==================== ddr_cmd_ctrl
Fig. 1: ddr_cmd_ctrl, cell sizes after repair
Scale: 3 px per um.
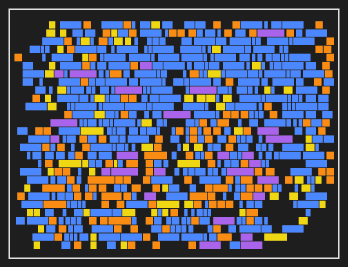

## config.mk

```make
export PLATFORM = sky130hd
export DESIGN_NAME = ddr_cmd_ctrl
export DESIGN_NICKNAME = d
export VERILOG_FILES = /design/src/rtl/ddr_cmd_ctrl.sv
export SDC_FILE = /design/constraint.sdc
export NUM_CORES = 1
export LEC_CHECK = 0
export CAP_MARGIN = 20
export CORE_ASPECT_RATIO = 0.75
export CORE_UTILIZATION = 46
export CTS_CLUSTER_SIZE = 8
export DETAILED_ROUTE_END_ITERATION = 10
export GPL_ROUTABILITY_DRIVEN = 1
export PLACE_DENSITY = 0.75
export SYNTH_ARGS = -nofsm -noshare
export SYNTH_HDL_FRONTEND = slang
export SYNTH_SLANG_ARGS = --single-unit
```

## constraint.sdc

```tcl
create_clock -name clk -period 1.8 [get_ports clk]
set_clock_uncertainty 0.1 [all_clocks]
set_input_delay 0.18 -clock clk [delete_from_list [all_inputs] [get_ports clk]]
set_output_delay 0.18 -clock clk [all_outputs]
set_load 0.1 [all_outputs]
```

## src/rtl/ddr_cmd_ctrl.sv

```systemverilog
// Closed-page DRAM command controller: power-up init, single-beat read/write
// accesses (ACT -> RD/WR -> PRE) and periodic auto-refresh.
module ddr_cmd_ctrl #(
  parameter int BANK_BITS   = 3,
  parameter int ADDR_WIDTH  = 8,
  parameter int DATA_WIDTH  = 8,
  parameter int T_RCD       = 2,
  parameter int CL          = 2,
  parameter int T_WR        = 2,
  parameter int T_RP        = 2,
  parameter int T_RFC       = 4,
  parameter int T_REFI      = 64,
  parameter int INIT_CYCLES = 16
) (
  input  logic                  clk,
  input  logic                  rst,
  input  logic                  req_valid,
  output logic                  req_ready,
  input  logic                  req_we,
  input  logic [BANK_BITS-1:0]  req_bank,
  input  logic [ADDR_WIDTH-1:0] req_row,
  input  logic [ADDR_WIDTH-1:0] req_col,
  input  logic [DATA_WIDTH-1:0] req_wdata,
  input  logic                  req_wmask,
  output logic                  rsp_valid,
  output logic [DATA_WIDTH-1:0] rsp_rdata,
  output logic                  init_done,
  output logic                  cke,
  output logic                  cs_n,
  output logic                  ras_n,
  output logic                  cas_n,
  output logic                  we_n,
  output logic [BANK_BITS-1:0]  ba,
  output logic [ADDR_WIDTH-1:0] addr,
  output logic [DATA_WIDTH-1:0] dq_out,
  output logic                  dq_oe,
  input  logic [DATA_WIDTH-1:0] dq_in,
  output logic                  dqs_out,
  output logic                  dqs_oe,
  output logic                  dm
);

  typedef enum logic [3:0] {
    S_INIT_WAIT = 4'd0,
    S_INIT_CKE  = 4'd1,
    S_INIT_PRE  = 4'd2,
    S_INIT_MRS  = 4'd3,
    S_IDLE      = 4'd4,
    S_ACT       = 4'd5,
    S_RW        = 4'd6,
    S_WDATA     = 4'd7,
    S_RWAIT     = 4'd8,
    S_PRE       = 4'd9,
    S_REF       = 4'd10
  } state_t;

  localparam logic [3:0] CMD_DES = 4'b1111;
  localparam logic [3:0] CMD_NOP = 4'b0111;
  localparam logic [3:0] CMD_ACT = 4'b0011;
  localparam logic [3:0] CMD_RD  = 4'b0101;
  localparam logic [3:0] CMD_WR  = 4'b0100;
  localparam logic [3:0] CMD_PRE = 4'b0010;
  localparam logic [3:0] CMD_REF = 4'b0001;
  localparam logic [3:0] CMD_MRS = 4'b0000;

  localparam logic [ADDR_WIDTH-1:0] PRE_ALL = {1'b1, {(ADDR_WIDTH-1){1'b0}}};
  localparam logic [ADDR_WIDTH-1:0] MRS_VAL = ADDR_WIDTH'((CL & 7) << 4);

  localparam logic [15:0] INIT_LAST = 16'(INIT_CYCLES - 1);
  localparam logic [15:0] RCD_LAST  = 16'(T_RCD - 1);
  localparam logic [15:0] CL_LAST   = 16'(CL - 1);
  localparam logic [15:0] WR_LAST   = 16'(T_WR - 1);
  localparam logic [15:0] RP_LAST   = 16'(T_RP - 1);
  localparam logic [15:0] RFC_LAST  = 16'(T_RFC - 1);
  localparam logic [15:0] REFI_LAST = 16'(T_REFI - 1);

  state_t                state_r;
  logic [15:0]           cnt_r;
  logic [15:0]           refi_r;
  logic                  ref_pending_r;
  logic [3:0]            cmd_r;
  logic                  we_r;
  logic [BANK_BITS-1:0]  bank_r;
  logic [ADDR_WIDTH-1:0] col_r;
  logic [DATA_WIDTH-1:0] wdata_r;
  logic                  wmask_r;

  assign {cs_n, ras_n, cas_n, we_n} = cmd_r;
  assign req_ready = (state_r == S_IDLE) && !ref_pending_r;

  // Sequencer: every pin is a register loaded one cycle ahead of its bus cycle.
  always_ff @(posedge clk) begin
    if (rst) begin
      state_r       <= S_INIT_WAIT;
      cnt_r         <= 16'd0;
      refi_r        <= 16'd0;
      ref_pending_r <= 1'b0;
      cmd_r         <= CMD_DES;
      cke           <= 1'b0;
      ba            <= '0;
      addr          <= '0;
      dq_out        <= '0;
      dq_oe         <= 1'b0;
      dqs_out       <= 1'b0;
      dqs_oe        <= 1'b0;
      dm            <= 1'b0;
      rsp_valid     <= 1'b0;
      rsp_rdata     <= '0;
      init_done     <= 1'b0;
      we_r          <= 1'b0;
      bank_r        <= '0;
      col_r         <= '0;
      wdata_r       <= '0;
      wmask_r       <= 1'b0;
    end else begin
      cmd_r     <= CMD_NOP;
      ba        <= '0;
      addr      <= '0;
      dq_out    <= '0;
      dq_oe     <= 1'b0;
      dqs_out   <= 1'b0;
      dqs_oe    <= 1'b0;
      dm        <= 1'b0;
      rsp_valid <= 1'b0;
      cnt_r     <= cnt_r + 16'd1;

      // Refresh interval timer; a wrap with the flag already set is absorbed.
      if (init_done) begin
        if (refi_r == REFI_LAST) begin
          refi_r        <= 16'd0;
          ref_pending_r <= 1'b1;
        end else begin
          refi_r <= refi_r + 16'd1;
        end
      end else begin
        refi_r <= 16'd0;
      end

      case (state_r)
        S_INIT_WAIT: begin
          if (cnt_r == INIT_LAST) begin
            cke     <= 1'b1;
            state_r <= S_INIT_CKE;
            cnt_r   <= 16'd0;
          end else begin
            cmd_r <= CMD_DES;
          end
        end
        S_INIT_CKE: begin
          cmd_r   <= CMD_PRE;
          addr    <= PRE_ALL;
          state_r <= S_INIT_PRE;
          cnt_r   <= 16'd0;
        end
        S_INIT_PRE: begin
          if (cnt_r == RP_LAST) begin
            cmd_r   <= CMD_MRS;
            addr    <= MRS_VAL;
            state_r <= S_INIT_MRS;
            cnt_r   <= 16'd0;
          end
        end
        S_INIT_MRS: begin
          if (cnt_r == 16'd1) begin
            init_done <= 1'b1;
            state_r   <= S_IDLE;
          end
        end
        S_IDLE: begin
          // A request accepted on the same edge that raises ref_pending goes first.
          if (req_valid && req_ready) begin
            we_r    <= req_we;
            bank_r  <= req_bank;
            col_r   <= req_col;
            wdata_r <= req_wdata;
            wmask_r <= req_wmask;
            cmd_r   <= CMD_ACT;
            ba      <= req_bank;
            addr    <= req_row;
            state_r <= S_ACT;
            cnt_r   <= 16'd0;
          end else if (ref_pending_r) begin
            cmd_r         <= CMD_REF;
            ref_pending_r <= 1'b0;
            state_r       <= S_REF;
            cnt_r         <= 16'd0;
          end
        end
        S_ACT: begin
          if (cnt_r == RCD_LAST) begin
            cmd_r   <= we_r ? CMD_WR : CMD_RD;
            ba      <= bank_r;
            addr    <= col_r;
            state_r <= S_RW;
            cnt_r   <= 16'd0;
          end
        end
        S_RW: begin
          if (we_r) begin
            dq_out  <= wdata_r;
            dq_oe   <= 1'b1;
            dqs_out <= 1'b1;
            dqs_oe  <= 1'b1;
            dm      <= wmask_r;
            state_r <= S_WDATA;
          end else begin
            state_r <= S_RWAIT;
          end
          cnt_r <= 16'd0;
        end
        S_WDATA: begin
          if (cnt_r == WR_LAST) begin
            cmd_r   <= CMD_PRE;
            ba      <= bank_r;
            state_r <= S_PRE;
            cnt_r   <= 16'd0;
          end
        end
        S_RWAIT: begin
          if (cnt_r == CL_LAST) begin
            rsp_valid <= 1'b1;
            rsp_rdata <= dq_in;
            cmd_r     <= CMD_PRE;
            ba        <= bank_r;
            state_r   <= S_PRE;
            cnt_r     <= 16'd0;
          end
        end
        S_PRE: begin
          if (cnt_r == RP_LAST) begin
            state_r <= S_IDLE;
          end
        end
        S_REF: begin
          if (cnt_r == RFC_LAST) begin
            state_r <= S_IDLE;
          end
        end
        default: begin
          cke       <= 1'b0;
          init_done <= 1'b0;
          cmd_r     <= CMD_DES;
          state_r   <= S_INIT_WAIT;
          cnt_r     <= 16'd0;
        end
      endcase
    end
  end

endmodule

```

==================== load_store_unit
## config.mk

```make
export PLATFORM = sky130hd
export DESIGN_NAME = load_store_unit
export DESIGN_NICKNAME = d
export VERILOG_FILES = /design/src/rtl/load_store_unit_pkg.sv /design/src/rtl/load_store_unit_store_buffer.sv /design/src/rtl/load_store_unit.sv
export SDC_FILE = /design/constraint.sdc
export NUM_CORES = 1
export LEC_CHECK = 0
export CAP_MARGIN = 25
export CORE_ASPECT_RATIO = 1.25
export CORE_MARGIN = 2
export CORE_UTILIZATION = 46
export CTS_CLUSTER_SIZE = 28
export DETAILED_ROUTE_END_ITERATION = 12
export HOLD_SLACK_MARGIN = 0.12
export PLACE_DENSITY = 0.76
export SETUP_SLACK_MARGIN = 0.5
export SYNTH_ARGS = -nofsm -noshare
export SYNTH_HDL_FRONTEND = slang
export SYNTH_HIERARCHICAL = 1
export SYNTH_SLANG_ARGS = --single-unit
```

## constraint.sdc

```tcl
create_clock -name clk -period 18.79 [get_ports clk]
set_input_delay 3.758 -clock clk [delete_from_list [all_inputs] [get_ports clk]]
set_output_delay 3.758 -clock clk [all_outputs]
set_load 0.01 [all_outputs]
```

## src/rtl/load_store_unit_pkg.sv

```systemverilog
// Shared constants and types for the load/store unit and its store buffer.
package lsu_pkg;

    localparam int unsigned DATA_BYTES_DEFAULT = 128;

    localparam logic [2:0] F3_B  = 3'b000;
    localparam logic [2:0] F3_H  = 3'b001;
    localparam logic [2:0] F3_W  = 3'b010;
    localparam logic [2:0] F3_BU = 3'b100;
    localparam logic [2:0] F3_HU = 3'b101;

    localparam logic [1:0] CAUSE_NONE     = 2'b00;
    localparam logic [1:0] CAUSE_MISALIGN = 2'b01;
    localparam logic [1:0] CAUSE_RANGE    = 2'b10;
    localparam logic [1:0] CAUSE_FUNC3    = 2'b11;

    typedef enum logic {
        ST_RUN,
        ST_FLUSH
    } lsu_state_t;

    function automatic logic [2:0] access_size(input logic [1:0] size_code);
        case (size_code)
            2'b00:   return 3'd1;
            2'b01:   return 3'd2;
            default: return 3'd4;
        endcase
    endfunction

endpackage

```

## src/rtl/load_store_unit_store_buffer.sv

```systemverilog
// FIFO of pending stores with per-entry byte-range overlap detection for loads.
module store_buffer
    import lsu_pkg::*;
#(
    parameter int unsigned SB_DEPTH = 2
) (
    input  logic        clk,
    input  logic        rst_n,
    input  logic        push,
    input  logic [6:0]  push_addr,
    input  logic [31:0] push_data,
    input  logic [2:0]  push_func3,
    input  logic        pop,
    input  logic [6:0]  chk_addr,
    input  logic [2:0]  chk_size,
    output logic [6:0]  head_addr,
    output logic [31:0] head_data,
    output logic [2:0]  head_func3,
    output logic        full,
    output logic        empty,
    output logic        conflict
);

    localparam int unsigned PW = $clog2(SB_DEPTH);
    localparam int unsigned CW = $clog2(SB_DEPTH) + 1;

    logic [6:0]    ent_addr  [SB_DEPTH];
    logic [31:0]   ent_data  [SB_DEPTH];
    logic [2:0]    ent_func3 [SB_DEPTH];
    logic [PW-1:0] wr_ptr;
    logic [PW-1:0] rd_ptr;
    logic [CW-1:0] count;
    logic          do_push;
    logic          do_pop;

    assign empty   = (count == '0);
    assign full    = (count == CW'(SB_DEPTH));
    assign do_pop  = pop && !empty;
    assign do_push = push && (!full || do_pop);

    assign head_addr  = ent_addr[rd_ptr];
    assign head_data  = ent_data[rd_ptr];
    assign head_func3 = ent_func3[rd_ptr];

    always_ff @(posedge clk or negedge rst_n) begin
        if (!rst_n) begin
            wr_ptr <= '0;
            rd_ptr <= '0;
            count  <= '0;
        end else begin
            if (do_push) wr_ptr <= wr_ptr + PW'(1);
            if (do_pop)  rd_ptr <= rd_ptr + PW'(1);
            count <= count + CW'(do_push) - CW'(do_pop);
        end
    end

    always_ff @(posedge clk) begin
        if (do_push) begin
            ent_addr[wr_ptr]  <= push_addr;
            ent_data[wr_ptr]  <= push_data;
            ent_func3[wr_ptr] <= push_func3;
        end
    end

    // Walk the occupied slots from the head; ranges are half-open [lo, hi).
    always_comb begin
        logic [PW-1:0] slot;
        logic [7:0]    c_lo, c_hi, e_lo, e_hi;
        conflict = 1'b0;
        slot     = '0;
        e_lo     = '0;
        e_hi     = '0;
        c_lo     = {1'b0, chk_addr};
        c_hi     = c_lo + 8'(chk_size);
        for (int unsigned k = 0; k < SB_DEPTH; k++) begin
            slot = rd_ptr + PW'(k);
            e_lo = {1'b0, ent_addr[slot]};
            e_hi = e_lo + 8'(access_size(ent_func3[slot][1:0]));
            if ((CW'(k) < count) && (c_lo < e_hi) && (e_lo < c_hi))
                conflict = 1'b1;
        end
    end

endmodule

```

## src/rtl/load_store_unit.sv

```systemverilog
// MEM-stage load/store unit: fault checks, store buffering, load issue and fence drain.
module load_store_unit
    import lsu_pkg::*;
#(
    parameter int unsigned SB_DEPTH   = 2,
    parameter int unsigned DATA_BYTES = DATA_BYTES_DEFAULT
) (
    input  logic        clk,
    input  logic        rst_n,
    input  logic        req_valid,
    input  logic        req_read,
    input  logic        req_write,
    input  logic [31:0] req_addr,
    input  logic [31:0] req_wdata,
    input  logic [2:0]  req_func3,
    input  logic        flush,
    output logic        stall,
    output logic [31:0] load_data,
    output logic        load_valid,
    output logic        exc_valid,
    output logic [1:0]  exc_cause,
    output logic [31:0] exc_addr,
    output logic [13:0] mem_addr,
    output logic [31:0] mem_data_in,
    output logic [2:0]  mem_func3,
    output logic        mem_read,
    output logic        mem_write,
    input  logic [31:0] mem_data_out
);

    lsu_state_t  state, state_next;
    logic        is_load, is_store, req_mem;
    logic [2:0]  acc_sz;
    logic        bad_func3, misaligned, out_of_range;
    logic [1:0]  fault_cause;
    logic        running, load_ok, store_ok, fault_take;
    logic        load_issue, drain, store_stall, stall_int, sb_push;
    logic [6:0]  head_addr;
    logic [31:0] head_data;
    logic [2:0]  head_func3;
    logic        sb_full, sb_empty, sb_conflict;

    always_comb begin
        is_load  = req_read;
        is_store = req_write && !req_read;
        req_mem  = req_valid && (is_load || is_store);
        acc_sz   = access_size(req_func3[1:0]);
        if (is_load)
            bad_func3 = !(req_func3 inside {F3_B, F3_H, F3_W, F3_BU, F3_HU});
        else
            bad_func3 = !(req_func3 inside {F3_B, F3_H, F3_W});
        misaligned   = ((req_func3[1:0] == 2'b01) && req_addr[0])
                    || ((req_func3[1:0] == 2'b10) && (req_addr[1:0] != 2'b00));
        out_of_range = (({1'b0, req_addr} + 33'(acc_sz)) > 33'(DATA_BYTES));
        if (bad_func3)         fault_cause = CAUSE_FUNC3;
        else if (misaligned)   fault_cause = CAUSE_MISALIGN;
        else if (out_of_range) fault_cause = CAUSE_RANGE;
        else                   fault_cause = CAUSE_NONE;
    end

    // A store only stalls when full and the head cannot leave this cycle;
    // a conflicting load is not issued, which lets the head drain meanwhile.
    always_comb begin
        running     = (state == ST_RUN);
        fault_take  = running && req_mem && (fault_cause != CAUSE_NONE);
        load_ok     = running && req_mem && is_load  && (fault_cause == CAUSE_NONE);
        store_ok    = running && req_mem && is_store && (fault_cause == CAUSE_NONE);
        load_issue  = load_ok && !sb_conflict;
        drain       = !sb_empty && !load_issue;
        store_stall = store_ok && sb_full && !drain;
        sb_push     = store_ok && !store_stall;
        stall_int   = !running || (load_ok && sb_conflict) || store_stall;
    end

    assign stall = rst_n && stall_int;

    store_buffer #(
        .SB_DEPTH (SB_DEPTH)
    ) u_store_buffer (
        .clk        (clk),
        .rst_n      (rst_n),
        .push       (sb_push),
        .push_addr  (req_addr[6:0]),
        .push_data  (req_wdata),
        .push_func3 (req_func3),
        .pop        (drain),
        .chk_addr   (req_addr[6:0]),
        .chk_size   (acc_sz),
        .head_addr  (head_addr),
        .head_data  (head_data),
        .head_func3 (head_func3),
        .full       (sb_full),
        .empty      (sb_empty),
        .conflict   (sb_conflict)
    );

    always_comb begin
        mem_addr    = '0;
        mem_data_in = '0;
        mem_func3   = '0;
        mem_read    = 1'b0;
        mem_write   = 1'b0;
        if (rst_n) begin
            if (load_issue) begin
                mem_read  = 1'b1;
                mem_addr  = {req_addr[6:0], 7'b0};
                mem_func3 = req_func3;
            end else if (drain) begin
                mem_write   = 1'b1;
                mem_addr    = {head_addr, 7'b0};
                mem_data_in = head_data;
                mem_func3   = head_func3;
            end
        end
    end

    always_ff @(posedge clk or negedge rst_n) begin
        if (!rst_n) state <= ST_RUN;
        else        state <= state_next;
    end

    always_comb begin
        state_next = state;
        case (state)
            ST_RUN:   if (flush && !sb_empty) state_next = ST_FLUSH;
            ST_FLUSH: if (sb_empty)           state_next = ST_RUN;
            default:                          state_next = ST_RUN;
        endcase
    end

    always_ff @(posedge clk or negedge rst_n) begin
        if (!rst_n) begin
            load_valid <= 1'b0;
            load_data  <= '0;
            exc_valid  <= 1'b0;
            exc_cause  <= '0;
            exc_addr   <= '0;
        end else begin
            load_valid <= load_issue;
            if (load_issue) load_data <= mem_data_out;
            exc_valid <= fault_take;
            if (fault_take) begin
                exc_cause <= fault_cause;
                exc_addr  <= req_addr;
            end
        end
    end

endmodule

```

==================== arb_mux_reg
File: src/rtl/arb_mux_reg.sv
// N-channel mux with explicit-select or round-robin arbitration into a single output register.
// Latency: one cycle from the accepting edge to out_valid/out_data/out_src.
// Backpressure: a held output (out_valid && !out_ready) blocks loading and drives in_ready to zero.
module arb_mux_reg #(
  parameter int WIDTH = 8,
  parameter int N     = 4,
  localparam int SEL_W = $clog2(N)
) (
  input  logic               clk,
  input  logic               rst_n,
  input  logic [N*WIDTH-1:0] in_data,
  input  logic [N-1:0]       in_valid,
  output logic [N-1:0]       in_ready,
  input  logic [SEL_W-1:0]   sel,
  input  logic               mode,
  output logic [WIDTH-1:0]   out_data,
  output logic               out_valid,
  input  logic               out_ready,
  output logic [SEL_W-1:0]   out_src
);

  logic             load_en;
  logic             grant_valid;
  logic [SEL_W-1:0] grant;
  logic [WIDTH-1:0] grant_data;
  logic             xfer;
  logic [SEL_W-1:0] ptr;

  // The output register can take a new item when it is empty or being drained.
  assign load_en = !out_valid || out_ready;
  assign xfer    = load_en && grant_valid;

  // Grant selection. Explicit select only matches legal channel indices, so an
  // out-of-range sel yields no grant. Round-robin takes the lowest valid index
  // at or above ptr, otherwise wraps to the lowest valid index below ptr.
  always_comb begin
    grant       = '0;
    grant_valid = 1'b0;
    if (!mode) begin
      for (int i = 0; i < N; i++) begin
        if (sel == SEL_W'(i)) begin
          grant       = SEL_W'(i);
          grant_valid = in_valid[i];
        end
      end
    end else begin
      // Wrapped candidates first, in descending order, so later passes override.
      for (int i = N - 1; i >= 0; i--) begin
        if (in_valid[i] && (SEL_W'(i) < ptr)) begin
          grant = SEL_W'(i);
        end
      end
      for (int i = N - 1; i >= 0; i--) begin
        if (in_valid[i] && (SEL_W'(i) >= ptr)) begin
          grant = SEL_W'(i);
        end
      end
      grant_valid = |in_valid;
    end
  end

  // Data mux driven by the grant index; only legal indices ever match.
  always_comb begin
    grant_data = '0;
    for (int i = 0; i < N; i++) begin
      if (grant == SEL_W'(i)) begin
        grant_data = in_data[i*WIDTH +: WIDTH];
      end
    end
  end

  // One-hot accept on the granted channel; forced low while reset is asserted.
  always_comb begin
    in_ready = '0;
    if (rst_n && xfer) begin
      in_ready = {{(N-1){1'b0}}, 1'b1} << grant;
    end
  end

  // Round-robin pointer advances past the winner only on a round-robin transfer.
  always_ff @(posedge clk or negedge rst_n) begin
    if (!rst_n) begin
      ptr <= '0;
    end else if (xfer && mode) begin
      ptr <= (grant == SEL_W'(N - 1)) ? '0 : grant + 1'b1;
    end
  end

  // Output register: load on transfer, drop valid when drained, hold when stalled.
  always_ff @(posedge clk or negedge rst_n) begin
    if (!rst_n) begin
      out_valid <= 1'b0;
      out_data  <= '0;
      out_src   <= '0;
    end else if (load_en) begin
      if (grant_valid) begin
        out_valid <= 1'b1;
        out_data  <= grant_data;
        out_src   <= grant;
      end else begin
        out_valid <= 1'b0;
      end
    end
  end

endmodule

File: config.mk
export PLATFORM = sky130hd
export DESIGN_NAME = arb_mux_reg
export DESIGN_NICKNAME = d
export VERILOG_FILES = /design/src/rtl/arb_mux_reg.sv
export SDC_FILE = /design/constraint.sdc
export NUM_CORES = 1
export LEC_CHECK = 0
export ABC_AREA = 1
export CORE_UTILIZATION = 36
export CTS_CLUSTER_DIAMETER = 40
export CTS_CLUSTER_SIZE = 28
export DETAILED_ROUTE_END_ITERATION = 8
export PLACE_DENSITY = 0.77
export SETUP_SLACK_MARGIN = 0.4
export SLEW_MARGIN = 20
export SYNTH_ARGS = -nofsm -noshare
export SYNTH_HDL_FRONTEND = slang
export SYNTH_SLANG_ARGS = --single-unit
export TNS_END_PERCENT = 20
File: constraint.sdc
create_clock -name clk -period 1.95 [get_ports clk]
set_input_delay 0.4875 -clock clk [delete_from_list [all_inputs] [get_ports clk]]
set_output_delay 0.4875 -clock clk [all_outputs]
set_load 0.02 [all_outputs]
Fig. 2: load_store_unit, cell sizes after repair
Scale: 2 px per um.
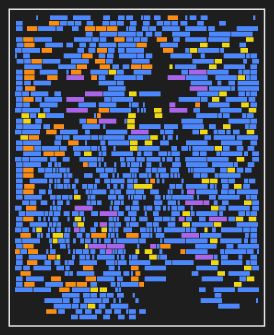
Key: drive 1 or less = blue [cells 729, share 82%]; drive 6 and up = purple [cells 26, share 2.9%]; drive 3 to 4 = orange [cells 70, share 7.8%]; drive 2 = yellow [cells 68, share 7.6%]
final instance area: 11500 um^2
area growth from synthesis to layout: 32.5%

==> summary.txt, load_store_unit <==
status: finished clean
Top Layer Used: met4
grt met2 use: 36.0%
# Cells Yosys: 664
clk tree area frac: 4.88%
Netlist cell types: 67
flop count: 157
worst slew pin tran: 1070 ps
Top Family by Delay on Critical Path: buffers and inverters
Synth Flop Type: edfxtp_1
RD Place Congestion: 0.875
TritonCTS Sinks: 157
CTS tree: yes
hold-fix buffers at CTS: 0
arrival time at the worst endpoint: 8960 ps
WL met2: 10400 um
crit path cell chain: clkdlybuf4s50_1, inv_1, nor2_1, ha_1, a21o_1, a21oi_1, nor2_1, xnor2_1, ha_1, a21o_1, a21oi_1, nor3b_1, a221oi_1, o32ai_1, and3b_1, nand3_4, inv_6, mux2i_1, clkdlybuf4s50_1
clkbuf count: 18
Final Util: 61.7%
Avg Inst Size Synth: 13.1 um^2
critical path capture point type: primary output
Max Freq: 78.6 MHz
Die Y: 158 um
combinational gates: 463
and+or+nand+nor area frac: 11.8%
DR pass1 iterations: 4
Commonest Layout Cell: clkdlybuf4s50_1
buffer share of cell area: 19.2%
hold_ws: 502 ps
Met1 Wirelength: 8730 um
Max VDD drop: 0.0000608 V
post-CTS resize count: 0
area leader, netlist: edfxtp_1
Post-DP Area: 10900 um^2
Yosys chip area: 8680 um^2
tap cell count: 232
via/cell ratio: 5.46
CP required: 15030 ps
Mux area share: 18.9%
Lkg Pwr: 4.60 nW
sequential cell area share: 37.8%
Comb/total area: 34.9%
RSZ-0062 raised after global routing: no
antenna violations before repair: 0
share of layout cells above drive strength 1: 18.4%
-- load_store_unit: report_power, final --
group	switching [mW]	leakage [nW]	internal, mW
sequential	0.00585	1.69	0.373
clock	0.145	0.273	0.185
combinational	0.0445	2.63	0.0597
total	0.195	4.60	0.618
-- load_store_unit: logic make-up after synthesis --
| logic type | count (synthesis) |
|---|---|
| buffers and inverters | 50 |
| XOR/XNOR | 25 |
| adder cells (fa/ha/maj) | 42 |
| other | 1 |
| AND-OR/OR-AND | 75 |
| multiplexers | 129 |
| flip-flops | 157 |
| AND/OR/NAND/NOR | 185 |
-- load_store_unit: path summary, 6_finish.rpt --
path                                        from                       to  cells after the start  slack, ps
max                                 req_func3[0]              mem_addr[8]                     19       6070
min                                 exc_cause[0]             exc_cause[0]                      1        500
max reg2reg                u_store_buffer/rd_ptr  u_store_buffer/count[1]                     21      12840
min reg2reg                         exc_cause[0]             exc_cause[0]                      1        500
max in group asynchronous                  rst_n    u_store_buffer/rd_ptr                      2      14480
min in group asynchronous                  rst_n             exc_addr[19]                      1       3250
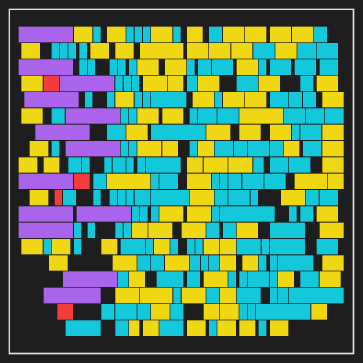
Fig. 3. Placed cells, one color a class (arb_mux_reg).
Scale: 6 px per um.
Key: flip-flops = purple [cells 13]; other buffers and delay cells = yellow [cells 96]; clock drivers and dummy loads = red [cells 4]; all other logic = cyan [cells 152]
final instance area: 2370 um^2
sequential cell area share: 13.8%
Final Util: 84.4%
core area: 2810 um^2
row count: 19

==> summary.txt, arb_mux_reg <==
Num CTS Buffers: 3
Post-route DRC: 6
Die X: 57.1 um
Die Y: 57.1 um
min-delay src: out_data[1]
die area: 3260 um^2
failing checks: design-rule violations, negative setup slack
status: finished with violations
hold_ws: 469 ps
Top area cell types: dfrtp_1 (30%), nand2_1 (25%), nand3_1 (9.6%)
r2r setup slk: -230 ps
crit path cell chain: buf_6, buf_8, inv_12, nand3_4, nand2_2, nand2_1, nand2_1, nand2_2, nand2_4, buf_12, ha_4, clkinv_4, nor3_4, buf_6
final worst slack: -393 ps
syn_nets: 216
fin cells: 296
Final setup viols: 13
Post-synth ARST share: 100%
CP max FO: 4
via/cell ratio: 5.11
GR peak layer: met2
==> arb_mux_reg: power breakdown <==
| group | switching [mW] | total, mW | leakage [nW] | internal, mW |
|---|---|---|---|---|
| Clock | 0.0824 | 0.162 | 0.0150 | 0.0794 |
| Sequential | 0.0591 | 0.408 | 0.157 | 0.349 |
| Combinational | 0.603 | 1.14 | 0.996 | 0.541 |
| Total | 0.745 | 1.71 | 1.17 | 0.969 |
==> arb_mux_reg: cells in the mapped netlist (2+ instances only) <==
cell and n:
nand2_1 72, nand3_1 21, inv_1 16, dfrtp_1 13, a21oi_1 9, or2_2 6, nand2_2 5, ha_1 4
nor3_2 4, nor2_1 3, buf_4 2, clkinv_1 2, inv_2 2, or2_1 2
==> arb_mux_reg: logic make-up (layout without fill, tap and decap cells) <==
logic type / Yosys count / count (layout) / synth area share, %
flip-flops: 13 / 13 / 29.7
adder cells (fa/ha/maj): 4 / 4 / 4.58
AND-OR/OR-AND: 12 / 12 / 5.84
AND/OR/NAND/NOR: 116 / 116 / 49.0
buffers and inverters: 25 / 120 / 10.9
==> arb_mux_reg: what timing repair did <==
item,CTS,global route
setup endpoints to repair,28,16
gates resized,97,35
pin swaps,35,19
buffers inserted,14,4
endpoints found under the hold margin,0,0
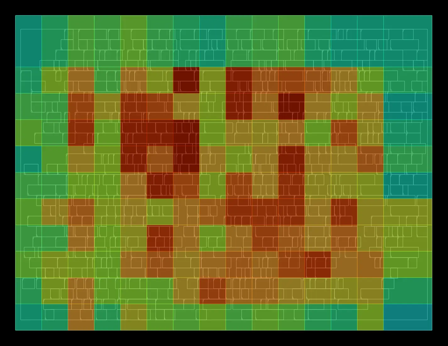
Fig. 4. Congestion heat map (ddr_cmd_ctrl).
grt met2 use: 43.6%
Final Util: 74.3%

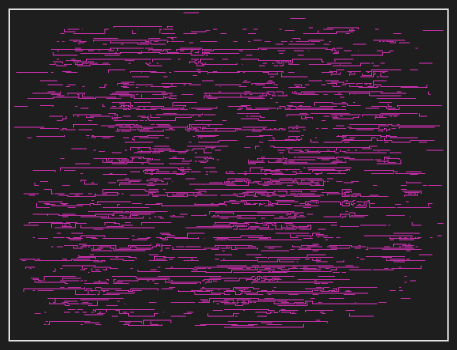
Fig. 5. The metal 1 layer (ddr_cmd_ctrl).
Scale: 4 px per um.
The wires run mostly horizontal. The layer carries 4960 um of wire. 622 nets have wire on it.
met1 GRT Util: 31.6%
drt total wl: 11400 um
via count: 3962

Notes on Fig. 1 above:
Key: drive 3 to 4 = orange [cells 141, share 22%]; drive 6 and up = purple [cells 26, share 4.1%]; drive 1 or less = blue [cells 409, share 64%]; drive 2 = yellow [cells 65, share 10%]
Non-Clock Buffer Count: 174
final worst slack: -225 ps
final instance area: 6040 um^2
area growth from synthesis to layout: 52.0%

==> summary.txt, ddr_cmd_ctrl <==
root buffer cell: clkbuf_16
Worst Hold Path Cells: 3
area leader, netlist: dfxtp_1
layout net count: 679
Mux area share: 0.252%
logic area: 2190 um^2
Netlist cell types: 52
post-CTS resize count: 15
Mapped Area: 3970 um^2
Reg-to-Reg Start: state_r[1]
Top non-seq family: simple AND/OR/NAND/NOR gates
Slew HR: 69.2%
All-Layer GR Usage: 25.3%
drt initial violations: 251
and+or+nand+nor area frac: 27.6%
crit path buf inv count: 2
worst slew pin tran: 459 ps
CTS tree: yes
max_cap viols: 0
Die Y: 82.5 um
slowest stage delay, CP: 550 ps
hold_ws: 270 ps
Top-area cell share: 47.4%
Final Slew Violations: 0
die area: 9020 um^2
Synth Flop Type: dfxtp_1
Final setup viols: 38
status: finished with violations
Skew-Pair Late Insertion Delay: 360 ps
Yosys chip area: 3970 um^2
r2r setup slk: -220 ps
core area: 8130 um^2
failing checks: negative setup slack
Adder Share, Synth: 1.20%
Avg Inst Size Synth: 8.31 um^2
antenna violations before repair: 0
Synth top cell by count: dfxtp_1
vias in the first global route: 3627
final-report hold violation count: 0
final worst slack: -225 ps
CP required: 1990 ps
antenna diode count: 0
## ddr_cmd_ctrl: final cells by class
| type | instances | area share [%] |
|---|---|---|
| sequential | 94 | 31.3 |
| tap | 105 | 2.18 |
| clock inverter | 7 | 1.06 |
| inverter | 10 | 0.622 |
| multi-input combinational | 347 | 36.2 |
| clock buffer | 9 | 3.73 |
| timing repair buffer | 174 | 24.9 |
## ddr_cmd_ctrl: layer usage
layer	wire length, um	share of wire [%]	global-route usage, %
met1	4960	43	31.6
met2	5670	50	43.6
met3	581	5.1	6.20
met4	217	1.9	7.20
met5	0	0	0
## ddr_cmd_ctrl: report_power, final
group / total [mW] / switching [mW] / internal, mW
clock: 1.86 / 0.893 / 0.969
combinational: 2.69 / 1.53 / 1.16
sequential: 2.27 / 0.0787 / 2.20
total: 6.83 / 2.51 / 4.32
## ddr_cmd_ctrl: placed cells by master, fill, tap and decap left out, drive strengths merged, types with 4 or more instances in the layout
cell type        n
xnor2           14
nor2b            4
nand4            9
xor2            15
nor2            59
nor4             6
inv             14
a21oi           44
a22oi            6
clkbuf           9
nor3            10
o21ai           14
or3              5
and2            10
nand2           91
nand3           18
clkdlybuf4s50   39
buf            135
dfxtp           94

==================== instr_fetch_unit
Fig. 6: instr_fetch_unit, placed cells, one color a class
Scale: 4 px per um.
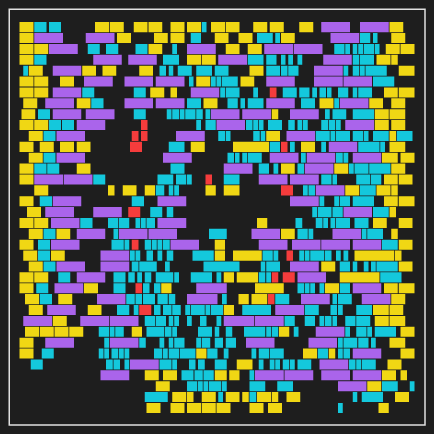

File: src/rtl/instr_fetch_unit.sv
// Instruction fetch stage: reads one word per PC from instruction memory over
// a valid/ready request channel, waits for the single-cycle response, and
// hands the word plus its PC to decode. Advances the PC once per accepted
// instruction, and handles flush/redirect, bus errors, timeouts and
// misaligned PCs.
module instr_fetch_unit #(
   parameter int unsigned TIMEOUT_CYCLES = 255,
   parameter logic [31:0] NOP_INSTR      = 32'h0000_0013
) (
   input  logic        clk,
   input  logic        rst,
   input  logic [31:0] pc_in,
   input  logic        flush,
   output logic        imem_req_valid,
   input  logic        imem_req_ready,
   output logic [31:0] imem_addr,
   input  logic        imem_rsp_valid,
   input  logic [31:0] imem_rsp_data,
   input  logic        imem_rsp_err,
   output logic        if_valid,
   input  logic        if_ready,
   output logic [31:0] if_instr,
   output logic [31:0] if_pc,
   output logic        if_fault,
   output logic        pc_en
);

   typedef enum logic [1:0] {
      ST_IDLE = 2'd0,
      ST_REQ  = 2'd1,
      ST_WAIT = 2'd2,
      ST_OUT  = 2'd3
   } state_t;

   // The counter value seen in the last cycle before the limit is reached;
   // a wait therefore lasts exactly TIMEOUT_CYCLES cycles.
   localparam logic [7:0] TIMEOUT_LAST = 8'(TIMEOUT_CYCLES - 1);

   state_t      state_reg, state_next;
   logic [31:0] addr_reg, addr_next;
   logic [31:0] instr_reg, instr_next;
   logic [31:0] pc_reg, pc_next;
   logic        fault_reg, fault_next;
   logic [7:0]  cnt_reg, cnt_next;
   logic        drop_reg, drop_next;
   // Set on entry to REQ: pc_in has not been sampled yet for this fetch.
   logic        fresh_reg, fresh_next;

   logic [31:0] pc_aligned;
   logic        pc_mis;
   logic        handshake;
   logic        timeout_hit;

   assign pc_aligned = {pc_in[31:2], 2'b00};
   assign pc_mis     = |pc_in[1:0];

   // On the first REQ cycle the address comes straight from pc_in (which by
   // then already reflects the PC update); afterwards the latched copy keeps
   // the address stable while the request is held.
   assign imem_addr = (state_reg == ST_REQ && fresh_reg) ? pc_aligned : addr_reg;

   // No request while a dropped response is still outstanding, and none at
   // all for a misaligned PC.
   assign imem_req_valid = (state_reg == ST_REQ) && !drop_reg && !(fresh_reg && pc_mis);
   assign handshake      = imem_req_valid && imem_req_ready;
   assign timeout_hit    = (cnt_reg == TIMEOUT_LAST);

   assign if_valid = (state_reg == ST_OUT);
   assign if_instr = instr_reg;
   assign if_pc    = pc_reg;
   assign if_fault = fault_reg;
   // Flush beats acceptance: a flushed instruction never advances the PC.
   assign pc_en    = (state_reg == ST_OUT) && if_ready && !flush;

   // Next-state and datapath decisions; flush overrides the per-state result.
   always_comb begin
      state_next = state_reg;
      addr_next  = addr_reg;
      instr_next = instr_reg;
      pc_next    = pc_reg;
      fault_next = fault_reg;
      cnt_next   = cnt_reg;
      drop_next  = drop_reg;
      fresh_next = fresh_reg;

      case (state_reg)
         ST_IDLE: begin
            state_next = ST_REQ;
            fresh_next = 1'b1;
            cnt_next   = 8'd0;
         end

         ST_REQ: begin
            if (drop_reg) begin
               // Waiting for the abandoned response; the timeout also
               // releases us in case it never arrives.
               if (imem_rsp_valid || timeout_hit) begin
                  drop_next = 1'b0;
                  cnt_next  = 8'd0;
               end else begin
                  cnt_next = cnt_reg + 8'd1;
               end
            end else if (fresh_reg && pc_mis) begin
               // Misaligned PC: skip memory and report a fault immediately.
               addr_next  = pc_aligned;
               pc_next    = pc_aligned;
               instr_next = NOP_INSTR;
               fault_next = 1'b1;
               fresh_next = 1'b0;
               state_next = ST_OUT;
            end else begin
               if (fresh_reg) begin
                  addr_next  = pc_aligned;
                  fresh_next = 1'b0;
               end
               if (handshake) begin
                  cnt_next   = 8'd0;
                  state_next = ST_WAIT;
               end
            end
         end

         ST_WAIT: begin
            if (imem_rsp_valid) begin
               // A response in the timeout cycle still wins.
               instr_next = imem_rsp_err ? NOP_INSTR : imem_rsp_data;
               fault_next = imem_rsp_err;
               pc_next    = addr_reg;
               state_next = ST_OUT;
            end else if (timeout_hit) begin
               instr_next = NOP_INSTR;
               fault_next = 1'b1;
               pc_next    = addr_reg;
               state_next = ST_OUT;
            end else begin
               cnt_next = cnt_reg + 8'd1;
            end
         end

         ST_OUT: begin
            if (if_ready) begin
               state_next = ST_REQ;
               fresh_next = 1'b1;
               cnt_next   = 8'd0;
            end
         end

         default: begin
            state_next = ST_IDLE;
         end
      endcase

      if (flush) begin
         state_next = ST_REQ;
         fresh_next = 1'b1;
         cnt_next   = 8'd0;
         // A request already accepted by memory will still be answered; mark
         // that answer for discard so only one request is ever outstanding.
         if (state_reg == ST_WAIT && !imem_rsp_valid && !timeout_hit)
            drop_next = 1'b1;
         if (state_reg == ST_REQ && handshake)
            drop_next = 1'b1;
      end
   end

   // State and datapath registers with synchronous reset.
   always_ff @(posedge clk) begin
      if (rst) begin
         state_reg <= ST_IDLE;
         addr_reg  <= 32'd0;
         instr_reg <= 32'd0;
         pc_reg    <= 32'd0;
         fault_reg <= 1'b0;
         cnt_reg   <= 8'd0;
         drop_reg  <= 1'b0;
         fresh_reg <= 1'b0;
      end else begin
         state_reg <= state_next;
         addr_reg  <= addr_next;
         instr_reg <= instr_next;
         pc_reg    <= pc_next;
         fault_reg <= fault_next;
         cnt_reg   <= cnt_next;
         drop_reg  <= drop_next;
         fresh_reg <= fresh_next;
      end
   end

endmodule
File: config.mk
export PLATFORM = sky130hd
export DESIGN_NAME = instr_fetch_unit
export DESIGN_NICKNAME = d
export VERILOG_FILES = /design/src/rtl/instr_fetch_unit.sv
export SDC_FILE = /design/constraint.sdc
export NUM_CORES = 1
export LEC_CHECK = 0
export CAP_MARGIN = 20
export CORE_MARGIN = 2
export CORE_UTILIZATION = 46
export CTS_BUF_LIST = sky130_fd_sc_hd__clkbuf_2
export DETAILED_ROUTE_END_ITERATION = 16
export PLACE_DENSITY = 0.89
export REMOVE_ABC_BUFFERS = 1
export SLEW_MARGIN = 20
export SYNTH_ARGS = -nofsm -noshare
export SYNTH_HDL_FRONTEND = slang
export SYNTH_SLANG_ARGS = --single-unit
File: constraint.sdc
create_clock -name clk -period 2.55 [get_ports clk]
set_input_delay 0.51 -clock clk [delete_from_list [all_inputs] [get_ports clk]]
set_output_delay 0.51 -clock clk [all_outputs]
set_load 0.01 [all_outputs]
==================== bytecode_byte_unpacker_flat
===== src/rtl/bytecode_byte_unpacker_if.sv =====
`default_nettype none
// +----------------------------------------------------------------------------+
// | bytecode_byte_unpacker_if                                                  |
// | Word-in / byte-out bundle between fetcher, unpacker and decode stage.      |
// | Revision: 1.0                                                              |
// +----------------------------------------------------------------------------+
interface bytecode_byte_unpacker_if #(
  parameter int ADDRESS_WIDTH = 8,
  parameter int DEPTH         = 2
);
  localparam int CNT_W = $clog2(DEPTH) + 1;

  logic [31:0]              word_in;
  logic [ADDRESS_WIDTH-1:0] word_addr;
  logic                     word_valid;
  logic                     word_ready;
  logic                     redirect;
  logic [ADDRESS_WIDTH-1:0] redirect_addr;
  logic [7:0]               byte_out;
  logic [ADDRESS_WIDTH-1:0] byte_addr;
  logic                     byte_valid;
  logic                     byte_ready;
  logic [CNT_W-1:0]         fifo_count;

  modport master (
    output word_in, word_addr, word_valid, redirect, redirect_addr, byte_ready,
    input  word_ready, byte_out, byte_addr, byte_valid, fifo_count
  );

  modport slave (
    input  word_in, word_addr, word_valid, redirect, redirect_addr, byte_ready,
    output word_ready, byte_out, byte_addr, byte_valid, fifo_count
  );
endinterface
`default_nettype wire


===== src/rtl/bytecode_byte_unpacker.sv =====
`default_nettype none
// +----------------------------------------------------------------------------+
// | bytecode_byte_unpacker                                                     |
// | Buffers 32-bit instruction words, emits big-endian bytecode bytes.         |
// | Revision: 1.0                                                              |
// +----------------------------------------------------------------------------+
module bytecode_byte_unpacker #(
  parameter int ADDRESS_WIDTH = 8,
  parameter int DEPTH         = 2
) (
  input  wire logic                 clk,
  input  wire logic                 reset,
  bytecode_byte_unpacker_if.slave   bus
);
  localparam int PTR_W = $clog2(DEPTH);
  localparam int CNT_W = PTR_W + 1;

  logic [31:0]              word_mem [DEPTH];
  logic [ADDRESS_WIDTH-1:0] addr_mem [DEPTH];
  logic [PTR_W-1:0]         rd_ptr;
  logic [PTR_W-1:0]         wr_ptr;
  logic [CNT_W-1:0]         count;
  logic [1:0]               index;
  logic [1:0]               skip;
  logic                     skip_pending;

  logic                     word_ready_c;
  logic                     byte_valid_c;
  logic                     push;
  logic                     byte_take;
  logic                     pop;
  logic [31:0]              head_word;
  logic [7:0]               head_byte;
  logic                     unused_redirect_hi;

  assign word_ready_c = !reset && !bus.redirect && (count < CNT_W'(DEPTH));
  assign byte_valid_c = (count != '0);
  assign push         = bus.word_valid && word_ready_c;
  // A byte taken during a redirect cycle is voided along with the FIFO contents.
  assign byte_take    = byte_valid_c && bus.byte_ready && !bus.redirect;
  assign pop          = byte_take && (index == 2'd3);

  assign head_word = word_mem[rd_ptr];

  always_comb begin
    head_byte = head_word[31:24];
    case (index)
      2'd0: head_byte = head_word[31:24];
      2'd1: head_byte = head_word[23:16];
      2'd2: head_byte = head_word[15:8];
      2'd3: head_byte = head_word[7:0];
      default: head_byte = head_word[31:24];
    endcase
  end

  assign bus.word_ready = word_ready_c;
  assign bus.byte_valid = byte_valid_c;
  assign bus.byte_out   = head_byte;
  assign bus.byte_addr  = addr_mem[rd_ptr] + ADDRESS_WIDTH'(index);
  assign bus.fifo_count = count;

  // Only the byte lane of the redirect target matters here; the fetcher
  // supplies the aligned word.
  assign unused_redirect_hi = ^bus.redirect_addr[ADDRESS_WIDTH-1:2];

  always_ff @(posedge clk) begin
    if (reset) begin
      rd_ptr       <= '0;
      wr_ptr       <= '0;
      count        <= '0;
      index        <= 2'd0;
      skip         <= 2'd0;
      skip_pending <= 1'b0;
      for (int i = 0; i < DEPTH; i++) begin
        word_mem[i] <= '0;
        addr_mem[i] <= '0;
      end
    end else if (bus.redirect) begin
      rd_ptr       <= '0;
      wr_ptr       <= '0;
      count        <= '0;
      index        <= 2'd0;
      skip         <= bus.redirect_addr[1:0];
      skip_pending <= 1'b1;
    end else begin
      if (push) begin
        word_mem[wr_ptr] <= bus.word_in;
        addr_mem[wr_ptr] <= bus.word_addr;
        wr_ptr           <= wr_ptr + PTR_W'(1);
      end

      if (pop) begin
        rd_ptr <= rd_ptr + PTR_W'(1);
      end

      case ({push, pop})
        2'b10:   count <= count + CNT_W'(1);
        2'b01:   count <= count - CNT_W'(1);
        default: count <= count;
      endcase

      // The first word after a redirect lands in an empty FIFO and becomes
      // the head, so it can start straight at the skipped-to byte.
      if (push && skip_pending) begin
        index        <= skip;
        skip_pending <= 1'b0;
      end else if (byte_take) begin
        if (index == 2'd3) begin
          index <= skip_pending ? skip : 2'd0;
        end else begin
          index <= index + 2'd1;
        end
      end
    end
  end
endmodule
`default_nettype wire

===== src/flat_wrapper.sv =====
// flat-port wrapper written by rule: the top's interface ports become plain ports
module bytecode_byte_unpacker_flat 
#(
  parameter int ADDRESS_WIDTH = 8,
  parameter int DEPTH         = 2
)
  (clk, reset, bus_word_in, bus_word_addr, bus_word_valid, bus_redirect, bus_redirect_addr, bus_byte_ready, bus_word_ready, bus_byte_out, bus_byte_addr, bus_byte_valid, bus_fifo_count);
  bytecode_byte_unpacker_if #(.ADDRESS_WIDTH(ADDRESS_WIDTH), .DEPTH(DEPTH)) bus_i ();
  input  wire logic clk;
  input  wire logic reset;
  input wire logic [$bits(bus_i.word_in)-1:0] bus_word_in;
  input wire logic [$bits(bus_i.word_addr)-1:0] bus_word_addr;
  input wire logic [$bits(bus_i.word_valid)-1:0] bus_word_valid;
  input wire logic [$bits(bus_i.redirect)-1:0] bus_redirect;
  input wire logic [$bits(bus_i.redirect_addr)-1:0] bus_redirect_addr;
  input wire logic [$bits(bus_i.byte_ready)-1:0] bus_byte_ready;
  output wire logic [$bits(bus_i.word_ready)-1:0] bus_word_ready;
  output wire logic [$bits(bus_i.byte_out)-1:0] bus_byte_out;
  output wire logic [$bits(bus_i.byte_addr)-1:0] bus_byte_addr;
  output wire logic [$bits(bus_i.byte_valid)-1:0] bus_byte_valid;
  output wire logic [$bits(bus_i.fifo_count)-1:0] bus_fifo_count;
  assign bus_i.word_in = bus_word_in;
  assign bus_i.word_addr = bus_word_addr;
  assign bus_i.word_valid = bus_word_valid;
  assign bus_i.redirect = bus_redirect;
  assign bus_i.redirect_addr = bus_redirect_addr;
  assign bus_i.byte_ready = bus_byte_ready;
  assign bus_word_ready = bus_i.word_ready;
  assign bus_byte_out = bus_i.byte_out;
  assign bus_byte_addr = bus_i.byte_addr;
  assign bus_byte_valid = bus_i.byte_valid;
  assign bus_fifo_count = bus_i.fifo_count;
  bytecode_byte_unpacker #(.ADDRESS_WIDTH(ADDRESS_WIDTH), .DEPTH(DEPTH)) u_core (.clk(clk), .reset(reset), .bus(bus_i));
endmodule

===== config.mk =====
export PLATFORM = sky130hd
export DESIGN_NAME = bytecode_byte_unpacker_flat
export DESIGN_NICKNAME = d
export VERILOG_FILES = /design/src/rtl/bytecode_byte_unpacker_if.sv /design/src/rtl/bytecode_byte_unpacker.sv /design/src/flat_wrapper.sv
export SDC_FILE = /design/constraint.sdc
export NUM_CORES = 1
export LEC_CHECK = 0
export CAP_MARGIN = 20
export CORE_AREA = 4 4 99 101
export DETAILED_ROUTE_END_ITERATION = 8
export DIE_AREA = 0 0 103 105
export PLACE_DENSITY = 0.76
export REMOVE_ABC_BUFFERS = 1
export SYNTH_ARGS = -nofsm -noshare
export SYNTH_HDL_FRONTEND = slang
export SYNTH_SLANG_ARGS = --single-unit
export TNS_END_PERCENT = 30

===== constraint.sdc =====
create_clock -name clk -period 2.7 [get_ports clk]
set_clock_uncertainty 0.1 [all_clocks]
set_input_delay 0.54 -clock clk [delete_from_list [all_inputs] [get_ports clk]]
set_output_delay 0.54 -clock clk [all_outputs]
set_load 0.01 [all_outputs]

Fig. 7: bytecode_byte_unpacker_flat, a small window of the routed layout
Window x 13 to 38, y 66 to 91 um. Cells in gray, sequential cells in the stronger gray; small squares are vias.
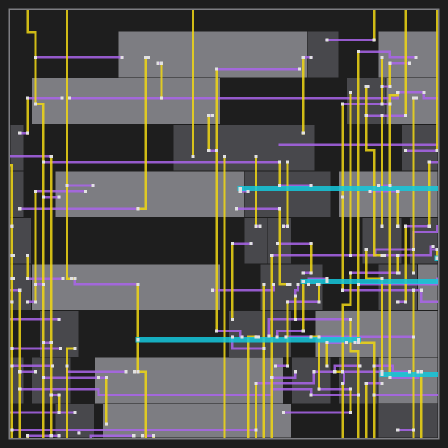
Key: met2 = yellow; met1 = purple; met3 = cyan
Most frequent: and3_1 (11), edfxtp_1 (8). Netlist names of flops here include `u_core.word_mem` (8). Sequential cells in the window: 8. 27 logic cells have their middle in the window.

==> summary.txt, bytecode_byte_unpacker_flat <==
status: finished with violations
failing checks: negative setup slack
Clock Power Share: 35.2%
CTS tree: yes
most instantiated logic cells after routing: and3_1 (80), edfxtp_1 (80), clkdlybuf4s50_1 (51)
Setup crit start kind: flop
ao+oa area frac: 6.74%
and+or+nand+nor area frac: 15.8%
Crit. Startpoint: u_core.index[0]
final worst slack: -102 ps
Post-Syn Instances: 320
final worst-path cycle share: 104%
RD Place Congestion: 0.788
internal power: 2.25 mW
Final setup viols: 9
## bytecode_byte_unpacker_flat: metal layers
metal	vias to the layer above	share of wire, %
li1	1398	-
met1	1399	38
met2	95	53
met3	15	6.9
met4	0	2.0
met5	-	0
## bytecode_byte_unpacker_flat: final cells by class
class	count	area, um^2
sequential	90	2610
inverter	24	92.6
tap	111	139
clock inverter	5	85.1
clock buffer	11	131
fill	687	3490
timing repair buffer	102	986
multi-input combinational	180	1490
## bytecode_byte_unpacker_flat: power groups by stage
stage	Combinational [mW]	Clock, mW	Sequential (mW)
global placement	0.256	0	1.63
detailed placement	0.261	0	1.63
CTS	0.262	1.02	1.60
finish	0.260	1.01	1.60
floorplan	0.0962	0	1.63
global route	0.282	1.09	1.60
## bytecode_byte_unpacker_flat: critical path: cells and delay by family (launching register included)
| family | cells | cell delay (ps) |
|---|---|---|
| DFF | 1 | 380 |
| adders and majority gates | 1 | 210 |
| buffers and inverters | 3 | 400 |
| AOI/OAI and AO/OA | 1 | 370 |
| muxes | 1 | 450 |
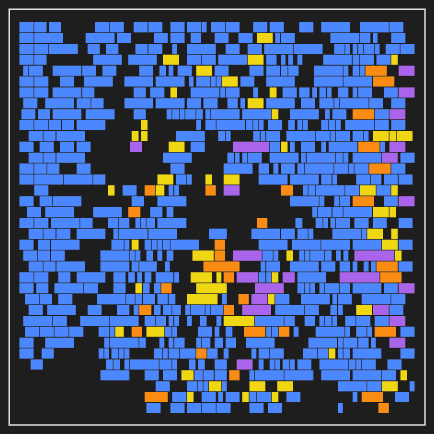
Fig. 8. Cell sizes after repair (instr_fetch_unit).
Scale: 4 px per um.
Key: drive 6 and up = purple [cells 22, share 3.3%]; drive 1 or less = blue [cells 551, share 84%]; drive 3 to 4 = orange [cells 30, share 4.6%]; drive 2 = yellow [cells 55, share 8.4%]
final instance area: 6580 um^2
area growth from synthesis to layout: 44.2%

## Picture notes: Fig. 6
Key: other buffers and delay cells = yellow [cells 187]; all other logic = cyan [cells 350]; flip-flops = purple [cells 105]; clock drivers and dummy loads = red [cells 16]
Final Util: 67.9%
core area: 9680 um^2
row count: 36

==> summary.txt, instr_fetch_unit <==
TritonCTS Sinks: 105
Commonest Layout Cell: clkdlybuf4s50_1
Die Y: 104 um
max_cap viols: 0
buffer share of cell area: 28.2%
layout net count: 730
met3 wire length: 790 um
Remaining Overflow, GRT: 0
Post-synth ARST share: 0%
Seq/Total Area, Yosys: 46.1%
worst hold path type: in -> reg
Synth Flop Type: dfxtp_1
drt total wl: 12600 um
Max Freq: 400 MHz
crit path capture: imem_addr[20]
Max VDD drop: 0.000235 V
All-Layer GR Usage: 22.5%
FF-to-FF path depth: 9
Ys Warns: 0
fin crit period: 2500 ps
Final Slew Violations: 0
tap cell count: 133
hold-fix buffers at CTS: 0
Reg clk slew, reported paths: 300 ps
number of fill cells: 751
top cells by count: dfxtp_1 (105), nand2_1 (77), nor2_1 (51)
Crit. Startpoint: state_reg[1]
inverter count: 4
via count: 4236
WL met2: 6160 um
sequential cell area share: 32.0%
Worst Hold Path Cells: 2
Netlist cell types: 43
hold worst-path end: fresh_reg
Num CTS Buffers: 9
status: finished clean
Top area cell types: dfxtp_1 (46%), mux2_2 (7.4%), mux2i_1 (6.8%)
Largest register FFs: 32
combinational gates: 346
drt initial violations: 198
H-Tree Depth: 3
ANT nets after route: 0
logic area: 2330 um^2
antenna violations before repair: 0
Skew-Pair Late Insertion Delay: 570 ps
instr_fetch_unit: power by group:
part | internal (mW) | switching (mW)
Clock | 0.140 | 0.562
Combinational | 0.526 | 0.448
Sequential | 1.75 | 0.0698
instr_fetch_unit: logic make-up (layout without fill, tap and decap cells):
group,Yosys count,in the layout,synth area share (%)
AND-OR/OR-AND,119,119,18.7
adder cells (fa/ha/maj),6,6,1.65
buffers and inverters,45,207,4.97
flip-flops,105,105,46.1
multiplexers,61,61,14.2
other,1,4,0.0822
AND/OR/NAND/NOR,156,156,14.3
instr_fetch_unit: critical path, cell delays in order, from the launching register on:
cell             delay, ps
dfxtp_2                410
inv_2                   50
ha_4                   170
nand2_8                 90
clkbuf_16              140
mux2_2                 340
clkdlybuf4s15_1        240
instr_fetch_unit: per-stage QoR:
step           total power, mW  hold WS, ps  area, um^2  worst slack (ps)
6_report                  3.50          240        6580              47.4
5_1_grt                   3.66          207        6580             -14.0
4_1_cts                   3.46          202        6450              1.09
3_5_place_dp              2.76          453        6300               122
3_3_place_gp              2.72          452        6300               159
2_1_floorplan             2.26          439        4360             -3130

## Gallery

The metal 1 layer.
Scale: 4 px per um.
panel A
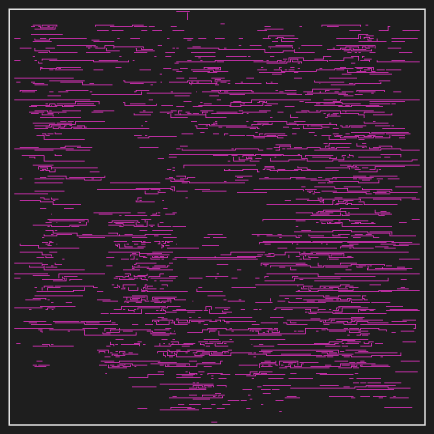
panel B
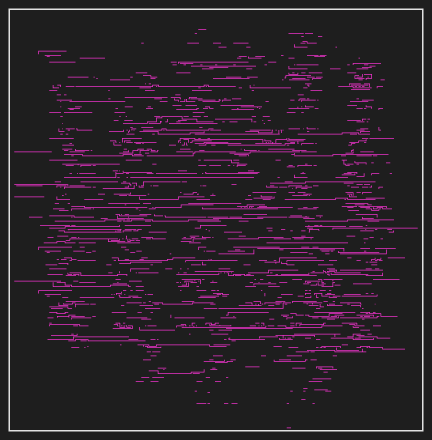
bytecode_byte_unpacker_flat is panel B.
instr_fetch_unit is panel A.

Key to panel B:
The layer holds 38% of the routed length. The wires run mostly horizontal. The layer carries 3420 um of wire. 425 nets have wire on it.


==================== sample_unpacker_flat
Fig. 9: sample_unpacker_flat, cell sizes after repair
Scale: 2 px per um.
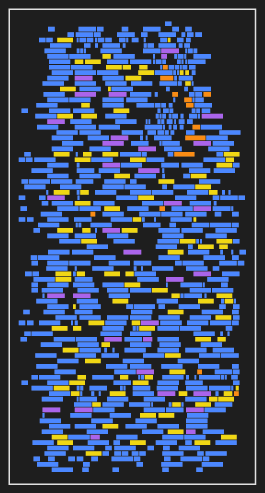

File: src/rtl/sample_unpacker_if.sv
// Handshake bundle between the sample fetcher / I2S side and the sample unpacker.
//   enable        playback enable
//   chunk         64-bit sample chunk from the fetcher
//   chunk_valid   chunk holds valid data
//   chunk_ack     chunk accepted this cycle
//   sample_req    1-cycle frame request from I2S
//   sample_l/r    left/right 16-bit samples
//   sample_valid  samples updated this cycle
//   underrun      request served with silence
//   buffer_done   final frame of a sample buffer played
interface sample_unpacker_if;
  logic        enable;
  logic [63:0] chunk;
  logic        chunk_valid;
  logic        chunk_ack;
  logic        sample_req;
  logic [15:0] sample_l;
  logic [15:0] sample_r;
  logic        sample_valid;
  logic        underrun;
  logic        buffer_done;

  modport master (
    output enable, chunk, chunk_valid, sample_req,
    input  chunk_ack, sample_l, sample_r, sample_valid, underrun, buffer_done
  );

  modport slave (
    input  enable, chunk, chunk_valid, sample_req,
    output chunk_ack, sample_l, sample_r, sample_valid, underrun, buffer_done
  );
endinterface

File: src/rtl/sample_unpacker.sv
// Sample unpacker: buffers 64-bit chunks in a small FIFO and plays them out as two
// 16-bit stereo frames, one per I2S request, with silence + underrun when starved.
// Ports:
//   clock    system clock
//   reset_l  asynchronous active-low reset
//   bus      sample_unpacker_if.slave (chunk handshake in, frame outputs out)
module sample_unpacker #(
  parameter int FIFO_DEPTH     = 4,
  parameter int CHUNKS_PER_BUF = 64
) (
  input logic          clock,
  input logic          reset_l,
  sample_unpacker_if.slave bus
);

  localparam int PW = $clog2(FIFO_DEPTH);
  localparam int CW = PW + 1;
  localparam int NW = (CHUNKS_PER_BUF > 1) ? $clog2(CHUNKS_PER_BUF) : 1;

  logic [63:0]   mem [FIFO_DEPTH];
  logic [PW-1:0] wr_ptr;
  logic [PW-1:0] rd_ptr;
  logic [CW-1:0] count;
  logic          half;
  logic [NW-1:0] chunk_cnt;

  logic          full;
  logic          empty;
  logic          push;
  logic          serve;
  logic          pop;
  logic          last_chunk;
  logic [63:0]   head;
  logic [31:0]   head_frame;

  logic [15:0]   sample_l_q;
  logic [15:0]   sample_r_q;
  logic          sample_valid_q;
  logic          underrun_q;
  logic          buffer_done_q;

  assign full  = (count == CW'(FIFO_DEPTH));
  assign empty = (count == '0);

  // While disabled every offered chunk is acked and dropped so the fetcher drains.
  assign bus.chunk_ack = bus.chunk_valid & (~full | ~bus.enable);
  assign push          = bus.chunk_valid & ~full & bus.enable;
  assign serve         = bus.sample_req & bus.enable & ~empty;
  assign pop           = serve & half;
  assign last_chunk    = (chunk_cnt == NW'(CHUNKS_PER_BUF - 1));

  assign head       = mem[rd_ptr];
  assign head_frame = half ? head[63:32] : head[31:0];

  always_ff @(posedge clock) begin
    if (push) mem[wr_ptr] <= bus.chunk;
  end

  always_ff @(posedge clock or negedge reset_l) begin
    if (!reset_l) begin
      wr_ptr    <= '0;
      rd_ptr    <= '0;
      count     <= '0;
      half      <= 1'b0;
      chunk_cnt <= '0;
    end else if (!bus.enable) begin
      wr_ptr    <= '0;
      rd_ptr    <= '0;
      count     <= '0;
      half      <= 1'b0;
      chunk_cnt <= '0;
    end else begin
      if (push) wr_ptr <= wr_ptr + PW'(1);
      if (pop)  rd_ptr <= rd_ptr + PW'(1);
      if (push && !pop)      count <= count + CW'(1);
      else if (!push && pop) count <= count - CW'(1);
      if (serve) half <= ~half;
      if (pop)   chunk_cnt <= last_chunk ? '0 : chunk_cnt + NW'(1);
    end
  end

  // Every request gets a sample_valid one cycle later; silence unless a frame was served.
  always_ff @(posedge clock or negedge reset_l) begin
    if (!reset_l) begin
      sample_l_q     <= '0;
      sample_r_q     <= '0;
      sample_valid_q <= 1'b0;
      underrun_q     <= 1'b0;
      buffer_done_q  <= 1'b0;
    end else begin
      sample_valid_q <= bus.sample_req;
      underrun_q     <= bus.sample_req & bus.enable & empty;
      buffer_done_q  <= pop & last_chunk;
      if (bus.sample_req) begin
        sample_l_q <= serve ? head_frame[15:0]  : 16'h0000;
        sample_r_q <= serve ? head_frame[31:16] : 16'h0000;
      end
    end
  end

  assign bus.sample_l     = sample_l_q;
  assign bus.sample_r     = sample_r_q;
  assign bus.sample_valid = sample_valid_q;
  assign bus.underrun     = underrun_q;
  assign bus.buffer_done  = buffer_done_q;

endmodule
File: src/flat_wrapper.sv
// flat-port wrapper written by rule: the top's interface ports become plain ports
module sample_unpacker_flat 
#(
  parameter int FIFO_DEPTH     = 4,
  parameter int CHUNKS_PER_BUF = 64
)
  (clock, reset_l, bus_enable, bus_chunk, bus_chunk_valid, bus_sample_req, bus_chunk_ack, bus_sample_l, bus_sample_r, bus_sample_valid, bus_underrun, bus_buffer_done);
  sample_unpacker_if bus_i ();
  input logic clock;
  input logic reset_l;
  input wire logic [$bits(bus_i.enable)-1:0] bus_enable;
  input wire logic [$bits(bus_i.chunk)-1:0] bus_chunk;
  input wire logic [$bits(bus_i.chunk_valid)-1:0] bus_chunk_valid;
  input wire logic [$bits(bus_i.sample_req)-1:0] bus_sample_req;
  output wire logic [$bits(bus_i.chunk_ack)-1:0] bus_chunk_ack;
  output wire logic [$bits(bus_i.sample_l)-1:0] bus_sample_l;
  output wire logic [$bits(bus_i.sample_r)-1:0] bus_sample_r;
  output wire logic [$bits(bus_i.sample_valid)-1:0] bus_sample_valid;
  output wire logic [$bits(bus_i.underrun)-1:0] bus_underrun;
  output wire logic [$bits(bus_i.buffer_done)-1:0] bus_buffer_done;
  assign bus_i.enable = bus_enable;
  assign bus_i.chunk = bus_chunk;
  assign bus_i.chunk_valid = bus_chunk_valid;
  assign bus_i.sample_req = bus_sample_req;
  assign bus_chunk_ack = bus_i.chunk_ack;
  assign bus_sample_l = bus_i.sample_l;
  assign bus_sample_r = bus_i.sample_r;
  assign bus_sample_valid = bus_i.sample_valid;
  assign bus_underrun = bus_i.underrun;
  assign bus_buffer_done = bus_i.buffer_done;
  sample_unpacker #(.FIFO_DEPTH(FIFO_DEPTH), .CHUNKS_PER_BUF(CHUNKS_PER_BUF)) u_core (.clock(clock), .reset_l(reset_l), .bus(bus_i));
endmodule
File: config.mk
export PLATFORM = sky130hd
export DESIGN_NAME = sample_unpacker_flat
export DESIGN_NICKNAME = d
export VERILOG_FILES = /design/src/rtl/sample_unpacker_if.sv /design/src/rtl/sample_unpacker.sv /design/src/flat_wrapper.sv
export SDC_FILE = /design/constraint.sdc
export NUM_CORES = 1
export LEC_CHECK = 0
export CORE_ASPECT_RATIO = 2
export CORE_MARGIN = 4
export CORE_UTILIZATION = 45
export DETAILED_ROUTE_END_ITERATION = 8
export PLACE_DENSITY_LB_ADDON = 0.15
export SLEW_MARGIN = 15
export SYNTH_ARGS = -nofsm -noshare
export SYNTH_HDL_FRONTEND = slang
export SYNTH_SLANG_ARGS = --single-unit
File: constraint.sdc
create_clock -name clock -period 6.4 [get_ports clock]
set_input_delay 0.96 -clock clock [delete_from_list [all_inputs] [get_ports clock]]
set_output_delay 0.96 -clock clock [all_outputs]
set_load 0.01 [all_outputs]
==================== fetch_unit_flat
--- config.mk ---
export PLATFORM = sky130hd
export DESIGN_NAME = fetch_unit_flat
export DESIGN_NICKNAME = d
export VERILOG_FILES = /design/src/rtl/fetch_unit_pkg.sv /design/src/rtl/fetch_unit_if.sv /design/src/rtl/fetch_unit_fifo.sv /design/src/rtl/fetch_unit.sv /design/src/flat_wrapper.sv
export SDC_FILE = /design/constraint.sdc
export NUM_CORES = 1
export LEC_CHECK = 0
export ABC_CLOCK_PERIOD_IN_PS = 2000
export CORE_MARGIN = 10
export CORE_UTILIZATION = 32
export CTS_CLUSTER_DIAMETER = 100
export DETAILED_ROUTE_END_ITERATION = 8
export PLACE_DENSITY = 0.57
export SLEW_MARGIN = 40
export SYNTH_ARGS = -nofsm -noshare
export SYNTH_HDL_FRONTEND = slang
export SYNTH_SLANG_ARGS = --single-unit
export TNS_END_PERCENT = 10
--- constraint.sdc ---
create_clock -name clk -period 2 [get_ports clk]
set_input_delay 0.2 -clock clk [delete_from_list [all_inputs] [get_ports clk]]
set_output_delay 0.2 -clock clk [all_outputs]
set_load 0.01 [all_outputs]
--- src/rtl/fetch_unit_pkg.sv ---
// Shared types and constants for the instruction-fetch stage.
// Optional feature macro: FETCH_ALIGN_CHECK_EN (misaligned-redirect trap).
package fetch_unit_pkg;

  localparam int PC_W        = 8;
  localparam int INSTR_W     = 32;
  localparam int FETCH_DEPTH = 2;
  localparam int CNT_W       = $clog2(FETCH_DEPTH + 1);
  localparam int PTR_W       = $clog2(FETCH_DEPTH);

  localparam logic [CNT_W-1:0] FIFO_FULL  = CNT_W'(FETCH_DEPTH);
  localparam logic [CNT_W-1:0] FIFO_EMPTY = {CNT_W{1'b0}};

  typedef enum logic [0:0] {
    FS_RUN  = 1'b0,
    FS_HALT = 1'b1
  } fetch_state_e;

  typedef struct packed {
    logic [PC_W-1:0]    pc;
    logic [INSTR_W-1:0] instr;
  } fetch_entry_t;

  localparam fetch_entry_t ENTRY_ZERO = '{pc: 8'd0, instr: 32'd0};

  function automatic logic pc_misaligned(input logic [PC_W-1:0] pc);
    return (pc[1:0] != 2'b00);
  endfunction

endpackage

--- src/rtl/fetch_unit_if.sv ---
// Fetch-stage bus: memory address/data, decode handshake, redirect and status.
// Used by fetch_unit (master) and its environment (slave).
interface fetch_unit_if;
  import fetch_unit_pkg::*;

  logic [PC_W-1:0]    inst_address;
  logic [INSTR_W-1:0] inst_data;
  logic               out_valid;
  logic               out_ready;
  logic [INSTR_W-1:0] out_instr;
  logic [PC_W-1:0]    out_pc;
  logic               redirect_valid;
  logic [PC_W-1:0]    redirect_pc;
  logic               halted;
  logic               fetch_err;

  modport master (
    output inst_address, out_valid, out_instr, out_pc, halted, fetch_err,
    input  inst_data, out_ready, redirect_valid, redirect_pc
  );

  modport slave (
    input  inst_address, out_valid, out_instr, out_pc, halted, fetch_err,
    output inst_data, out_ready, redirect_valid, redirect_pc
  );

endinterface

--- src/rtl/fetch_unit_fifo.sv ---
// fetch_fifo: 2-entry synchronous FIFO of {pc, instr} with push/pop/flush.
// Flush wins over push and pop; the head reads as zero while empty.
module fetch_fifo
  import fetch_unit_pkg::*;
(
  input  logic             clk,
  input  logic             rst_n,
  input  logic             push_i,
  input  logic             pop_i,
  input  logic             flush_i,
  input  fetch_entry_t     wr_data_i,
  output fetch_entry_t     head_o,
  output logic             valid_o,
  output logic [CNT_W-1:0] count_o,
  output logic [CNT_W-1:0] count_next_o
);

  fetch_entry_t     mem_q [FETCH_DEPTH];
  logic [PTR_W-1:0] wr_ptr_q, wr_ptr_d;
  logic [PTR_W-1:0] rd_ptr_q, rd_ptr_d;
  logic [CNT_W-1:0] count_q, count_d;
  logic             do_push_s;
  logic             do_pop_s;

  // Pointer and occupancy next-state
  always_comb begin
    do_push_s = push_i && (count_q != FIFO_FULL);
    do_pop_s  = pop_i && (count_q != FIFO_EMPTY);
    wr_ptr_d  = wr_ptr_q;
    rd_ptr_d  = rd_ptr_q;
    count_d   = count_q;
    if (flush_i) begin
      wr_ptr_d = {PTR_W{1'b0}};
      rd_ptr_d = {PTR_W{1'b0}};
      count_d  = FIFO_EMPTY;
    end else begin
      if (do_push_s) begin
        wr_ptr_d = wr_ptr_q + 1'b1;
      end else begin
        wr_ptr_d = wr_ptr_q;
      end
      if (do_pop_s) begin
        rd_ptr_d = rd_ptr_q + 1'b1;
      end else begin
        rd_ptr_d = rd_ptr_q;
      end
      case ({do_push_s, do_pop_s})
        2'b10:   count_d = count_q + 2'd1;
        2'b01:   count_d = count_q - 2'd1;
        default: count_d = count_q;
      endcase
    end
  end

  // Pointer and occupancy registers
  always_ff @(posedge clk or negedge rst_n) begin
    if (!rst_n) begin
      wr_ptr_q <= {PTR_W{1'b0}};
      rd_ptr_q <= {PTR_W{1'b0}};
      count_q  <= FIFO_EMPTY;
    end else begin
      wr_ptr_q <= wr_ptr_d;
      rd_ptr_q <= rd_ptr_d;
      count_q  <= count_d;
    end
  end

  // Entry storage
  always_ff @(posedge clk or negedge rst_n) begin
    if (!rst_n) begin
      for (int i = 0; i < FETCH_DEPTH; i++) begin
        mem_q[i] <= ENTRY_ZERO;
      end
    end else if (do_push_s && !flush_i) begin
      mem_q[wr_ptr_q] <= wr_data_i;
    end
  end

  // Head presentation
  always_comb begin
    valid_o = (count_q != FIFO_EMPTY);
    if (valid_o) begin
      head_o = mem_q[rd_ptr_q];
    end else begin
      head_o = ENTRY_ZERO;
    end
  end

  assign count_o      = count_q;
  assign count_next_o = count_d;

endmodule

--- src/rtl/fetch_unit.sv ---
// Instruction-fetch stage: PC, RUN/HALT control, redirect and halt status.
// Define FETCH_ALIGN_CHECK_EN to trap misaligned redirects into a sticky fetch_err.
module fetch_unit
  import fetch_unit_pkg::*;
#(
  parameter logic [PC_W-1:0] RESET_PC = 8'd0,
  parameter logic [PC_W-1:0] PROG_END = 8'd80,
  parameter logic [PC_W-1:0] PC_STEP  = 8'd4
) (
  input logic          clk,
  input logic          rst_n,
  fetch_unit_if.master bus
);

  fetch_state_e     state_q, state_d;
  logic [PC_W-1:0]  pc_q, pc_d;
  logic             halted_q, halted_d;
  logic             push_s;
  logic             pop_s;
  logic             flush_s;
  fetch_entry_t     wr_entry_s;
  fetch_entry_t     head_s;
  logic             head_valid_s;
  logic [CNT_W-1:0] count_s;
  logic [CNT_W-1:0] count_next_s;

  // Fetch/pop decisions use the registered count only
  always_comb begin
    flush_s    = bus.redirect_valid;
    pop_s      = head_valid_s && bus.out_ready;
    push_s     = (state_q == FS_RUN) && (pc_q < PROG_END) &&
                 (count_s < FIFO_FULL) && !bus.redirect_valid;
    wr_entry_s = '{pc: pc_q, instr: bus.inst_data};
  end

  fetch_fifo u_fifo (
    .clk          (clk),
    .rst_n        (rst_n),
    .push_i       (push_s),
    .pop_i        (pop_s),
    .flush_i      (flush_s),
    .wr_data_i    (wr_entry_s),
    .head_o       (head_s),
    .valid_o      (head_valid_s),
    .count_o      (count_s),
    .count_next_o (count_next_s)
  );

`ifdef FETCH_ALIGN_CHECK_EN
  logic fetch_err_q, fetch_err_d;
  logic bad_align_s;
`endif

  // PC, state and halt next-state; redirect overrides everything else
  always_comb begin
    pc_d    = pc_q;
    state_d = state_q;
`ifdef FETCH_ALIGN_CHECK_EN
    bad_align_s = bus.redirect_valid && pc_misaligned(bus.redirect_pc);
    fetch_err_d = fetch_err_q | bad_align_s;
`endif
    if (bus.redirect_valid) begin
`ifdef FETCH_ALIGN_CHECK_EN
      if (bad_align_s) begin
        pc_d    = {bus.redirect_pc[PC_W-1:2], 2'b00};
        state_d = FS_HALT;
      end else begin
        pc_d    = bus.redirect_pc;
        state_d = FS_RUN;
      end
`else
      pc_d    = bus.redirect_pc;
      state_d = FS_RUN;
`endif
    end else begin
      if (push_s) begin
        pc_d = pc_q + PC_STEP;
      end else begin
        pc_d = pc_q;
      end
      case (state_q)
        FS_RUN:  state_d = (pc_q >= PROG_END) ? FS_HALT : FS_RUN;
        FS_HALT: state_d = FS_HALT;
        default: state_d = FS_HALT;
      endcase
    end
    // Built from next-state values so halted agrees with state/count after each edge
    halted_d = (state_d == FS_HALT) && (count_next_s == FIFO_EMPTY);
  end

  // PC, state and halt registers
  always_ff @(posedge clk or negedge rst_n) begin
    if (!rst_n) begin
      pc_q     <= RESET_PC;
      state_q  <= FS_RUN;
      halted_q <= 1'b0;
    end else begin
      pc_q     <= pc_d;
      state_q  <= state_d;
      halted_q <= halted_d;
    end
  end

`ifdef FETCH_ALIGN_CHECK_EN
  // Sticky misaligned-redirect flag
  always_ff @(posedge clk or negedge rst_n) begin
    if (!rst_n) begin
      fetch_err_q <= 1'b0;
    end else begin
      fetch_err_q <= fetch_err_d;
    end
  end

  assign bus.fetch_err = fetch_err_q;
`else
  assign bus.fetch_err = 1'b0;
`endif

  assign bus.inst_address = pc_q;
  assign bus.out_valid    = head_valid_s;
  assign bus.out_instr    = head_s.instr;
  assign bus.out_pc       = head_s.pc;
  assign bus.halted       = halted_q;

endmodule

--- src/flat_wrapper.sv ---
// flat-port wrapper written by rule: the top's interface ports become plain ports
module fetch_unit_flat import fetch_unit_pkg::*;
#(
  parameter logic [PC_W-1:0] RESET_PC = 8'd0,
  parameter logic [PC_W-1:0] PROG_END = 8'd80,
  parameter logic [PC_W-1:0] PC_STEP  = 8'd4
)
  (clk, rst_n, bus_inst_address, bus_out_valid, bus_out_instr, bus_out_pc, bus_halted, bus_fetch_err, bus_inst_data, bus_out_ready, bus_redirect_valid, bus_redirect_pc);
  fetch_unit_if bus_i ();
  input logic clk;
  input logic rst_n;
  output wire logic [$bits(bus_i.inst_address)-1:0] bus_inst_address;
  output wire logic [$bits(bus_i.out_valid)-1:0] bus_out_valid;
  output wire logic [$bits(bus_i.out_instr)-1:0] bus_out_instr;
  output wire logic [$bits(bus_i.out_pc)-1:0] bus_out_pc;
  output wire logic [$bits(bus_i.halted)-1:0] bus_halted;
  output wire logic [$bits(bus_i.fetch_err)-1:0] bus_fetch_err;
  input wire logic [$bits(bus_i.inst_data)-1:0] bus_inst_data;
  input wire logic [$bits(bus_i.out_ready)-1:0] bus_out_ready;
  input wire logic [$bits(bus_i.redirect_valid)-1:0] bus_redirect_valid;
  input wire logic [$bits(bus_i.redirect_pc)-1:0] bus_redirect_pc;
  assign bus_inst_address = bus_i.inst_address;
  assign bus_out_valid = bus_i.out_valid;
  assign bus_out_instr = bus_i.out_instr;
  assign bus_out_pc = bus_i.out_pc;
  assign bus_halted = bus_i.halted;
  assign bus_fetch_err = bus_i.fetch_err;
  assign bus_i.inst_data = bus_inst_data;
  assign bus_i.out_ready = bus_out_ready;
  assign bus_i.redirect_valid = bus_redirect_valid;
  assign bus_i.redirect_pc = bus_redirect_pc;
  fetch_unit #(.RESET_PC(RESET_PC), .PROG_END(PROG_END), .PC_STEP(PC_STEP)) u_core (.clk(clk), .rst_n(rst_n), .bus(bus_i));
endmodule
==================== spect_uart_rx
$ cat src/rtl/spect_uart_rx.sv
`default_nettype none
// ============================================================================
// Module   : spect_uart_rx
// Purpose  : Serial receiver on the POSI line feeding the regmap/config logic.
//            Synchronises posi, validates the start bit, samples WIDTH data
//            bits LSB-first at mid-bit and checks the stop bit. Each good word
//            is presented with a one-cycle rx_valid strobe; a stop bit sampled
//            low produces a one-cycle frame_err strobe.
// Optional : UART_RX_PARITY_EN - when defined, one even-parity bit follows the
//            data bits; a mismatch drops the word and pulses parity_err.
//            When undefined, no parity bit is expected and parity_err is 0.
// Ports    : clk        in   1      core clock, rising edge
//            reset      in   1      synchronous, active-high
//            posi       in   1      serial data, asynchronous to clk
//            rx_data    out  WIDTH  last good word, held until next good frame
//            rx_valid   out  1      one-cycle pulse: rx_data updated
//            rx_busy    out  1      high from start detection until IDLE
//            frame_err  out  1      one-cycle pulse: stop bit sampled 0
//            parity_err out  1      one-cycle pulse: parity mismatch
// Revision : 1.0 - initial release
// ============================================================================
module spect_uart_rx #(
  parameter int WIDTH        = 8,
  parameter int CLKS_PER_BIT = 4   // must be even and >= 4
) (
  input  logic             clk,
  input  logic             reset,
  input  logic             posi,
  output logic [WIDTH-1:0] rx_data,
  output logic             rx_valid,
  output logic             rx_busy,
  output logic             frame_err,
  output logic             parity_err
);

  localparam int c_CYC_W = $clog2(CLKS_PER_BIT);
  localparam int c_BIT_W = $clog2(WIDTH + 1);

  // Start bit is checked half a bit in; every later bit one full bit later,
  // which lands all subsequent samples at mid-bit.
  localparam logic [c_CYC_W-1:0] c_CYC_HALF = c_CYC_W'(CLKS_PER_BIT / 2 - 1);
  localparam logic [c_CYC_W-1:0] c_CYC_LAST = c_CYC_W'(CLKS_PER_BIT - 1);
  localparam logic [c_BIT_W-1:0] c_BIT_LAST = c_BIT_W'(WIDTH - 1);

  localparam logic [2:0] c_S_IDLE   = 3'd0;
  localparam logic [2:0] c_S_START  = 3'd1;
  localparam logic [2:0] c_S_DATA   = 3'd2;
`ifdef UART_RX_PARITY_EN
  localparam logic [2:0] c_S_PARITY = 3'd3;
`endif
  localparam logic [2:0] c_S_STOP   = 3'd4;

  // Synchroniser
  logic               posi_meta_q;
  logic               posi_s_q;

  // Control
  logic [2:0]         state_q,  state_d;
  logic [c_CYC_W-1:0] cyc_q,    cyc_d;
  logic [c_BIT_W-1:0] bit_q,    bit_d;
  logic               armed_q,  armed_d;

  // Datapath / outputs
  logic [WIDTH-1:0]   sr_q,         sr_d;
  logic [WIDTH-1:0]   rx_data_q,    rx_data_d;
  logic               rx_valid_q,   rx_valid_d;
  logic               rx_busy_q,    rx_busy_d;
  logic               frame_err_q,  frame_err_d;

  logic               w_cyc_half;
  logic               w_cyc_last;
  logic               w_par_bad;

`ifdef UART_RX_PARITY_EN
  logic               par_q,        par_d;
  logic               parity_err_q, parity_err_d;
`endif

  assign w_cyc_half = (cyc_q == c_CYC_HALF);
  assign w_cyc_last = (cyc_q == c_CYC_LAST);

`ifdef UART_RX_PARITY_EN
  // Even parity: data ones plus the parity bit must be an even count.
  assign w_par_bad = par_q ^ (^sr_q);
`else
  assign w_par_bad = 1'b0;
`endif

  // --------------------------------------------------------------------------
  // State and datapath registers
  // --------------------------------------------------------------------------
  always_ff @(posedge clk) begin
    if (reset) begin
      posi_meta_q  <= 1'b1;
      posi_s_q     <= 1'b1;
      state_q      <= c_S_IDLE;
      cyc_q        <= '0;
      bit_q        <= '0;
      armed_q      <= 1'b0;
      sr_q         <= '0;
      rx_data_q    <= '0;
      rx_valid_q   <= 1'b0;
      rx_busy_q    <= 1'b0;
      frame_err_q  <= 1'b0;
`ifdef UART_RX_PARITY_EN
      par_q        <= 1'b0;
      parity_err_q <= 1'b0;
`endif
    end else begin
      posi_meta_q  <= posi;
      posi_s_q     <= posi_meta_q;
      state_q      <= state_d;
      cyc_q        <= cyc_d;
      bit_q        <= bit_d;
      armed_q      <= armed_d;
      sr_q         <= sr_d;
      rx_data_q    <= rx_data_d;
      rx_valid_q   <= rx_valid_d;
      rx_busy_q    <= rx_busy_d;
      frame_err_q  <= frame_err_d;
`ifdef UART_RX_PARITY_EN
      par_q        <= par_d;
      parity_err_q <= parity_err_d;
`endif
    end
  end

  // --------------------------------------------------------------------------
  // Next-state logic
  // --------------------------------------------------------------------------
  always_comb begin
    state_d = state_q;
    cyc_d   = cyc_q;
    bit_d   = bit_q;
    armed_d = 1'b0;

    case (state_q)
      c_S_IDLE: begin
        cyc_d = '0;
        bit_d = '0;
        // Only a falling edge seen after the line was high starts a frame,
        // so a stuck-low line cannot retrigger endlessly.
        if (armed_q && !posi_s_q) begin
          state_d = c_S_START;
        end else begin
          armed_d = armed_q | posi_s_q;
        end
      end

      c_S_START: begin
        if (w_cyc_half) begin
          cyc_d   = '0;
          state_d = posi_s_q ? c_S_IDLE : c_S_DATA;
        end else begin
          cyc_d = cyc_q + c_CYC_W'(1);
        end
      end

      c_S_DATA: begin
        if (w_cyc_last) begin
          cyc_d = '0;
          if (bit_q == c_BIT_LAST) begin
            bit_d   = '0;
`ifdef UART_RX_PARITY_EN
            state_d = c_S_PARITY;
`else
            state_d = c_S_STOP;
`endif
          end else begin
            bit_d = bit_q + c_BIT_W'(1);
          end
        end else begin
          cyc_d = cyc_q + c_CYC_W'(1);
        end
      end

`ifdef UART_RX_PARITY_EN
      c_S_PARITY: begin
        if (w_cyc_last) begin
          cyc_d   = '0;
          state_d = c_S_STOP;
        end else begin
          cyc_d = cyc_q + c_CYC_W'(1);
        end
      end
`endif

      c_S_STOP: begin
        // Leaving at the stop-bit mid sample gives half a bit of slack to
        // catch a following start edge with no idle gap.
        if (w_cyc_last) begin
          cyc_d   = '0;
          state_d = c_S_IDLE;
        end else begin
          cyc_d = cyc_q + c_CYC_W'(1);
        end
      end

      default: begin
        state_d = c_S_IDLE;
        cyc_d   = '0;
        bit_d   = '0;
      end
    endcase
  end

  // --------------------------------------------------------------------------
  // Output and datapath logic
  // --------------------------------------------------------------------------
  always_comb begin
    sr_d         = sr_q;
    rx_data_d    = rx_data_q;
    rx_valid_d   = 1'b0;
    frame_err_d  = 1'b0;
    rx_busy_d    = (state_d != c_S_IDLE);
`ifdef UART_RX_PARITY_EN
    par_d        = par_q;
    parity_err_d = 1'b0;
`endif

    if (w_cyc_last) begin
      case (state_q)
        c_S_DATA: begin
          // LSB arrives first and ends up in bit 0 after WIDTH shifts.
          sr_d = {posi_s_q, sr_q[WIDTH-1:1]};
        end
`ifdef UART_RX_PARITY_EN
        c_S_PARITY: begin
          par_d = posi_s_q;
        end
`endif
        c_S_STOP: begin
          // Framing error takes precedence over parity error.
          if (!posi_s_q) begin
            frame_err_d = 1'b1;
          end else if (w_par_bad) begin
`ifdef UART_RX_PARITY_EN
            parity_err_d = 1'b1;
`endif
          end else begin
            rx_data_d  = sr_q;
            rx_valid_d = 1'b1;
          end
        end
        default: begin
        end
      endcase
    end
  end

  assign rx_data   = rx_data_q;
  assign rx_valid  = rx_valid_q;
  assign rx_busy   = rx_busy_q;
  assign frame_err = frame_err_q;
`ifdef UART_RX_PARITY_EN
  assign parity_err = parity_err_q;
`else
  assign parity_err = 1'b0;
`endif

endmodule
`default_nettype wire
$ cat config.mk
export PLATFORM = sky130hd
export DESIGN_NAME = spect_uart_rx
export DESIGN_NICKNAME = d
export VERILOG_FILES = /design/src/rtl/spect_uart_rx.sv
export SDC_FILE = /design/constraint.sdc
export NUM_CORES = 1
export LEC_CHECK = 0
export CELL_PAD_IN_SITES_DETAIL_PLACEMENT = 0
export CELL_PAD_IN_SITES_GLOBAL_PLACEMENT = 1
export CORE_UTILIZATION = 40
export DETAILED_ROUTE_END_ITERATION = 8
export HOLD_SLACK_MARGIN = 0.08
export PLACE_DENSITY = 0.76
export SLEW_MARGIN = 20
export SYNTH_ARGS = -nofsm -noshare
export SYNTH_HDL_FRONTEND = slang
export SYNTH_SLANG_ARGS = --single-unit
$ cat constraint.sdc
create_clock -name clk -period 1.4 [get_ports clk]
set_input_delay 0.14 -clock clk [delete_from_list [all_inputs] [get_ports clk]]
set_output_delay 0.14 -clock clk [all_outputs]
set_load 0.005 [all_outputs]
==================== mult_iter_hs
## config.mk

```make
export PLATFORM = sky130hd
export DESIGN_NAME = mult_iter_hs
export DESIGN_NICKNAME = d
export VERILOG_FILES = /design/src/rtl/mult_iter_hs.sv
export SDC_FILE = /design/constraint.sdc
export NUM_CORES = 1
export LEC_CHECK = 0
export ABC_CLOCK_PERIOD_IN_PS = 10300
export CAP_MARGIN = 15
export CORE_MARGIN = 2
export CORE_UTILIZATION = 40
export CTS_BUF_LIST = sky130_fd_sc_hd__clkbuf_4 sky130_fd_sc_hd__clkbuf_8
export DETAILED_ROUTE_END_ITERATION = 10
export SYNTH_ARGS = -nofsm -noshare
export SYNTH_HDL_FRONTEND = slang
export SYNTH_SLANG_ARGS = --single-unit
```

## constraint.sdc

```tcl
create_clock -name clk -period 10.3 [get_ports clk]
set_clock_uncertainty 0.1 [all_clocks]
set_input_delay 2.06 -clock clk [delete_from_list [all_inputs] [get_ports clk]]
set_output_delay 2.06 -clock clk [all_outputs]
set_load 0.02 [all_outputs]
```

## src/rtl/mult_iter_hs.sv

```systemverilog
// mult_iter_hs : iterative WIDTH x WIDTH multiplier with valid/ready handshakes.
//   Retires BPC multiplier bits per BUSY cycle (N = WIDTH/BPC cycles per op),
//   supports unsigned and two's-complement signed operands, and presents the
//   2*WIDTH product as out1 (low word) / out2 (high word) plus an overflow flag.
// Ports:
//   clk, rst_n          clock, asynchronous active-low reset
//   clr                 synchronous abort back to IDLE (data outputs hold)
//   in_valid/in_ready   operand handshake for a, b, sgn
//   a, b                multiplicand / multiplier (WIDTH bits)
//   sgn                 1 = signed operands, 0 = unsigned
//   out_valid/out_ready result handshake for out1, out2, of
//   out1, out2          product low / high word
//   of                  product does not fit in WIDTH bits
module mult_iter_hs #(
  parameter int WIDTH = 16,
  parameter int BPC   = 4
) (
  input  logic             clk,
  input  logic             rst_n,
  input  logic             clr,
  input  logic             in_valid,
  output logic             in_ready,
  input  logic [WIDTH-1:0] a,
  input  logic [WIDTH-1:0] b,
  input  logic             sgn,
  output logic             out_valid,
  input  logic             out_ready,
  output logic [WIDTH-1:0] out1,
  output logic [WIDTH-1:0] out2,
  output logic             of
);

  localparam int N     = WIDTH / BPC;
  localparam int CNT_W = (N > 1) ? $clog2(N) : 1;

  typedef enum logic [1:0] {IDLE, BUSY, DONE} state_t;

  state_t                     state;
  state_t                     state_nxt;
  logic [CNT_W-1:0]           cnt;
  logic [WIDTH-1:0]           a_mag;
  logic [WIDTH-1:0]           b_mag;
  logic                       neg;
  logic                       sgn_q;
  logic [2*WIDTH-1:0]         acc;
  logic [2*WIDTH-1:0]         part;
  logic [2*WIDTH-1:0]         sum;
  logic signed [2*WIDTH-1:0]  prod;
  logic                       last;

  // Magnitude of a signed operand as WIDTH-bit unsigned; -2^(WIDTH-1) maps exactly.
  function automatic logic [WIDTH-1:0] mag(input logic [WIDTH-1:0] x, input logic s);
    return (s && x[WIDTH-1]) ? (~x + WIDTH'(1)) : x;
  endfunction

  function automatic logic signed [2*WIDTH-1:0] fix_sign(input logic [2*WIDTH-1:0] p,
                                                         input logic n);
    return n ? $signed(~p + (2*WIDTH)'(1)) : $signed(p);
  endfunction

  function automatic logic ovf(input logic signed [2*WIDTH-1:0] p, input logic s);
    logic [WIDTH-1:0] hi;
    logic [WIDTH-1:0] lo;
    hi = p[2*WIDTH-1:WIDTH];
    lo = p[WIDTH-1:0];
    return s ? (hi != {WIDTH{lo[WIDTH-1]}}) : (|hi);
  endfunction

  // Partial product for this step: |a| times the next BPC bits of |b|, aligned to its weight.
  always_comb begin
    part = ({{WIDTH{1'b0}}, a_mag} * {{(2*WIDTH-BPC){1'b0}}, b_mag[BPC-1:0]}) << (BPC * cnt);
    sum  = acc + part;
    prod = fix_sign(sum, neg);
    last = (cnt == CNT_W'(N - 1));
  end

  always_ff @(posedge clk or negedge rst_n) begin
    if (!rst_n) begin
      state <= IDLE;
    end else begin
      state <= state_nxt;
    end
  end

  always_comb begin
    state_nxt = state;
    in_ready  = 1'b0;
    out_valid = 1'b0;
    case (state)
      IDLE: begin
        in_ready = 1'b1;
        if (in_valid) state_nxt = BUSY;
      end
      BUSY: begin
        if (last) state_nxt = DONE;
      end
      DONE: begin
        out_valid = 1'b1;
        if (out_ready) state_nxt = IDLE;
      end
      default: state_nxt = IDLE;
    endcase
    if (clr) state_nxt = IDLE;
  end

  always_ff @(posedge clk or negedge rst_n) begin
    if (!rst_n) begin
      cnt   <= '0;
      a_mag <= '0;
      b_mag <= '0;
      neg   <= 1'b0;
      sgn_q <= 1'b0;
      acc   <= '0;
      out1  <= '0;
      out2  <= '0;
      of    <= 1'b0;
    end else if (!clr) begin
      if (state == IDLE && in_valid) begin
        a_mag <= mag(a, sgn);
        b_mag <= mag(b, sgn);
        neg   <= sgn & (a[WIDTH-1] ^ b[WIDTH-1]);
        sgn_q <= sgn;
        acc   <= '0;
        cnt   <= '0;
      end else if (state == BUSY) begin
        acc   <= sum;
        b_mag <= b_mag >> BPC;
        cnt   <= cnt + CNT_W'(1);
        // Last step: publish the sign-corrected product.
        if (last) begin
          out1 <= prod[WIDTH-1:0];
          out2 <= prod[2*WIDTH-1:WIDTH];
          of   <= ovf(prod, sgn_q);
        end
      end
    end
  end

endmodule

```

Fig. 10: fetch_unit_flat, placed cells, one color a class
Scale: 3 px per um.
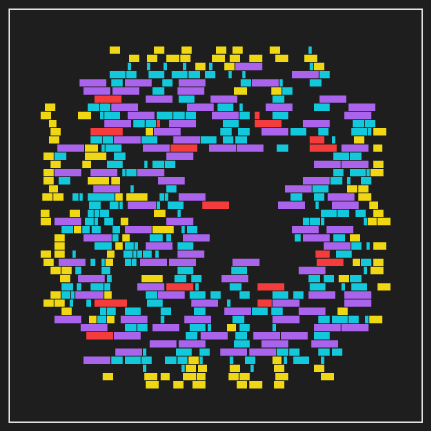
Key: flip-flops = purple [cells 94]; all other logic = cyan [cells 211]; clock drivers and dummy loads = red [cells 16]; other buffers and delay cells = yellow [cells 112]
row count: 42
sequential cell area share: 39.0%

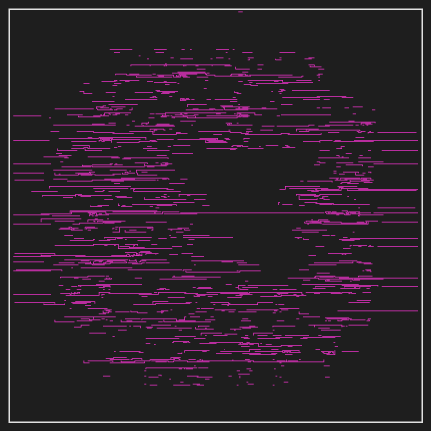
Fig. 11. The metal 1 layer (fetch_unit_flat).
Scale: 3 px per um.
The longest straight run is 47.8 um. The wires run mostly horizontal. 434 nets have wire on it. The layer carries 4730 um of wire.
met1 GRT Util: 13.8%
via count: 2820
drt total wl: 10300 um

==> summary.txt, fetch_unit_flat <==
DP Cell Count: 592
r2r setup slk: 80 ps
status: finished clean
sw frac: 28.5%
Sw Pwr: 2.19 mW
final-report hold violation count: 0
Clock Skew: 4.67 ps
Final Power: 7.70 mW
TritonCTS Sinks: 94
root buffer cell: clkbuf_16
grt met2 use: 18.5%
pwr/cell area: 1270 nW/um^2
Clock Path Buffers: 2
M3 GR Usage: 5.02%
pre-CTS setup slack: 50.6 ps
Slowest-stage cell, CP: clkdlybuf4s50_1
ANT nets after route: 0
clkbuf count: 13
dpl hpwl: 6960 um
Netlist cell types: 31
Largest register FFs: 80
logic area: 1940 um^2
Die X: 137 um
pin count of the biggest net entering global routing: 50
Met1 Wirelength: 4730 um
final instance area: 6040 um^2
fin crit period: 1980 ps
Final Slew Violations: 0
==> fetch_unit_flat: logic make-up (layout without fill, tap and decap cells) <==
family / after synthesis / count (layout) / synth area share (%)
flip-flops: 94 / 94 / 53.6
XOR/XNOR: 7 / 7 / 1.40
adder cells (fa/ha/maj): 3 / 3 / 0.855
AND/OR/NAND/NOR: 65 / 65 / 6.64
buffers and inverters: 24 / 131 / 2.93
multiplexers: 120 / 120 / 33.0
AND-OR/OR-AND: 12 / 12 / 1.57
other: 1 / 1 / 0.0854
==> fetch_unit_flat: cell usage after synthesis, drive strengths merged <==
| cell type | number |
|---|---|
| dfrtp | 94 |
| mux2 | 80 |
| nor2 | 45 |
| mux2i | 40 |
| clkbuf | 12 |
| buf | 9 |
| nand2 | 7 |
| o21ai | 7 |
| xnor2 | 4 |
| a21oi | 3 |
| and2 | 3 |
| ha | 3 |
| inv | 3 |
| xor2 | 3 |
| nor2b | 2 |
| or3 | 2 |
| a31oi | 1 |
| a41oi | 1 |
| conb | 1 |
| nand3 | 1 |
| nand4 | 1 |
| nand4b | 1 |
| nor3 | 1 |
| nor3b | 1 |
| or2 | 1 |
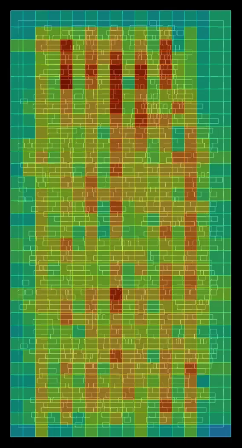
Fig. 12. Congestion heat map (sample_unpacker_flat).
All-Layer GR Usage: 16.5%
GR peak layer: met2
grt met2 use: 29.8%
Final Util: 54.2%

Notes on Fig. 9 above:
Key: drive 1 or less = blue [cells 553, share 79%]; drive 2 = yellow [cells 101, share 14%]; drive 6 and up = purple [cells 33, share 4.7%]; drive 3 to 4 = orange [cells 13, share 1.9%]
area growth from synthesis to layout: 18.5%
final instance area: 13900 um^2
final worst slack: 2890 ps
Non-Clock Buffer Count: 107

==> summary.txt, sample_unpacker_flat <==
Max Freq: 285 MHz
met3 wire length: 899 um
Worst Hold Path Cells: 2
Clock Power Share: 35.5%
worst slew pin tran: 1080 ps
Clock Skew: 16.2 ps
clkbuf count: 33
WL met2: 12600 um
Remaining Overflow, GRT: 0
worst r2r dst: u_core.bus.sample_l[13]
Post-synth regs: 305
first-pass GRT wire length: 36300 um
Setup crit start kind: input pin
Top area cell types: edfxtp_1 (65%), mux4_2 (12%), dfrtp_1 (10%)
status: finished clean
Die Y: 237 um
Met1 Wirelength: 8690 um
ao+oa area frac: 5.55%
Post-route DRC: 0
Lkg Pwr: 4.47 nW
Mux area share: 12.4%
core area: 25800 um^2
share of layout cells above drive strength 1: 21.0%
vias in the first global route: 6354
TritonCTS Sinks: 305
min-delay src: u_core.bus.sample_l[2]
clk tree area frac: 6.12%
H-Tree Depth: 1
Seq group: 2.38 mW
internal power: 3.47 mW
hold-fix buffers at CTS: 0
critical path capture point type: primary output
P_comb: 507 uW
## sample_unpacker_flat: state kept, by name, indices dropped and copies added (netlist names)
name	flops
u_core.bus.sample_valid	1
u_core.bus.sample_r	16
u_core.bus.sample_l	16
u_core.half	1
u_core.bus.buffer_done	1
u_core.wr_ptr	2
u_core.rd_ptr	2
u_core.mem	256
u_core.chunk_cnt	6
u_core.bus.underrun	1
u_core.count	3
## sample_unpacker_flat: stage by stage
step	setup WS, ps	hold WS (ps)	total power, mW	util [%]	std cells
2_1_floorplan	3060	468	2.69	-	578
3_3_place_gp	2530	495	2.92	50.8	995
3_5_place_dp	2410	503	2.94	50.8	995
4_1_cts	2880	514	4.53	54.2	1040
5_1_grt	2720	542	4.66	54.2	1041
6_report	2890	508	4.47	54.2	1041
## sample_unpacker_flat: synthesized netlist by cell type (2+ instances only)
cell        n
buf_2       8
and3_1      6
nor2_1      3
nand4_1     4
a21oi_1     4
clkbuf_1   10
edfxtp_1  256
nand2_1    10
nand3_1     7
dfrtp_1    49
or2_2       2
xnor2_1     8
buf_6       7
ha_1        5
a22oi_1     4
o21ai_1    32
mux4_2     64
buf_1       2
inv_1      38
mux2i_1     2
and2_1      6
nor2b_1     3
buf_4       3
a22oi_2    29
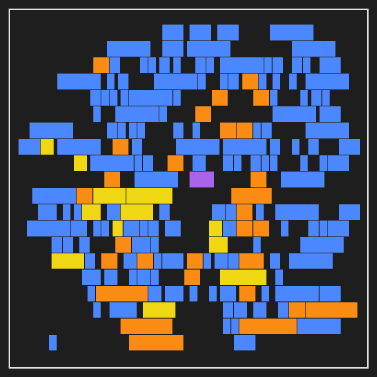
Fig. 13. Cell sizes after repair (spect_uart_rx).
Scale: 6 px per um.
Key: drive 2 = yellow [cells 12, share 6.4%]; drive 3 to 4 = orange [cells 29, share 15%]; drive 1 or less = blue [cells 146, share 78%]; drive 6 and up = purple [cells 1, share 0.53%]
Non-Clock Buffer Count: 31
final instance area: 1700 um^2
final worst slack: 28.5 ps
area growth from synthesis to layout: 28.1%

==> summary.txt, spect_uart_rx <==
xor/xnor share of the synthesized area: 0%
final worst-path cycle share: 98.0%
Crit. Startpoint: cyc_q[1]
number of enable flip-flop cells: 0
IO Port Bufs: 13
r2r setup slk: 30 ps
dpl hpwl: 1910 um
Post-Syn Instances: 160
status: finished clean
Reg clk slew, reported paths: 90 ps
most instantiated logic cells after routing: nand2_1 (39), dfxtp_1 (26), a21oi_1 (20)
Final Util: 54.6%
Setup crit start kind: flop
FF-to-FF path depth: 6
Seq/Total Area, Yosys: 46.9%
Num CTS Buffers: 5
antenna diode count: 0
crit path capture: rx_busy
drt total wl: 2670 um
max_cap viols: 0
Top-area cell share: 46.9%
worst r2r dst: rx_busy
TritonCTS Sinks: 31
Adder Share, Synth: 3.78%
DP Cell Count: 224
DR pass1 iterations: 4
logic area: 661 um^2
drt initial violations: 43
via count: 1130
Max VDD drop: 0.000546 V
Top Layer Used: met4
-- spect_uart_rx: worst max-delay path: cells and delay by family, from the launching register on --
family,cells,cell delay [ps]
buf+inv,1,40
flops,1,370
simple gates,2,550
fa+ha+maj,1,180
compound gates,2,140
-- spect_uart_rx: metal layers --
metal / vias to the layer above / GRT usage (%)
met5: - / 0
met4: 0 / 6.98
met3: 4 / 5.90
met2: 23 / 27.1
met1: 516 / 23.0
li1: 587 / -
-- spect_uart_rx: power by group --
part	switching (mW)	total (mW)	leakage, nW	internal (mW)
Clock	0.286	0.481	0.0293	0.195
Sequential	0.00738	0.891	0.254	0.884
Combinational	0.0281	0.0529	0.335	0.0248
Total	0.321	1.43	0.619	1.10
-- spect_uart_rx: layout make-up --
| cell class | count | share of cell area, % |
|---|---|---|
| repair buffers | 31 | 15.9 |
| inverters | 7 | 1.55 |
| clock buffers | 7 | 2.66 |
| flip-flops and latches | 31 | 37.4 |
| clock inverters | 1 | 0.295 |
| multi-input cells | 111 | 39.0 |
| well taps | 44 | 3.25 |
-- spect_uart_rx: state kept, by name, indices dropped and copies added, names as in the netlist, 2 cells and up --
register / cells
bit_q: 4
cyc_q: 2
rx_data: 8
sr_q: 8
state_q: 3
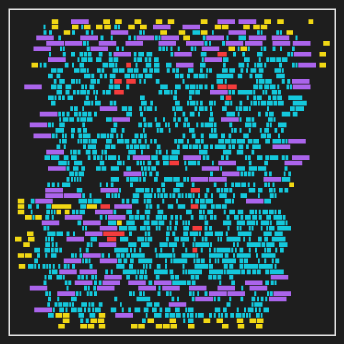
Fig. 14. Placed cells, one color a class (mult_iter_hs).
Scale: 2 px per um.
Key: flip-flops = purple [cells 103]; clock drivers and dummy loads = red [cells 16]; all other logic = cyan [cells 1109]; other buffers and delay cells = yellow [cells 78]
core area: 24500 um^2
sequential cell area share: 23.1%
Final Util: 45.6%
final instance area: 11200 um^2
row count: 57

==> summary.txt, mult_iter_hs <==
drt total wl: 26800 um
Crit. Startpoint: b_mag[3]
buffer share of cell area: 7.09%
top cell category: logic gates
H-Tree Depth: 3
flop count: 103
status: finished clean
via count: 8982
hold-fix buffers at CTS: 0
kind of critical path: reg -> reg
I/O pin count: 73
worst slew pin tran: 1140 ps
slowest stage delay, CP: 660 ps
clk tree area frac: 1.92%
Top non-seq family: simple AND/OR/NAND/NOR gates
RSZ-0062 raised after global routing: no
Setup crit start kind: flop
antenna diode count: 0
Post-route DRC: 0
P_comb: 3.14 mW
r2r setup slk: 1530 ps
Mapped Area: 10000 um^2
top cells by count: nand2_1 (179), o21ai_0 (130), dfrtp_1 (103)
worst hold path type: reg -> reg
mult_iter_hs: flip-flops by register name (all words and copies together), names as in the netlist:
signal,cells
cnt,2
of,1
state,2
out1,16
out2,16
acc,32
neg,1
a_mag,16
b_mag,16
sgn_q,1
mult_iter_hs: cells by family (layout without fill, tap and decap cells):
group	after synthesis	in the layout
AND-OR/OR-AND	347	347
XOR/XNOR	92	92
adder cells (fa/ha/maj)	88	88
buffers and inverters	134	163
flip-flops	103	103
multiplexers	22	22
AND/OR/NAND/NOR	491	491
mult_iter_hs: placed cells by master (no fill, tap or decap), types with 29 or more instances in the layout:
| cell | n |
|---|---|
| nand2_1 | 178 |
| xnor2_1 | 50 |
| a21oi_1 | 74 |
| ha_1 | 59 |
| xor2_1 | 41 |
| inv_1 | 69 |
| clkdlybuf4s50_1 | 71 |
| nor2_1 | 91 |
| o21ai_0 | 130 |
| fa_1 | 29 |
| and2_1 | 60 |
| dfrtp_1 | 103 |
| nand3_1 | 52 |
mult_iter_hs: per-layer routing:
metal,global-route usage [%],up-vias,routed length (um)
li1,-,4506,-
met3,2.35,24,913
met2,35.5,172,12600
met4,4.30,0,382
met1,29.8,4280,12900
met5,0,-,0

==================== grf_wb_queue
Fig. 15: grf_wb_queue, placed cells, one color a class
Scale: 2 px per um.
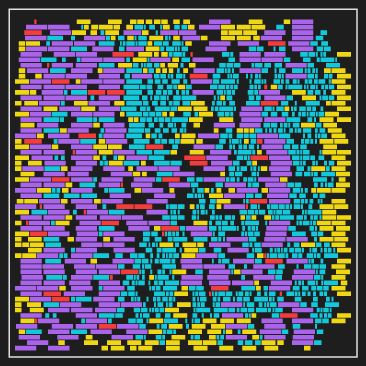

## src/rtl/grf_wb_queue.sv

```systemverilog
// In-order write-back queue in front of the GRF write port, with a two-port
// lookup that forwards the youngest pending value for a register.
module grf_wb_queue #(
   parameter int DEPTH = 4
) (
   input  logic                       clk,
   input  logic                       reset,
   input  logic                       in_valid,
   output logic                       in_ready,
   input  logic [31:0]                in_pc,
   input  logic [4:0]                 in_addr,
   input  logic [31:0]                in_data,
   input  logic                       drain_en,
   output logic                       wEn,
   output logic [4:0]                 wA,
   output logic [31:0]                wD,
   output logic [31:0]                pc,
   input  logic [4:0]                 q_addr1,
   input  logic [4:0]                 q_addr2,
   output logic                       q_hit1,
   output logic                       q_hit2,
   output logic [31:0]                q_data1,
   output logic [31:0]                q_data2,
   output logic                       empty,
   output logic                       full,
   output logic [$clog2(DEPTH):0]     count
);

   localparam int AW = $clog2(DEPTH);
   localparam int CW = AW + 1;

   logic [31:0]   r_pc_mem   [DEPTH];
   logic [4:0]    r_addr_mem [DEPTH];
   logic [31:0]   r_data_mem [DEPTH];
   logic [AW-1:0] r_rd_ptr;
   logic [AW-1:0] r_wr_ptr;
   logic [CW-1:0] r_count;

   logic w_full;
   logic w_empty;
   logic w_push;
   logic w_pop;

   assign w_full  = (r_count == CW'(DEPTH));
   assign w_empty = (r_count == '0);
   // Writes to r0 complete the handshake but never occupy a slot.
   assign w_push  = in_valid && !w_full && (in_addr != 5'd0);
   assign w_pop   = drain_en && !w_empty;

   assign in_ready = !w_full;
   assign full     = w_full;
   assign empty    = w_empty;
   assign count    = r_count;

   assign wEn = w_pop;
   assign wA  = w_pop ? r_addr_mem[r_rd_ptr] : 5'd0;
   assign wD  = w_pop ? r_data_mem[r_rd_ptr] : 32'd0;
   assign pc  = w_pop ? r_pc_mem[r_rd_ptr]   : 32'd0;

   always_ff @(posedge clk) begin
      if (w_push) begin
         r_pc_mem[r_wr_ptr]   <= in_pc;
         r_addr_mem[r_wr_ptr] <= in_addr;
         r_data_mem[r_wr_ptr] <= in_data;
      end
   end

   always_ff @(posedge clk or negedge reset) begin
      if (!reset) begin
         r_rd_ptr <= '0;
         r_wr_ptr <= '0;
         r_count  <= '0;
      end else begin
         if (w_push) r_wr_ptr <= r_wr_ptr + 1'b1;
         if (w_pop)  r_rd_ptr <= r_rd_ptr + 1'b1;
         case ({w_push, w_pop})
            2'b10:   r_count <= r_count + 1'b1;
            2'b01:   r_count <= r_count - 1'b1;
            default: r_count <= r_count;
         endcase
      end
   end

   // Walk from oldest to youngest so later matches overwrite earlier ones.
   always_comb begin
      logic [AW-1:0] v_idx;
      v_idx   = '0;
      q_hit1  = 1'b0;
      q_hit2  = 1'b0;
      q_data1 = 32'd0;
      q_data2 = 32'd0;
      for (int i = 0; i < DEPTH; i++) begin
         v_idx = r_rd_ptr + AW'(i);
         if (CW'(i) < r_count) begin
            if (q_addr1 != 5'd0 && r_addr_mem[v_idx] == q_addr1) begin
               q_hit1  = 1'b1;
               q_data1 = r_data_mem[v_idx];
            end
            if (q_addr2 != 5'd0 && r_addr_mem[v_idx] == q_addr2) begin
               q_hit2  = 1'b1;
               q_data2 = r_data_mem[v_idx];
            end
         end
      end
   end

endmodule

```

## config.mk

```make
export PLATFORM = sky130hd
export DESIGN_NAME = grf_wb_queue
export DESIGN_NICKNAME = d
export VERILOG_FILES = /design/src/rtl/grf_wb_queue.sv
export SDC_FILE = /design/constraint.sdc
export NUM_CORES = 1
export LEC_CHECK = 0
export CORE_MARGIN = 2
export CORE_UTILIZATION = 56
export DETAILED_ROUTE_END_ITERATION = 16
export PLACE_DENSITY = 0.79
export SLEW_MARGIN = 5
export SYNTH_ARGS = -nofsm -noshare
export SYNTH_HDL_FRONTEND = slang
export SYNTH_SLANG_ARGS = --single-unit
```

## constraint.sdc

```tcl
create_clock -name clk -period 4.5 [get_ports clk]
set_input_delay 0.9 -clock clk [delete_from_list [all_inputs] [get_ports clk]]
set_output_delay 0.9 -clock clk [all_outputs]
set_load 0.1 [all_outputs]
```

==================== shift_right_unit
`src/rtl/shift_right_unit_pkg.sv`:
```
// -----------------------------------------------------------------------------
// shift_right_unit_pkg
// Shared definitions for the multi-cycle right shifter: FSM state encoding and
// default data / shift-amount widths.
// -----------------------------------------------------------------------------
package shift_right_unit_pkg;

    localparam int SRU_WIDTH   = 8;
    localparam int SRU_SHAMT_W = 3;

    typedef enum logic [1:0] {
        ST_IDLE  = 2'd0,
        ST_SHIFT = 2'd1,
        ST_DONE  = 2'd2
    } state_e;

endpackage

```
`src/rtl/shift_right_unit.sv`:
```
// -----------------------------------------------------------------------------
// shift_right_unit
// Iterative right shifter: shifts B right by A positions, one bit per clock,
// with zero fill (logical) or sign fill (arithmetic).
//
// Ports
//   clk          in   clock, all state updates on the rising edge
//   rst          in   synchronous active-high reset, aborts any operation
//   start        in   begin a shift (only looked at while idle)
//   arith        in   0 = logical, 1 = arithmetic fill
//   A            in   shift amount, 0..WIDTH-1
//   B            in   operand
//   busy         out  high while an operation is in flight (SHIFT or DONE)
//   done         out  one-cycle pulse, Shift_Result valid in that cycle
//   Shift_Result out  registered result, held while idle
// -----------------------------------------------------------------------------
module shift_right_unit
    import shift_right_unit_pkg::*;
#(
    parameter int WIDTH   = SRU_WIDTH,
    parameter int SHAMT_W = SRU_SHAMT_W
) (
    input  logic               clk,
    input  logic               rst,
    input  logic               start,
    input  logic               arith,
    input  logic [SHAMT_W-1:0] A,
    input  logic [WIDTH-1:0]   B,
    output logic               busy,
    output logic               done,
    output logic [WIDTH-1:0]   Shift_Result
);

    if (SHAMT_W != $clog2(WIDTH)) begin : g_bad_shamt_w
        $error("shift_right_unit: SHAMT_W must equal clog2(WIDTH)");
    end

    state_e             state_q, state_d;
    logic [SHAMT_W-1:0] cnt_q,   cnt_d;
    logic               mode_q,  mode_d;
    logic [WIDTH-1:0]   data_q,  data_d;

    always_comb begin
        state_d = state_q;
        cnt_d   = cnt_q;
        mode_d  = mode_q;
        data_d  = data_q;
        case (state_q)
            ST_IDLE: begin
                if (start) begin
                    data_d  = B;
                    cnt_d   = A;
                    mode_d  = arith;
                    // A zero-length shift skips straight to the result pulse.
                    state_d = (A == '0) ? ST_DONE : ST_SHIFT;
                end
            end
            ST_SHIFT: begin
                // Sign fill reuses the current MSB; logical fill forces zero.
                data_d = {mode_q & data_q[WIDTH-1], data_q[WIDTH-1:1]};
                cnt_d  = cnt_q - SHAMT_W'(1);
                if (cnt_q == SHAMT_W'(1)) begin
                    state_d = ST_DONE;
                end
            end
            ST_DONE: begin
                state_d = ST_IDLE;
            end
            default: begin
                state_d = ST_IDLE;
            end
        endcase
    end

    always_ff @(posedge clk) begin
        if (rst) begin
            state_q <= ST_IDLE;
            cnt_q   <= '0;
            mode_q  <= 1'b0;
            data_q  <= '0;
        end else begin
            state_q <= state_d;
            cnt_q   <= cnt_d;
            mode_q  <= mode_d;
            data_q  <= data_d;
        end
    end

    // Status decoded from registered state only: no input-to-output path.
    assign busy         = (state_q != ST_IDLE);
    assign done         = (state_q == ST_DONE);
    assign Shift_Result = data_q;

endmodule
```
`config.mk`:
```
export PLATFORM = sky130hd
export DESIGN_NAME = shift_right_unit
export DESIGN_NICKNAME = d
export VERILOG_FILES = /design/src/rtl/shift_right_unit_pkg.sv /design/src/rtl/shift_right_unit.sv
export SDC_FILE = /design/constraint.sdc
export NUM_CORES = 1
export LEC_CHECK = 0
export ABC_AREA = 1
export CAP_MARGIN = 5
export CORE_MARGIN = 3
export CORE_UTILIZATION = 44
export DETAILED_ROUTE_END_ITERATION = 8
export PLACE_DENSITY_LB_ADDON = 0.1
export REMOVE_ABC_BUFFERS = 1
export SLEW_MARGIN = 20
export SYNTH_ARGS = -nofsm -noshare
export SYNTH_HDL_FRONTEND = slang
export SYNTH_SLANG_ARGS = --single-unit
```
`constraint.sdc`:
```
create_clock -name clk -period 1.2 [get_ports clk]
set_input_delay 0.24 -clock clk [delete_from_list [all_inputs] [get_ports clk]]
set_output_delay 0.24 -clock clk [all_outputs]
set_load 0.02 [all_outputs]
```
Fig. 16: grf_wb_queue, a small window of the routed layout
Window x 31 to 56, y 117 to 142 um. Cells in gray, sequential cells in the stronger gray; small squares are vias.
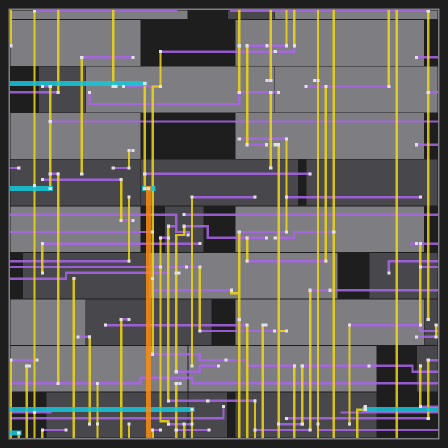
Key: met1 = purple; met4 = orange; met3 = cyan; met2 = yellow
Sequential cells in the window: 12. Netlist names of flops here include `r_addr_mem` (7), `r_pc_mem` (5). Most frequent: edfxtp_1 (12), mux4_2 (3). 23 logic cells have their middle in the window.

About Fig. 15:
Key: all other logic = cyan [cells 883]; other buffers and delay cells = yellow [cells 288]; flip-flops = purple [cells 283]; clock drivers and dummy loads = red [cells 46]
Final Util: 77.0%
sequential cell area share: 39.3%

==> summary.txt, grf_wb_queue <==
status: finished clean
dpl hpwl: 28100 um
syn_nets: 1376
H-Tree Depth: 1
worst hold path type: in -> async
crit path cell chain: buf_8, mux4_2, xnor2_1, nand4_1, or3_1, buf_6, o311ai_1, a22o_1, buf_12
Avg Inst Size Synth: 12.5 um^2
ANT nets after route: 0
hold_ws: 630 ps
I/O pin count: 225
number of fill cells: 1702
Reg clk slew, reported paths: 70 ps
Top Layer Used: met5
Reg-to-Reg Start: count[0]
tool warnings: 37
CP required: 3600 ps
FF/Latch Area: 8470 um^2
Netlist cell types: 50
final instance area: 21600 um^2
final-report hold violation count: 0
ao+oa area frac: 9.94%
Post-Syn Instances: 1284
Ys Warns: 0
r2r setup slk: 1850 ps
Top Family by Delay on Critical Path: buffers and inverters
fin cells: 1881
met1 GRT Util: 35.8%
worst slew pin tran: 978 ps
Slowest-stage cell, CP: mux4_2
slowest stage delay, CP: 590 ps
IO Port Bufs: 224
logic area: 7350 um^2
via/cell ratio: 6.42
hold-fix buffers at CTS: 0
drt initial violations: 1111
routed len/inst: 23.6 um
met3 wire length: 4520 um
grf_wb_queue: sequential cells by signal, summed over array words and instances, names as in the netlist:
register and cells:
r_wr_ptr 2, r_pc_mem 128, r_addr_mem 20, count 3, r_rd_ptr 2, r_data_mem 128
grf_wb_queue: cells in the final DEF, fill, tap and decap left out, types with 37 or more instances in the layout:
cell and instances:
edfxtp_1 276, clkdlybuf4s50_1 87, a21oi_1 67, mux2_2 63, nor2_1 97, mux2i_1 129
nand2_1 42, xnor2_1 37, and3_1 68, mux4_2 52, inv_1 39, buf_4 44
buf_12 152
grf_wb_queue: area by class of cell:
| class | instances | area share [%] |
|---|---|---|
| Sequential cell | 283 | 39.3 |
| Multi-Input combinational cell | 843 | 34.1 |
| Timing Repair Buffer | 288 | 20.0 |
| Clock buffer | 34 | 3.25 |
| Tap cell | 378 | 2.19 |
| Inverter | 40 | 0.719 |
| Clock inverter | 12 | 0.487 |
| Antenna cell | 3 | 0.0348 |
grf_wb_queue: stage by stage:
step / setup WS, ps
after floorplan: -85.8
after global placement: 72.3
after detailed placement: -10.5
after CTS: 4.26
after global routing: -39.8
final: 37.2
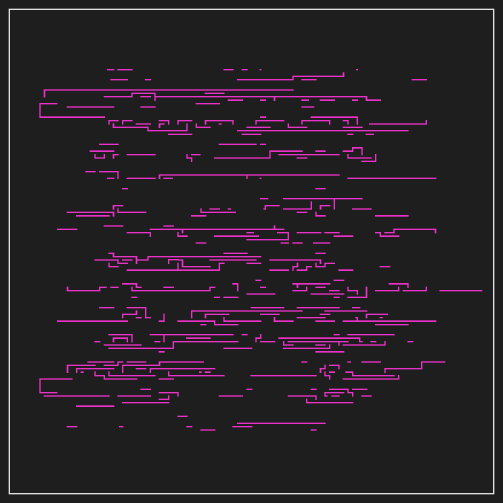
Fig. 17. The metal 1 layer (shift_right_unit).
Scale: 10 px per um.
The longest straight run is 24.8 um. The wires run mostly horizontal. The layer holds 45% of the routed length. 155 nets have wire on it. The layer carries 751 um of wire.
drt total wl: 1650 um
via count: 812
met1 GRT Util: 19.3%

==> summary.txt, shift_right_unit <==
status: finished with violations
failing checks: negative setup slack
DR pass1 iterations: 4
antenna diode count: 0
die area: 2330 um^2
Final setup viols: 1
most instantiated logic cells after routing: nand2_1 (39), nor2_1 (23), inv_1 (17)
row count: 14
Setup crit start kind: flop
hold-fix buffers at CTS: 0
fin crit period: 1210 ps
Num CTS Buffers: 3
tool warnings: 28
final worst slack: -14.8 ps
final instance area: 1110 um^2
core area: 1590 um^2
Worst Hold Path Cells: 2
hold worst-path end: state_q[0]
==> shift_right_unit: cells in the mapped netlist <==
cell	instances	share of area [%]
buf_4	1	0.95
buf_6	3	4.3
inv_1	18	8.6
nand2_2	1	0.80
ha_1	2	3.2
o21ai_0	2	1.3
o21ai_2	1	1.1
nor2_2	2	1.6
nand2_1	39	19
a21oi_1	2	1.3
o21ai_1	10	6.4
nand3_1	5	3.2
nor2_1	24	11
inv_2	1	0.48
nor3_1	1	0.64
buf_2	1	0.64
dfxtp_1	14	36
==> shift_right_unit: area by class of cell <==
| class | count | area [um^2] |
|---|---|---|
| Fill cell | 148 | 488 |
| Multi-Input combinational cell | 89 | 404 |
| Sequential cell | 14 | 288 |
| Timing Repair Buffer | 31 | 277 |
| Inverter | 19 | 71.3 |
| Clock buffer | 4 | 36.3 |
| Tap cell | 24 | 30.0 |
==> shift_right_unit: state kept, by name, summed over array words and instances, names as in the netlist <==
signal,flops
Shift_Result,8
cnt_q,3
state_q,2
mode_q,1
==> shift_right_unit: critical path, stage by stage, from the launching register on <==
cell and delay (ps):
dfxtp_4 370, nor2_4 130, inv_2 60, buf_6 130

==================== btn_debounce_multi
Fig. 18: btn_debounce_multi, a small window of the routed layout
Window x 34 to 59, y 128 to 153 um. Cells in gray, sequential cells in the stronger gray; small squares are vias.
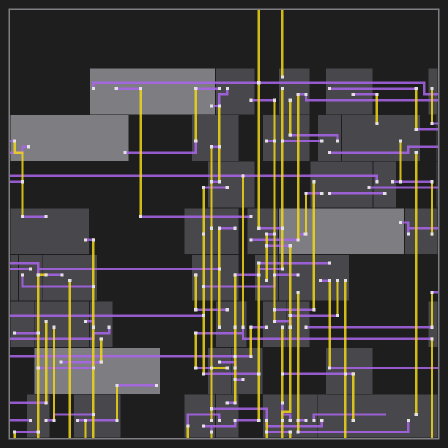

### config.mk
export PLATFORM = sky130hd
export DESIGN_NAME = btn_debounce_multi
export DESIGN_NICKNAME = d
export VERILOG_FILES = /design/src/rtl/btn_pkg.sv /design/src/rtl/btn_debounce_chan.sv /design/src/rtl/btn_debounce_multi.sv
export SDC_FILE = /design/constraint.sdc
export NUM_CORES = 1
export LEC_CHECK = 0
export CAP_MARGIN = 20
export CORE_AREA = 2 2 184 186
export DETAILED_ROUTE_END_ITERATION = 8
export DIE_AREA = 0 0 186 188
export REMOVE_ABC_BUFFERS = 1
export SYNTH_ARGS = -nofsm -noshare
export SYNTH_HDL_FRONTEND = slang
export SYNTH_SLANG_ARGS = --single-unit
### constraint.sdc
create_clock -name clk -period 2.37 [get_ports clk]
set_input_delay 0.474 -clock clk [delete_from_list [all_inputs] [get_ports clk]]
set_output_delay 0.474 -clock clk [all_outputs]
set_load 0.01 [all_outputs]
### src/rtl/btn_pkg.sv
// btn_pkg: shared channel state encodings and counter sizing helper
package btn_pkg;
   typedef enum logic [1:0] {IDLE = 2'd0, HELD = 2'd1, LONG = 2'd2} btn_state_e;
   function automatic int cnt_w(input int max_val);
      return (max_val < 1) ? 1 : $clog2(max_val + 1);
   endfunction
endpackage

### src/rtl/btn_debounce_chan.sv
// btn_debounce_chan: one button channel with sync, debounce, hold FSM and pulses
module btn_debounce_chan
   import btn_pkg::*;
#(
   parameter int ACTIVE_LOW  = 0,
   parameter int DEB_CYCLES  = 1000000,
   parameter int LONG_CYCLES = 50000000,
   parameter int REP_CYCLES  = 10000000
) (
   input  logic clk,
   input  logic rst_n,
   input  logic btn,
   output logic level,
   output logic press_pulse,
   output logic rel_pulse,
   output logic long_pulse,
   output logic rep_pulse
);
   localparam int DW = cnt_w(DEB_CYCLES);
   localparam int HW = cnt_w(LONG_CYCLES > REP_CYCLES ? LONG_CYCLES : REP_CYCLES);
   logic s1, s2, s, toggle, rise, fall, long_nxt, rep_nxt;
   logic [DW-1:0] deb_cnt;
   logic [HW-1:0] hold_cnt, hold_nxt;
   btn_state_e state, state_nxt;
   assign s      = (ACTIVE_LOW != 0) ? ~s2 : s2;
   assign toggle = (s != level) && (deb_cnt == DW'(DEB_CYCLES - 1));
   assign rise   = toggle && !level;
   assign fall   = toggle && level;
   always_ff @(posedge clk) begin
      if (!rst_n) begin
         s1          <= 1'b0;
         s2          <= 1'b0;
         deb_cnt     <= '0;
         level       <= 1'b0;
         press_pulse <= 1'b0;
         rel_pulse   <= 1'b0;
         long_pulse  <= 1'b0;
         rep_pulse   <= 1'b0;
         hold_cnt    <= '0;
         state       <= IDLE;
      end else begin
         s1          <= btn;
         s2          <= s1;
         deb_cnt     <= (s == level || toggle) ? '0 : deb_cnt + 1'b1;
         level       <= level ^ toggle;
         press_pulse <= rise;
         rel_pulse   <= fall;
         long_pulse  <= long_nxt;
         rep_pulse   <= rep_nxt;
         hold_cnt    <= hold_nxt;
         state       <= state_nxt;
      end
   end
   // a falling level is checked first so release beats a coincident long/repeat threshold
   always_comb begin
      state_nxt = state;
      hold_nxt  = hold_cnt;
      long_nxt  = 1'b0;
      rep_nxt   = 1'b0;
      case (state)
         IDLE: begin
            state_nxt = rise ? HELD : IDLE;
            hold_nxt  = rise ? '0 : hold_cnt;
         end
         HELD: begin
            if (fall) state_nxt = IDLE;
            else if (hold_cnt == HW'(LONG_CYCLES - 1)) begin
               state_nxt = LONG;
               long_nxt  = 1'b1;
               hold_nxt  = '0;
            end else hold_nxt = hold_cnt + 1'b1;
         end
         LONG: begin
            if (fall) state_nxt = IDLE;
            else if (REP_CYCLES != 0) begin
               rep_nxt  = (hold_cnt == HW'(REP_CYCLES - 1));
               hold_nxt = rep_nxt ? '0 : hold_cnt + 1'b1;
            end
         end
         default: state_nxt = IDLE;
      endcase
   end
endmodule

### src/rtl/btn_debounce_multi.sv
// btn_debounce_multi: N independent button conditioning channels
module btn_debounce_multi
   import btn_pkg::*;
#(
   parameter int N_BTN       = 4,
   parameter int ACTIVE_LOW  = 0,
   parameter int DEB_CYCLES  = 1000000,
   parameter int LONG_CYCLES = 50000000,
   parameter int REP_CYCLES  = 10000000
) (
   input  logic             clk,
   input  logic             rst_n,
   input  logic [N_BTN-1:0] btn,
   output logic [N_BTN-1:0] btn_level,
   output logic [N_BTN-1:0] press_pulse,
   output logic [N_BTN-1:0] rel_pulse,
   output logic [N_BTN-1:0] long_pulse,
   output logic [N_BTN-1:0] rep_pulse
);
   for (genvar i = 0; i < N_BTN; i++) begin : g_chan
      btn_debounce_chan #(
         .ACTIVE_LOW (ACTIVE_LOW),
         .DEB_CYCLES (DEB_CYCLES),
         .LONG_CYCLES(LONG_CYCLES),
         .REP_CYCLES (REP_CYCLES)
      ) u_chan (
         .clk        (clk),
         .rst_n      (rst_n),
         .btn        (btn[i]),
         .level      (btn_level[i]),
         .press_pulse(press_pulse[i]),
         .rel_pulse  (rel_pulse[i]),
         .long_pulse (long_pulse[i]),
         .rep_pulse  (rep_pulse[i])
      );
   end
endmodule

==================== mem_access_ctrl_flat
[config.mk]
export PLATFORM = sky130hd
export DESIGN_NAME = mem_access_ctrl_flat
export DESIGN_NICKNAME = d
export VERILOG_FILES = /design/src/rtl/mem_access_ctrl_pkg.sv /design/src/rtl/mem_access_ctrl_if.sv /design/src/rtl/mem_access_ctrl_align.sv /design/src/rtl/mem_access_ctrl.sv /design/src/flat_wrapper.sv
export SDC_FILE = /design/constraint.sdc
export NUM_CORES = 1
export LEC_CHECK = 0
export ABC_AREA = 1
export CAP_MARGIN = 20
export CORE_MARGIN = 4
export CORE_UTILIZATION = 50
export DETAILED_ROUTE_END_ITERATION = 10
export PLACE_DENSITY = 0.86
export SYNTH_ARGS = -nofsm -noshare
export SYNTH_HDL_FRONTEND = slang
export SYNTH_SLANG_ARGS = --single-unit
[constraint.sdc]
create_clock -name clk -period 21.8 [get_ports clk]
set_clock_uncertainty 0.15 [all_clocks]
set_input_delay 2.18 -clock clk [delete_from_list [all_inputs] [get_ports clk]]
set_output_delay 2.18 -clock clk [all_outputs]
set_load 0.02 [all_outputs]
[src/rtl/mem_access_ctrl_pkg.sv]
// riscv_mem_pkg: funct3, exception and FSM encodings shared by the MEM-stage bus logic.
package riscv_mem_pkg;
    localparam logic [2:0] F3_B  = 3'd0;
    localparam logic [2:0] F3_H  = 3'd1;
    localparam logic [2:0] F3_W  = 3'd2;
    localparam logic [2:0] F3_D  = 3'd3;
    localparam logic [2:0] F3_BU = 3'd4;
    localparam logic [2:0] F3_HU = 3'd5;
    localparam logic [2:0] F3_WU = 3'd6;
    typedef enum logic [1:0] {EXC_NONE, EXC_MISALIGN, EXC_TIMEOUT, EXC_ILLEGAL} exc_t;
    typedef enum logic {IDLE, BUSY} state_t;
endpackage

[src/rtl/mem_access_ctrl_if.sv]
// mem_access_ctrl_if: req/ack data-memory bus with byte strobes.
interface mem_access_ctrl_if #(
    parameter int XLEN = 64
);
    logic            req;
    logic            we;
    logic [XLEN-1:0] addr;
    logic [XLEN-1:0] wdata;
    logic [7:0]      wstrb;
    logic            ack;
    logic [XLEN-1:0] rdata;
    modport master(output req, we, addr, wdata, wstrb, input ack, rdata);
    modport slave(input req, we, addr, wdata, wstrb, output ack, rdata);
endinterface

[src/rtl/mem_access_ctrl_align.sv]
// load_store_align: store lane placement, load extraction/extension and access legality check.
module load_store_align
    import riscv_mem_pkg::*;
#(
    parameter int XLEN = 64
) (
    input  logic [2:0]      funct3,
    input  logic [2:0]      off,
    input  logic            is_store,
    input  logic [XLEN-1:0] wdata,
    input  logic [XLEN-1:0] rdata,
    output logic [XLEN-1:0] lane_wdata,
    output logic [7:0]      wstrb,
    output logic [XLEN-1:0] load_data,
    output exc_t            exc
);
    logic [1:0]      sz;
    logic [XLEN-1:0] sh;
    logic            sx;
    logic            illegal;
    logic            misalign;
    always_comb begin
        sz = funct3[1:0];
        sh = rdata >> {off, 3'b000};
        sx = ~funct3[2];
        lane_wdata = sz == F3_B[1:0] ? {(XLEN/8){wdata[7:0]}} :
                     sz == F3_H[1:0] ? {(XLEN/16){wdata[15:0]}} :
                     sz == F3_W[1:0] ? {(XLEN/32){wdata[31:0]}} : wdata;
        wstrb = sz == F3_B[1:0] ? 8'h01 << off :
                sz == F3_H[1:0] ? 8'h03 << off :
                sz == F3_W[1:0] ? 8'h0F << off : 8'hFF;
        load_data = sz == F3_B[1:0] ? {{(XLEN-8){sx & sh[7]}}, sh[7:0]} :
                    sz == F3_H[1:0] ? {{(XLEN-16){sx & sh[15]}}, sh[15:0]} :
                    sz == F3_W[1:0] ? {{(XLEN-32){sx & sh[31]}}, sh[31:0]} : sh;
        // unsigned variants only exist for loads, and there is no 64-bit unsigned load
        illegal = is_store ? funct3 >= F3_BU : funct3 == 3'd7;
        misalign = sz == F3_H[1:0] ? off[0] :
                   sz == F3_W[1:0] ? |off[1:0] :
                   sz == F3_D[1:0] ? |off : 1'b0;
        exc = illegal ? EXC_ILLEGAL : misalign ? EXC_MISALIGN : EXC_NONE;
    end
endmodule

[src/rtl/mem_access_ctrl.sv]
// mem_access_ctrl: MEM-stage controller turning EX/MEM load/store slots into req/ack bus
// transactions, with alignment, exception reporting, bus timeout and upstream stall.
module mem_access_ctrl
    import riscv_mem_pkg::*;
#(
    parameter int XLEN           = 64,
    parameter int TIMEOUT_CYCLES = 16,
    parameter int TO_W           = 5
) (
    input  logic              clk,
    input  logic              rst,
    input  logic              in_valid,
    input  logic              in_mem_read,
    input  logic              in_mem_write,
    input  logic [2:0]        in_funct3,
    input  logic [XLEN-1:0]   in_addr,
    input  logic [XLEN-1:0]   in_wdata,
    input  logic [4:0]        in_rd,
    input  logic              in_reg_write,
    output logic              stall,
    mem_access_ctrl_if.master dmem,
    output logic              wb_valid,
    output logic [4:0]        wb_rd,
    output logic              wb_reg_write,
    output logic [XLEN-1:0]   wb_data,
    output logic [1:0]        wb_exc
);
    state_t          state;
    logic [TO_W-1:0] cnt;
    logic [2:0]      off_q;
    logic [2:0]      f3_q;
    logic [4:0]      rd_q;
    logic            rw_q;
    logic            busy;
    logic            mem_op;
    logic            start;
    logic            fault;
    logic            timeout;
    logic [XLEN-1:0] lane_wdata;
    logic [XLEN-1:0] load_data;
    logic [7:0]      wstrb;
    exc_t            chk;

    // while busy the aligner works on the latched access so the load is extracted correctly
    load_store_align #(.XLEN(XLEN)) u_align (
        .funct3    (busy ? f3_q : in_funct3),
        .off       (busy ? off_q : in_addr[2:0]),
        .is_store  (busy ? dmem.we : in_mem_write),
        .wdata     (in_wdata),
        .rdata     (dmem.rdata),
        .lane_wdata(lane_wdata),
        .wstrb     (wstrb),
        .load_data (load_data),
        .exc       (chk)
    );

    always_comb begin
        busy = state == BUSY;
        mem_op = in_valid & (in_mem_read | in_mem_write);
        start = ~busy & mem_op & (chk == EXC_NONE);
        fault = ~busy & mem_op & (chk != EXC_NONE);
        timeout = busy & ~dmem.ack & (cnt == TO_W'(TIMEOUT_CYCLES - 1));
        stall = ~rst & (start | (busy & ~dmem.ack & ~timeout));
    end

    always_ff @(posedge clk or posedge rst) begin
        if (rst) begin
            state <= IDLE;
            cnt <= '0;
            off_q <= '0;
            f3_q <= '0;
            rd_q <= '0;
            rw_q <= 1'b0;
            dmem.req <= 1'b0;
            dmem.we <= 1'b0;
            dmem.addr <= '0;
            dmem.wdata <= '0;
            dmem.wstrb <= '0;
            wb_valid <= 1'b0;
            wb_rd <= '0;
            wb_reg_write <= 1'b0;
            wb_data <= '0;
            wb_exc <= '0;
        end else if (busy) begin
            if (dmem.ack | timeout) begin
                state <= IDLE;
                dmem.req <= 1'b0;
                wb_valid <= 1'b1;
                wb_rd <= rd_q;
                wb_reg_write <= dmem.ack & rw_q;
                wb_data <= dmem.ack & ~dmem.we ? load_data : '0;
                wb_exc <= dmem.ack ? EXC_NONE : EXC_TIMEOUT;
            end else begin
                cnt <= cnt + 1'b1;
            end
        end else if (start) begin
            state <= BUSY;
            cnt <= '0;
            off_q <= in_addr[2:0];
            f3_q <= in_funct3;
            rd_q <= in_rd;
            rw_q <= in_reg_write & in_mem_read;
            dmem.req <= 1'b1;
            dmem.we <= in_mem_write;
            dmem.addr <= {in_addr[XLEN-1:3], 3'b000};
            dmem.wdata <= lane_wdata;
            dmem.wstrb <= in_mem_write ? wstrb : 8'h00;
            wb_valid <= 1'b0;
            wb_reg_write <= 1'b0;
            wb_exc <= EXC_NONE;
        end else begin
            wb_valid <= in_valid;
            wb_rd <= in_rd;
            wb_reg_write <= in_reg_write & ~fault;
            wb_data <= in_addr;
            wb_exc <= fault ? chk : EXC_NONE;
        end
    end
endmodule
[src/flat_wrapper.sv]
// flat-port wrapper written by rule: the top's interface ports become plain ports
module mem_access_ctrl_flat import riscv_mem_pkg::*;
#(
    parameter int XLEN           = 64,
    parameter int TIMEOUT_CYCLES = 16,
    parameter int TO_W           = 5
)
  (clk, rst, in_valid, in_mem_read, in_mem_write, in_funct3, in_addr, in_wdata, in_rd, in_reg_write, stall, wb_valid, wb_rd, wb_reg_write, wb_data, wb_exc, dmem_req, dmem_we, dmem_addr, dmem_wdata, dmem_wstrb, dmem_ack, dmem_rdata);
  mem_access_ctrl_if #(.XLEN(XLEN)) dmem_i ();
  input  logic clk;
  input  logic rst;
  input  logic in_valid;
  input  logic in_mem_read;
  input  logic in_mem_write;
  input  logic [2:0] in_funct3;
  input  logic [XLEN-1:0] in_addr;
  input  logic [XLEN-1:0] in_wdata;
  input  logic [4:0] in_rd;
  input  logic in_reg_write;
  output logic stall;
  output logic wb_valid;
  output logic [4:0] wb_rd;
  output logic wb_reg_write;
  output logic [XLEN-1:0] wb_data;
  output logic [1:0] wb_exc;
  output wire logic [$bits(dmem_i.req)-1:0] dmem_req;
  output wire logic [$bits(dmem_i.we)-1:0] dmem_we;
  output wire logic [$bits(dmem_i.addr)-1:0] dmem_addr;
  output wire logic [$bits(dmem_i.wdata)-1:0] dmem_wdata;
  output wire logic [$bits(dmem_i.wstrb)-1:0] dmem_wstrb;
  input wire logic [$bits(dmem_i.ack)-1:0] dmem_ack;
  input wire logic [$bits(dmem_i.rdata)-1:0] dmem_rdata;
  assign dmem_req = dmem_i.req;
  assign dmem_we = dmem_i.we;
  assign dmem_addr = dmem_i.addr;
  assign dmem_wdata = dmem_i.wdata;
  assign dmem_wstrb = dmem_i.wstrb;
  assign dmem_i.ack = dmem_ack;
  assign dmem_i.rdata = dmem_rdata;
  mem_access_ctrl #(.XLEN(XLEN), .TIMEOUT_CYCLES(TIMEOUT_CYCLES), .TO_W(TO_W)) u_core (.clk(clk), .rst(rst), .in_valid(in_valid), .in_mem_read(in_mem_read), .in_mem_write(in_mem_write), .in_funct3(in_funct3), .in_addr(in_addr), .in_wdata(in_wdata), .in_rd(in_rd), .in_reg_write(in_reg_write), .stall(stall), .dmem(dmem_i), .wb_valid(wb_valid), .wb_rd(wb_rd), .wb_reg_write(wb_reg_write), .wb_data(wb_data), .wb_exc(wb_exc));
endmodule
==================== rr_arbiter_n
### src/rtl/arb_pkg.sv
// arb_pkg: shared arbitration policy encodings and helpers
// ARB_FIXED / ARB_RR select the MODE of rr_arbiter_n; lsb_idx finds the lowest set bit.
package arb_pkg;
  typedef enum int {ARB_FIXED = 0, ARB_RR = 1} arb_mode_e;
  localparam int ARB_MAX_N = 16;
  // Returns the index of the lowest set bit, or ARB_MAX_N when v is zero.
  function automatic logic [4:0] lsb_idx(input logic [ARB_MAX_N-1:0] v);
    lsb_idx = 5'(ARB_MAX_N);
    for (int i = ARB_MAX_N - 1; i >= 0; i--) if (v[i]) lsb_idx = 5'(i);
  endfunction
endpackage

### src/rtl/rr_arbiter_n_onehot_to_idx.sv
// onehot_to_idx: one-hot (or zero) vector to binary index
// oh: one-hot input; idx: index of the set bit, 0 when oh is zero.
module onehot_to_idx #(
  parameter int N = 3
) (
  input  logic [N-1:0]         oh,
  output logic [$clog2(N)-1:0] idx
);
  localparam int IW = $clog2(N);
  always_comb begin
    idx = '0;
    for (int i = 0; i < N; i++) if (oh[i]) idx = idx | IW'(i);
  end
endmodule

### src/rtl/rr_arbiter_n.sv
// rr_arbiter_n: registered N-way arbiter, fixed priority or round-robin, optional contested hold limit
// clk: clock; rst: async active-low reset; r: request vector;
// g: registered one-hot grant; g_idx: index of the grant (0 when idle); g_valid: grant present.
module rr_arbiter_n
  import arb_pkg::*;
#(
  parameter int N        = 3,
  parameter int MODE     = ARB_RR,
  parameter int MAX_HOLD = 0
) (
  input  logic                 clk,
  input  logic                 rst,
  input  logic [N-1:0]         r,
  output logic [N-1:0]         g,
  output logic [$clog2(N)-1:0] g_idx,
  output logic                 g_valid
);
  localparam int IW = $clog2(N);
  localparam int CW = MAX_HOLD > 0 ? $clog2(MAX_HOLD + 1) : 1;
  logic [IW-1:0] ptr, win;
  logic [CW-1:0] cnt, cnt_nx;
  logic [N-1:0]  g_nx, m, rot;
  logic [IW:0]   base;
  logic [4:0]    j;
  logic          held, others, preempt, chg;
  always_comb begin
    held    = |(g & r);
    others  = |(r & ~g);
    // the current contested cycle is the one that reaches MAX_HOLD
    preempt = MAX_HOLD > 0 && held && others && int'(cnt) + 1 >= MAX_HOLD;
    m       = preempt ? r & ~g : r;
    // rotate so the search origin sits at bit 0, then take the lowest set bit
    base    = MODE == ARB_RR ? {1'b0, ptr} + 1'b1 : '0;
    rot     = N'({m, m} >> base);
    j       = lsb_idx(ARB_MAX_N'(rot));
    win     = IW'((int'(base) + int'(j)) % N);
    g_nx    = held && !preempt ? g : (|m ? {{(N-1){1'b0}}, 1'b1} << win : '0);
    chg     = g_nx != g;
    cnt_nx  = MAX_HOLD == 0 || chg || !others ? '0 : (&cnt ? cnt : cnt + 1'b1);
  end
  always_ff @(posedge clk or negedge rst)
    if (!rst) begin
      g   <= '0;
      ptr <= IW'(N - 1);
      cnt <= '0;
    end else begin
      g   <= g_nx;
      cnt <= cnt_nx;
      if (chg && |g_nx) ptr <= win;
    end
  assign g_valid = |g;
  onehot_to_idx #(.N(N)) u_idx (.oh(g), .idx(g_idx));
endmodule

### config.mk
export PLATFORM = sky130hd
export DESIGN_NAME = rr_arbiter_n
export DESIGN_NICKNAME = d
export VERILOG_FILES = /design/src/rtl/arb_pkg.sv /design/src/rtl/rr_arbiter_n_onehot_to_idx.sv /design/src/rtl/rr_arbiter_n.sv
export SDC_FILE = /design/constraint.sdc
export NUM_CORES = 1
export LEC_CHECK = 0
export CORE_MARGIN = 2
export CORE_UTILIZATION = 52
export DETAILED_ROUTE_END_ITERATION = 8
export PLACE_DENSITY = 0.79
export SLEW_MARGIN = 20
export SYNTH_ARGS = -nofsm -noshare
export SYNTH_HDL_FRONTEND = slang
export SYNTH_SLANG_ARGS = --single-unit
### constraint.sdc
create_clock -name clk -period 6.39 [get_ports clk]
set_clock_uncertainty 0.2 [all_clocks]
set_input_delay 1.278 -clock clk [delete_from_list [all_inputs] [get_ports clk]]
set_output_delay 1.278 -clock clk [all_outputs]
set_load 0.01 [all_outputs]
==================== kernel_reg_ctrl
$ cat src/rtl/kernel_reg_ctrl.sv
// Kernel register file sequencer: LOAD writes NUM_WORDS words, RUN replays them num_passes times.
// Optional KREG_CTRL_ERR_EN adds err_clr/err sticky flag for ignored start requests.
module kernel_reg_ctrl #(
  parameter int WIDTH     = 16,
  parameter int NUM_WORDS = 18,
  parameter int ADDR_W    = 5,
  parameter int PASS_W    = 16
) (
  input  logic              clk,
  input  logic              rst_n_in,
`ifdef KREG_CTRL_ERR_EN
  input  logic              err_clr,
  output logic              err,
`endif
  input  logic              load_start,
  input  logic              ld_valid,
  input  logic [WIDTH-1:0]  ld_data,
  output logic              ld_ready,
  input  logic              run_start,
  input  logic [PASS_W-1:0] num_passes,
  output logic [ADDR_W-1:0] kr_write_addr,
  output logic              kr_write_en,
  output logic [WIDTH-1:0]  kr_din,
  output logic [ADDR_W-1:0] kr_read_addr,
  output logic              kr_read_en,
  output logic              k_valid,
  input  logic              k_ready,
  output logic              k_last_word,
  output logic              k_last,
  output logic              loaded,
  output logic              busy,
  output logic              done
);

  typedef enum logic [1:0] {
    S_IDLE,
    S_LOAD,
    S_RUN
  } state_t;

  localparam logic [ADDR_W-1:0] LAST = ADDR_W'(NUM_WORDS - 1);

  state_t            state, state_d;
  logic [ADDR_W-1:0] wr_cnt;
  logic [ADDR_W-1:0] rd_cnt;
  logic [PASS_W-1:0] pass_cnt;
  logic [PASS_W-1:0] passes;

  logic is_idle, is_load, is_run;
  logic ld_hs, k_hs;
  logic wr_last, rd_last, pass_last;
  logic go_load, go_run;

  assign is_idle   = (state == S_IDLE);
  assign is_load   = (state == S_LOAD);
  assign is_run    = (state == S_RUN);
  assign ld_hs     = is_load && ld_valid;
  assign k_hs      = is_run && k_ready;
  assign wr_last   = (wr_cnt == LAST);
  assign rd_last   = (rd_cnt == LAST);
  assign pass_last = (pass_cnt == passes - PASS_W'(1));

  // Load has priority over run when both starts arrive together.
  assign go_load = is_idle && load_start;
  assign go_run  = is_idle && !load_start && run_start
                   && loaded && (num_passes != '0);

  always_ff @(posedge clk) begin
    if (!rst_n_in) begin
      state <= S_IDLE;
    end else begin
      state <= state_d;
    end
  end

  always_comb begin
    state_d = state;
    unique case (state)
      S_IDLE: begin
        if (go_load) begin
          state_d = S_LOAD;
        end else if (go_run) begin
          state_d = S_RUN;
        end
      end
      S_LOAD: begin
        if (ld_hs && wr_last) state_d = S_IDLE;
      end
      S_RUN: begin
        if (k_hs && rd_last && pass_last) state_d = S_IDLE;
      end
      default: state_d = S_IDLE;
    endcase
  end

  always_comb begin
    ld_ready      = 1'b0;
    kr_write_en   = 1'b0;
    kr_write_addr = '0;
    kr_din        = '0;
    kr_read_en    = 1'b0;
    kr_read_addr  = '0;
    k_valid       = 1'b0;
    k_last_word   = 1'b0;
    k_last        = 1'b0;
    busy          = !is_idle;
    unique case (1'b1)
      is_load: begin
        ld_ready    = 1'b1;
        kr_write_en = ld_valid;
        if (ld_valid) begin
          kr_write_addr = wr_cnt;
          kr_din        = ld_data;
        end
      end
      is_run: begin
        kr_read_en   = 1'b1;
        kr_read_addr = rd_cnt;
        k_valid      = 1'b1;
        k_last_word  = rd_last;
        k_last       = rd_last && pass_last;
      end
      default: ;
    endcase
  end

  always_ff @(posedge clk) begin
    if (!rst_n_in) begin
      wr_cnt   <= '0;
      rd_cnt   <= '0;
      pass_cnt <= '0;
      passes   <= '0;
      loaded   <= 1'b0;
      done     <= 1'b0;
    end else begin
      done <= (ld_hs && wr_last) || (k_hs && rd_last && pass_last);
      if (go_load) begin
        wr_cnt <= '0;
        loaded <= 1'b0;
      end else if (ld_hs) begin
        wr_cnt <= wr_last ? '0 : wr_cnt + ADDR_W'(1);
        if (wr_last) loaded <= 1'b1;
      end
      if (go_run) begin
        rd_cnt   <= '0;
        pass_cnt <= '0;
        passes   <= num_passes;
      end else if (k_hs) begin
        if (rd_last) begin
          rd_cnt   <= '0;
          pass_cnt <= pass_cnt + PASS_W'(1);
        end else begin
          rd_cnt <= rd_cnt + ADDR_W'(1);
        end
      end
    end
  end

`ifdef KREG_CTRL_ERR_EN
  logic err_set;

  // Any start request that does not change state is flagged.
  assign err_set = (!is_idle && (load_start || run_start))
                || (is_idle && run_start && !load_start && !go_run)
                || (is_idle && run_start && load_start);

  always_ff @(posedge clk) begin
    if (!rst_n_in) begin
      err <= 1'b0;
    end else if (err_set) begin
      err <= 1'b1;
    end else if (err_clr) begin
      err <= 1'b0;
    end
  end
`endif

endmodule

$ cat config.mk
export PLATFORM = sky130hd
export DESIGN_NAME = kernel_reg_ctrl
export DESIGN_NICKNAME = d
export VERILOG_FILES = /design/src/rtl/kernel_reg_ctrl.sv
export SDC_FILE = /design/constraint.sdc
export NUM_CORES = 1
export LEC_CHECK = 0
export ABC_CLOCK_PERIOD_IN_PS = 2900
export CAP_MARGIN = 30
export CORE_AREA = 2 2 87 73
export CTS_CLUSTER_DIAMETER = 80
export CTS_CLUSTER_SIZE = 10
export DETAILED_ROUTE_END_ITERATION = 16
export DIE_AREA = 0 0 89 75
export PLACE_DENSITY_LB_ADDON = 0.1
export SYNTH_ARGS = -nofsm -noshare
export SYNTH_HDL_FRONTEND = slang
export SYNTH_SLANG_ARGS = --single-unit
$ cat constraint.sdc
create_clock -name clk -period 2.9 [get_ports clk]
set_input_delay 0.58 -clock clk [delete_from_list [all_inputs] [get_ports clk]]
set_output_delay 0.58 -clock clk [all_outputs]
set_load 0.1 [all_outputs]
Fig. 19: rr_arbiter_n, cell sizes after repair
Scale: 10 px per um.
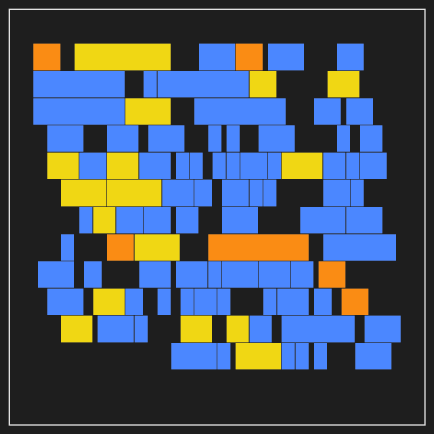
Key: drive 2 = yellow [cells 16, share 17%]; drive 3 to 4 = orange [cells 6, share 6.3%]; drive 1 or less = blue [cells 73, share 77%]
final instance area: 842 um^2
Non-Clock Buffer Count: 12
area growth from synthesis to layout: 15.6%
final worst slack: 573 ps

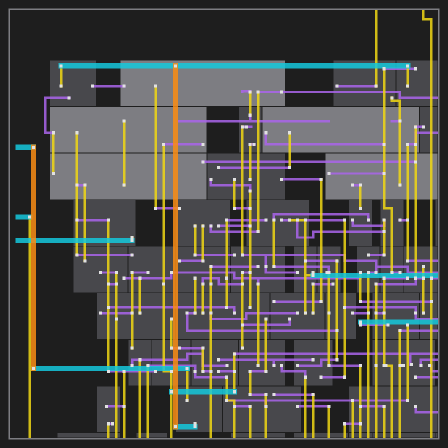
Fig. 20. A small window of the routed layout (rr_arbiter_n).
Window x 0 to 25, y 16 to 41 um. Cells in gray, sequential cells in the stronger gray; small squares are vias.
Key: met1 = purple; met3 = cyan; met4 = orange; met2 = yellow
40 logic cells have their middle in the window. Netlist names of flops here include `g` (3), `ptr` (2). Sequential cells in the window: 5. Most frequent: nand2_1 (4), dfrtp_1 (4).

==> summary.txt, rr_arbiter_n <==
sequential cell area share: 15.0%
CP required: 6360 ps
Netlist cell types: 41
vias in the first global route: 650
CP max FO: 7
row count: 13
Max Freq: 172 MHz
syn_nets: 94
Yosys chip area: 728 um^2
post-CTS setup buffer count: 0
drt total wl: 1520 um
Mux area share: 1.37%
Top area cell types: dfrtp_1 (14%), fa_1 (5.5%), inv_1 (5.2%)
status: finished clean
crit path cell chain: clkdlybuf4s50_1, nor2b_1, a211oi_1, a31o_2, ha_1, fa_1, inv_1, fa_1, xnor2_1, o41ai_4, inv_1, ha_1, inv_1, o2111a_2, mux2i_1, a22oi_1, a21o_1, a31o_1, a211oi_2
DR pass1 iterations: 4
Avg Inst Size Synth: 8.57 um^2
Setup crit start kind: input pin
All-Layer GR Usage: 21.3%
Top-area cell share: 13.7%
Die X: 41.4 um
buffer share of cell area: 13.7%
share of layout cells above drive strength 1: 23.2%
CTS tree: yes
via count: 679
flop count: 5
hold worst-path end: ptr[1]
first-pass GRT wire length: 2860 um
fin crit period: 5820 ps
area leader, netlist: dfrtp_1
arrival time at the worst endpoint: 5780 ps
post-CTS resize count: 0
root buffer cell: clkbuf_4
Remaining Overflow, GRT: 0
met3 wire length: 75 um
## rr_arbiter_n: registers in the layout, indices dropped and copies added, names as in the netlist
| register | cells |
|---|---|
| ptr | 2 |
| g | 3 |
## rr_arbiter_n: metrics by stage
stage	hold WS, ps	instances	utilization, %	setup slack [ps]	area [um^2]
after CTS	400	110	64.7	597	842
final	397	110	64.7	573	842
after detailed placement	395	106	62.7	339	816
after global placement	388	106	62.7	400	816
after floorplan	437	85	-	941	728
after global routing	417	110	64.7	246	842
## rr_arbiter_n: worst max path at each step
stage,from,end,slack (ps),cells after the start
3_3_place_gp,r[1],ptr[0],400,19
6_report,r[1],ptr[0],570,19
2_1_floorplan,r[2],ptr[0],940,19
4_1_cts,r[1],ptr[0],600,19
3_5_place_dp,r[1],ptr[0],340,19
5_1_grt,r[1],ptr[1],250,19
## rr_arbiter_n: cells by family (layout without fill, tap and decap cells)
group | Yosys count | count (layout)
AND-OR/OR-AND | 28 | 28
XOR/XNOR | 2 | 2
adder cells (fa/ha/maj) | 4 | 4
buffers and inverters | 16 | 26
flip-flops | 5 | 5
multiplexers | 1 | 1
AND/OR/NAND/NOR | 29 | 29
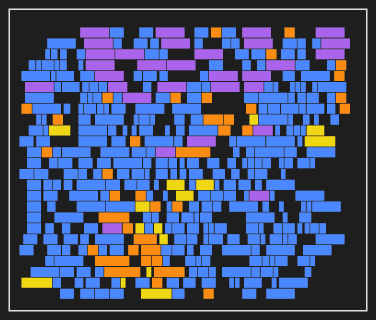
Fig. 21. Cell sizes after repair (kernel_reg_ctrl).
Scale: 4 px per um.
Key: drive 3 to 4 = orange [cells 38, share 9.4%]; drive 6 and up = purple [cells 30, share 7.4%]; drive 2 = yellow [cells 15, share 3.7%]; drive 1 or less = blue [cells 320, share 79%]
Non-Clock Buffer Count: 90
final instance area: 3990 um^2
final worst slack: -154 ps
area growth from synthesis to layout: 45.1%

==> summary.txt, kernel_reg_ctrl <==
final-report hold violation count: 0
vias in the first global route: 2302
CP required: 2320 ps
final worst slack: -154 ps
failing checks: negative setup slack
status: finished with violations
die area: 6680 um^2
GR peak layer: met1
Post-synth ARST share: 0%
IO Port Bufs: 72
Mapped Area: 2750 um^2
Final setup viols: 1
Clock Skew: 6.42 ps
Die Y: 75 um
first-pass GRT wire length: 11200 um
kernel_reg_ctrl: what timing repair did:
item / CTS / global route
setup endpoints to repair: 1 / 1
pin swaps: 8 / 0
gates resized: 7 / 0
gates cloned: 0 / 0
setup buffers: 3 / 0
kernel_reg_ctrl: worst reg2reg max path, cell delays in order, from the launching register on:
cell and delay [ps]:
dfxtp_4 350, inv_2 50, ha_4 110, or4b_4 480, nor4_4 250, nand3_1 120, o211ai_1 140, a31oi_2 160
nand4b_1 230, a31o_1 230
kernel_reg_ctrl: kinds of logic after synthesis:
kind of cell               synth area share, %
and+or+nand+nor                           35.3
DFF                                       33.5
AOI/OAI and AO/OA                         5.28
adders and majority gates                 2.73
buffers and inverters                     4.23
xor gates and xnor gates                  12.4
muxes                                     6.55
kernel_reg_ctrl: worst paths after layout:
check,start,end,slack [ps],depth (start not counted)
setup / recovery,passes[11],k_last,-150,7
hold / removal,pass_cnt[15],pass_cnt[15],510,2
setup reg to reg,passes[1],state[1],670,9
hold reg to reg,pass_cnt[15],pass_cnt[15],510,2
kernel_reg_ctrl: state kept, by name, summed over array words and instances, names as in the netlist:
signal	flops
done	1
wr_cnt	5
loaded	1
passes	16
state	2
rd_cnt	5
pass_cnt	16
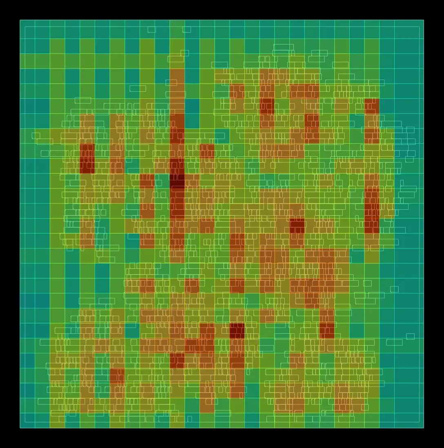
Fig. 22. Congestion heat map (btn_debounce_multi).
M3 GR Usage: 2.43%
GR peak layer: met2

## Picture notes: Fig. 18
Key: met2 = yellow; met1 = purple
Sequential cells in the window: 4. 38 logic cells have their middle in the window. Most frequent: buf_4 (9), nand2_1 (6).

==> summary.txt, btn_debounce_multi <==
status: finished with violations
failing checks: negative setup slack
Netlist cell types: 69
first-pass GRT wire length: 46200 um
pin count of the biggest net entering global routing: 71
Final setup viols: 4
area growth from synthesis to layout: 26.0%
dpl hpwl: 18300 um
buffer share of cell area: 10.7%
final worst slack: -22.0 ps
Post-route DRC: 0
Final Util: 43.3%
Post-Syn Instances: 1404
antenna diode count: 0
met3 wire length: 1080 um
crit path buf inv count: 1
die area: 35000 um^2
logic area: 6810 um^2
pre-CTS setup slack: -422 ps
clk tree area frac: 6.15%
## btn_debounce_multi: logic make-up after synthesis
| family | Yosys count | share of synthesized area (%) |
|---|---|---|
| adders and majority gates | 28 | 3.08 |
| buffers and inverters | 119 | 4.93 |
| DFF | 220 | 38.7 |
| and+or+nand+nor | 736 | 33.9 |
| AOI/OAI and AO/OA | 206 | 12.0 |
| muxes | 2 | 0.176 |
| xor gates and xnor gates | 93 | 7.17 |
## btn_debounce_multi: through the flow
| step | hold WS, ps | cell area [um^2] | cells |
|---|---|---|---|
| global route | 448 | 14300 | 1987 |
| finish | 425 | 14300 | 1987 |
| detailed placement | 418 | 12900 | 1925 |
| global placement | 418 | 12900 | 1925 |
| CTS | 398 | 13900 | 1979 |
| floorplan | 412 | 10900 | 1319 |
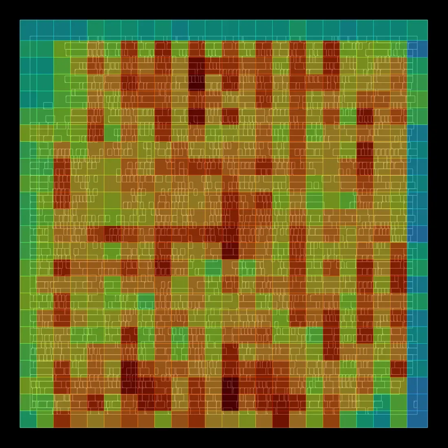
Fig. 23. Congestion heat map (mem_access_ctrl_flat).
M3 GR Usage: 7.21%
routed len/inst: 20.0 um
met1 GRT Util: 44.6%
All-Layer GR Usage: 32.6%
grt met2 use: 51.1%

==> summary.txt, mem_access_ctrl_flat <==
status: finished clean
Adder Share, Synth: 1.09%
final instance area: 17600 um^2
hold worst-path end: u_core.dmem.addr[37]
Mapped Area: 12700 um^2
RSZ-0062 raised after global routing: no
fin cells: 2386
arrival time at the worst endpoint: 6680 ps
xor/xnor share of the synthesized area: 0.0692%
tap cell count: 324
pin count of the biggest net entering global routing: 145
r2r setup slk: 15550 ps
Commonest Layout Cell: nand2_1
Num CTS Buffers: 25
and+or+nand+nor area frac: 29.5%
flop count: 226
-- mem_access_ctrl_flat: critical path, stage by stage --
cell	delay, ps
clkdlybuf4s50_1	520
nand2_8	170
nand2_8	310
inv_2	450
ha_1	240
inv_1	60
nor2_2	120
nor2_2	80
nor2_4	150
nand3_4	620
nand2_4	700
inv_4	220
nor2_1	130
clkdlybuf4s50_1	610
-- mem_access_ctrl_flat: through the flow --
stage / worst slack, ps / utilization (%)
floorplan: 13280 / -
global placement: 12860 / 67.6
detailed placement: 12790 / 67.6
CTS: 12790 / 71.1
global route: 12420 / 71.3
finish: 12790 / 71.4

==================== sat_cnt
Fig. 24: sat_cnt, the metal 1 layer
Scale: 12 px per um.
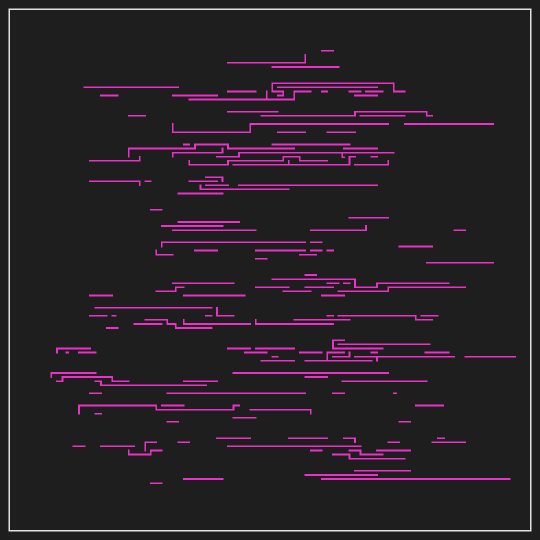

## src/rtl/sat_cnt.sv

```systemverilog
// -----------------------------------------------------------------------------
// sat_cnt
// Saturating event counter with synchronous clear. Clear has priority over
// increment; the count holds at all-ones once reached.
// Ports:
//   clk   in   clock
//   rst_n in   asynchronous active-low reset (count -> 0)
//   inc   in   count one event this edge
//   clr   in   synchronous clear
//   q     out  [W-1:0] current count
// -----------------------------------------------------------------------------
module sat_cnt #(
  parameter int W = 8
) (
  input  logic         clk,
  input  logic         rst_n,
  input  logic         inc,
  input  logic         clr,
  output logic [W-1:0] q
);

  always_ff @(posedge clk or negedge rst_n) begin
    if (!rst_n) begin
      q <= '0;
    end else if (clr) begin
      q <= '0;
    end else if (inc && (q != '1)) begin
      q <= q + 1'b1;
    end
  end

endmodule

```

## config.mk

```make
export PLATFORM = sky130hd
export DESIGN_NAME = sat_cnt
export DESIGN_NICKNAME = d
export VERILOG_FILES = /design/src/rtl/sat_cnt.sv
export SDC_FILE = /design/constraint.sdc
export NUM_CORES = 1
export LEC_CHECK = 0
export CAP_MARGIN = 0
export CELL_PAD_IN_SITES_DETAIL_PLACEMENT = 1
export CELL_PAD_IN_SITES_GLOBAL_PLACEMENT = 2
export CORE_MARGIN = 2
export CORE_UTILIZATION = 30
export DETAILED_ROUTE_END_ITERATION = 10
export DONT_BUFFER_PORTS = 1
export PLACE_DENSITY_LB_ADDON = 0.1
export SYNTH_ARGS = -nofsm -noshare
export SYNTH_HDL_FRONTEND = slang
export SYNTH_SLANG_ARGS = --single-unit
```

## constraint.sdc

```tcl
create_clock -name clk -period 1.55 [get_ports clk]
set_input_delay 0.155 -clock clk [delete_from_list [all_inputs] [get_ports clk]]
set_output_delay 0.155 -clock clk [all_outputs]
set_load 0.05 [all_outputs]
```

==================== mem_cmd_packer
## src/rtl/mem_cmd_packer.sv

```systemverilog
// mem_cmd_packer: coalesces single-word core writes into masked 16-byte line
// commands and issues line reads into the 179-bit command FIFO write port.
module mem_cmd_packer #(
  parameter int FLUSH_TIMEOUT = 8,
  parameter int CMD_WIDTH     = 179
) (
  input  logic                 clk_25MHz,
  input  logic                 rstn,
  input  logic                 req_valid,
  output logic                 req_ready,
  input  logic                 req_we,
  input  logic [31:0]          req_addr,
  input  logic [31:0]          req_wdata,
  input  logic [3:0]           req_wstrb,
  output logic [CMD_WIDTH-1:0] fifo_data,
  output logic                 fifo_wr_en,
  input  logic                 fifo_full
);

  localparam logic [7:0] TIMEOUT  = 8'(FLUSH_TIMEOUT);
  localparam logic [2:0] OP_WRITE = 3'b001;
  localparam logic [2:0] OP_READ  = 3'b010;

  logic                 buf_valid_r;
  logic [27:0]          buf_line_r;
  logic [15:0]          buf_mask_r;
  logic [127:0]         buf_data_r;
  logic [7:0]           timer_r;
  logic                 out_valid_r;
  logic [CMD_WIDTH-1:0] out_data_r;
  logic                 ready_en_r;

  logic                 same_line_s;
  logic                 flush_s;
  logic                 out_free_s;
  logic                 do_flush_s;
  logic                 wr_acc_s;
  logic                 rd_acc_s;
  logic [15:0]          mask_next_s;
  logic [127:0]         data_next_s;

  assign fifo_data   = out_data_r;
  assign fifo_wr_en  = out_valid_r & ~fifo_full;
  assign out_free_s  = ~out_valid_r | fifo_wr_en;
  assign same_line_s = (req_addr[31:4] == buf_line_r);
  assign flush_s     = buf_valid_r & ((&buf_mask_r) | (timer_r == TIMEOUT) |
                                      (req_valid & ~req_we) |
                                      (req_valid & req_we & ~same_line_s));
  assign do_flush_s  = flush_s & out_free_s;
  assign wr_acc_s    = req_valid & req_ready & req_we;
  assign rd_acc_s    = req_valid & req_ready & ~req_we;

  // Request acceptance: reads wait until no write is pending ahead of them
  always_comb begin
    if (!ready_en_r) begin
      req_ready = 1'b0;
    end else if (req_we) begin
      req_ready = ~flush_s;
    end else begin
      req_ready = ~buf_valid_r & out_free_s;
    end
  end

  // Merge the incoming word into the line image; an empty buffer starts clean
  always_comb begin
    mask_next_s = buf_valid_r ? buf_mask_r : 16'h0000;
    data_next_s = buf_valid_r ? buf_data_r : 128'h0;
    for (int i = 0; i < 16; i++) begin
      if (((i / 4) == int'(req_addr[3:2])) && req_wstrb[i % 4]) begin
        mask_next_s[i]        = 1'b1;
        data_next_s[8*i +: 8] = req_wdata[8*(i % 4) +: 8];
      end else begin
        mask_next_s[i]        = mask_next_s[i];
      end
    end
  end

  // Hold off requests for one cycle after reset release
  always_ff @(posedge clk_25MHz or negedge rstn) begin
    if (!rstn) begin
      ready_en_r <= 1'b0;
    end else begin
      ready_en_r <= 1'b1;
    end
  end

  // Line buffer: accumulate same-line writes, age the line while idle
  always_ff @(posedge clk_25MHz or negedge rstn) begin
    if (!rstn) begin
      buf_valid_r <= 1'b0;
      buf_line_r  <= 28'h0;
      buf_mask_r  <= 16'h0000;
      buf_data_r  <= 128'h0;
      timer_r     <= 8'h00;
    end else if (do_flush_s) begin
      buf_valid_r <= 1'b0;
    end else if (wr_acc_s && (req_wstrb != 4'h0)) begin
      buf_valid_r <= 1'b1;
      buf_line_r  <= req_addr[31:4];
      buf_mask_r  <= mask_next_s;
      buf_data_r  <= data_next_s;
      timer_r     <= 8'h00;
    end else if (buf_valid_r && (timer_r != TIMEOUT)) begin
      timer_r     <= timer_r + 8'd1;
    end else begin
      timer_r     <= timer_r;
    end
  end

  // Output register: a flushed line takes priority, a read only loads when no line is held
  always_ff @(posedge clk_25MHz or negedge rstn) begin
    if (!rstn) begin
      out_valid_r <= 1'b0;
      out_data_r  <= '0;
    end else if (do_flush_s) begin
      out_valid_r <= 1'b1;
      out_data_r  <= {OP_WRITE, buf_line_r, 4'h0, buf_mask_r, buf_data_r};
    end else if (rd_acc_s) begin
      out_valid_r <= 1'b1;
      out_data_r  <= {OP_READ, req_addr[31:4], 4'h0, 16'h0000, 128'h0};
    end else if (fifo_wr_en) begin
      out_valid_r <= 1'b0;
    end else begin
      out_valid_r <= out_valid_r;
    end
  end

endmodule

```

## config.mk

```make
export PLATFORM = sky130hd
export DESIGN_NAME = mem_cmd_packer
export DESIGN_NICKNAME = d
export VERILOG_FILES = /design/src/rtl/mem_cmd_packer.sv
export SDC_FILE = /design/constraint.sdc
export NUM_CORES = 1
export LEC_CHECK = 0
export CORE_ASPECT_RATIO = 1.75
export CORE_MARGIN = 1.5
export CORE_UTILIZATION = 35
export CTS_BUF_LIST = sky130_fd_sc_hd__clkbuf_4 sky130_fd_sc_hd__clkbuf_8
export DETAILED_ROUTE_END_ITERATION = 7
export GPL_TIMING_DRIVEN = 0
export PLACE_DENSITY = 0.63
export SYNTH_ARGS = -nofsm -noshare
export SYNTH_HDL_FRONTEND = slang
export SYNTH_SLANG_ARGS = --single-unit
```

## constraint.sdc

```tcl
create_clock -name clk_25MHz -period 2.65 [get_ports clk_25MHz]
set_input_delay 0.53 -clock clk_25MHz [delete_from_list [all_inputs] [get_ports clk_25MHz]]
set_output_delay 0.53 -clock clk_25MHz [all_outputs]
set_load 0.01 [all_outputs]
```

==================== support_point_search_flat
**config.mk**
```make
export PLATFORM = sky130hd
export DESIGN_NAME = support_point_search_flat
export DESIGN_NICKNAME = d
export VERILOG_FILES = /design/src/rtl/support_point_search_pkg.sv /design/src/rtl/support_point_search_if.sv /design/src/rtl/support_point_search_dot2_signed.sv /design/src/rtl/support_point_search.sv /design/src/flat_wrapper.sv
export SDC_FILE = /design/constraint.sdc
export NUM_CORES = 2
export LEC_CHECK = 0
export CORE_UTILIZATION = 54
export DETAILED_ROUTE_END_ITERATION = 7
export HOLD_SLACK_MARGIN = 0.02
export PLACE_DENSITY_LB_ADDON = 0.1
export SETUP_SLACK_MARGIN = 0.3
export SYNTH_ARGS = -nofsm -noshare
export SYNTH_HDL_FRONTEND = slang
export SYNTH_SLANG_ARGS = --single-unit
```
**constraint.sdc**
```tcl
create_clock -name clk -period 13.4 [get_ports clk]
set_input_delay 2.68 -clock clk [delete_from_list [all_inputs] [get_ports clk]]
set_output_delay 2.68 -clock clk [all_outputs]
set_load 0.01 [all_outputs]
```
**src/rtl/support_point_search_pkg.sv**
```systemverilog
// rtl/support_point_search_pkg.sv - shared widths, Q-format constant and FSM encoding for the support-point search
package support_point_search_pkg;

  localparam int DEF_COORD_W = 19;
  localparam int DEF_DIR_W   = 10;
  localparam int DEF_DOT_W   = DEF_COORD_W + DEF_DIR_W + 1;
  localparam int FRAC_BITS   = 8;
  localparam int NUM_VERTS   = 4;

  typedef enum logic [1:0] {
    ST_IDLE = 2'd0,
    ST_SCAN = 2'd1,
    ST_DONE = 2'd2
  } state_e;

endpackage

```
**src/rtl/support_point_search_if.sv**
```systemverilog
// rtl/support_point_search_if.sv - sup_start/done request bus between the penetration search and the support-point search
// Optional SUPPORT_BEST_DOT_EN adds bestIndex/bestDot to the response side.
interface support_point_search_if
  import support_point_search_pkg::*;
#(
  parameter int COORD_W = DEF_COORD_W,
  parameter int DIR_W   = DEF_DIR_W
);
  localparam int DOT_W = COORD_W + DIR_W + 1;

  logic                      sup_start;
  logic signed [COORD_W-1:0] v0_x, v1_x, v2_x, v3_x;
  logic signed [COORD_W-1:0] v0_y, v1_y, v2_y, v3_y;
  logic signed [COORD_W-1:0] pos_x, pos_y;
  logic signed [DIR_W-1:0]   dir_x, dir_y;
  logic signed [COORD_W-1:0] bestVertex_x, bestVertex_y;
  logic                      done;
`ifdef SUPPORT_BEST_DOT_EN
  logic [1:0]                bestIndex;
  logic signed [DOT_W-1:0]   bestDot;

  modport master (
    output sup_start, v0_x, v1_x, v2_x, v3_x, v0_y, v1_y, v2_y, v3_y,
           pos_x, pos_y, dir_x, dir_y,
    input  bestVertex_x, bestVertex_y, done, bestIndex, bestDot
  );
  modport slave (
    input  sup_start, v0_x, v1_x, v2_x, v3_x, v0_y, v1_y, v2_y, v3_y,
           pos_x, pos_y, dir_x, dir_y,
    output bestVertex_x, bestVertex_y, done, bestIndex, bestDot
  );
`else
  modport master (
    output sup_start, v0_x, v1_x, v2_x, v3_x, v0_y, v1_y, v2_y, v3_y,
           pos_x, pos_y, dir_x, dir_y,
    input  bestVertex_x, bestVertex_y, done
  );
  modport slave (
    input  sup_start, v0_x, v1_x, v2_x, v3_x, v0_y, v1_y, v2_y, v3_y,
           pos_x, pos_y, dir_x, dir_y,
    output bestVertex_x, bestVertex_y, done
  );
`endif

endinterface

```
**src/rtl/support_point_search_dot2_signed.sv**
```systemverilog
// rtl/support_point_search_dot2_signed.sv - combinational full-width signed 2-term dot product a.b
module dot2_signed #(
  parameter int A_W = 19,
  parameter int B_W = 10
) (
  input  logic signed [A_W-1:0]     a_x,
  input  logic signed [A_W-1:0]     a_y,
  input  logic signed [B_W-1:0]     b_x,
  input  logic signed [B_W-1:0]     b_y,
  output logic signed [A_W+B_W:0]   p
);
  localparam int P_W = A_W + B_W + 1;

  // Operands widened first so the multiply and sum happen at the result width.
  logic signed [P_W-1:0] ax_w, ay_w, bx_w, by_w;

  assign ax_w = {{(P_W-A_W){a_x[A_W-1]}}, a_x};
  assign ay_w = {{(P_W-A_W){a_y[A_W-1]}}, a_y};
  assign bx_w = {{(P_W-B_W){b_x[B_W-1]}}, b_x};
  assign by_w = {{(P_W-B_W){b_y[B_W-1]}}, b_y};

  assign p = ax_w * bx_w + ay_w * by_w;

endmodule

```
**src/rtl/support_point_search.sv**
```systemverilog
// rtl/support_point_search.sv - scans 4 box vertices one per cycle, returns the world vertex furthest along dir
// Optional SUPPORT_BEST_DOT_EN registers the winning index and dot product alongside bestVertex.
module support_point_search
  import support_point_search_pkg::*;
#(
  parameter int COORD_W = DEF_COORD_W,
  parameter int DIR_W   = DEF_DIR_W
) (
  input  logic                   clk,
  input  logic                   rst,
  support_point_search_if.slave  sup
);
  localparam int DOT_W = COORD_W + DIR_W + 1;

  state_e                    state_q, state_d;
  logic [1:0]                idx_q, idx_d;
  logic [1:0]                best_idx_q, best_idx_d;
  logic signed [DOT_W-1:0]   best_dot_q, best_dot_d;
  logic signed [COORD_W-1:0] vx_q [NUM_VERTS];
  logic signed [COORD_W-1:0] vx_d [NUM_VERTS];
  logic signed [COORD_W-1:0] vy_q [NUM_VERTS];
  logic signed [COORD_W-1:0] vy_d [NUM_VERTS];
  logic signed [COORD_W-1:0] pos_x_q, pos_x_d, pos_y_q, pos_y_d;
  logic signed [DIR_W-1:0]   dir_x_q, dir_x_d, dir_y_q, dir_y_d;
  logic signed [COORD_W-1:0] out_x_q, out_x_d, out_y_q, out_y_d;
  logic                      done_q, done_d;
`ifdef SUPPORT_BEST_DOT_EN
  logic [1:0]                out_idx_q, out_idx_d;
  logic signed [DOT_W-1:0]   out_dot_q, out_dot_d;
`endif

  logic signed [DOT_W-1:0]   cur_dot;
  logic                      take;
  logic [1:0]                sel_idx;
  logic signed [DOT_W-1:0]   sel_dot;

  dot2_signed #(
    .A_W (COORD_W),
    .B_W (DIR_W)
  ) u_dot (
    .a_x (vx_q[idx_q]),
    .a_y (vy_q[idx_q]),
    .b_x (dir_x_q),
    .b_y (dir_y_q),
    .p   (cur_dot)
  );

  always_comb begin
    state_d    = state_q;
    idx_d      = idx_q;
    best_idx_d = best_idx_q;
    best_dot_d = best_dot_q;
    vx_d       = vx_q;
    vy_d       = vy_q;
    pos_x_d    = pos_x_q;
    pos_y_d    = pos_y_q;
    dir_x_d    = dir_x_q;
    dir_y_d    = dir_y_q;
    out_x_d    = out_x_q;
    out_y_d    = out_y_q;
    done_d     = 1'b0;
`ifdef SUPPORT_BEST_DOT_EN
    out_idx_d  = out_idx_q;
    out_dot_d  = out_dot_q;
`endif

    // Strict compare: on a tie the earlier (lower-index) vertex is kept.
    take    = (idx_q == 2'd0) || (cur_dot > best_dot_q);
    sel_idx = take ? idx_q : best_idx_q;
    sel_dot = take ? cur_dot : best_dot_q;

    unique case (state_q)
      ST_SCAN: begin
        best_idx_d = sel_idx;
        best_dot_d = sel_dot;
        if (idx_q == 2'd3) begin
          state_d = ST_DONE;
          done_d  = 1'b1;
          out_x_d = vx_q[sel_idx] + pos_x_q;
          out_y_d = vy_q[sel_idx] + pos_y_q;
`ifdef SUPPORT_BEST_DOT_EN
          out_idx_d = sel_idx;
          out_dot_d = sel_dot;
`endif
        end else begin
          idx_d = idx_q + 2'd1;
        end
      end
      ST_DONE: state_d = ST_IDLE;
      default: state_d = state_q;
    endcase

    // A new request in any state restarts the scan and suppresses the
    // result of the search it interrupts.
    if (sup.sup_start) begin
      vx_d[0] = sup.v0_x;
      vx_d[1] = sup.v1_x;
      vx_d[2] = sup.v2_x;
      vx_d[3] = sup.v3_x;
      vy_d[0] = sup.v0_y;
      vy_d[1] = sup.v1_y;
      vy_d[2] = sup.v2_y;
      vy_d[3] = sup.v3_y;
      pos_x_d = sup.pos_x;
      pos_y_d = sup.pos_y;
      dir_x_d = sup.dir_x;
      dir_y_d = sup.dir_y;
      idx_d   = 2'd0;
      state_d = ST_SCAN;
      done_d  = 1'b0;
      out_x_d = out_x_q;
      out_y_d = out_y_q;
`ifdef SUPPORT_BEST_DOT_EN
      out_idx_d = out_idx_q;
      out_dot_d = out_dot_q;
`endif
    end
  end

  always_ff @(posedge clk) begin
    if (rst) begin
      state_q    <= ST_IDLE;
      idx_q      <= 2'd0;
      best_idx_q <= 2'd0;
      best_dot_q <= '0;
      for (int i = 0; i < NUM_VERTS; i++) begin
        vx_q[i] <= '0;
        vy_q[i] <= '0;
      end
      pos_x_q    <= '0;
      pos_y_q    <= '0;
      dir_x_q    <= '0;
      dir_y_q    <= '0;
      out_x_q    <= '0;
      out_y_q    <= '0;
      done_q     <= 1'b0;
`ifdef SUPPORT_BEST_DOT_EN
      out_idx_q  <= 2'd0;
      out_dot_q  <= '0;
`endif
    end else begin
      state_q    <= state_d;
      idx_q      <= idx_d;
      best_idx_q <= best_idx_d;
      best_dot_q <= best_dot_d;
      vx_q       <= vx_d;
      vy_q       <= vy_d;
      pos_x_q    <= pos_x_d;
      pos_y_q    <= pos_y_d;
      dir_x_q    <= dir_x_d;
      dir_y_q    <= dir_y_d;
      out_x_q    <= out_x_d;
      out_y_q    <= out_y_d;
      done_q     <= done_d;
`ifdef SUPPORT_BEST_DOT_EN
      out_idx_q  <= out_idx_d;
      out_dot_q  <= out_dot_d;
`endif
    end
  end

  assign sup.bestVertex_x = out_x_q;
  assign sup.bestVertex_y = out_y_q;
  assign sup.done         = done_q;
`ifdef SUPPORT_BEST_DOT_EN
  assign sup.bestIndex    = out_idx_q;
  assign sup.bestDot      = out_dot_q;
`endif

endmodule

```
**src/flat_wrapper.sv**
```systemverilog
// flat-port wrapper written by rule: the top's interface ports become plain ports
module support_point_search_flat import support_point_search_pkg::*;
#(
  parameter int COORD_W = DEF_COORD_W,
  parameter int DIR_W   = DEF_DIR_W
)
  (clk, rst, sup_sup_start, sup_v0_x, sup_v1_x, sup_v2_x, sup_v3_x, sup_v0_y, sup_v1_y, sup_v2_y, sup_v3_y, sup_pos_x, sup_pos_y, sup_dir_x, sup_dir_y, sup_bestVertex_x, sup_bestVertex_y, sup_done);
  support_point_search_if #(.COORD_W(COORD_W), .DIR_W(DIR_W)) sup_i ();
  input  logic clk;
  input  logic rst;
  input wire logic [$bits(sup_i.sup_start)-1:0] sup_sup_start;
  input wire logic [$bits(sup_i.v0_x)-1:0] sup_v0_x;
  input wire logic [$bits(sup_i.v1_x)-1:0] sup_v1_x;
  input wire logic [$bits(sup_i.v2_x)-1:0] sup_v2_x;
  input wire logic [$bits(sup_i.v3_x)-1:0] sup_v3_x;
  input wire logic [$bits(sup_i.v0_y)-1:0] sup_v0_y;
  input wire logic [$bits(sup_i.v1_y)-1:0] sup_v1_y;
  input wire logic [$bits(sup_i.v2_y)-1:0] sup_v2_y;
  input wire logic [$bits(sup_i.v3_y)-1:0] sup_v3_y;
  input wire logic [$bits(sup_i.pos_x)-1:0] sup_pos_x;
  input wire logic [$bits(sup_i.pos_y)-1:0] sup_pos_y;
  input wire logic [$bits(sup_i.dir_x)-1:0] sup_dir_x;
  input wire logic [$bits(sup_i.dir_y)-1:0] sup_dir_y;
  output wire logic [$bits(sup_i.bestVertex_x)-1:0] sup_bestVertex_x;
  output wire logic [$bits(sup_i.bestVertex_y)-1:0] sup_bestVertex_y;
  output wire logic [$bits(sup_i.done)-1:0] sup_done;
  assign sup_i.sup_start = sup_sup_start;
  assign sup_i.v0_x = sup_v0_x;
  assign sup_i.v1_x = sup_v1_x;
  assign sup_i.v2_x = sup_v2_x;
  assign sup_i.v3_x = sup_v3_x;
  assign sup_i.v0_y = sup_v0_y;
  assign sup_i.v1_y = sup_v1_y;
  assign sup_i.v2_y = sup_v2_y;
  assign sup_i.v3_y = sup_v3_y;
  assign sup_i.pos_x = sup_pos_x;
  assign sup_i.pos_y = sup_pos_y;
  assign sup_i.dir_x = sup_dir_x;
  assign sup_i.dir_y = sup_dir_y;
  assign sup_bestVertex_x = sup_i.bestVertex_x;
  assign sup_bestVertex_y = sup_i.bestVertex_y;
  assign sup_done = sup_i.done;
  support_point_search #(.COORD_W(COORD_W), .DIR_W(DIR_W)) u_core (.clk(clk), .rst(rst), .sup(sup_i));
endmodule
```
==================== meter_pwm_bank_flat
===== config.mk =====
export PLATFORM = sky130hd
export DESIGN_NAME = meter_pwm_bank_flat
export DESIGN_NICKNAME = d
export VERILOG_FILES = /design/src/rtl/meter_pwm_bank_if.sv /design/src/rtl/meter_pwm_bank.sv /design/src/flat_wrapper.sv
export SDC_FILE = /design/constraint.sdc
export NUM_CORES = 1
export LEC_CHECK = 0
export CAP_MARGIN = 25
export CORE_MARGIN = 5
export CORE_UTILIZATION = 44
export CTS_CLUSTER_DIAMETER = 40
export CTS_CLUSTER_SIZE = 8
export DETAILED_ROUTE_END_ITERATION = 16
export PLACE_DENSITY = 0.68
export SLEW_MARGIN = 10
export SYNTH_ARGS = -nofsm -noshare
export SYNTH_HDL_FRONTEND = slang
export SYNTH_SLANG_ARGS = --single-unit

===== constraint.sdc =====
create_clock -name clk -period 8.2 [get_ports clk]
set_input_delay 1.64 -clock clk [delete_from_list [all_inputs] [get_ports clk]]
set_output_delay 1.64 -clock clk [all_outputs]
set_load 0.03 [all_outputs]

===== src/rtl/meter_pwm_bank_if.sv =====
// meter_pwm_bank_if: value/calibration bus and meter outputs
// shared between the meter driver and whatever feeds it.
interface meter_pwm_bank_if #(
    parameter int CH = 3
);
    localparam int CW = (CH > 1) ? $clog2(CH) : 1;

    logic [CH*8-1:0] value_bcd;
    logic            value_valid;
    logic            snap;
    logic            cal_we;
    logic [CW-1:0]   cal_ch;
    logic [15:0]     cal_scale;
    logic [CH-1:0]   pwm;
    logic            busy;
    logic            bcd_err;

    modport master (
        output value_bcd,
        output value_valid,
        output snap,
        output cal_we,
        output cal_ch,
        output cal_scale,
        input  pwm,
        input  busy,
        input  bcd_err
    );

    modport slave (
        input  value_bcd,
        input  value_valid,
        input  snap,
        input  cal_we,
        input  cal_ch,
        input  cal_scale,
        output pwm,
        output busy,
        output bcd_err
    );
endinterface


===== src/rtl/meter_pwm_bank.sv =====
// meter_pwm_bank: N-channel BCD-to-PWM moving-coil meter driver
// with runtime calibration and slew-limited needle motion.
module meter_pwm_bank #(
    parameter int CH        = 3,
    parameter int SYSCLKHZ  = 50_000_000,
    parameter int PWM_HZ    = 1_000,
    parameter int PERIOD    = SYSCLKHZ / PWM_HZ,
    parameter int DW        = $clog2(PERIOD + 1),
    parameter int DEF_SCALE = PERIOD / 99,
    parameter int SLEW_STEP = PERIOD / 100
) (
    input logic            clk,
    input logic            rst,
    meter_pwm_bank_if.slave bus
);
    localparam int CW = (CH > 1) ? $clog2(CH) : 1;
    localparam logic [DW-1:0] FULL  = DW'(PERIOD);
    localparam logic [DW-1:0] LAST  = DW'(PERIOD - 1);
    localparam logic [DW-1:0] SLEW  = DW'(SLEW_STEP);
    localparam logic [15:0]   SCL0  = 16'(DEF_SCALE);
    localparam logic [CW-1:0] CH_HI = CW'(CH - 1);

    typedef enum logic [1:0] {
        S_IDLE,
        S_CONV,
        S_COMMIT
    } state_t;

    state_t state;
    state_t state_nx;

    logic [CW-1:0]   ch;
    logic [CH*8-1:0] bcd_q;
    logic            err_q;
    logic [15:0]     scale   [CH];
    logic [DW-1:0]   tgt_tmp [CH];
    logic [DW-1:0]   tgt     [CH];
    logic [DW-1:0]   cur     [CH];
    logic [DW-1:0]   cur_nx  [CH];
    logic [DW-1:0]   cnt;
    logic [CH-1:0]   pwm_q;

    logic            busy;
    logic            bcd_err;
    logic            accept;
    logic            last;
    logic            frame_edge;
    logic [7:0]      byte_sel;
    logic [3:0]      tens;
    logic [3:0]      ones;
    logic            dig_bad;
    logic [7:0]      bin;
    logic [22:0]     prod;
    logic [DW-1:0]   sat;

    assign bus.busy    = busy;
    assign bus.bcd_err = bcd_err;
    assign bus.pwm     = pwm_q;

    // One shared BCD->binary->scaled datapath, walked by ch.
    always_comb begin
        byte_sel = bcd_q[8*int'(ch) +: 8];
        tens     = byte_sel[7:4];
        ones     = byte_sel[3:0];
        dig_bad  = (tens > 4'd9) || (ones > 4'd9);
        bin      = {4'd0, tens} * 8'd10 + {4'd0, ones};
        prod     = 23'(bin) * 23'(scale[ch]);
        sat      = (prod > 23'(PERIOD)) ? FULL : DW'(prod);
    end

    always_ff @(posedge clk) begin
        if (rst) begin
            state <= S_IDLE;
        end else begin
            state <= state_nx;
        end
    end

    always_comb begin
        state_nx = state;
        busy     = 1'b0;
        bcd_err  = 1'b0;
        accept   = 1'b0;
        last     = (ch == CH_HI);
        unique case (state)
            S_IDLE: begin
                if (bus.value_valid) begin
                    accept   = 1'b1;
                    state_nx = S_CONV;
                end
            end
            S_CONV: begin
                busy = 1'b1;
                if (last) begin
                    state_nx = S_COMMIT;
                end
            end
            S_COMMIT: begin
                busy     = 1'b1;
                bcd_err  = err_q;
                state_nx = S_IDLE;
            end
            default: state_nx = S_IDLE;
        endcase
    end

    always_ff @(posedge clk) begin
        if (rst) begin
            ch    <= '0;
            err_q <= 1'b0;
            bcd_q <= '0;
            for (int k = 0; k < CH; k++) begin
                tgt_tmp[k] <= '0;
                tgt[k]     <= '0;
            end
        end else begin
            if (accept) begin
                bcd_q <= bus.value_bcd;
                ch    <= '0;
                err_q <= 1'b0;
            end
            if (state == S_CONV) begin
                tgt_tmp[ch] <= sat;
                ch          <= ch + 1'b1;
                if (dig_bad) begin
                    err_q <= 1'b1;
                end
            end
            // All needles retarget together, or none do.
            if (state == S_COMMIT && !err_q) begin
                for (int k = 0; k < CH; k++) begin
                    tgt[k] <= tgt_tmp[k];
                end
            end
        end
    end

    always_ff @(posedge clk) begin
        if (rst) begin
            for (int k = 0; k < CH; k++) begin
                scale[k] <= SCL0;
            end
        end else if (bus.cal_we && int'(bus.cal_ch) < CH) begin
            scale[bus.cal_ch] <= bus.cal_scale;
        end
    end

    always_comb begin
        for (int k = 0; k < CH; k++) begin
            cur_nx[k] = cur[k];
            if (bus.snap) begin
                cur_nx[k] = tgt[k];
            end else if (cur[k] < tgt[k]) begin
                cur_nx[k] = (tgt[k] - cur[k] > SLEW)
                          ? cur[k] + SLEW : tgt[k];
            end else if (cur[k] > tgt[k]) begin
                cur_nx[k] = (cur[k] - tgt[k] > SLEW)
                          ? cur[k] - SLEW : tgt[k];
            end
        end
    end

    assign frame_edge = (cnt == LAST);

    // cur loads on the edge entering cnt==0, so a frame has one duty.
    always_ff @(posedge clk) begin
        if (rst) begin
            cnt   <= '0;
            pwm_q <= '0;
            for (int k = 0; k < CH; k++) begin
                cur[k] <= '0;
            end
        end else begin
            cnt <= frame_edge ? '0 : cnt + 1'b1;
            for (int k = 0; k < CH; k++) begin
                pwm_q[k] <= (cnt < cur[k]);
                if (frame_edge) begin
                    cur[k] <= cur_nx[k];
                end
            end
        end
    end
endmodule


===== src/flat_wrapper.sv =====
// flat-port wrapper written by rule: the top's interface ports become plain ports
module meter_pwm_bank_flat 
#(
    parameter int CH        = 3,
    parameter int SYSCLKHZ  = 50_000_000,
    parameter int PWM_HZ    = 1_000,
    parameter int PERIOD    = SYSCLKHZ / PWM_HZ,
    parameter int DW        = $clog2(PERIOD + 1),
    parameter int DEF_SCALE = PERIOD / 99,
    parameter int SLEW_STEP = PERIOD / 100
)
  (clk, rst, bus_value_bcd, bus_value_valid, bus_snap, bus_cal_we, bus_cal_ch, bus_cal_scale, bus_pwm, bus_busy, bus_bcd_err);
  meter_pwm_bank_if #(.CH(CH)) bus_i ();
  input logic clk;
  input logic rst;
  input wire logic [$bits(bus_i.value_bcd)-1:0] bus_value_bcd;
  input wire logic [$bits(bus_i.value_valid)-1:0] bus_value_valid;
  input wire logic [$bits(bus_i.snap)-1:0] bus_snap;
  input wire logic [$bits(bus_i.cal_we)-1:0] bus_cal_we;
  input wire logic [$bits(bus_i.cal_ch)-1:0] bus_cal_ch;
  input wire logic [$bits(bus_i.cal_scale)-1:0] bus_cal_scale;
  output wire logic [$bits(bus_i.pwm)-1:0] bus_pwm;
  output wire logic [$bits(bus_i.busy)-1:0] bus_busy;
  output wire logic [$bits(bus_i.bcd_err)-1:0] bus_bcd_err;
  assign bus_i.value_bcd = bus_value_bcd;
  assign bus_i.value_valid = bus_value_valid;
  assign bus_i.snap = bus_snap;
  assign bus_i.cal_we = bus_cal_we;
  assign bus_i.cal_ch = bus_cal_ch;
  assign bus_i.cal_scale = bus_cal_scale;
  assign bus_pwm = bus_i.pwm;
  assign bus_busy = bus_i.busy;
  assign bus_bcd_err = bus_i.bcd_err;
  meter_pwm_bank #(.CH(CH), .SYSCLKHZ(SYSCLKHZ), .PWM_HZ(PWM_HZ), .PERIOD(PERIOD), .DW(DW), .DEF_SCALE(DEF_SCALE), .SLEW_STEP(SLEW_STEP)) u_core (.clk(clk), .rst(rst), .bus(bus_i));
endmodule

Fig. 25: support_point_search_flat, the metal 1 layer
Scale: 2 px per um.
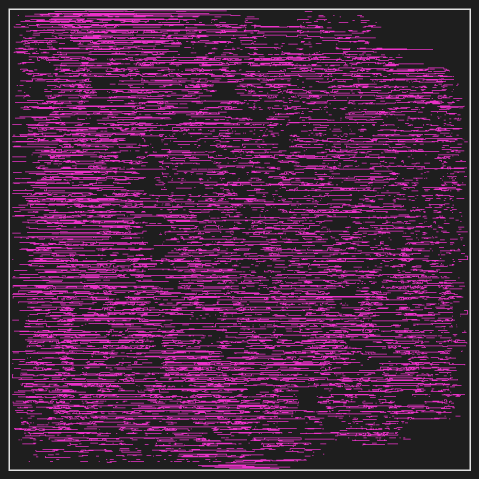
The longest straight run is 86.9 um. The layer carries 34.0 mm of wire. 3737 nets have wire on it. The wires run mostly horizontal. The layer holds 42% of the routed length.
drt total wl: 81900 um
via count: 22.1k

==> summary.txt, support_point_search_flat <==
All-Layer GR Usage: 30.7%
post-CTS resize count: 1
pin count of the biggest net entering global routing: 135
drt initial violations: 1368
TritonCTS Sinks: 285
min-delay src: u_core.best_dot_q[23]
H-Tree Depth: 2
row count: 83
Post-route DRC: 0
worst r2r dst: u_core.sup.bestVertex_y[17]
GR peak layer: met2
hold_ws: 456 ps
root buffer cell: clkbuf_16
routed len/inst: 20.6 um
critical path capture point type: flop
layout net count: 4043
M3 GR Usage: 4.94%
Mapped Area: 28000 um^2
status: finished clean
most instantiated logic cells after routing: inv_1 (474), fa_1 (390), nand2_1 (375)
Post-synth regs: 285
tool warnings: 31
Yosys chip area: 28000 um^2
final worst slack: 753 ps
Setup crit start kind: flop
Reg clk slew, reported paths: 60 ps
kind of critical path: reg -> reg
hold worst-path end: u_core.best_dot_q[23]
Max Freq: 79.1 MHz
-- support_point_search_flat: layout make-up --
| cell class | instances | area, um^2 | area share (%) |
|---|---|---|---|
| Multi-Input combinational cell | 2147 | 20100 | 61.2 |
| Sequential cell | 285 | 5710 | 17.4 |
| Timing Repair Buffer | 325 | 3220 | 9.80 |
| Inverter | 474 | 1780 | 5.41 |
| Clock buffer | 48 | 1000 | 3.05 |
| Tap cell | 680 | 851 | 2.59 |
| Clock inverter | 13 | 188 | 0.571 |
-- support_point_search_flat: cell families (layout without fill, tap and decap cells) --
kind of cell | after synthesis | count (layout) | share of synthesized area, %
simple gates | 962 | 962 | 15.7
buf+inv | 618 | 860 | 8.32
fa+ha+maj | 562 | 562 | 35.6
compound gates | 298 | 298 | 7.00
flops | 285 | 285 | 20.4
mux | 260 | 262 | 11.0
xor+xnor | 63 | 63 | 1.97
-- support_point_search_flat: where the power goes --
part,switching (mW),internal [mW],leakage [nW]
clock,0.398,0.588,0.588
sequential,0.0620,0.912,2.34
combinational,0.961,0.713,12.4
total,1.42,2.21,15.3
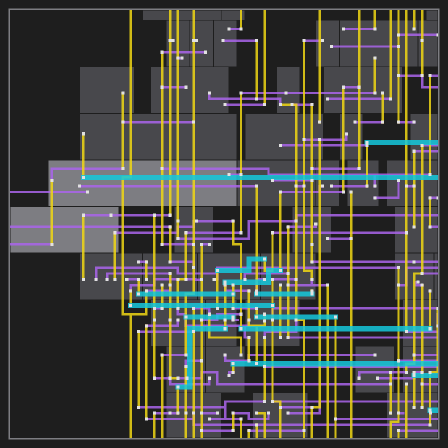
Fig. 26. A small window of the routed layout (meter_pwm_bank_flat).
Window x 47 to 72, y 166 to 191 um. Cells in gray, sequential cells in the stronger gray; small squares are vias.
Key: met2 = yellow; met1 = purple; met3 = cyan
Most frequent: inv_1 (7), and3_1 (6), ha_1 (5). 37 logic cells have their middle in the window. Netlist names of flops here include `u_core.cur` (2). Sequential cells in the window: 2.

==> summary.txt, meter_pwm_bank_flat <==
routed len/inst: 18.9 um
fin crit period: 7860 ps
hold_ws: 451 ps
final instance area: 25900 um^2
Met1 Wirelength: 27100 um
Synth top cell by count: inv_1
internal power: 3.94 mW
Largest register FFs: 64
and+or+nand+nor area frac: 18.2%
status: finished clean
CTS tree: yes
pin count of the biggest net entering global routing: 49
die area: 56900 um^2
sequential cell area share: 28.0%
fin cells: 3230
H-Tree Depth: 2
clk tree area frac: 5.96%
flop count: 258
max_cap viols: 0
kind of critical path: reg -> reg
GR peak layer: met2
Reg clk slew, reported paths: 50 ps
==> meter_pwm_bank_flat: power by group through the flow <==
stage	sequential [mW]	clock [mW]	combinational, mW
after global placement	1.58	0	2.84
final	1.56	1.87	3.01
after floorplan	1.56	0	2.00
after CTS	1.56	1.91	2.90
after detailed placement	1.59	0	2.88
after global routing	1.57	1.98	3.33
==> meter_pwm_bank_flat: cell usage in the layout, fill, tap and decap left out, types with 51 or more instances in the layout <==
master       n
edfxtp_1   208
inv_1      250
nand2b_1    58
and2_1     103
fa_1        88
ha_1       200
nor3_1      51
clkbuf_16   51
nor2_1     181
nand2_1    165
o21ai_0     78
a21oi_1    160
==> meter_pwm_bank_flat: worst paths after layout <==
check | to | slack, ps | depth (start not counted)
setup / recovery | u_core.tgt_tmp[2][10] | 340 | 31
hold / removal | u_core.bcd_q[0] | 450 | 2
setup reg to reg | u_core.tgt_tmp[2][10] | 340 | 31
hold reg to reg | u_core.bcd_q[0] | 450 | 2
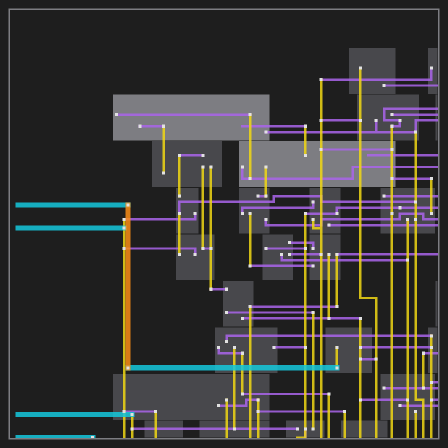
Fig. 27. A small window of the routed layout (sat_cnt).
Window x 0 to 25, y 18 to 43 um. Cells in gray, sequential cells in the stronger gray; small squares are vias.
Key: met1 = purple; met3 = cyan; met2 = yellow; met4 = orange
Most frequent: a21oi_1 (3). Netlist names of flops here include `q` (2). Sequential cells in the window: 2. 17 logic cells have their middle in the window.

About Fig. 24:
The longest straight run is 15.6 um. 62 nets have wire on it.
met1 GRT Util: 22.3%
via count: 440
drt total wl: 1380 um

==> summary.txt, sat_cnt <==
FF-to-FF path depth: 4
syn_nets: 54
Comb power frac: 14.3%
P_comb: 68.2 uW
Die Y: 43.3 um
All-Layer GR Usage: 17.0%
Die X: 43.3 um
post-CTS resize count: 0
status: finished clean
most flop-heavy register: q
worst slew pin tran: 391 ps
sw frac: 28.2%
RD Place Congestion: 0.724
# Cells Yosys: 49
first-pass GRT wire length: 2290 um
worst hold path type: in -> reg
Clock Power Share: 39.1%
Top Family by Delay on Critical Path: simple AND/OR/NAND/NOR gates
Seq/Total Area, Yosys: 43.1%
Max Freq: 698 MHz
Avg Inst Size Synth: 9.47 um^2
==> sat_cnt: stage by stage <==
step	cells	worst slack [ps]	utilization [%]
after CTS	78	35.7	41.7
after global routing	78	23.6	42.6
final	78	117	42.6
after floorplan	49	3.87	-
after global placement	72	166	38.5
after detailed placement	72	49.1	38.5
==> sat_cnt: layout make-up <==
cell class | instances | area (um^2)
Sequential cell | 8 | 203
Fill cell | 174 | 845
Timing Repair Buffer | 11 | 95.1
Clock buffer | 4 | 26.3
Multi-Input combinational cell | 37 | 275
Inverter | 2 | 7.51
Tap cell | 16 | 20.0
==> sat_cnt: cell families after synthesis <==
kind of cell	after synthesis	share of synthesized area [%]
multiplexers	3	7.01
AND-OR/OR-AND	9	12.7
adder cells (fa/ha/maj)	1	2.69
AND/OR/NAND/NOR	24	31.0
flip-flops	8	43.1
buffers and inverters	4	3.50
==> sat_cnt: metal layers <==
metal  share of wire (%)  track usage, %  wire, um
met1                  45            22.3       613
met2                  49            25.4       676
met3                 4.6            3.33        63
met4                 1.7            10.9        23
met5                   0               0         0
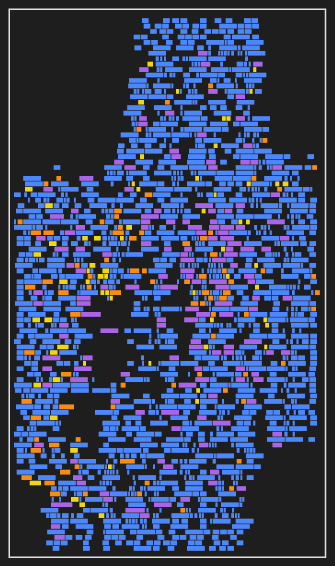
Fig. 28. Cell sizes after repair (mem_cmd_packer).
Scale: 2 px per um.
Key: drive 2 = yellow [cells 64, share 3.8%]; drive 1 or less = blue [cells 1410, share 83%]; drive 3 to 4 = orange [cells 82, share 4.8%]; drive 6 and up = purple [cells 149, share 8.7%]
final instance area: 20300 um^2
final worst slack: -242 ps

==> summary.txt, mem_cmd_packer <==
status: finished with violations
failing checks: negative setup slack
pwr/cell area: 1060 nW/um^2
share of layout cells above drive strength 1: 17.3%
cell mode on critical path: nand2_2
dpl hpwl: 34000 um
Die Y: 273 um
Post-DP Area: 17800 um^2
Post-synth ARST share: 100%
drt initial violations: 755
Final setup viols: 6
Commonest Layout Cell: dfrtp_1
via/cell ratio: 5.24
Final Slew Violations: 0
Clock Power Share: 22.6%
GR peak layer: met2
DR pass1 iterations: 5
tap cell count: 550
sequential share of power: 38.8%
Top non-seq family: AND-OR/OR-AND gates
antenna diode count: 1
Lkg Pwr: 8.83 nW
final worst slack: -242 ps
area leader, netlist: dfrtp_1
sw frac: 34.4%
most instantiated logic cells after routing: dfrtp_1 (357), nand2_1 (338), clkdlybuf4s50_1 (243)
logic area: 5450 um^2
post-CTS setup buffer count: 8
Num CTS Buffers: 53
worst slew pin tran: 1030 ps
TritonCTS Sinks: 357
r2r setup slk: -40 ps
Top Layer Used: met5
IO Port Bufs: 246
worst hold path type: in -> reg
## mem_cmd_packer: how the worst min path moves through the flow
stage	depth (start not counted)	end
2_1_floorplan	0	buf_data_r[0]
6_report	2	buf_line_r[3]
5_1_grt	2	buf_line_r[3]
3_5_place_dp	2	fifo_data[92]
3_3_place_gp	2	fifo_data[87]
4_1_cts	2	buf_line_r[3]
## mem_cmd_packer: metrics by stage
| step | setup WS (ps) | TNS, ps | util (%) | hold WS [ps] |
|---|---|---|---|---|
| after floorplan | 275 | 0 | - | 234 |
| after global placement | -14030 | -5361790 | 43.4 | 456 |
| after detailed placement | -1360 | -381830 | 43.5 | 467 |
| after CTS | -288 | -288 | 47.0 | 342 |
| after global routing | -424 | -8460 | 49.7 | 411 |
| final | -242 | -314 | 49.7 | 388 |
## mem_cmd_packer: power by group through the flow
| stage | Sequential, mW | Combinational, mW | Clock [mW] |
|---|---|---|---|
| final | 8.39 | 8.37 | 4.89 |
| after global placement | 8.42 | 6.80 | 0 |
| after detailed placement | 8.45 | 6.94 | 0 |
| after global routing | 8.58 | 9.00 | 5.21 |
| after CTS | 8.38 | 7.17 | 5.01 |
| after floorplan | 8.59 | 2.90 | 0 |

==> screenshots <==
Congestion heat map.
Plate I
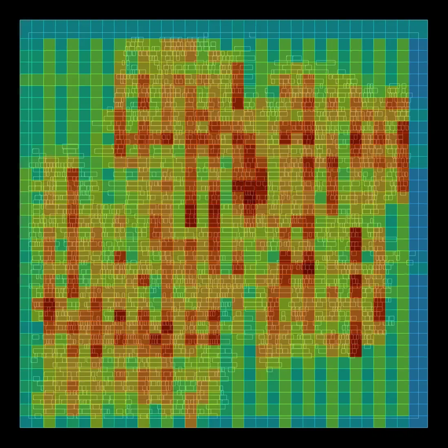
Plate II
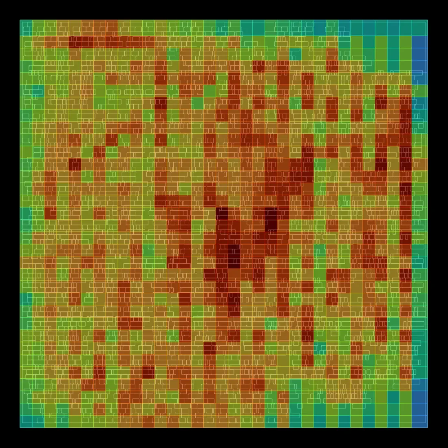
Plate III
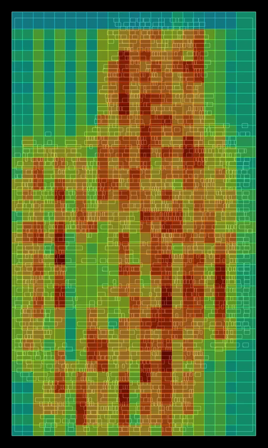
Plate III -> mem_cmd_packer
Plate I -> meter_pwm_bank_flat
Plate II -> support_point_search_flat
Of these, highest track usage: Plate II


==================== wb_cdb_arbiter
Fig. 29: wb_cdb_arbiter, cell sizes after repair
Scale: 1.5 px per um.
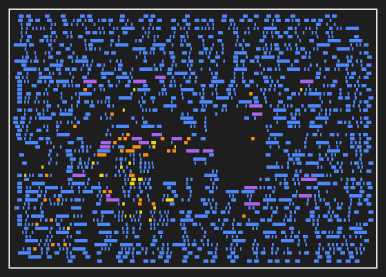

File: config.mk
export PLATFORM = sky130hd
export DESIGN_NAME = wb_cdb_arbiter
export DESIGN_NICKNAME = d
export VERILOG_FILES = /design/src/rtl/wb_cdb_arbiter_pkg.sv /design/src/rtl/wb_cdb_arbiter_rr.sv /design/src/rtl/wb_cdb_arbiter.sv
export SDC_FILE = /design/constraint.sdc
export NUM_CORES = 1
export LEC_CHECK = 0
export ABC_AREA = 1
export CELL_PAD_IN_SITES_DETAIL_PLACEMENT = 1
export CELL_PAD_IN_SITES_GLOBAL_PLACEMENT = 2
export CORE_ASPECT_RATIO = 0.7
export CORE_UTILIZATION = 19
export DETAILED_ROUTE_END_ITERATION = 10
export PLACE_DENSITY_LB_ADDON = 0.1
export RECOVER_POWER = 25
export SLEW_MARGIN = 20
export SYNTH_ARGS = -nofsm -noshare
export SYNTH_HDL_FRONTEND = slang
export SYNTH_SLANG_ARGS = --single-unit
export TNS_END_PERCENT = 30
File: constraint.sdc
create_clock -name clk -period 3.8 [get_ports clk]
set_input_delay 0.38 -clock clk [delete_from_list [all_inputs] [get_ports clk]]
set_output_delay 0.38 -clock clk [all_outputs]
set_load 0.03 [all_outputs]
File: src/rtl/wb_cdb_arbiter_pkg.sv
`default_nettype none
// ============================================================================
// Module      : wb_cdb_arbiter_pkg
// Description : Shared widths, CDB packet type and helpers for the writeback
//               CDB arbiter.
// Revision    : 1.0 - initial release
// ============================================================================
package wb_cdb_arbiter_pkg;

    localparam int ROB_W   = 6;
    localparam int PHYS_W  = 7;
    localparam int EPOCH_W = 3;

    typedef struct packed {
        logic [31:0]        pc;
        logic               uses_rd;
        logic [ROB_W-1:0]   rob_idx;
        logic [PHYS_W-1:0]  prd_new;
        logic [EPOCH_W-1:0] epoch;
        logic [31:0]        data;
    } cdb_pkt_t;

    function automatic logic [3:0] popcount8(input logic [7:0] v);
        logic [3:0] n;
        n = '0;
        for (int i = 0; i < 8; i++) begin
            n = n + {3'b000, v[i]};
        end
        return n;
    endfunction

endpackage
`default_nettype wire

File: src/rtl/wb_cdb_arbiter_rr.sv
`default_nettype none
// ============================================================================
// Module      : wb_cdb_arbiter_rr
// Description : Combinational round-robin arbiter; scans from ptr upward with
//               wrap and returns a one-hot grant plus its index.
// Revision    : 1.0 - initial release
// ============================================================================
module wb_cdb_arbiter_rr #(
    parameter int N     = 4,
    parameter int IDX_W = $clog2(N)
) (
    input  logic [N-1:0]     req,
    input  logic [IDX_W-1:0] ptr,
    output logic [N-1:0]     grant,
    output logic [IDX_W-1:0] grant_idx,
    output logic             any_grant
);

    logic [IDX_W:0]   w_sum;
    logic [IDX_W-1:0] w_idx;

    // ptr < N and k < N, so one conditional subtract is a full modulo
    always_comb begin
        grant     = '0;
        grant_idx = '0;
        any_grant = 1'b0;
        w_sum     = '0;
        w_idx     = '0;
        for (int k = 0; k < N; k++) begin
            w_sum = {1'b0, ptr} + (IDX_W+1)'(k);
            if (w_sum >= (IDX_W+1)'(N)) begin
                w_sum = w_sum - (IDX_W+1)'(N);
            end
            w_idx = w_sum[IDX_W-1:0];
            if (!any_grant && req[w_idx]) begin
                grant[w_idx] = 1'b1;
                grant_idx    = w_idx;
                any_grant    = 1'b1;
            end
        end
    end

endmodule
`default_nettype wire

File: src/rtl/wb_cdb_arbiter.sv
`default_nettype none
// ============================================================================
// Module      : wb_cdb_arbiter
// Description : Arbitrates FU writeback sources onto one registered CDB,
//               dropping wrong-epoch results and counting the drops.
// Revision    : 1.0 - initial release
// ============================================================================
module wb_cdb_arbiter
    import wb_cdb_arbiter_pkg::*;
#(
    parameter int N_SRC      = 4,
    parameter int SRC_IDX_W  = $clog2(N_SRC),
    parameter int DROP_CNT_W = 16
) (
    input  logic                            clk,
    input  logic                            rst,
    input  logic [N_SRC-1:0]                src_valid,
    output logic [N_SRC-1:0]                src_ready,
    input  logic [N_SRC-1:0][31:0]          src_pc,
    input  logic [N_SRC-1:0]                src_uses_rd,
    input  logic [N_SRC-1:0][ROB_W-1:0]     src_rob_idx,
    input  logic [N_SRC-1:0][PHYS_W-1:0]    src_prd_new,
    input  logic [N_SRC-1:0][EPOCH_W-1:0]   src_epoch,
    input  logic [N_SRC-1:0][31:0]          src_data,
    input  logic                            flush_valid,
    input  logic [EPOCH_W-1:0]              flush_epoch,
    output logic                            cdb_valid,
    output logic [31:0]                     cdb_pc,
    output logic                            cdb_uses_rd,
    output logic [ROB_W-1:0]                cdb_rob_idx,
    output logic [PHYS_W-1:0]               cdb_prd_new,
    output logic [EPOCH_W-1:0]              cdb_epoch,
    output logic [31:0]                     cdb_data,
    output logic [SRC_IDX_W-1:0]            cdb_src_idx,
    output logic [DROP_CNT_W-1:0]           drop_cnt
);

    cdb_pkt_t                w_pkt [N_SRC];
    logic [N_SRC-1:0]        w_stale;
    logic [N_SRC-1:0]        w_live;
    logic [N_SRC-1:0]        w_grant;
    logic [SRC_IDX_W-1:0]    w_grant_idx;
    logic                    w_any_grant;
    logic [N_SRC-1:0]        w_ready;
    logic [7:0]              w_drop8;
    logic [3:0]              w_drop_pop;
    logic [DROP_CNT_W:0]     w_drop_sum;
    logic [SRC_IDX_W-1:0]    w_ptr_next;

    logic [EPOCH_W-1:0]      r_cur_epoch;
    logic [SRC_IDX_W-1:0]    r_rr_ptr;
    logic                    r_cdb_valid;
    cdb_pkt_t                r_cdb_pkt;
    logic [SRC_IDX_W-1:0]    r_cdb_src_idx;
    logic [DROP_CNT_W-1:0]   r_drop_cnt;

    generate
        for (genvar gi = 0; gi < N_SRC; gi++) begin : g_pack
            assign w_pkt[gi] = '{pc:      src_pc[gi],
                                 uses_rd: src_uses_rd[gi],
                                 rob_idx: src_rob_idx[gi],
                                 prd_new: src_prd_new[gi],
                                 epoch:   src_epoch[gi],
                                 data:    src_data[gi]};
            assign w_stale[gi] = src_valid[gi] && (src_epoch[gi] != r_cur_epoch);
            assign w_live[gi]  = src_valid[gi] && !w_stale[gi];
        end
    endgenerate

    wb_cdb_arbiter_rr #(
        .N     (N_SRC),
        .IDX_W (SRC_IDX_W)
    ) u_rr (
        .req       (w_live),
        .ptr       (r_rr_ptr),
        .grant     (w_grant),
        .grant_idx (w_grant_idx),
        .any_grant (w_any_grant)
    );

    // Ready depends only on inputs, epoch and pointer, never on CDB state
    assign w_ready   = (rst || flush_valid) ? '0 : (w_stale | w_grant);
    assign src_ready = w_ready;

    always_comb begin
        w_drop8              = '0;
        w_drop8[N_SRC-1:0]   = w_stale & w_ready;
    end

    assign w_drop_pop = popcount8(w_drop8);
    assign w_drop_sum = {1'b0, r_drop_cnt} + {{(DROP_CNT_W-3){1'b0}}, w_drop_pop};
    assign w_ptr_next = (w_grant_idx == SRC_IDX_W'(N_SRC-1)) ? '0 : w_grant_idx + 1'b1;

    always_ff @(posedge clk or posedge rst) begin
        if (rst) begin
            r_cur_epoch   <= '0;
            r_rr_ptr      <= '0;
            r_cdb_valid   <= 1'b0;
            r_cdb_pkt     <= '0;
            r_cdb_src_idx <= '0;
            r_drop_cnt    <= '0;
        end else if (flush_valid) begin
            r_cur_epoch <= flush_epoch;
            r_cdb_valid <= 1'b0;
        end else begin
            r_cdb_valid <= w_any_grant;
            if (w_any_grant) begin
                r_cdb_pkt     <= w_pkt[w_grant_idx];
                r_cdb_src_idx <= w_grant_idx;
                r_rr_ptr      <= w_ptr_next;
            end
            r_drop_cnt <= w_drop_sum[DROP_CNT_W] ? '1 : w_drop_sum[DROP_CNT_W-1:0];
        end
    end

    assign cdb_valid   = r_cdb_valid;
    assign cdb_pc      = r_cdb_pkt.pc;
    assign cdb_uses_rd = r_cdb_pkt.uses_rd;
    assign cdb_rob_idx = r_cdb_pkt.rob_idx;
    assign cdb_prd_new = r_cdb_pkt.prd_new;
    assign cdb_epoch   = r_cdb_pkt.epoch;
    assign cdb_data    = r_cdb_pkt.data;
    assign cdb_src_idx = r_cdb_src_idx;
    assign drop_cnt    = r_drop_cnt;

endmodule
`default_nettype wire

==================== signed_divider_16x8
<file path="src/rtl/signed_divider_16x8.sv">
// Radix-2 restoring signed divider, 16-bit dividend by 8-bit divisor.
// Optional SDIV_EARLY_EXIT_EN: trivial operands skip the iteration loop.
module signed_divider_16x8 (
    input  logic        clk,
    input  logic        rst_n,
    input  logic        in_valid,
    output logic        in_ready,
    input  logic [15:0] dividend,
    input  logic [7:0]  divisor,
    output logic        out_valid,
    input  logic        out_ready,
    output logic [15:0] quotient,
    output logic [7:0]  remainder,
    output logic        div_zero,
    output logic        overflow
);

    typedef enum logic [1:0] {
        IDLE,
        CALC,
        FIX,
        DONE
    } state_t;

    state_t      state;
    state_t      state_nx;

    logic [15:0] dvd_mag;
    logic [7:0]  dsr_mag;
    logic [7:0]  prem;
    logic [15:0] q_mag;
    logic [4:0]  cnt;
    logic        q_neg;
    logic        r_neg;
    logic        dz;
    logic        ov;

    logic        accept;
    logic        early;
    logic        is_dz;
    logic        is_ov;
    logic [15:0] dvd_abs;
    logic [7:0]  dsr_abs;
    logic [8:0]  rem_sh;
    logic        fits;

    assign in_ready = (state == IDLE);
    assign accept   = in_valid && in_ready;
    assign is_dz    = (divisor == 8'h00);
    assign is_ov    = (dividend == 16'h8000) && (divisor == 8'hFF);

    // Unsigned 16 bits already hold 32768, the magnitude of -32768.
    assign dvd_abs = dividend[15] ? 16'd0 - dividend : dividend;
    assign dsr_abs = divisor[7] ? 8'd0 - divisor : divisor;

`ifdef SDIV_EARLY_EXIT_EN
    assign early = is_dz || is_ov || (dividend == 16'h0000);
`else
    assign early = 1'b0;
`endif

    assign rem_sh = {prem, dvd_mag[15]};
    assign fits   = (rem_sh >= {1'b0, dsr_mag});

    always_comb begin
        state_nx = state;
        unique case (state)
            IDLE: begin
                if (accept) begin
                    state_nx = early ? FIX : CALC;
                end
            end
            CALC: begin
                if (cnt == 5'd15) begin
                    state_nx = FIX;
                end
            end
            FIX: begin
                state_nx = DONE;
            end
            DONE: begin
                if (out_valid && out_ready) begin
                    state_nx = IDLE;
                end
            end
            default: state_nx = IDLE;
        endcase
    end

    always_ff @(posedge clk) begin
        if (!rst_n) begin
            state     <= IDLE;
            out_valid <= 1'b0;
            quotient  <= 16'h0000;
            remainder <= 8'h00;
            div_zero  <= 1'b0;
            overflow  <= 1'b0;
            dvd_mag   <= 16'h0000;
            dsr_mag   <= 8'h00;
            prem      <= 8'h00;
            q_mag     <= 16'h0000;
            cnt       <= 5'd0;
            q_neg     <= 1'b0;
            r_neg     <= 1'b0;
            dz        <= 1'b0;
            ov        <= 1'b0;
        end else begin
            state     <= state_nx;
            // Result is presented the cycle after DONE is entered.
            out_valid <= (state == DONE) && !(out_valid && out_ready);
            unique case (state)
                IDLE: begin
                    if (accept) begin
                        dvd_mag <= dvd_abs;
                        dsr_mag <= dsr_abs;
                        q_neg   <= dividend[15] ^ divisor[7];
                        r_neg   <= dividend[15];
                        dz      <= is_dz;
                        ov      <= is_ov;
                        prem    <= 8'h00;
                        q_mag   <= 16'h0000;
                        cnt     <= 5'd0;
                    end
                end
                CALC: begin
                    cnt     <= cnt + 5'd1;
                    dvd_mag <= {dvd_mag[14:0], 1'b0};
                    q_mag   <= {q_mag[14:0], fits};
                    if (fits) begin
                        prem <= 8'(rem_sh - {1'b0, dsr_mag});
                    end else begin
                        prem <= rem_sh[7:0];
                    end
                end
                FIX: begin
                    div_zero <= dz;
                    overflow <= ov && !dz;
                    if (dz) begin
                        quotient  <= r_neg ? 16'h8000 : 16'h7FFF;
                        remainder <= 8'h00;
                    end else if (ov) begin
                        quotient  <= 16'h8000;
                        remainder <= 8'h00;
                    end else begin
                        quotient  <= q_neg ? 16'd0 - q_mag : q_mag;
                        remainder <= r_neg ? 8'd0 - prem : prem;
                    end
                end
                DONE: begin
                end
                default: begin
                end
            endcase
        end
    end

endmodule

</file>
<file path="config.mk">
export PLATFORM = sky130hd
export DESIGN_NAME = signed_divider_16x8
export DESIGN_NICKNAME = d
export VERILOG_FILES = /design/src/rtl/signed_divider_16x8.sv
export SDC_FILE = /design/constraint.sdc
export NUM_CORES = 1
export LEC_CHECK = 0
export CORE_UTILIZATION = 35
export CTS_BUF_LIST = sky130_fd_sc_hd__clkbuf_8
export CTS_CLUSTER_DIAMETER = 200
export DETAILED_ROUTE_END_ITERATION = 10
export REMOVE_ABC_BUFFERS = 1
export SKIP_LAST_GASP = 1
export SYNTH_ARGS = -nofsm -noshare
export SYNTH_HDL_FRONTEND = slang
export SYNTH_SLANG_ARGS = --single-unit
</file>
<file path="constraint.sdc">
create_clock -name clk -period 3.9 [get_ports clk]
set_clock_uncertainty 0.1 [all_clocks]
set_input_delay 0.585 -clock clk [delete_from_list [all_inputs] [get_ports clk]]
set_output_delay 0.585 -clock clk [all_outputs]
set_load 0.03 [all_outputs]
</file>

==> notes/layouts.md <==
Pictures saved along the way, in no particular order.

Placed cells, one color a class.
image #1
Scale: 1.5 px per um.
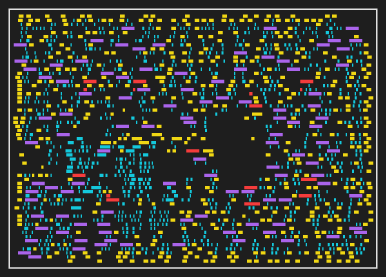
image #2
Scale: 3 px per um.
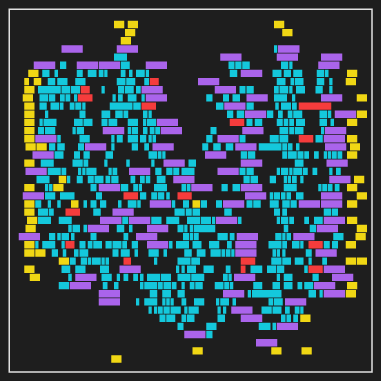
Of these, most cells: image #1
Image #1 comes from wb_cdb_arbiter.
Image #2 comes from signed_divider_16x8.

Key to image #2:
Key: clock drivers and dummy loads = red [cells 16]; all other logic = cyan [cells 458]; other buffers and delay cells = yellow [cells 59]; flip-flops = purple [cells 86]

Fig. 30: signed_divider_16x8, congestion heat map
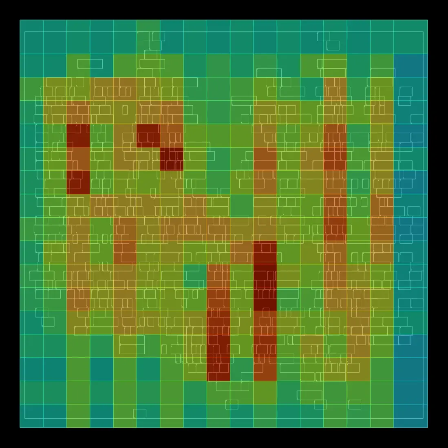
routed len/inst: 13.9 um
M3 GR Usage: 4.58%
Final Util: 42.8%

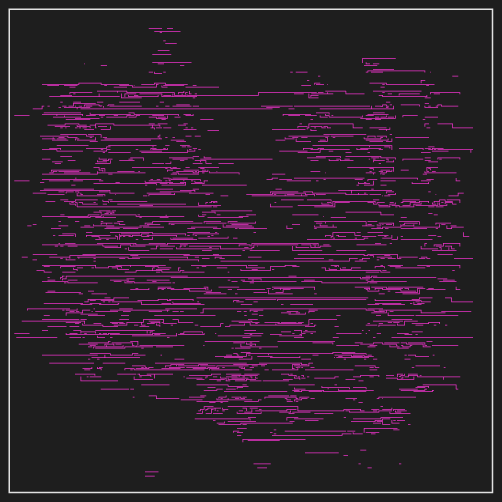
Fig. 31. The metal 1 layer (signed_divider_16x8).
Scale: 4 px per um.
The longest straight run is 47.8 um. 597 nets have wire on it. The wires run mostly horizontal. The layer carries 5670 um of wire. The layer holds 51% of the routed length.
met1 GRT Util: 21.3%
drt total wl: 11000 um
via count: 4145

==> summary.txt, signed_divider_16x8 <==
buffer share of cell area: 9.99%
ao+oa area frac: 20.8%
Final setup viols: 0
ANT nets after route: 0
inverter count: 27
pin count of the biggest net entering global routing: 43
pre-CTS setup slack: 1120 ps
share of layout cells above drive strength 1: 6.30%
final instance area: 5760 um^2
status: finished clean
logic area: 2940 um^2
final-report hold violation count: 0
die area: 14500 um^2
number of fill cells: 1410
worst slew pin tran: 1230 ps
Post-Syn Instances: 578
Top area cell types: dfxtp_1 (35%), ha_1 (4.8%), xor2_1 (4.6%)
sw frac: 41.9%
antenna violations before repair: 0
Mux area share: 3.06%
FF-to-FF path depth: 7
Synth Flop Type: dfxtp_1
DP Cell Count: 779
tool warnings: 29
Max Freq: 358 MHz
met3 wire length: 485 um
pwr/cell area: 607 nW/um^2
signed_divider_16x8: sequential cells by signal (all words and copies together), names as in the netlist:
signal,flops
out_valid,1
remainder,8
state,2
dvd_mag,16
r_neg,1
dsr_mag,8
ov,1
overflow,1
q_neg,1
q_mag,16
dz,1
quotient,16
prem,8
div_zero,1
cnt,5
signed_divider_16x8: cell usage in the layout, fill, tap and decap left out, drive strengths merged, types with 15 or more instances in the layout:
cell type and count:
dfxtp 86, ha 19, xnor2 15, mux2i 15, xor2 26, nor2 35, clkdlybuf4s50 54, a22oi 21
a21oi 22, nand3 15, nor2b 34, inv 29, nand2 59, o21ai 39
signed_divider_16x8: worst max path at each step:
stage             start           to  depth (start not counted)
2_1_floorplan  state[0]      prem[6]                          7
3_3_place_gp   in_valid  dvd_mag[12]                          6
3_5_place_dp   in_valid  dvd_mag[12]                          6
4_1_cts        state[1]       cnt[3]                          7
5_1_grt        state[1]  dvd_mag[14]                          7
6_report       state[1]       cnt[3]                          7
signed_divider_16x8: worst max-delay path, stage by stage (launching register included):
cell,delay (ps)
dfxtp_1,340
inv_1,80
ha_1,480
inv_1,210
o21ai_0,1000
nand4_1,220
xor2_1,190
nor2_1,50
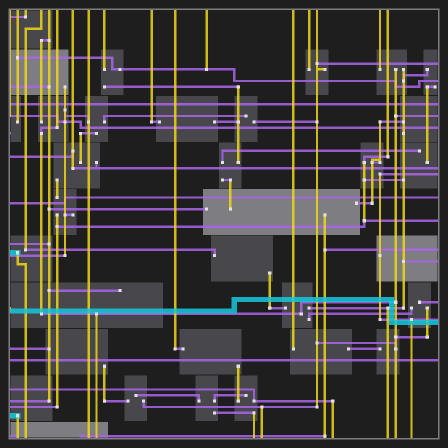
Fig. 32. A small window of the routed layout (wb_cdb_arbiter).
Window x 49 to 74, y 116 to 141 um. Cells in gray, sequential cells in the stronger gray; small squares are vias.
Key: met1 = purple; met2 = yellow; met3 = cyan
29 logic cells have their middle in the window. Most frequent: nand2_1 (9), clkdlybuf4s50_1 (8), nor2_1 (4). Sequential cells in the window: 1. Netlist names of flops here include `cdb_data` (1).

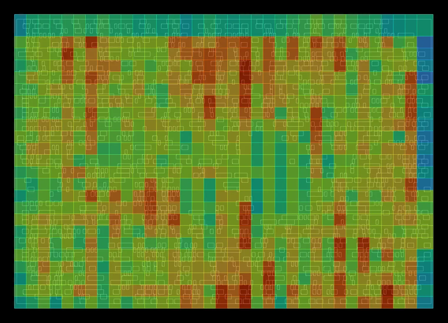
Fig. 33. Congestion heat map (wb_cdb_arbiter).
GR peak layer: met2
All-Layer GR Usage: 19.8%

About Fig. 29:
Key: drive 2 = yellow [cells 23, share 1.4%]; drive 1 or less = blue [cells 1549, share 95%]; drive 6 and up = purple [cells 21, share 1.3%]; drive 3 to 4 = orange [cells 34, share 2.1%]
final instance area: 13100 um^2
Non-Clock Buffer Count: 475
final worst slack: 299 ps
area growth from synthesis to layout: 68.6%

==> summary.txt, wb_cdb_arbiter <==
met1 GRT Util: 26.6%
met3 wire length: 1850 um
Clock Path Buffers: 2
failing checks: max-capacitance violations, max-slew violations
Netlist cell types: 33
Seq/Total Area, Yosys: 33.7%
worst slew pin tran: 1510 ps
share of layout cells above drive strength 1: 4.79%
Top area cell types: dfrtp_1 (34%), nand2_1 (22%), nand3_1 (20%)
status: finished with violations
Top Family by Delay on Critical Path: buffers and inverters
post-CTS setup buffer count: 0
CP max FO: 9
Commonest Layout Cell: nand2_1
max_cap viols: 1
Mapped Area: 7790 um^2
dpl hpwl: 30700 um
Final Slew Violations: 52
## wb_cdb_arbiter: area by class of cell
cell class | instances | share of cell area, %
multi-input cells | 986 | 35.0
diodes | 2 | 0.0381
repair buffers | 475 | 36.2
well taps | 535 | 5.10
inverters | 45 | 1.30
clock buffers | 9 | 1.71
clock inverters | 7 | 0.714
flip-flops and latches | 105 | 20.0
## wb_cdb_arbiter: per-stage QoR
step                power, mW  instances  worst slack, ps  util [%]
floorplan                9.38       1221              537         -
global placement         13.3       2146             4.45      32.0
detailed placement       13.4       2146             -107      32.0
CTS                      14.6       2162              214      32.8
global route             15.7       2163             6.80      32.8
finish                   14.2       2164              299      32.8
## wb_cdb_arbiter: power breakdown
group          switching [mW]  internal [mW]
clock                   0.528          0.580
sequential              0.284           1.69
combinational            7.37           3.80
total                    8.18           6.06
## wb_cdb_arbiter: flip-flops by register name (all words and copies together), names as in the netlist, named ones only
| register | count |
|---|---|
| cdb_data | 32 |
| cdb_epoch | 3 |
| cdb_pc | 32 |
| cdb_prd_new | 7 |
| cdb_rob_idx | 6 |
| cdb_src_idx | 2 |
| cdb_uses_rd | 1 |
| cdb_valid | 1 |
| drop_cnt | 16 |
| r_cur_epoch | 3 |
| r_rr_ptr | 1 |

==================== prog_update_ctrl
Fig. 34: prog_update_ctrl, congestion heat map
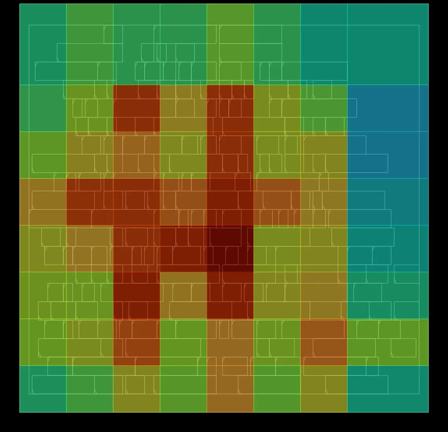

--- src/rtl/prog_ctrl_pkg.sv ---
// Shared types and constants for the divider program/update input conditioner.
package prog_ctrl_pkg;

    localparam int PROG_W        = 3;
    localparam int DEBOUNCE_10MS = 1_000_000;
    localparam int SIM_DEBOUNCE  = 4;

    typedef enum logic [1:0] {
        IDLE         = 2'b00,
        DEB_PRESS    = 2'b01,
        WAIT_RELEASE = 2'b10,
        DEB_RELEASE  = 2'b11
    } state_t;

endpackage

--- src/rtl/sync_2ff.sv ---
// Width-parameterised two-flop synchroniser; both stages clear to 0 on reset.
module sync_2ff #(
    parameter int WIDTH = 1
) (
    input  logic             clock,
    input  logic             reset,
    input  logic [WIDTH-1:0] raw,
    output logic [WIDTH-1:0] synced
);

    logic [WIDTH-1:0] meta;

    always_ff @(posedge clock or negedge reset) begin
        if (!reset) begin
            meta   <= '0;
            synced <= '0;
        end else begin
            meta   <= raw;
            synced <= meta;
        end
    end

endmodule

--- src/rtl/prog_update_ctrl.sv ---
// Debounces the update button and commits the synchronised rate switches,
// emitting exactly one update strobe per accepted press.
module prog_update_ctrl #(
    parameter int DEBOUNCE_CYCLES = prog_ctrl_pkg::DEBOUNCE_10MS,
    parameter int CNT_W           = 20,
    parameter int PROG_W          = prog_ctrl_pkg::PROG_W
) (
    input  logic              clock,
    input  logic              reset,
    input  logic              btn_update,
    input  logic [PROG_W-1:0] sw_prog,
    output logic              update,
    output logic [PROG_W-1:0] prog_out,
    output logic              prog_pending,
    output logic              btn_state
);

    import prog_ctrl_pkg::*;

    localparam logic [CNT_W-1:0] CNT_LAST = CNT_W'(DEBOUNCE_CYCLES - 1);

    logic              btn_s;
    logic [PROG_W-1:0] sw_s;

    state_t            state;
    state_t            state_n;
    logic [CNT_W-1:0]  cnt;
    logic [CNT_W-1:0]  cnt_n;
    logic              update_n;
    logic [PROG_W-1:0] prog_n;
    logic              btn_state_n;

    sync_2ff #(
        .WIDTH (1)
    ) u_sync_btn (
        .clock  (clock),
        .reset  (reset),
        .raw    (btn_update),
        .synced (btn_s)
    );

    sync_2ff #(
        .WIDTH (PROG_W)
    ) u_sync_sw (
        .clock  (clock),
        .reset  (reset),
        .raw    (sw_prog),
        .synced (sw_s)
    );

    always_ff @(posedge clock or negedge reset) begin
        if (!reset) begin
            state     <= IDLE;
            cnt       <= '0;
            update    <= 1'b0;
            prog_out  <= '0;
            btn_state <= 1'b0;
        end else begin
            state     <= state_n;
            cnt       <= cnt_n;
            update    <= update_n;
            prog_out  <= prog_n;
            btn_state <= btn_state_n;
        end
    end

    // The counter is cleared on every state change and at terminal count,
    // so it can never wrap.
    always_comb begin
        state_n     = state;
        cnt_n       = cnt;
        update_n    = 1'b0;
        prog_n      = prog_out;
        btn_state_n = btn_state;
        case (state)
            IDLE: begin
                if (btn_s) begin
                    state_n = DEB_PRESS;
                    cnt_n   = '0;
                end
            end
            DEB_PRESS: begin
                if (!btn_s) begin
                    state_n = IDLE;
                    cnt_n   = '0;
                end else if (cnt == CNT_LAST) begin
                    state_n     = WAIT_RELEASE;
                    cnt_n       = '0;
                    update_n    = 1'b1;
                    prog_n      = sw_s;
                    btn_state_n = 1'b1;
                end else begin
                    cnt_n = cnt + CNT_W'(1);
                end
            end
            WAIT_RELEASE: begin
                if (!btn_s) begin
                    state_n = DEB_RELEASE;
                    cnt_n   = '0;
                end
            end
            DEB_RELEASE: begin
                if (btn_s) begin
                    state_n = WAIT_RELEASE;
                    cnt_n   = '0;
                end else if (cnt == CNT_LAST) begin
                    state_n     = IDLE;
                    cnt_n       = '0;
                    btn_state_n = 1'b0;
                end else begin
                    cnt_n = cnt + CNT_W'(1);
                end
            end
            default: begin
                state_n = IDLE;
                cnt_n   = '0;
            end
        endcase
    end

    assign prog_pending = (sw_s != prog_out);

endmodule

--- config.mk ---
export PLATFORM = sky130hd
export DESIGN_NAME = prog_update_ctrl
export DESIGN_NICKNAME = d
export VERILOG_FILES = /design/src/rtl/prog_ctrl_pkg.sv /design/src/rtl/sync_2ff.sv /design/src/rtl/prog_update_ctrl.sv
export SDC_FILE = /design/constraint.sdc
export NUM_CORES = 1
export LEC_CHECK = 0
export CORE_UTILIZATION = 55
export DETAILED_ROUTE_END_ITERATION = 6
export PLACE_DENSITY = 0.81
export SETUP_SLACK_MARGIN = 0.2
export SLEW_MARGIN = 20
export SYNTH_ARGS = -nofsm -noshare
export SYNTH_HDL_FRONTEND = slang
export SYNTH_SLANG_ARGS = --single-unit
export TNS_END_PERCENT = 50
--- constraint.sdc ---
create_clock -name clock -period 2.1 [get_ports clock]
set_clock_uncertainty 0.05 [all_clocks]
set_input_delay 0.315 -clock clock [delete_from_list [all_inputs] [get_ports clock]]
set_output_delay 0.315 -clock clock [all_outputs]
set_load 0.01 [all_outputs]
==================== fetch_stage_flat
<file path="src/rtl/riscv_pkg.sv">
// Shared definitions for the fetch stage: datapath width, NOP encoding,
// reset PC, the per-edge fetch operation and a saturating-increment helper.
package riscv_pkg;

  localparam int XLEN = 32;
  localparam int CNT_W = 32;
  localparam logic [31:0] NOP_INST = 32'h0000_0013;
  localparam logic [31:0] RESET_PC_DEFAULT = 32'h0000_0000;

  // What the fetch stage does on the next edge; flush outranks stall.
  typedef enum logic [1:0] {
    OP_ADVANCE = 2'd0,
    OP_STALL   = 2'd1,
    OP_FLUSH   = 2'd2
  } fetch_op_e;

  function automatic logic [CNT_W-1:0] sat_inc(input logic [CNT_W-1:0] v);
    return (&v) ? v : v + CNT_W'(1);
  endfunction

endpackage

</file>
<file path="src/rtl/fetch_stage_if.sv">
// Fetch-stage bus: hazard controls in, ROM port, IF/ID outputs and debug counters.
interface fetch_stage_if #(
  parameter int XLEN = riscv_pkg::XLEN
);
  logic            Cr_pipeline_stop;
  logic [XLEN-1:0] redirect_pc;
  logic            stall;
  logic [XLEN-1:0] irom_addr;
  logic [XLEN-1:0] irom_inst;
  logic [XLEN-1:0] id_pc;
  logic [XLEN-1:0] id_pc4;
  logic [XLEN-1:0] id_inst;
  logic            id_valid;
  logic [31:0]     flush_cnt;
  logic [31:0]     stall_cnt;

  modport slave (
    input  Cr_pipeline_stop, redirect_pc, stall, irom_inst,
    output irom_addr, id_pc, id_pc4, id_inst, id_valid, flush_cnt, stall_cnt
  );

  modport master (
    output Cr_pipeline_stop, redirect_pc, stall, irom_inst,
    input  irom_addr, id_pc, id_pc4, id_inst, id_valid, flush_cnt, stall_cnt
  );
endinterface

</file>
<file path="src/rtl/fetch_stage_pc_reg.sv">
// Program counter register: loads either the sequential PC or a redirect target.
module pc_reg #(
  parameter int              XLEN     = riscv_pkg::XLEN,
  parameter logic [XLEN-1:0] RESET_PC = '0
) (
  input  logic            clk,
  input  logic            rst_n,
  input  logic            load_en,
  input  logic            sel_redirect,
  input  logic [XLEN-1:0] pc_plus4,
  input  logic [XLEN-1:0] redirect_target,
  output logic [XLEN-1:0] pc
);

  // PC update: hold when not enabled, otherwise pick redirect or pc+4.
  always_ff @(posedge clk or negedge rst_n) begin
    if (!rst_n) begin
      pc <= RESET_PC;
    end else if (load_en) begin
      pc <= sel_redirect ? redirect_target : pc_plus4;
    end
  end

endmodule

</file>
<file path="src/rtl/fetch_stage.sv">
// Instruction-fetch stage: PC, next-PC selection, ROM address, IF/ID register
// and saturating flush/stall event counters.
module fetch_stage
  import riscv_pkg::*;
#(
  parameter int              XLEN     = riscv_pkg::XLEN,
  parameter logic [XLEN-1:0] RESET_PC = XLEN'(RESET_PC_DEFAULT)
) (
  input logic          clk,
  input logic          rst_n,
  fetch_stage_if.slave bus
);

  fetch_op_e       op;
  logic [XLEN-1:0] pc;
  logic [XLEN-1:0] pc_plus4;
  logic [XLEN-1:0] redirect_target;
  logic [XLEN-1:0] id_pc_q;
  logic [XLEN-1:0] id_pc4_q;
  logic [XLEN-1:0] id_inst_q;
  logic            id_valid_q;
  logic [31:0]     flush_q;
  logic [31:0]     stall_q;

  // Decide this edge's operation; the redirecting instruction is older, so flush wins.
  always_comb begin
    op = OP_ADVANCE;
    if (bus.Cr_pipeline_stop) begin
      op = OP_FLUSH;
    end else if (bus.stall) begin
      op = OP_STALL;
    end
  end

  assign pc_plus4        = pc + XLEN'(4);
  assign redirect_target = {bus.redirect_pc[XLEN-1:2], 2'b00};

  pc_reg #(
    .XLEN     (XLEN),
    .RESET_PC (RESET_PC)
  ) u_pc_reg (
    .clk             (clk),
    .rst_n           (rst_n),
    .load_en         (op != OP_STALL),
    .sel_redirect    (op == OP_FLUSH),
    .pc_plus4        (pc_plus4),
    .redirect_target (redirect_target),
    .pc              (pc)
  );

  // IF/ID pipeline register: bubble on flush, hold on stall, capture fetch on advance.
  always_ff @(posedge clk or negedge rst_n) begin
    if (!rst_n) begin
      id_pc_q    <= '0;
      id_pc4_q   <= '0;
      id_inst_q  <= XLEN'(NOP_INST);
      id_valid_q <= 1'b0;
    end else begin
      case (op)
        OP_FLUSH: begin
          id_pc_q    <= '0;
          id_pc4_q   <= '0;
          id_inst_q  <= XLEN'(NOP_INST);
          id_valid_q <= 1'b0;
        end
        OP_ADVANCE: begin
          id_pc_q    <= pc;
          id_pc4_q   <= pc_plus4;
          id_inst_q  <= bus.irom_inst;
          id_valid_q <= 1'b1;
        end
        default: begin
        end
      endcase
    end
  end

  // Performance counters: a flush cycle counts only as a flush, never as a stall.
  always_ff @(posedge clk or negedge rst_n) begin
    if (!rst_n) begin
      flush_q <= '0;
      stall_q <= '0;
    end else begin
      if (op == OP_FLUSH) flush_q <= sat_inc(flush_q);
      if (op == OP_STALL) stall_q <= sat_inc(stall_q);
    end
  end

  assign bus.irom_addr = pc;
  assign bus.id_pc     = id_pc_q;
  assign bus.id_pc4    = id_pc4_q;
  assign bus.id_inst   = id_inst_q;
  assign bus.id_valid  = id_valid_q;
  assign bus.flush_cnt = flush_q;
  assign bus.stall_cnt = stall_q;

endmodule

</file>
<file path="src/flat_wrapper.sv">
// flat-port wrapper written by rule: the top's interface ports become plain ports
module fetch_stage_flat import riscv_pkg::*;
#(
  parameter int              XLEN     = riscv_pkg::XLEN,
  parameter logic [XLEN-1:0] RESET_PC = XLEN'(RESET_PC_DEFAULT)
)
  (clk, rst_n, bus_Cr_pipeline_stop, bus_redirect_pc, bus_stall, bus_irom_inst, bus_irom_addr, bus_id_pc, bus_id_pc4, bus_id_inst, bus_id_valid, bus_flush_cnt, bus_stall_cnt);
  fetch_stage_if #(.XLEN(XLEN)) bus_i ();
  input logic clk;
  input logic rst_n;
  input wire logic [$bits(bus_i.Cr_pipeline_stop)-1:0] bus_Cr_pipeline_stop;
  input wire logic [$bits(bus_i.redirect_pc)-1:0] bus_redirect_pc;
  input wire logic [$bits(bus_i.stall)-1:0] bus_stall;
  input wire logic [$bits(bus_i.irom_inst)-1:0] bus_irom_inst;
  output wire logic [$bits(bus_i.irom_addr)-1:0] bus_irom_addr;
  output wire logic [$bits(bus_i.id_pc)-1:0] bus_id_pc;
  output wire logic [$bits(bus_i.id_pc4)-1:0] bus_id_pc4;
  output wire logic [$bits(bus_i.id_inst)-1:0] bus_id_inst;
  output wire logic [$bits(bus_i.id_valid)-1:0] bus_id_valid;
  output wire logic [$bits(bus_i.flush_cnt)-1:0] bus_flush_cnt;
  output wire logic [$bits(bus_i.stall_cnt)-1:0] bus_stall_cnt;
  assign bus_i.Cr_pipeline_stop = bus_Cr_pipeline_stop;
  assign bus_i.redirect_pc = bus_redirect_pc;
  assign bus_i.stall = bus_stall;
  assign bus_i.irom_inst = bus_irom_inst;
  assign bus_irom_addr = bus_i.irom_addr;
  assign bus_id_pc = bus_i.id_pc;
  assign bus_id_pc4 = bus_i.id_pc4;
  assign bus_id_inst = bus_i.id_inst;
  assign bus_id_valid = bus_i.id_valid;
  assign bus_flush_cnt = bus_i.flush_cnt;
  assign bus_stall_cnt = bus_i.stall_cnt;
  fetch_stage #(.XLEN(XLEN), .RESET_PC(RESET_PC)) u_core (.clk(clk), .rst_n(rst_n), .bus(bus_i));
endmodule
</file>
<file path="config.mk">
export PLATFORM = sky130hd
export DESIGN_NAME = fetch_stage_flat
export DESIGN_NICKNAME = d
export VERILOG_FILES = /design/src/rtl/riscv_pkg.sv /design/src/rtl/fetch_stage_if.sv /design/src/rtl/fetch_stage_pc_reg.sv /design/src/rtl/fetch_stage.sv /design/src/flat_wrapper.sv
export SDC_FILE = /design/constraint.sdc
export NUM_CORES = 1
export LEC_CHECK = 0
export ABC_AREA = 1
export CAP_MARGIN = 10
export CORE_ASPECT_RATIO = 0.7
export CORE_MARGIN = 2
export CORE_UTILIZATION = 25
export CTS_CLUSTER_DIAMETER = 80
export DETAILED_ROUTE_END_ITERATION = 8
export HOLD_SLACK_MARGIN = 0.06
export SYNTH_ARGS = -nofsm -noshare
export SYNTH_HDL_FRONTEND = slang
export SYNTH_SLANG_ARGS = --single-unit
</file>
<file path="constraint.sdc">
create_clock -name clk -period 3.2 [get_ports clk]
set_input_delay 0.32 -clock clk [delete_from_list [all_inputs] [get_ports clk]]
set_output_delay 0.32 -clock clk [all_outputs]
set_load 0.05 [all_outputs]
</file>
==================== mips32_fetch_unit
[src/rtl/mips32_fetch_unit.sv]
// Instruction fetch stage: variable-latency imem req/ack handshake feeding a small
// prefetch FIFO that presents {instruction, PC} pairs to decode via valid/ready.
module mips32_fetch_unit #(
  parameter int          DEPTH    = 4,
  parameter logic [31:0] RESET_PC = 32'h0000_0000
) (
  input  logic        clk,
  input  logic        reset,
  output logic        imem_req,
  output logic [29:0] imem_addr,
  input  logic        imem_ack,
  input  logic [31:0] imem_data,
  input  logic        redirect,
  input  logic [31:0] redirect_pc,
  output logic        id_valid,
  input  logic        id_ready,
  output logic [31:0] id_instr,
  output logic [31:0] id_pc
);

  localparam int PW = $clog2(DEPTH);
  localparam int CW = $clog2(DEPTH) + 1;
  localparam logic [CW-1:0] DEPTH_C = CW'(DEPTH);

  localparam logic [1:0] IDLE  = 2'd0;
  localparam logic [1:0] FETCH = 2'd1;
  localparam logic [1:0] DRAIN = 2'd2;

  logic [1:0]    state_reg, state_next;
  logic [29:0]   fpc_reg, fpc_next;
  logic [29:0]   target_reg, target_next;
  logic [CW-1:0] count_reg, count_next;
  logic [PW-1:0] wr_ptr_reg, wr_ptr_next;
  logic [PW-1:0] rd_ptr_reg, rd_ptr_next;

  logic [31:0] instr_mem [DEPTH];
  logic [29:0] pc_mem    [DEPTH];

  logic        push;
  logic        pop;
  logic        room;
  logic [29:0] redirect_wa;
  logic        unused_pc_bits;

  // PCs are kept as word addresses; the byte offset of a redirect target is dropped.
  assign redirect_wa    = redirect_pc[31:2];
  assign unused_pc_bits = ^redirect_pc[1:0];

  assign push = (state_reg == FETCH) && imem_ack && !redirect;
  assign pop  = id_valid && id_ready && !redirect;

  always_comb begin
    count_next  = count_reg;
    wr_ptr_next = wr_ptr_reg;
    rd_ptr_next = rd_ptr_reg;
    if (redirect) begin
      count_next  = '0;
      wr_ptr_next = '0;
      rd_ptr_next = '0;
    end else begin
      count_next = count_reg + CW'(push) - CW'(pop);
      if (push) wr_ptr_next = wr_ptr_reg + PW'(1);
      if (pop)  rd_ptr_next = rd_ptr_reg + PW'(1);
    end
  end

  assign room = (count_next < DEPTH_C);

  always_comb begin
    state_next  = state_reg;
    fpc_next    = fpc_reg;
    target_next = target_reg;
    case (state_reg)
      IDLE: begin
        if (redirect) begin
          fpc_next   = redirect_wa;
          state_next = FETCH;
        end else if (room) begin
          state_next = FETCH;
        end
      end
      FETCH: begin
        if (redirect) begin
          if (imem_ack) begin
            fpc_next = redirect_wa;
          end else begin
            // Outstanding request must still complete; its data will be dropped.
            target_next = redirect_wa;
            state_next  = DRAIN;
          end
        end else if (imem_ack) begin
          fpc_next   = fpc_reg + 30'd1;
          state_next = room ? FETCH : IDLE;
        end
      end
      DRAIN: begin
        if (imem_ack) begin
          fpc_next   = redirect ? redirect_wa : target_reg;
          state_next = FETCH;
        end else if (redirect) begin
          target_next = redirect_wa;
        end
      end
      default: state_next = IDLE;
    endcase
  end

  always_ff @(posedge clk or negedge reset) begin
    if (!reset) begin
      state_reg  <= IDLE;
      fpc_reg    <= RESET_PC[31:2];
      target_reg <= RESET_PC[31:2];
      count_reg  <= '0;
      wr_ptr_reg <= '0;
      rd_ptr_reg <= '0;
    end else begin
      state_reg  <= state_next;
      fpc_reg    <= fpc_next;
      target_reg <= target_next;
      count_reg  <= count_next;
      wr_ptr_reg <= wr_ptr_next;
      rd_ptr_reg <= rd_ptr_next;
    end
  end

  // Payload storage carries no reset; validity is tracked by count_reg alone.
  always_ff @(posedge clk) begin
    if (push) begin
      instr_mem[wr_ptr_reg] <= imem_data;
      pc_mem[wr_ptr_reg]    <= fpc_reg;
    end
  end

  assign imem_req  = (state_reg != IDLE);
  assign imem_addr = fpc_reg;
  assign id_valid  = (count_reg != '0);
  assign id_instr  = instr_mem[rd_ptr_reg];
  assign id_pc     = {pc_mem[rd_ptr_reg], 2'b00};

endmodule
[config.mk]
export PLATFORM = sky130hd
export DESIGN_NAME = mips32_fetch_unit
export DESIGN_NICKNAME = d
export VERILOG_FILES = /design/src/rtl/mips32_fetch_unit.sv
export SDC_FILE = /design/constraint.sdc
export NUM_CORES = 1
export LEC_CHECK = 0
export ABC_AREA = 1
export CORE_ASPECT_RATIO = 0.9
export CORE_MARGIN = 4
export CORE_UTILIZATION = 45
export DETAILED_ROUTE_END_ITERATION = 16
export PLACE_DENSITY = 0.77
export SLEW_MARGIN = 25
export SYNTH_ARGS = -nofsm -noshare
export SYNTH_HDL_FRONTEND = slang
export SYNTH_SLANG_ARGS = --single-unit
[constraint.sdc]
create_clock -name clk -period 8 [get_ports clk]
set_input_delay 1.6 -clock clk [delete_from_list [all_inputs] [get_ports clk]]
set_output_delay 1.6 -clock clk [all_outputs]
set_load 0.03 [all_outputs]
Fig. 35: prog_update_ctrl, the metal 1 layer
Scale: 8 px per um.
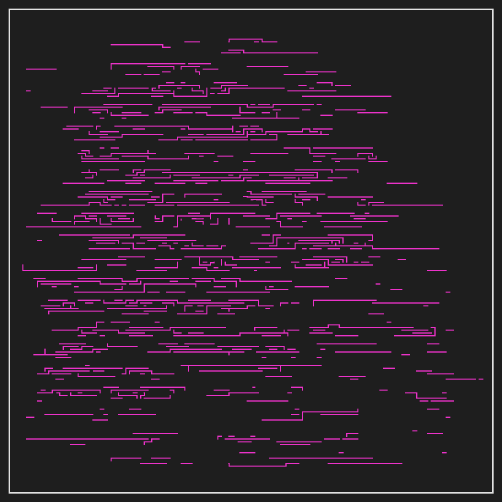
The longest straight run is 19.3 um. The layer carries 1650 um of wire. The layer holds 41% of the routed length. The wires run mostly horizontal.
drt total wl: 3990 um
via count: 1546
met1 GRT Util: 30.0%

Notes on Fig. 34 above:
M3 GR Usage: 6.49%
routed len/inst: 16.3 um

==> summary.txt, prog_update_ctrl <==
and+or+nand+nor area frac: 29.5%
Reg-to-Reg Start: cnt[5]
Yosys chip area: 1870 um^2
most flop-heavy register: cnt
setup tns final: 0 ps
Die Y: 60.3 um
Slew HR: 66.1%
Slowest-stage cell, CP: dfrtp_1
Final Power: 1.38 mW
All-Layer GR Usage: 25.7%
sw frac: 21.7%
status: finished clean
Clock Path Buffers: 2
CP required: 2350 ps
combinational gates: 132
Comb power frac: 4.9%
core area: 3130 um^2
pwr/cell area: 632 nW/um^2
DR pass1 iterations: 4
Mapped Area: 1870 um^2
Skew-Pair Late Insertion Delay: 350 ps
prog_update_ctrl: power by group through the flow:
| stage | logic [mW] | clock network (mW) | registers (mW) |
|---|---|---|---|
| after floorplan | 0.0341 | 0 | 0.706 |
| after global placement | 0.0620 | 0 | 0.708 |
| after detailed placement | 0.0640 | 0 | 0.709 |
| after CTS | 0.0671 | 0.625 | 0.695 |
| after global routing | 0.0757 | 0.651 | 0.698 |
| final | 0.0675 | 0.617 | 0.696 |
prog_update_ctrl: per-stage QoR:
step	setup slack [ps]	hold slack (ps)	util, %
finish	221	304	69.9
floorplan	265	-30.6	-
global route	159	315	69.9
detailed placement	86.6	285	64.4
global placement	166	282	64.4
CTS	166	309	68.0
prog_update_ctrl: layout by cell type (no fill, tap or decap), types with 3 or more instances in the layout:
| master | instances |
|---|---|
| nor2_1 | 5 |
| nand3_1 | 19 |
| clkdlybuf4s50_1 | 10 |
| or3_2 | 7 |
| nand4_1 | 9 |
| mux2_2 | 3 |
| clkbuf_4 | 5 |
| o21ai_0 | 9 |
| xnor2_1 | 4 |
| nand3b_1 | 6 |
| dfrtp_1 | 33 |
| buf_4 | 11 |
| nand2_1 | 21 |
| or2_2 | 3 |
| inv_1 | 4 |
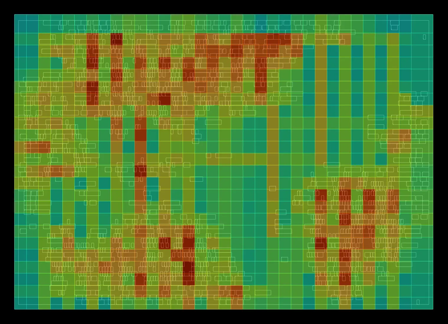
Fig. 36. Congestion heat map (fetch_stage_flat).
GR peak layer: met2
met1 GRT Util: 23.0%
grt met2 use: 24.3%

==> summary.txt, fetch_stage_flat <==
worst hold path type: in -> reg
via count: 9335
H-Tree Depth: 4
tool warnings: 28
crit path capture: u_core.bus.flush_cnt[27]
pre-CTS setup slack: 892 ps
P_comb: 1.54 mW
r2r setup slk: 900 ps
Main power group: registers
Max Freq: 434 MHz
root buffer cell: clkbuf_16
Netlist cell types: 32
Seq/Total Area, Yosys: 48.0%
area growth from synthesis to layout: 37.7%
vias in the first global route: 8798
Yosys chip area: 9770 um^2
kind of critical path: reg -> reg
hold worst-path end: u_core.bus.id_valid
Reg-to-Reg Start: u_core.bus.flush_cnt[1]
Worst path depth: 10
status: finished clean
[fetch_stage_flat: cell type report]
class	instances	area share (%)
antenna	1	0.0186
clock inverter	15	1.19
sequential	187	34.8
tap	527	4.91
inverter	121	3.38
clock buffer	17	3.16
timing repair buffer	264	19.6
multi-input combinational	983	32.9
[fetch_stage_flat: metrics by stage]
stage | std cells | utilization (%) | area (um^2)
2_1_floorplan | 1333 | - | 9780
3_3_place_gp | 2081 | 33.4 | 12800
3_5_place_dp | 2081 | 33.4 | 12800
4_1_cts | 2114 | 35.0 | 13400
5_1_grt | 2115 | 35.0 | 13400
6_report | 2115 | 35.0 | 13400
[fetch_stage_flat: layer usage]
metal  GRT usage, %  part of all wire, %
met1           23.0                   48
met2           24.3                   43
met3           4.23                  6.7
met4           5.32                  2.3
met5              0                 0.10
[fetch_stage_flat: kinds of logic after synthesis]
| logic type | share of synthesized area (%) |
|---|---|
| simple gates | 34.8 |
| fa+ha+maj | 0.384 |
| flops | 48.0 |
| other cells | 0.0384 |
| buf+inv | 7.11 |
| xor+xnor | 2.87 |
| compound gates | 6.83 |
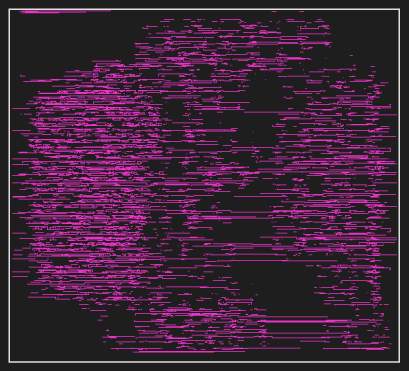
Fig. 37. The metal 1 layer (mips32_fetch_unit).
Scale: 2 px per um.
The longest straight run is 59.3 um. The layer holds 44% of the routed length. 1448 nets have wire on it. The wires run mostly horizontal.
met1 GRT Util: 27.8%
drt total wl: 34600 um

==> summary.txt, mips32_fetch_unit <==
FP Util: 45.6%
Top-area cell share: 53.0%
FF-to-FF path depth: 7
Commonest Layout Cell: nor2_1
final instance area: 17200 um^2
Avg Inst Size Synth: 10.3 um^2
CTS tree: yes
Die X: 194 um
worst slew pin tran: 1040 ps
Post-Syn Instances: 1370
Final Slew Violations: 0
r2r setup slk: 4970 ps
Comb power frac: 37.8%
row count: 61
min-delay src: target_reg[28]
crit path cell chain: inv_4, buf_4, nor2_1, o22ai_1, clkdlybuf4s50_1
worst r2r dst: imem_addr[3]
Largest register FFs: 128
post-CTS setup buffer count: 0
Synth top cell by count: nor2_1
sequential share of power: 36.9%
top cell category: sequential cells
logic area: 4290 um^2
status: finished clean
DR pass1 iterations: 5
Slew HR: 30.8%
DP Cell Count: 1877
Main power group: combinational cells
slowest stage delay, CP: 790 ps
Reg clk slew, reported paths: 60 ps
buffer share of cell area: 10.0%
Synth Flop Type: edfxtp_1
antenna violations before repair: 0
worst hold path type: reg -> reg
Comb/total area: 25.0%
hold-fix buffers at CTS: 0
Ys Warns: 0
IO Port Bufs: 160
final worst-path cycle share: 62.0%
Die Y: 176 um
routed len/inst: 17.9 um
Reg-to-Reg Start: state_reg[0]
final-report hold violation count: 0
vias in the first global route: 10.3k
mips32_fetch_unit: cell families after synthesis:
| kind of cell | count (synthesis) | share of synthesized area, % |
|---|---|---|
| AND-OR/OR-AND | 357 | 13.8 |
| buffers and inverters | 152 | 4.43 |
| XOR/XNOR | 3 | 0.187 |
| AND/OR/NAND/NOR | 528 | 15.1 |
| adder cells (fa/ha/maj) | 12 | 1.12 |
| other | 1 | 0.0267 |
| flip-flops | 317 | 65.3 |
mips32_fetch_unit: worst max path at each step:
stage / end / start / cells after the start / slack [ps]
2_1_floorplan: instr_mem[0][0] / redirect / 5 / 2750
3_3_place_gp: target_reg[5] / redirect / 9 / 3370
3_5_place_dp: target_reg[5] / redirect / 9 / 3340
4_1_cts: id_pc[14] / rd_ptr_reg[0] / 5 / 2840
5_1_grt: id_pc[19] / rd_ptr_reg[0] / 5 / 2830
6_report: id_pc[14] / rd_ptr_reg[0] / 5 / 3040
mips32_fetch_unit: per-layer routing:
layer | global-route usage [%] | routed length (um) | vias to the layer above
li1 | - | - | 5045
met1 | 27.8 | 15200 | 5117
met2 | 32.7 | 16100 | 393
met3 | 2.99 | 2490 | 76
met4 | 6.21 | 858 | 0
met5 | 0 | 0 | -

==> layout pictures side by side <==
A small window of the routed layout.
picture 1
Window x 3 to 28, y 33 to 58 um. Cells in gray, sequential cells in the stronger gray; small squares are vias.
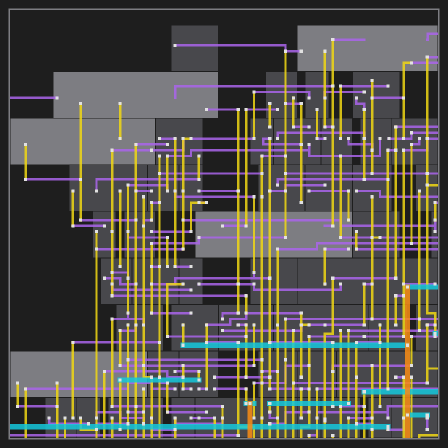
picture 2
Window x 48 to 73, y 115 to 140 um. Cells in gray, sequential cells in the stronger gray; small squares are vias.
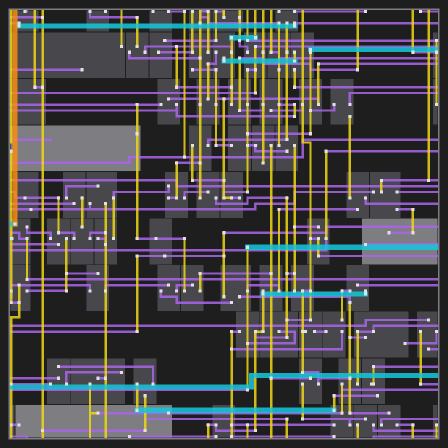
picture 3
Window x 36 to 61, y 119 to 144 um. Cells in gray, sequential cells in the stronger gray; small squares are vias.
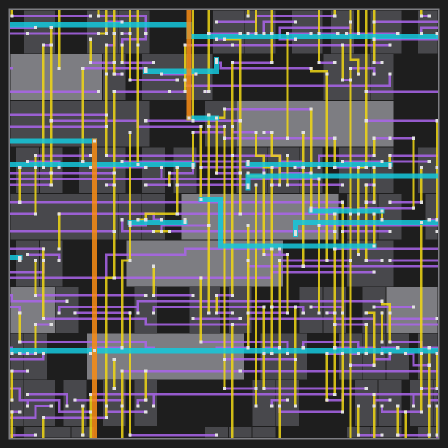
Picture 3 comes from mips32_fetch_unit.
Picture 1 comes from prog_update_ctrl.
Picture 2 comes from fetch_stage_flat.



==> layout pictures side by side <==
A small window of the routed layout.
shot_01.png
Window x 15 to 40, y 49 to 74 um. Cells in gray, sequential cells in the stronger gray; small squares are vias.
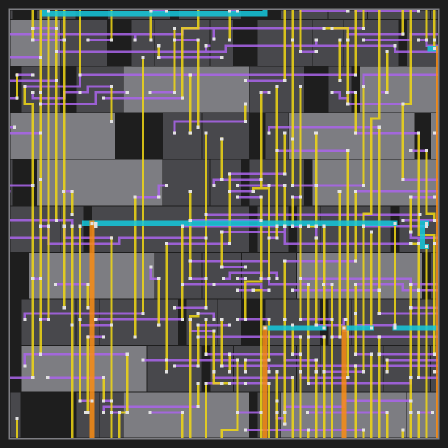
shot_02.png
Window x 29 to 54, y 113 to 138 um. Cells in gray, sequential cells in the stronger gray; small squares are vias.
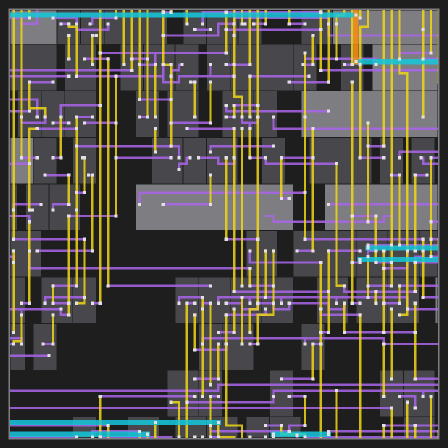
shot_03.png
Window x 28 to 53, y 109 to 134 um. Cells in gray, sequential cells in the stronger gray; small squares are vias.
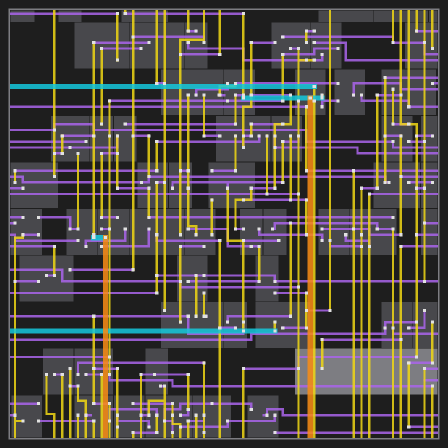
shot_04.png
Window x 22 to 47, y 90 to 115 um. Cells in gray, sequential cells in the stronger gray; small squares are vias.
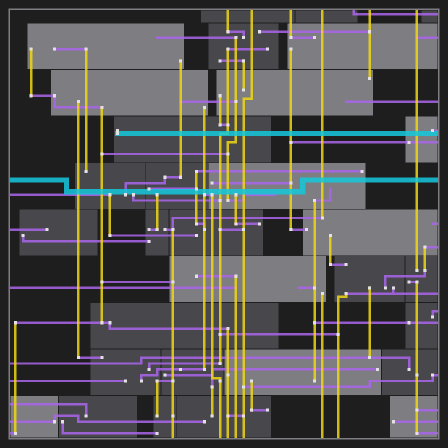
shot_05.png
Window x 2 to 27, y 30 to 55 um. Cells in gray, sequential cells in the stronger gray; small squares are vias.
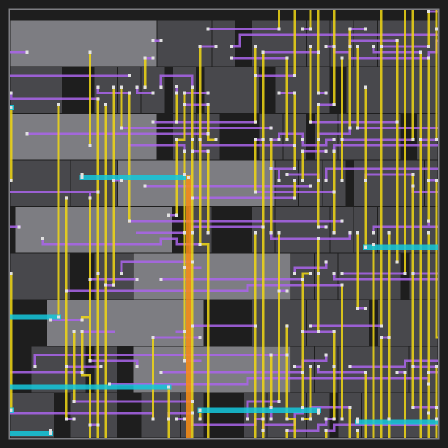
shot_06.png
Window x 45 to 70, y 160 to 185 um. Cells in gray, sequential cells in the stronger gray; small squares are vias.
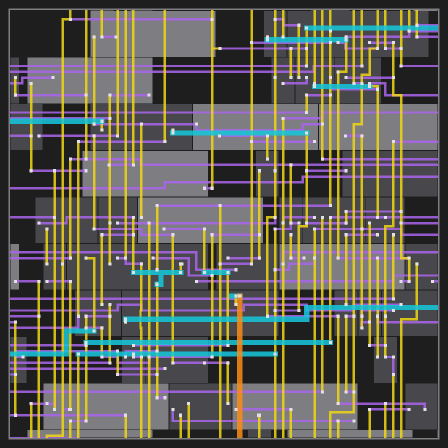
shot_02.png -> mem_access_ctrl_flat
shot_05.png -> arb_mux_reg
shot_03.png -> mult_iter_hs
shot_01.png -> ddr_cmd_ctrl
shot_04.png -> fetch_unit_flat
shot_06.png -> support_point_search_flat

Key to shot_05.png:
Key: met3 = cyan; met2 = yellow; met1 = purple; met4 = orange
Netlist names of flops here include `out_data` (7). Most frequent: nand2_1 (28), dlygate4sd2_1 (8), dfrtp_1 (7). 62 logic cells have their middle in the window. Sequential cells in the window: 7.


==> notes/layouts.md <==
Pictures saved along the way, in no particular order.

The metal 1 layer.
(a)
Scale: 12 px per um.
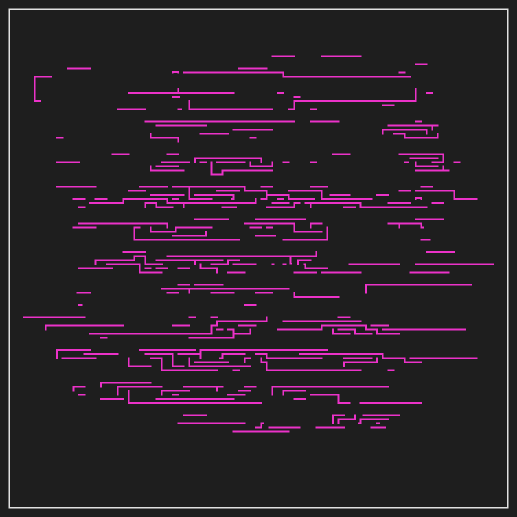
(b)
Scale: 3 px per um.
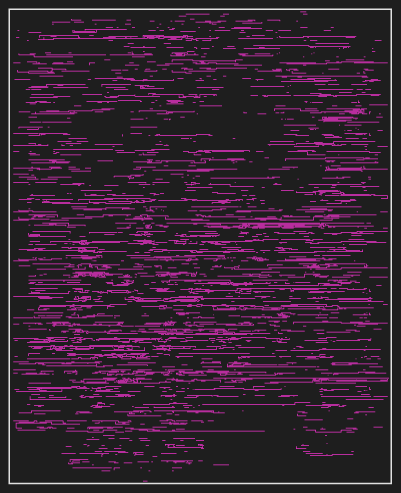
(c)
Scale: 2 px per um.
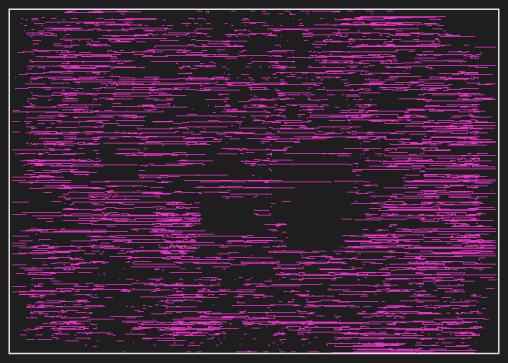
(d)
Scale: 2 px per um.
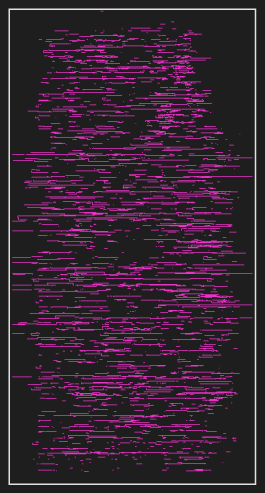
(e)
Scale: 6 px per um.
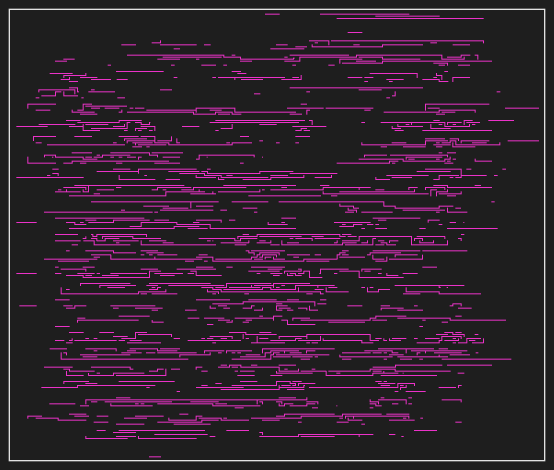
(f)
Scale: 3 px per um.
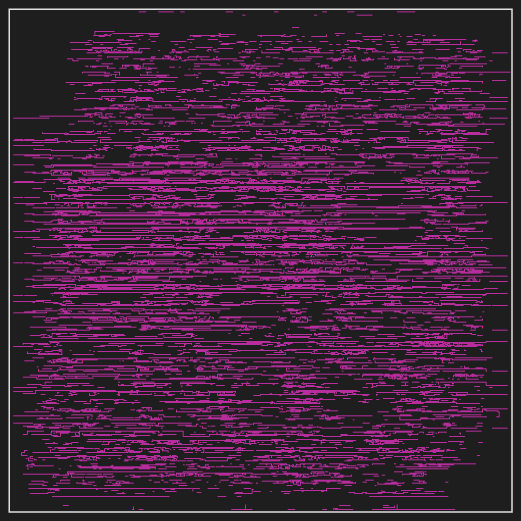
(f): mem_access_ctrl_flat
(a): rr_arbiter_n
(c): wb_cdb_arbiter
(d): sample_unpacker_flat
(b): load_store_unit
(e): kernel_reg_ctrl

Key to (d):
The longest straight run is 46.9 um. The wires run mostly horizontal.

Power figures rest on the tool's default switching activity, not on a simulated workload.
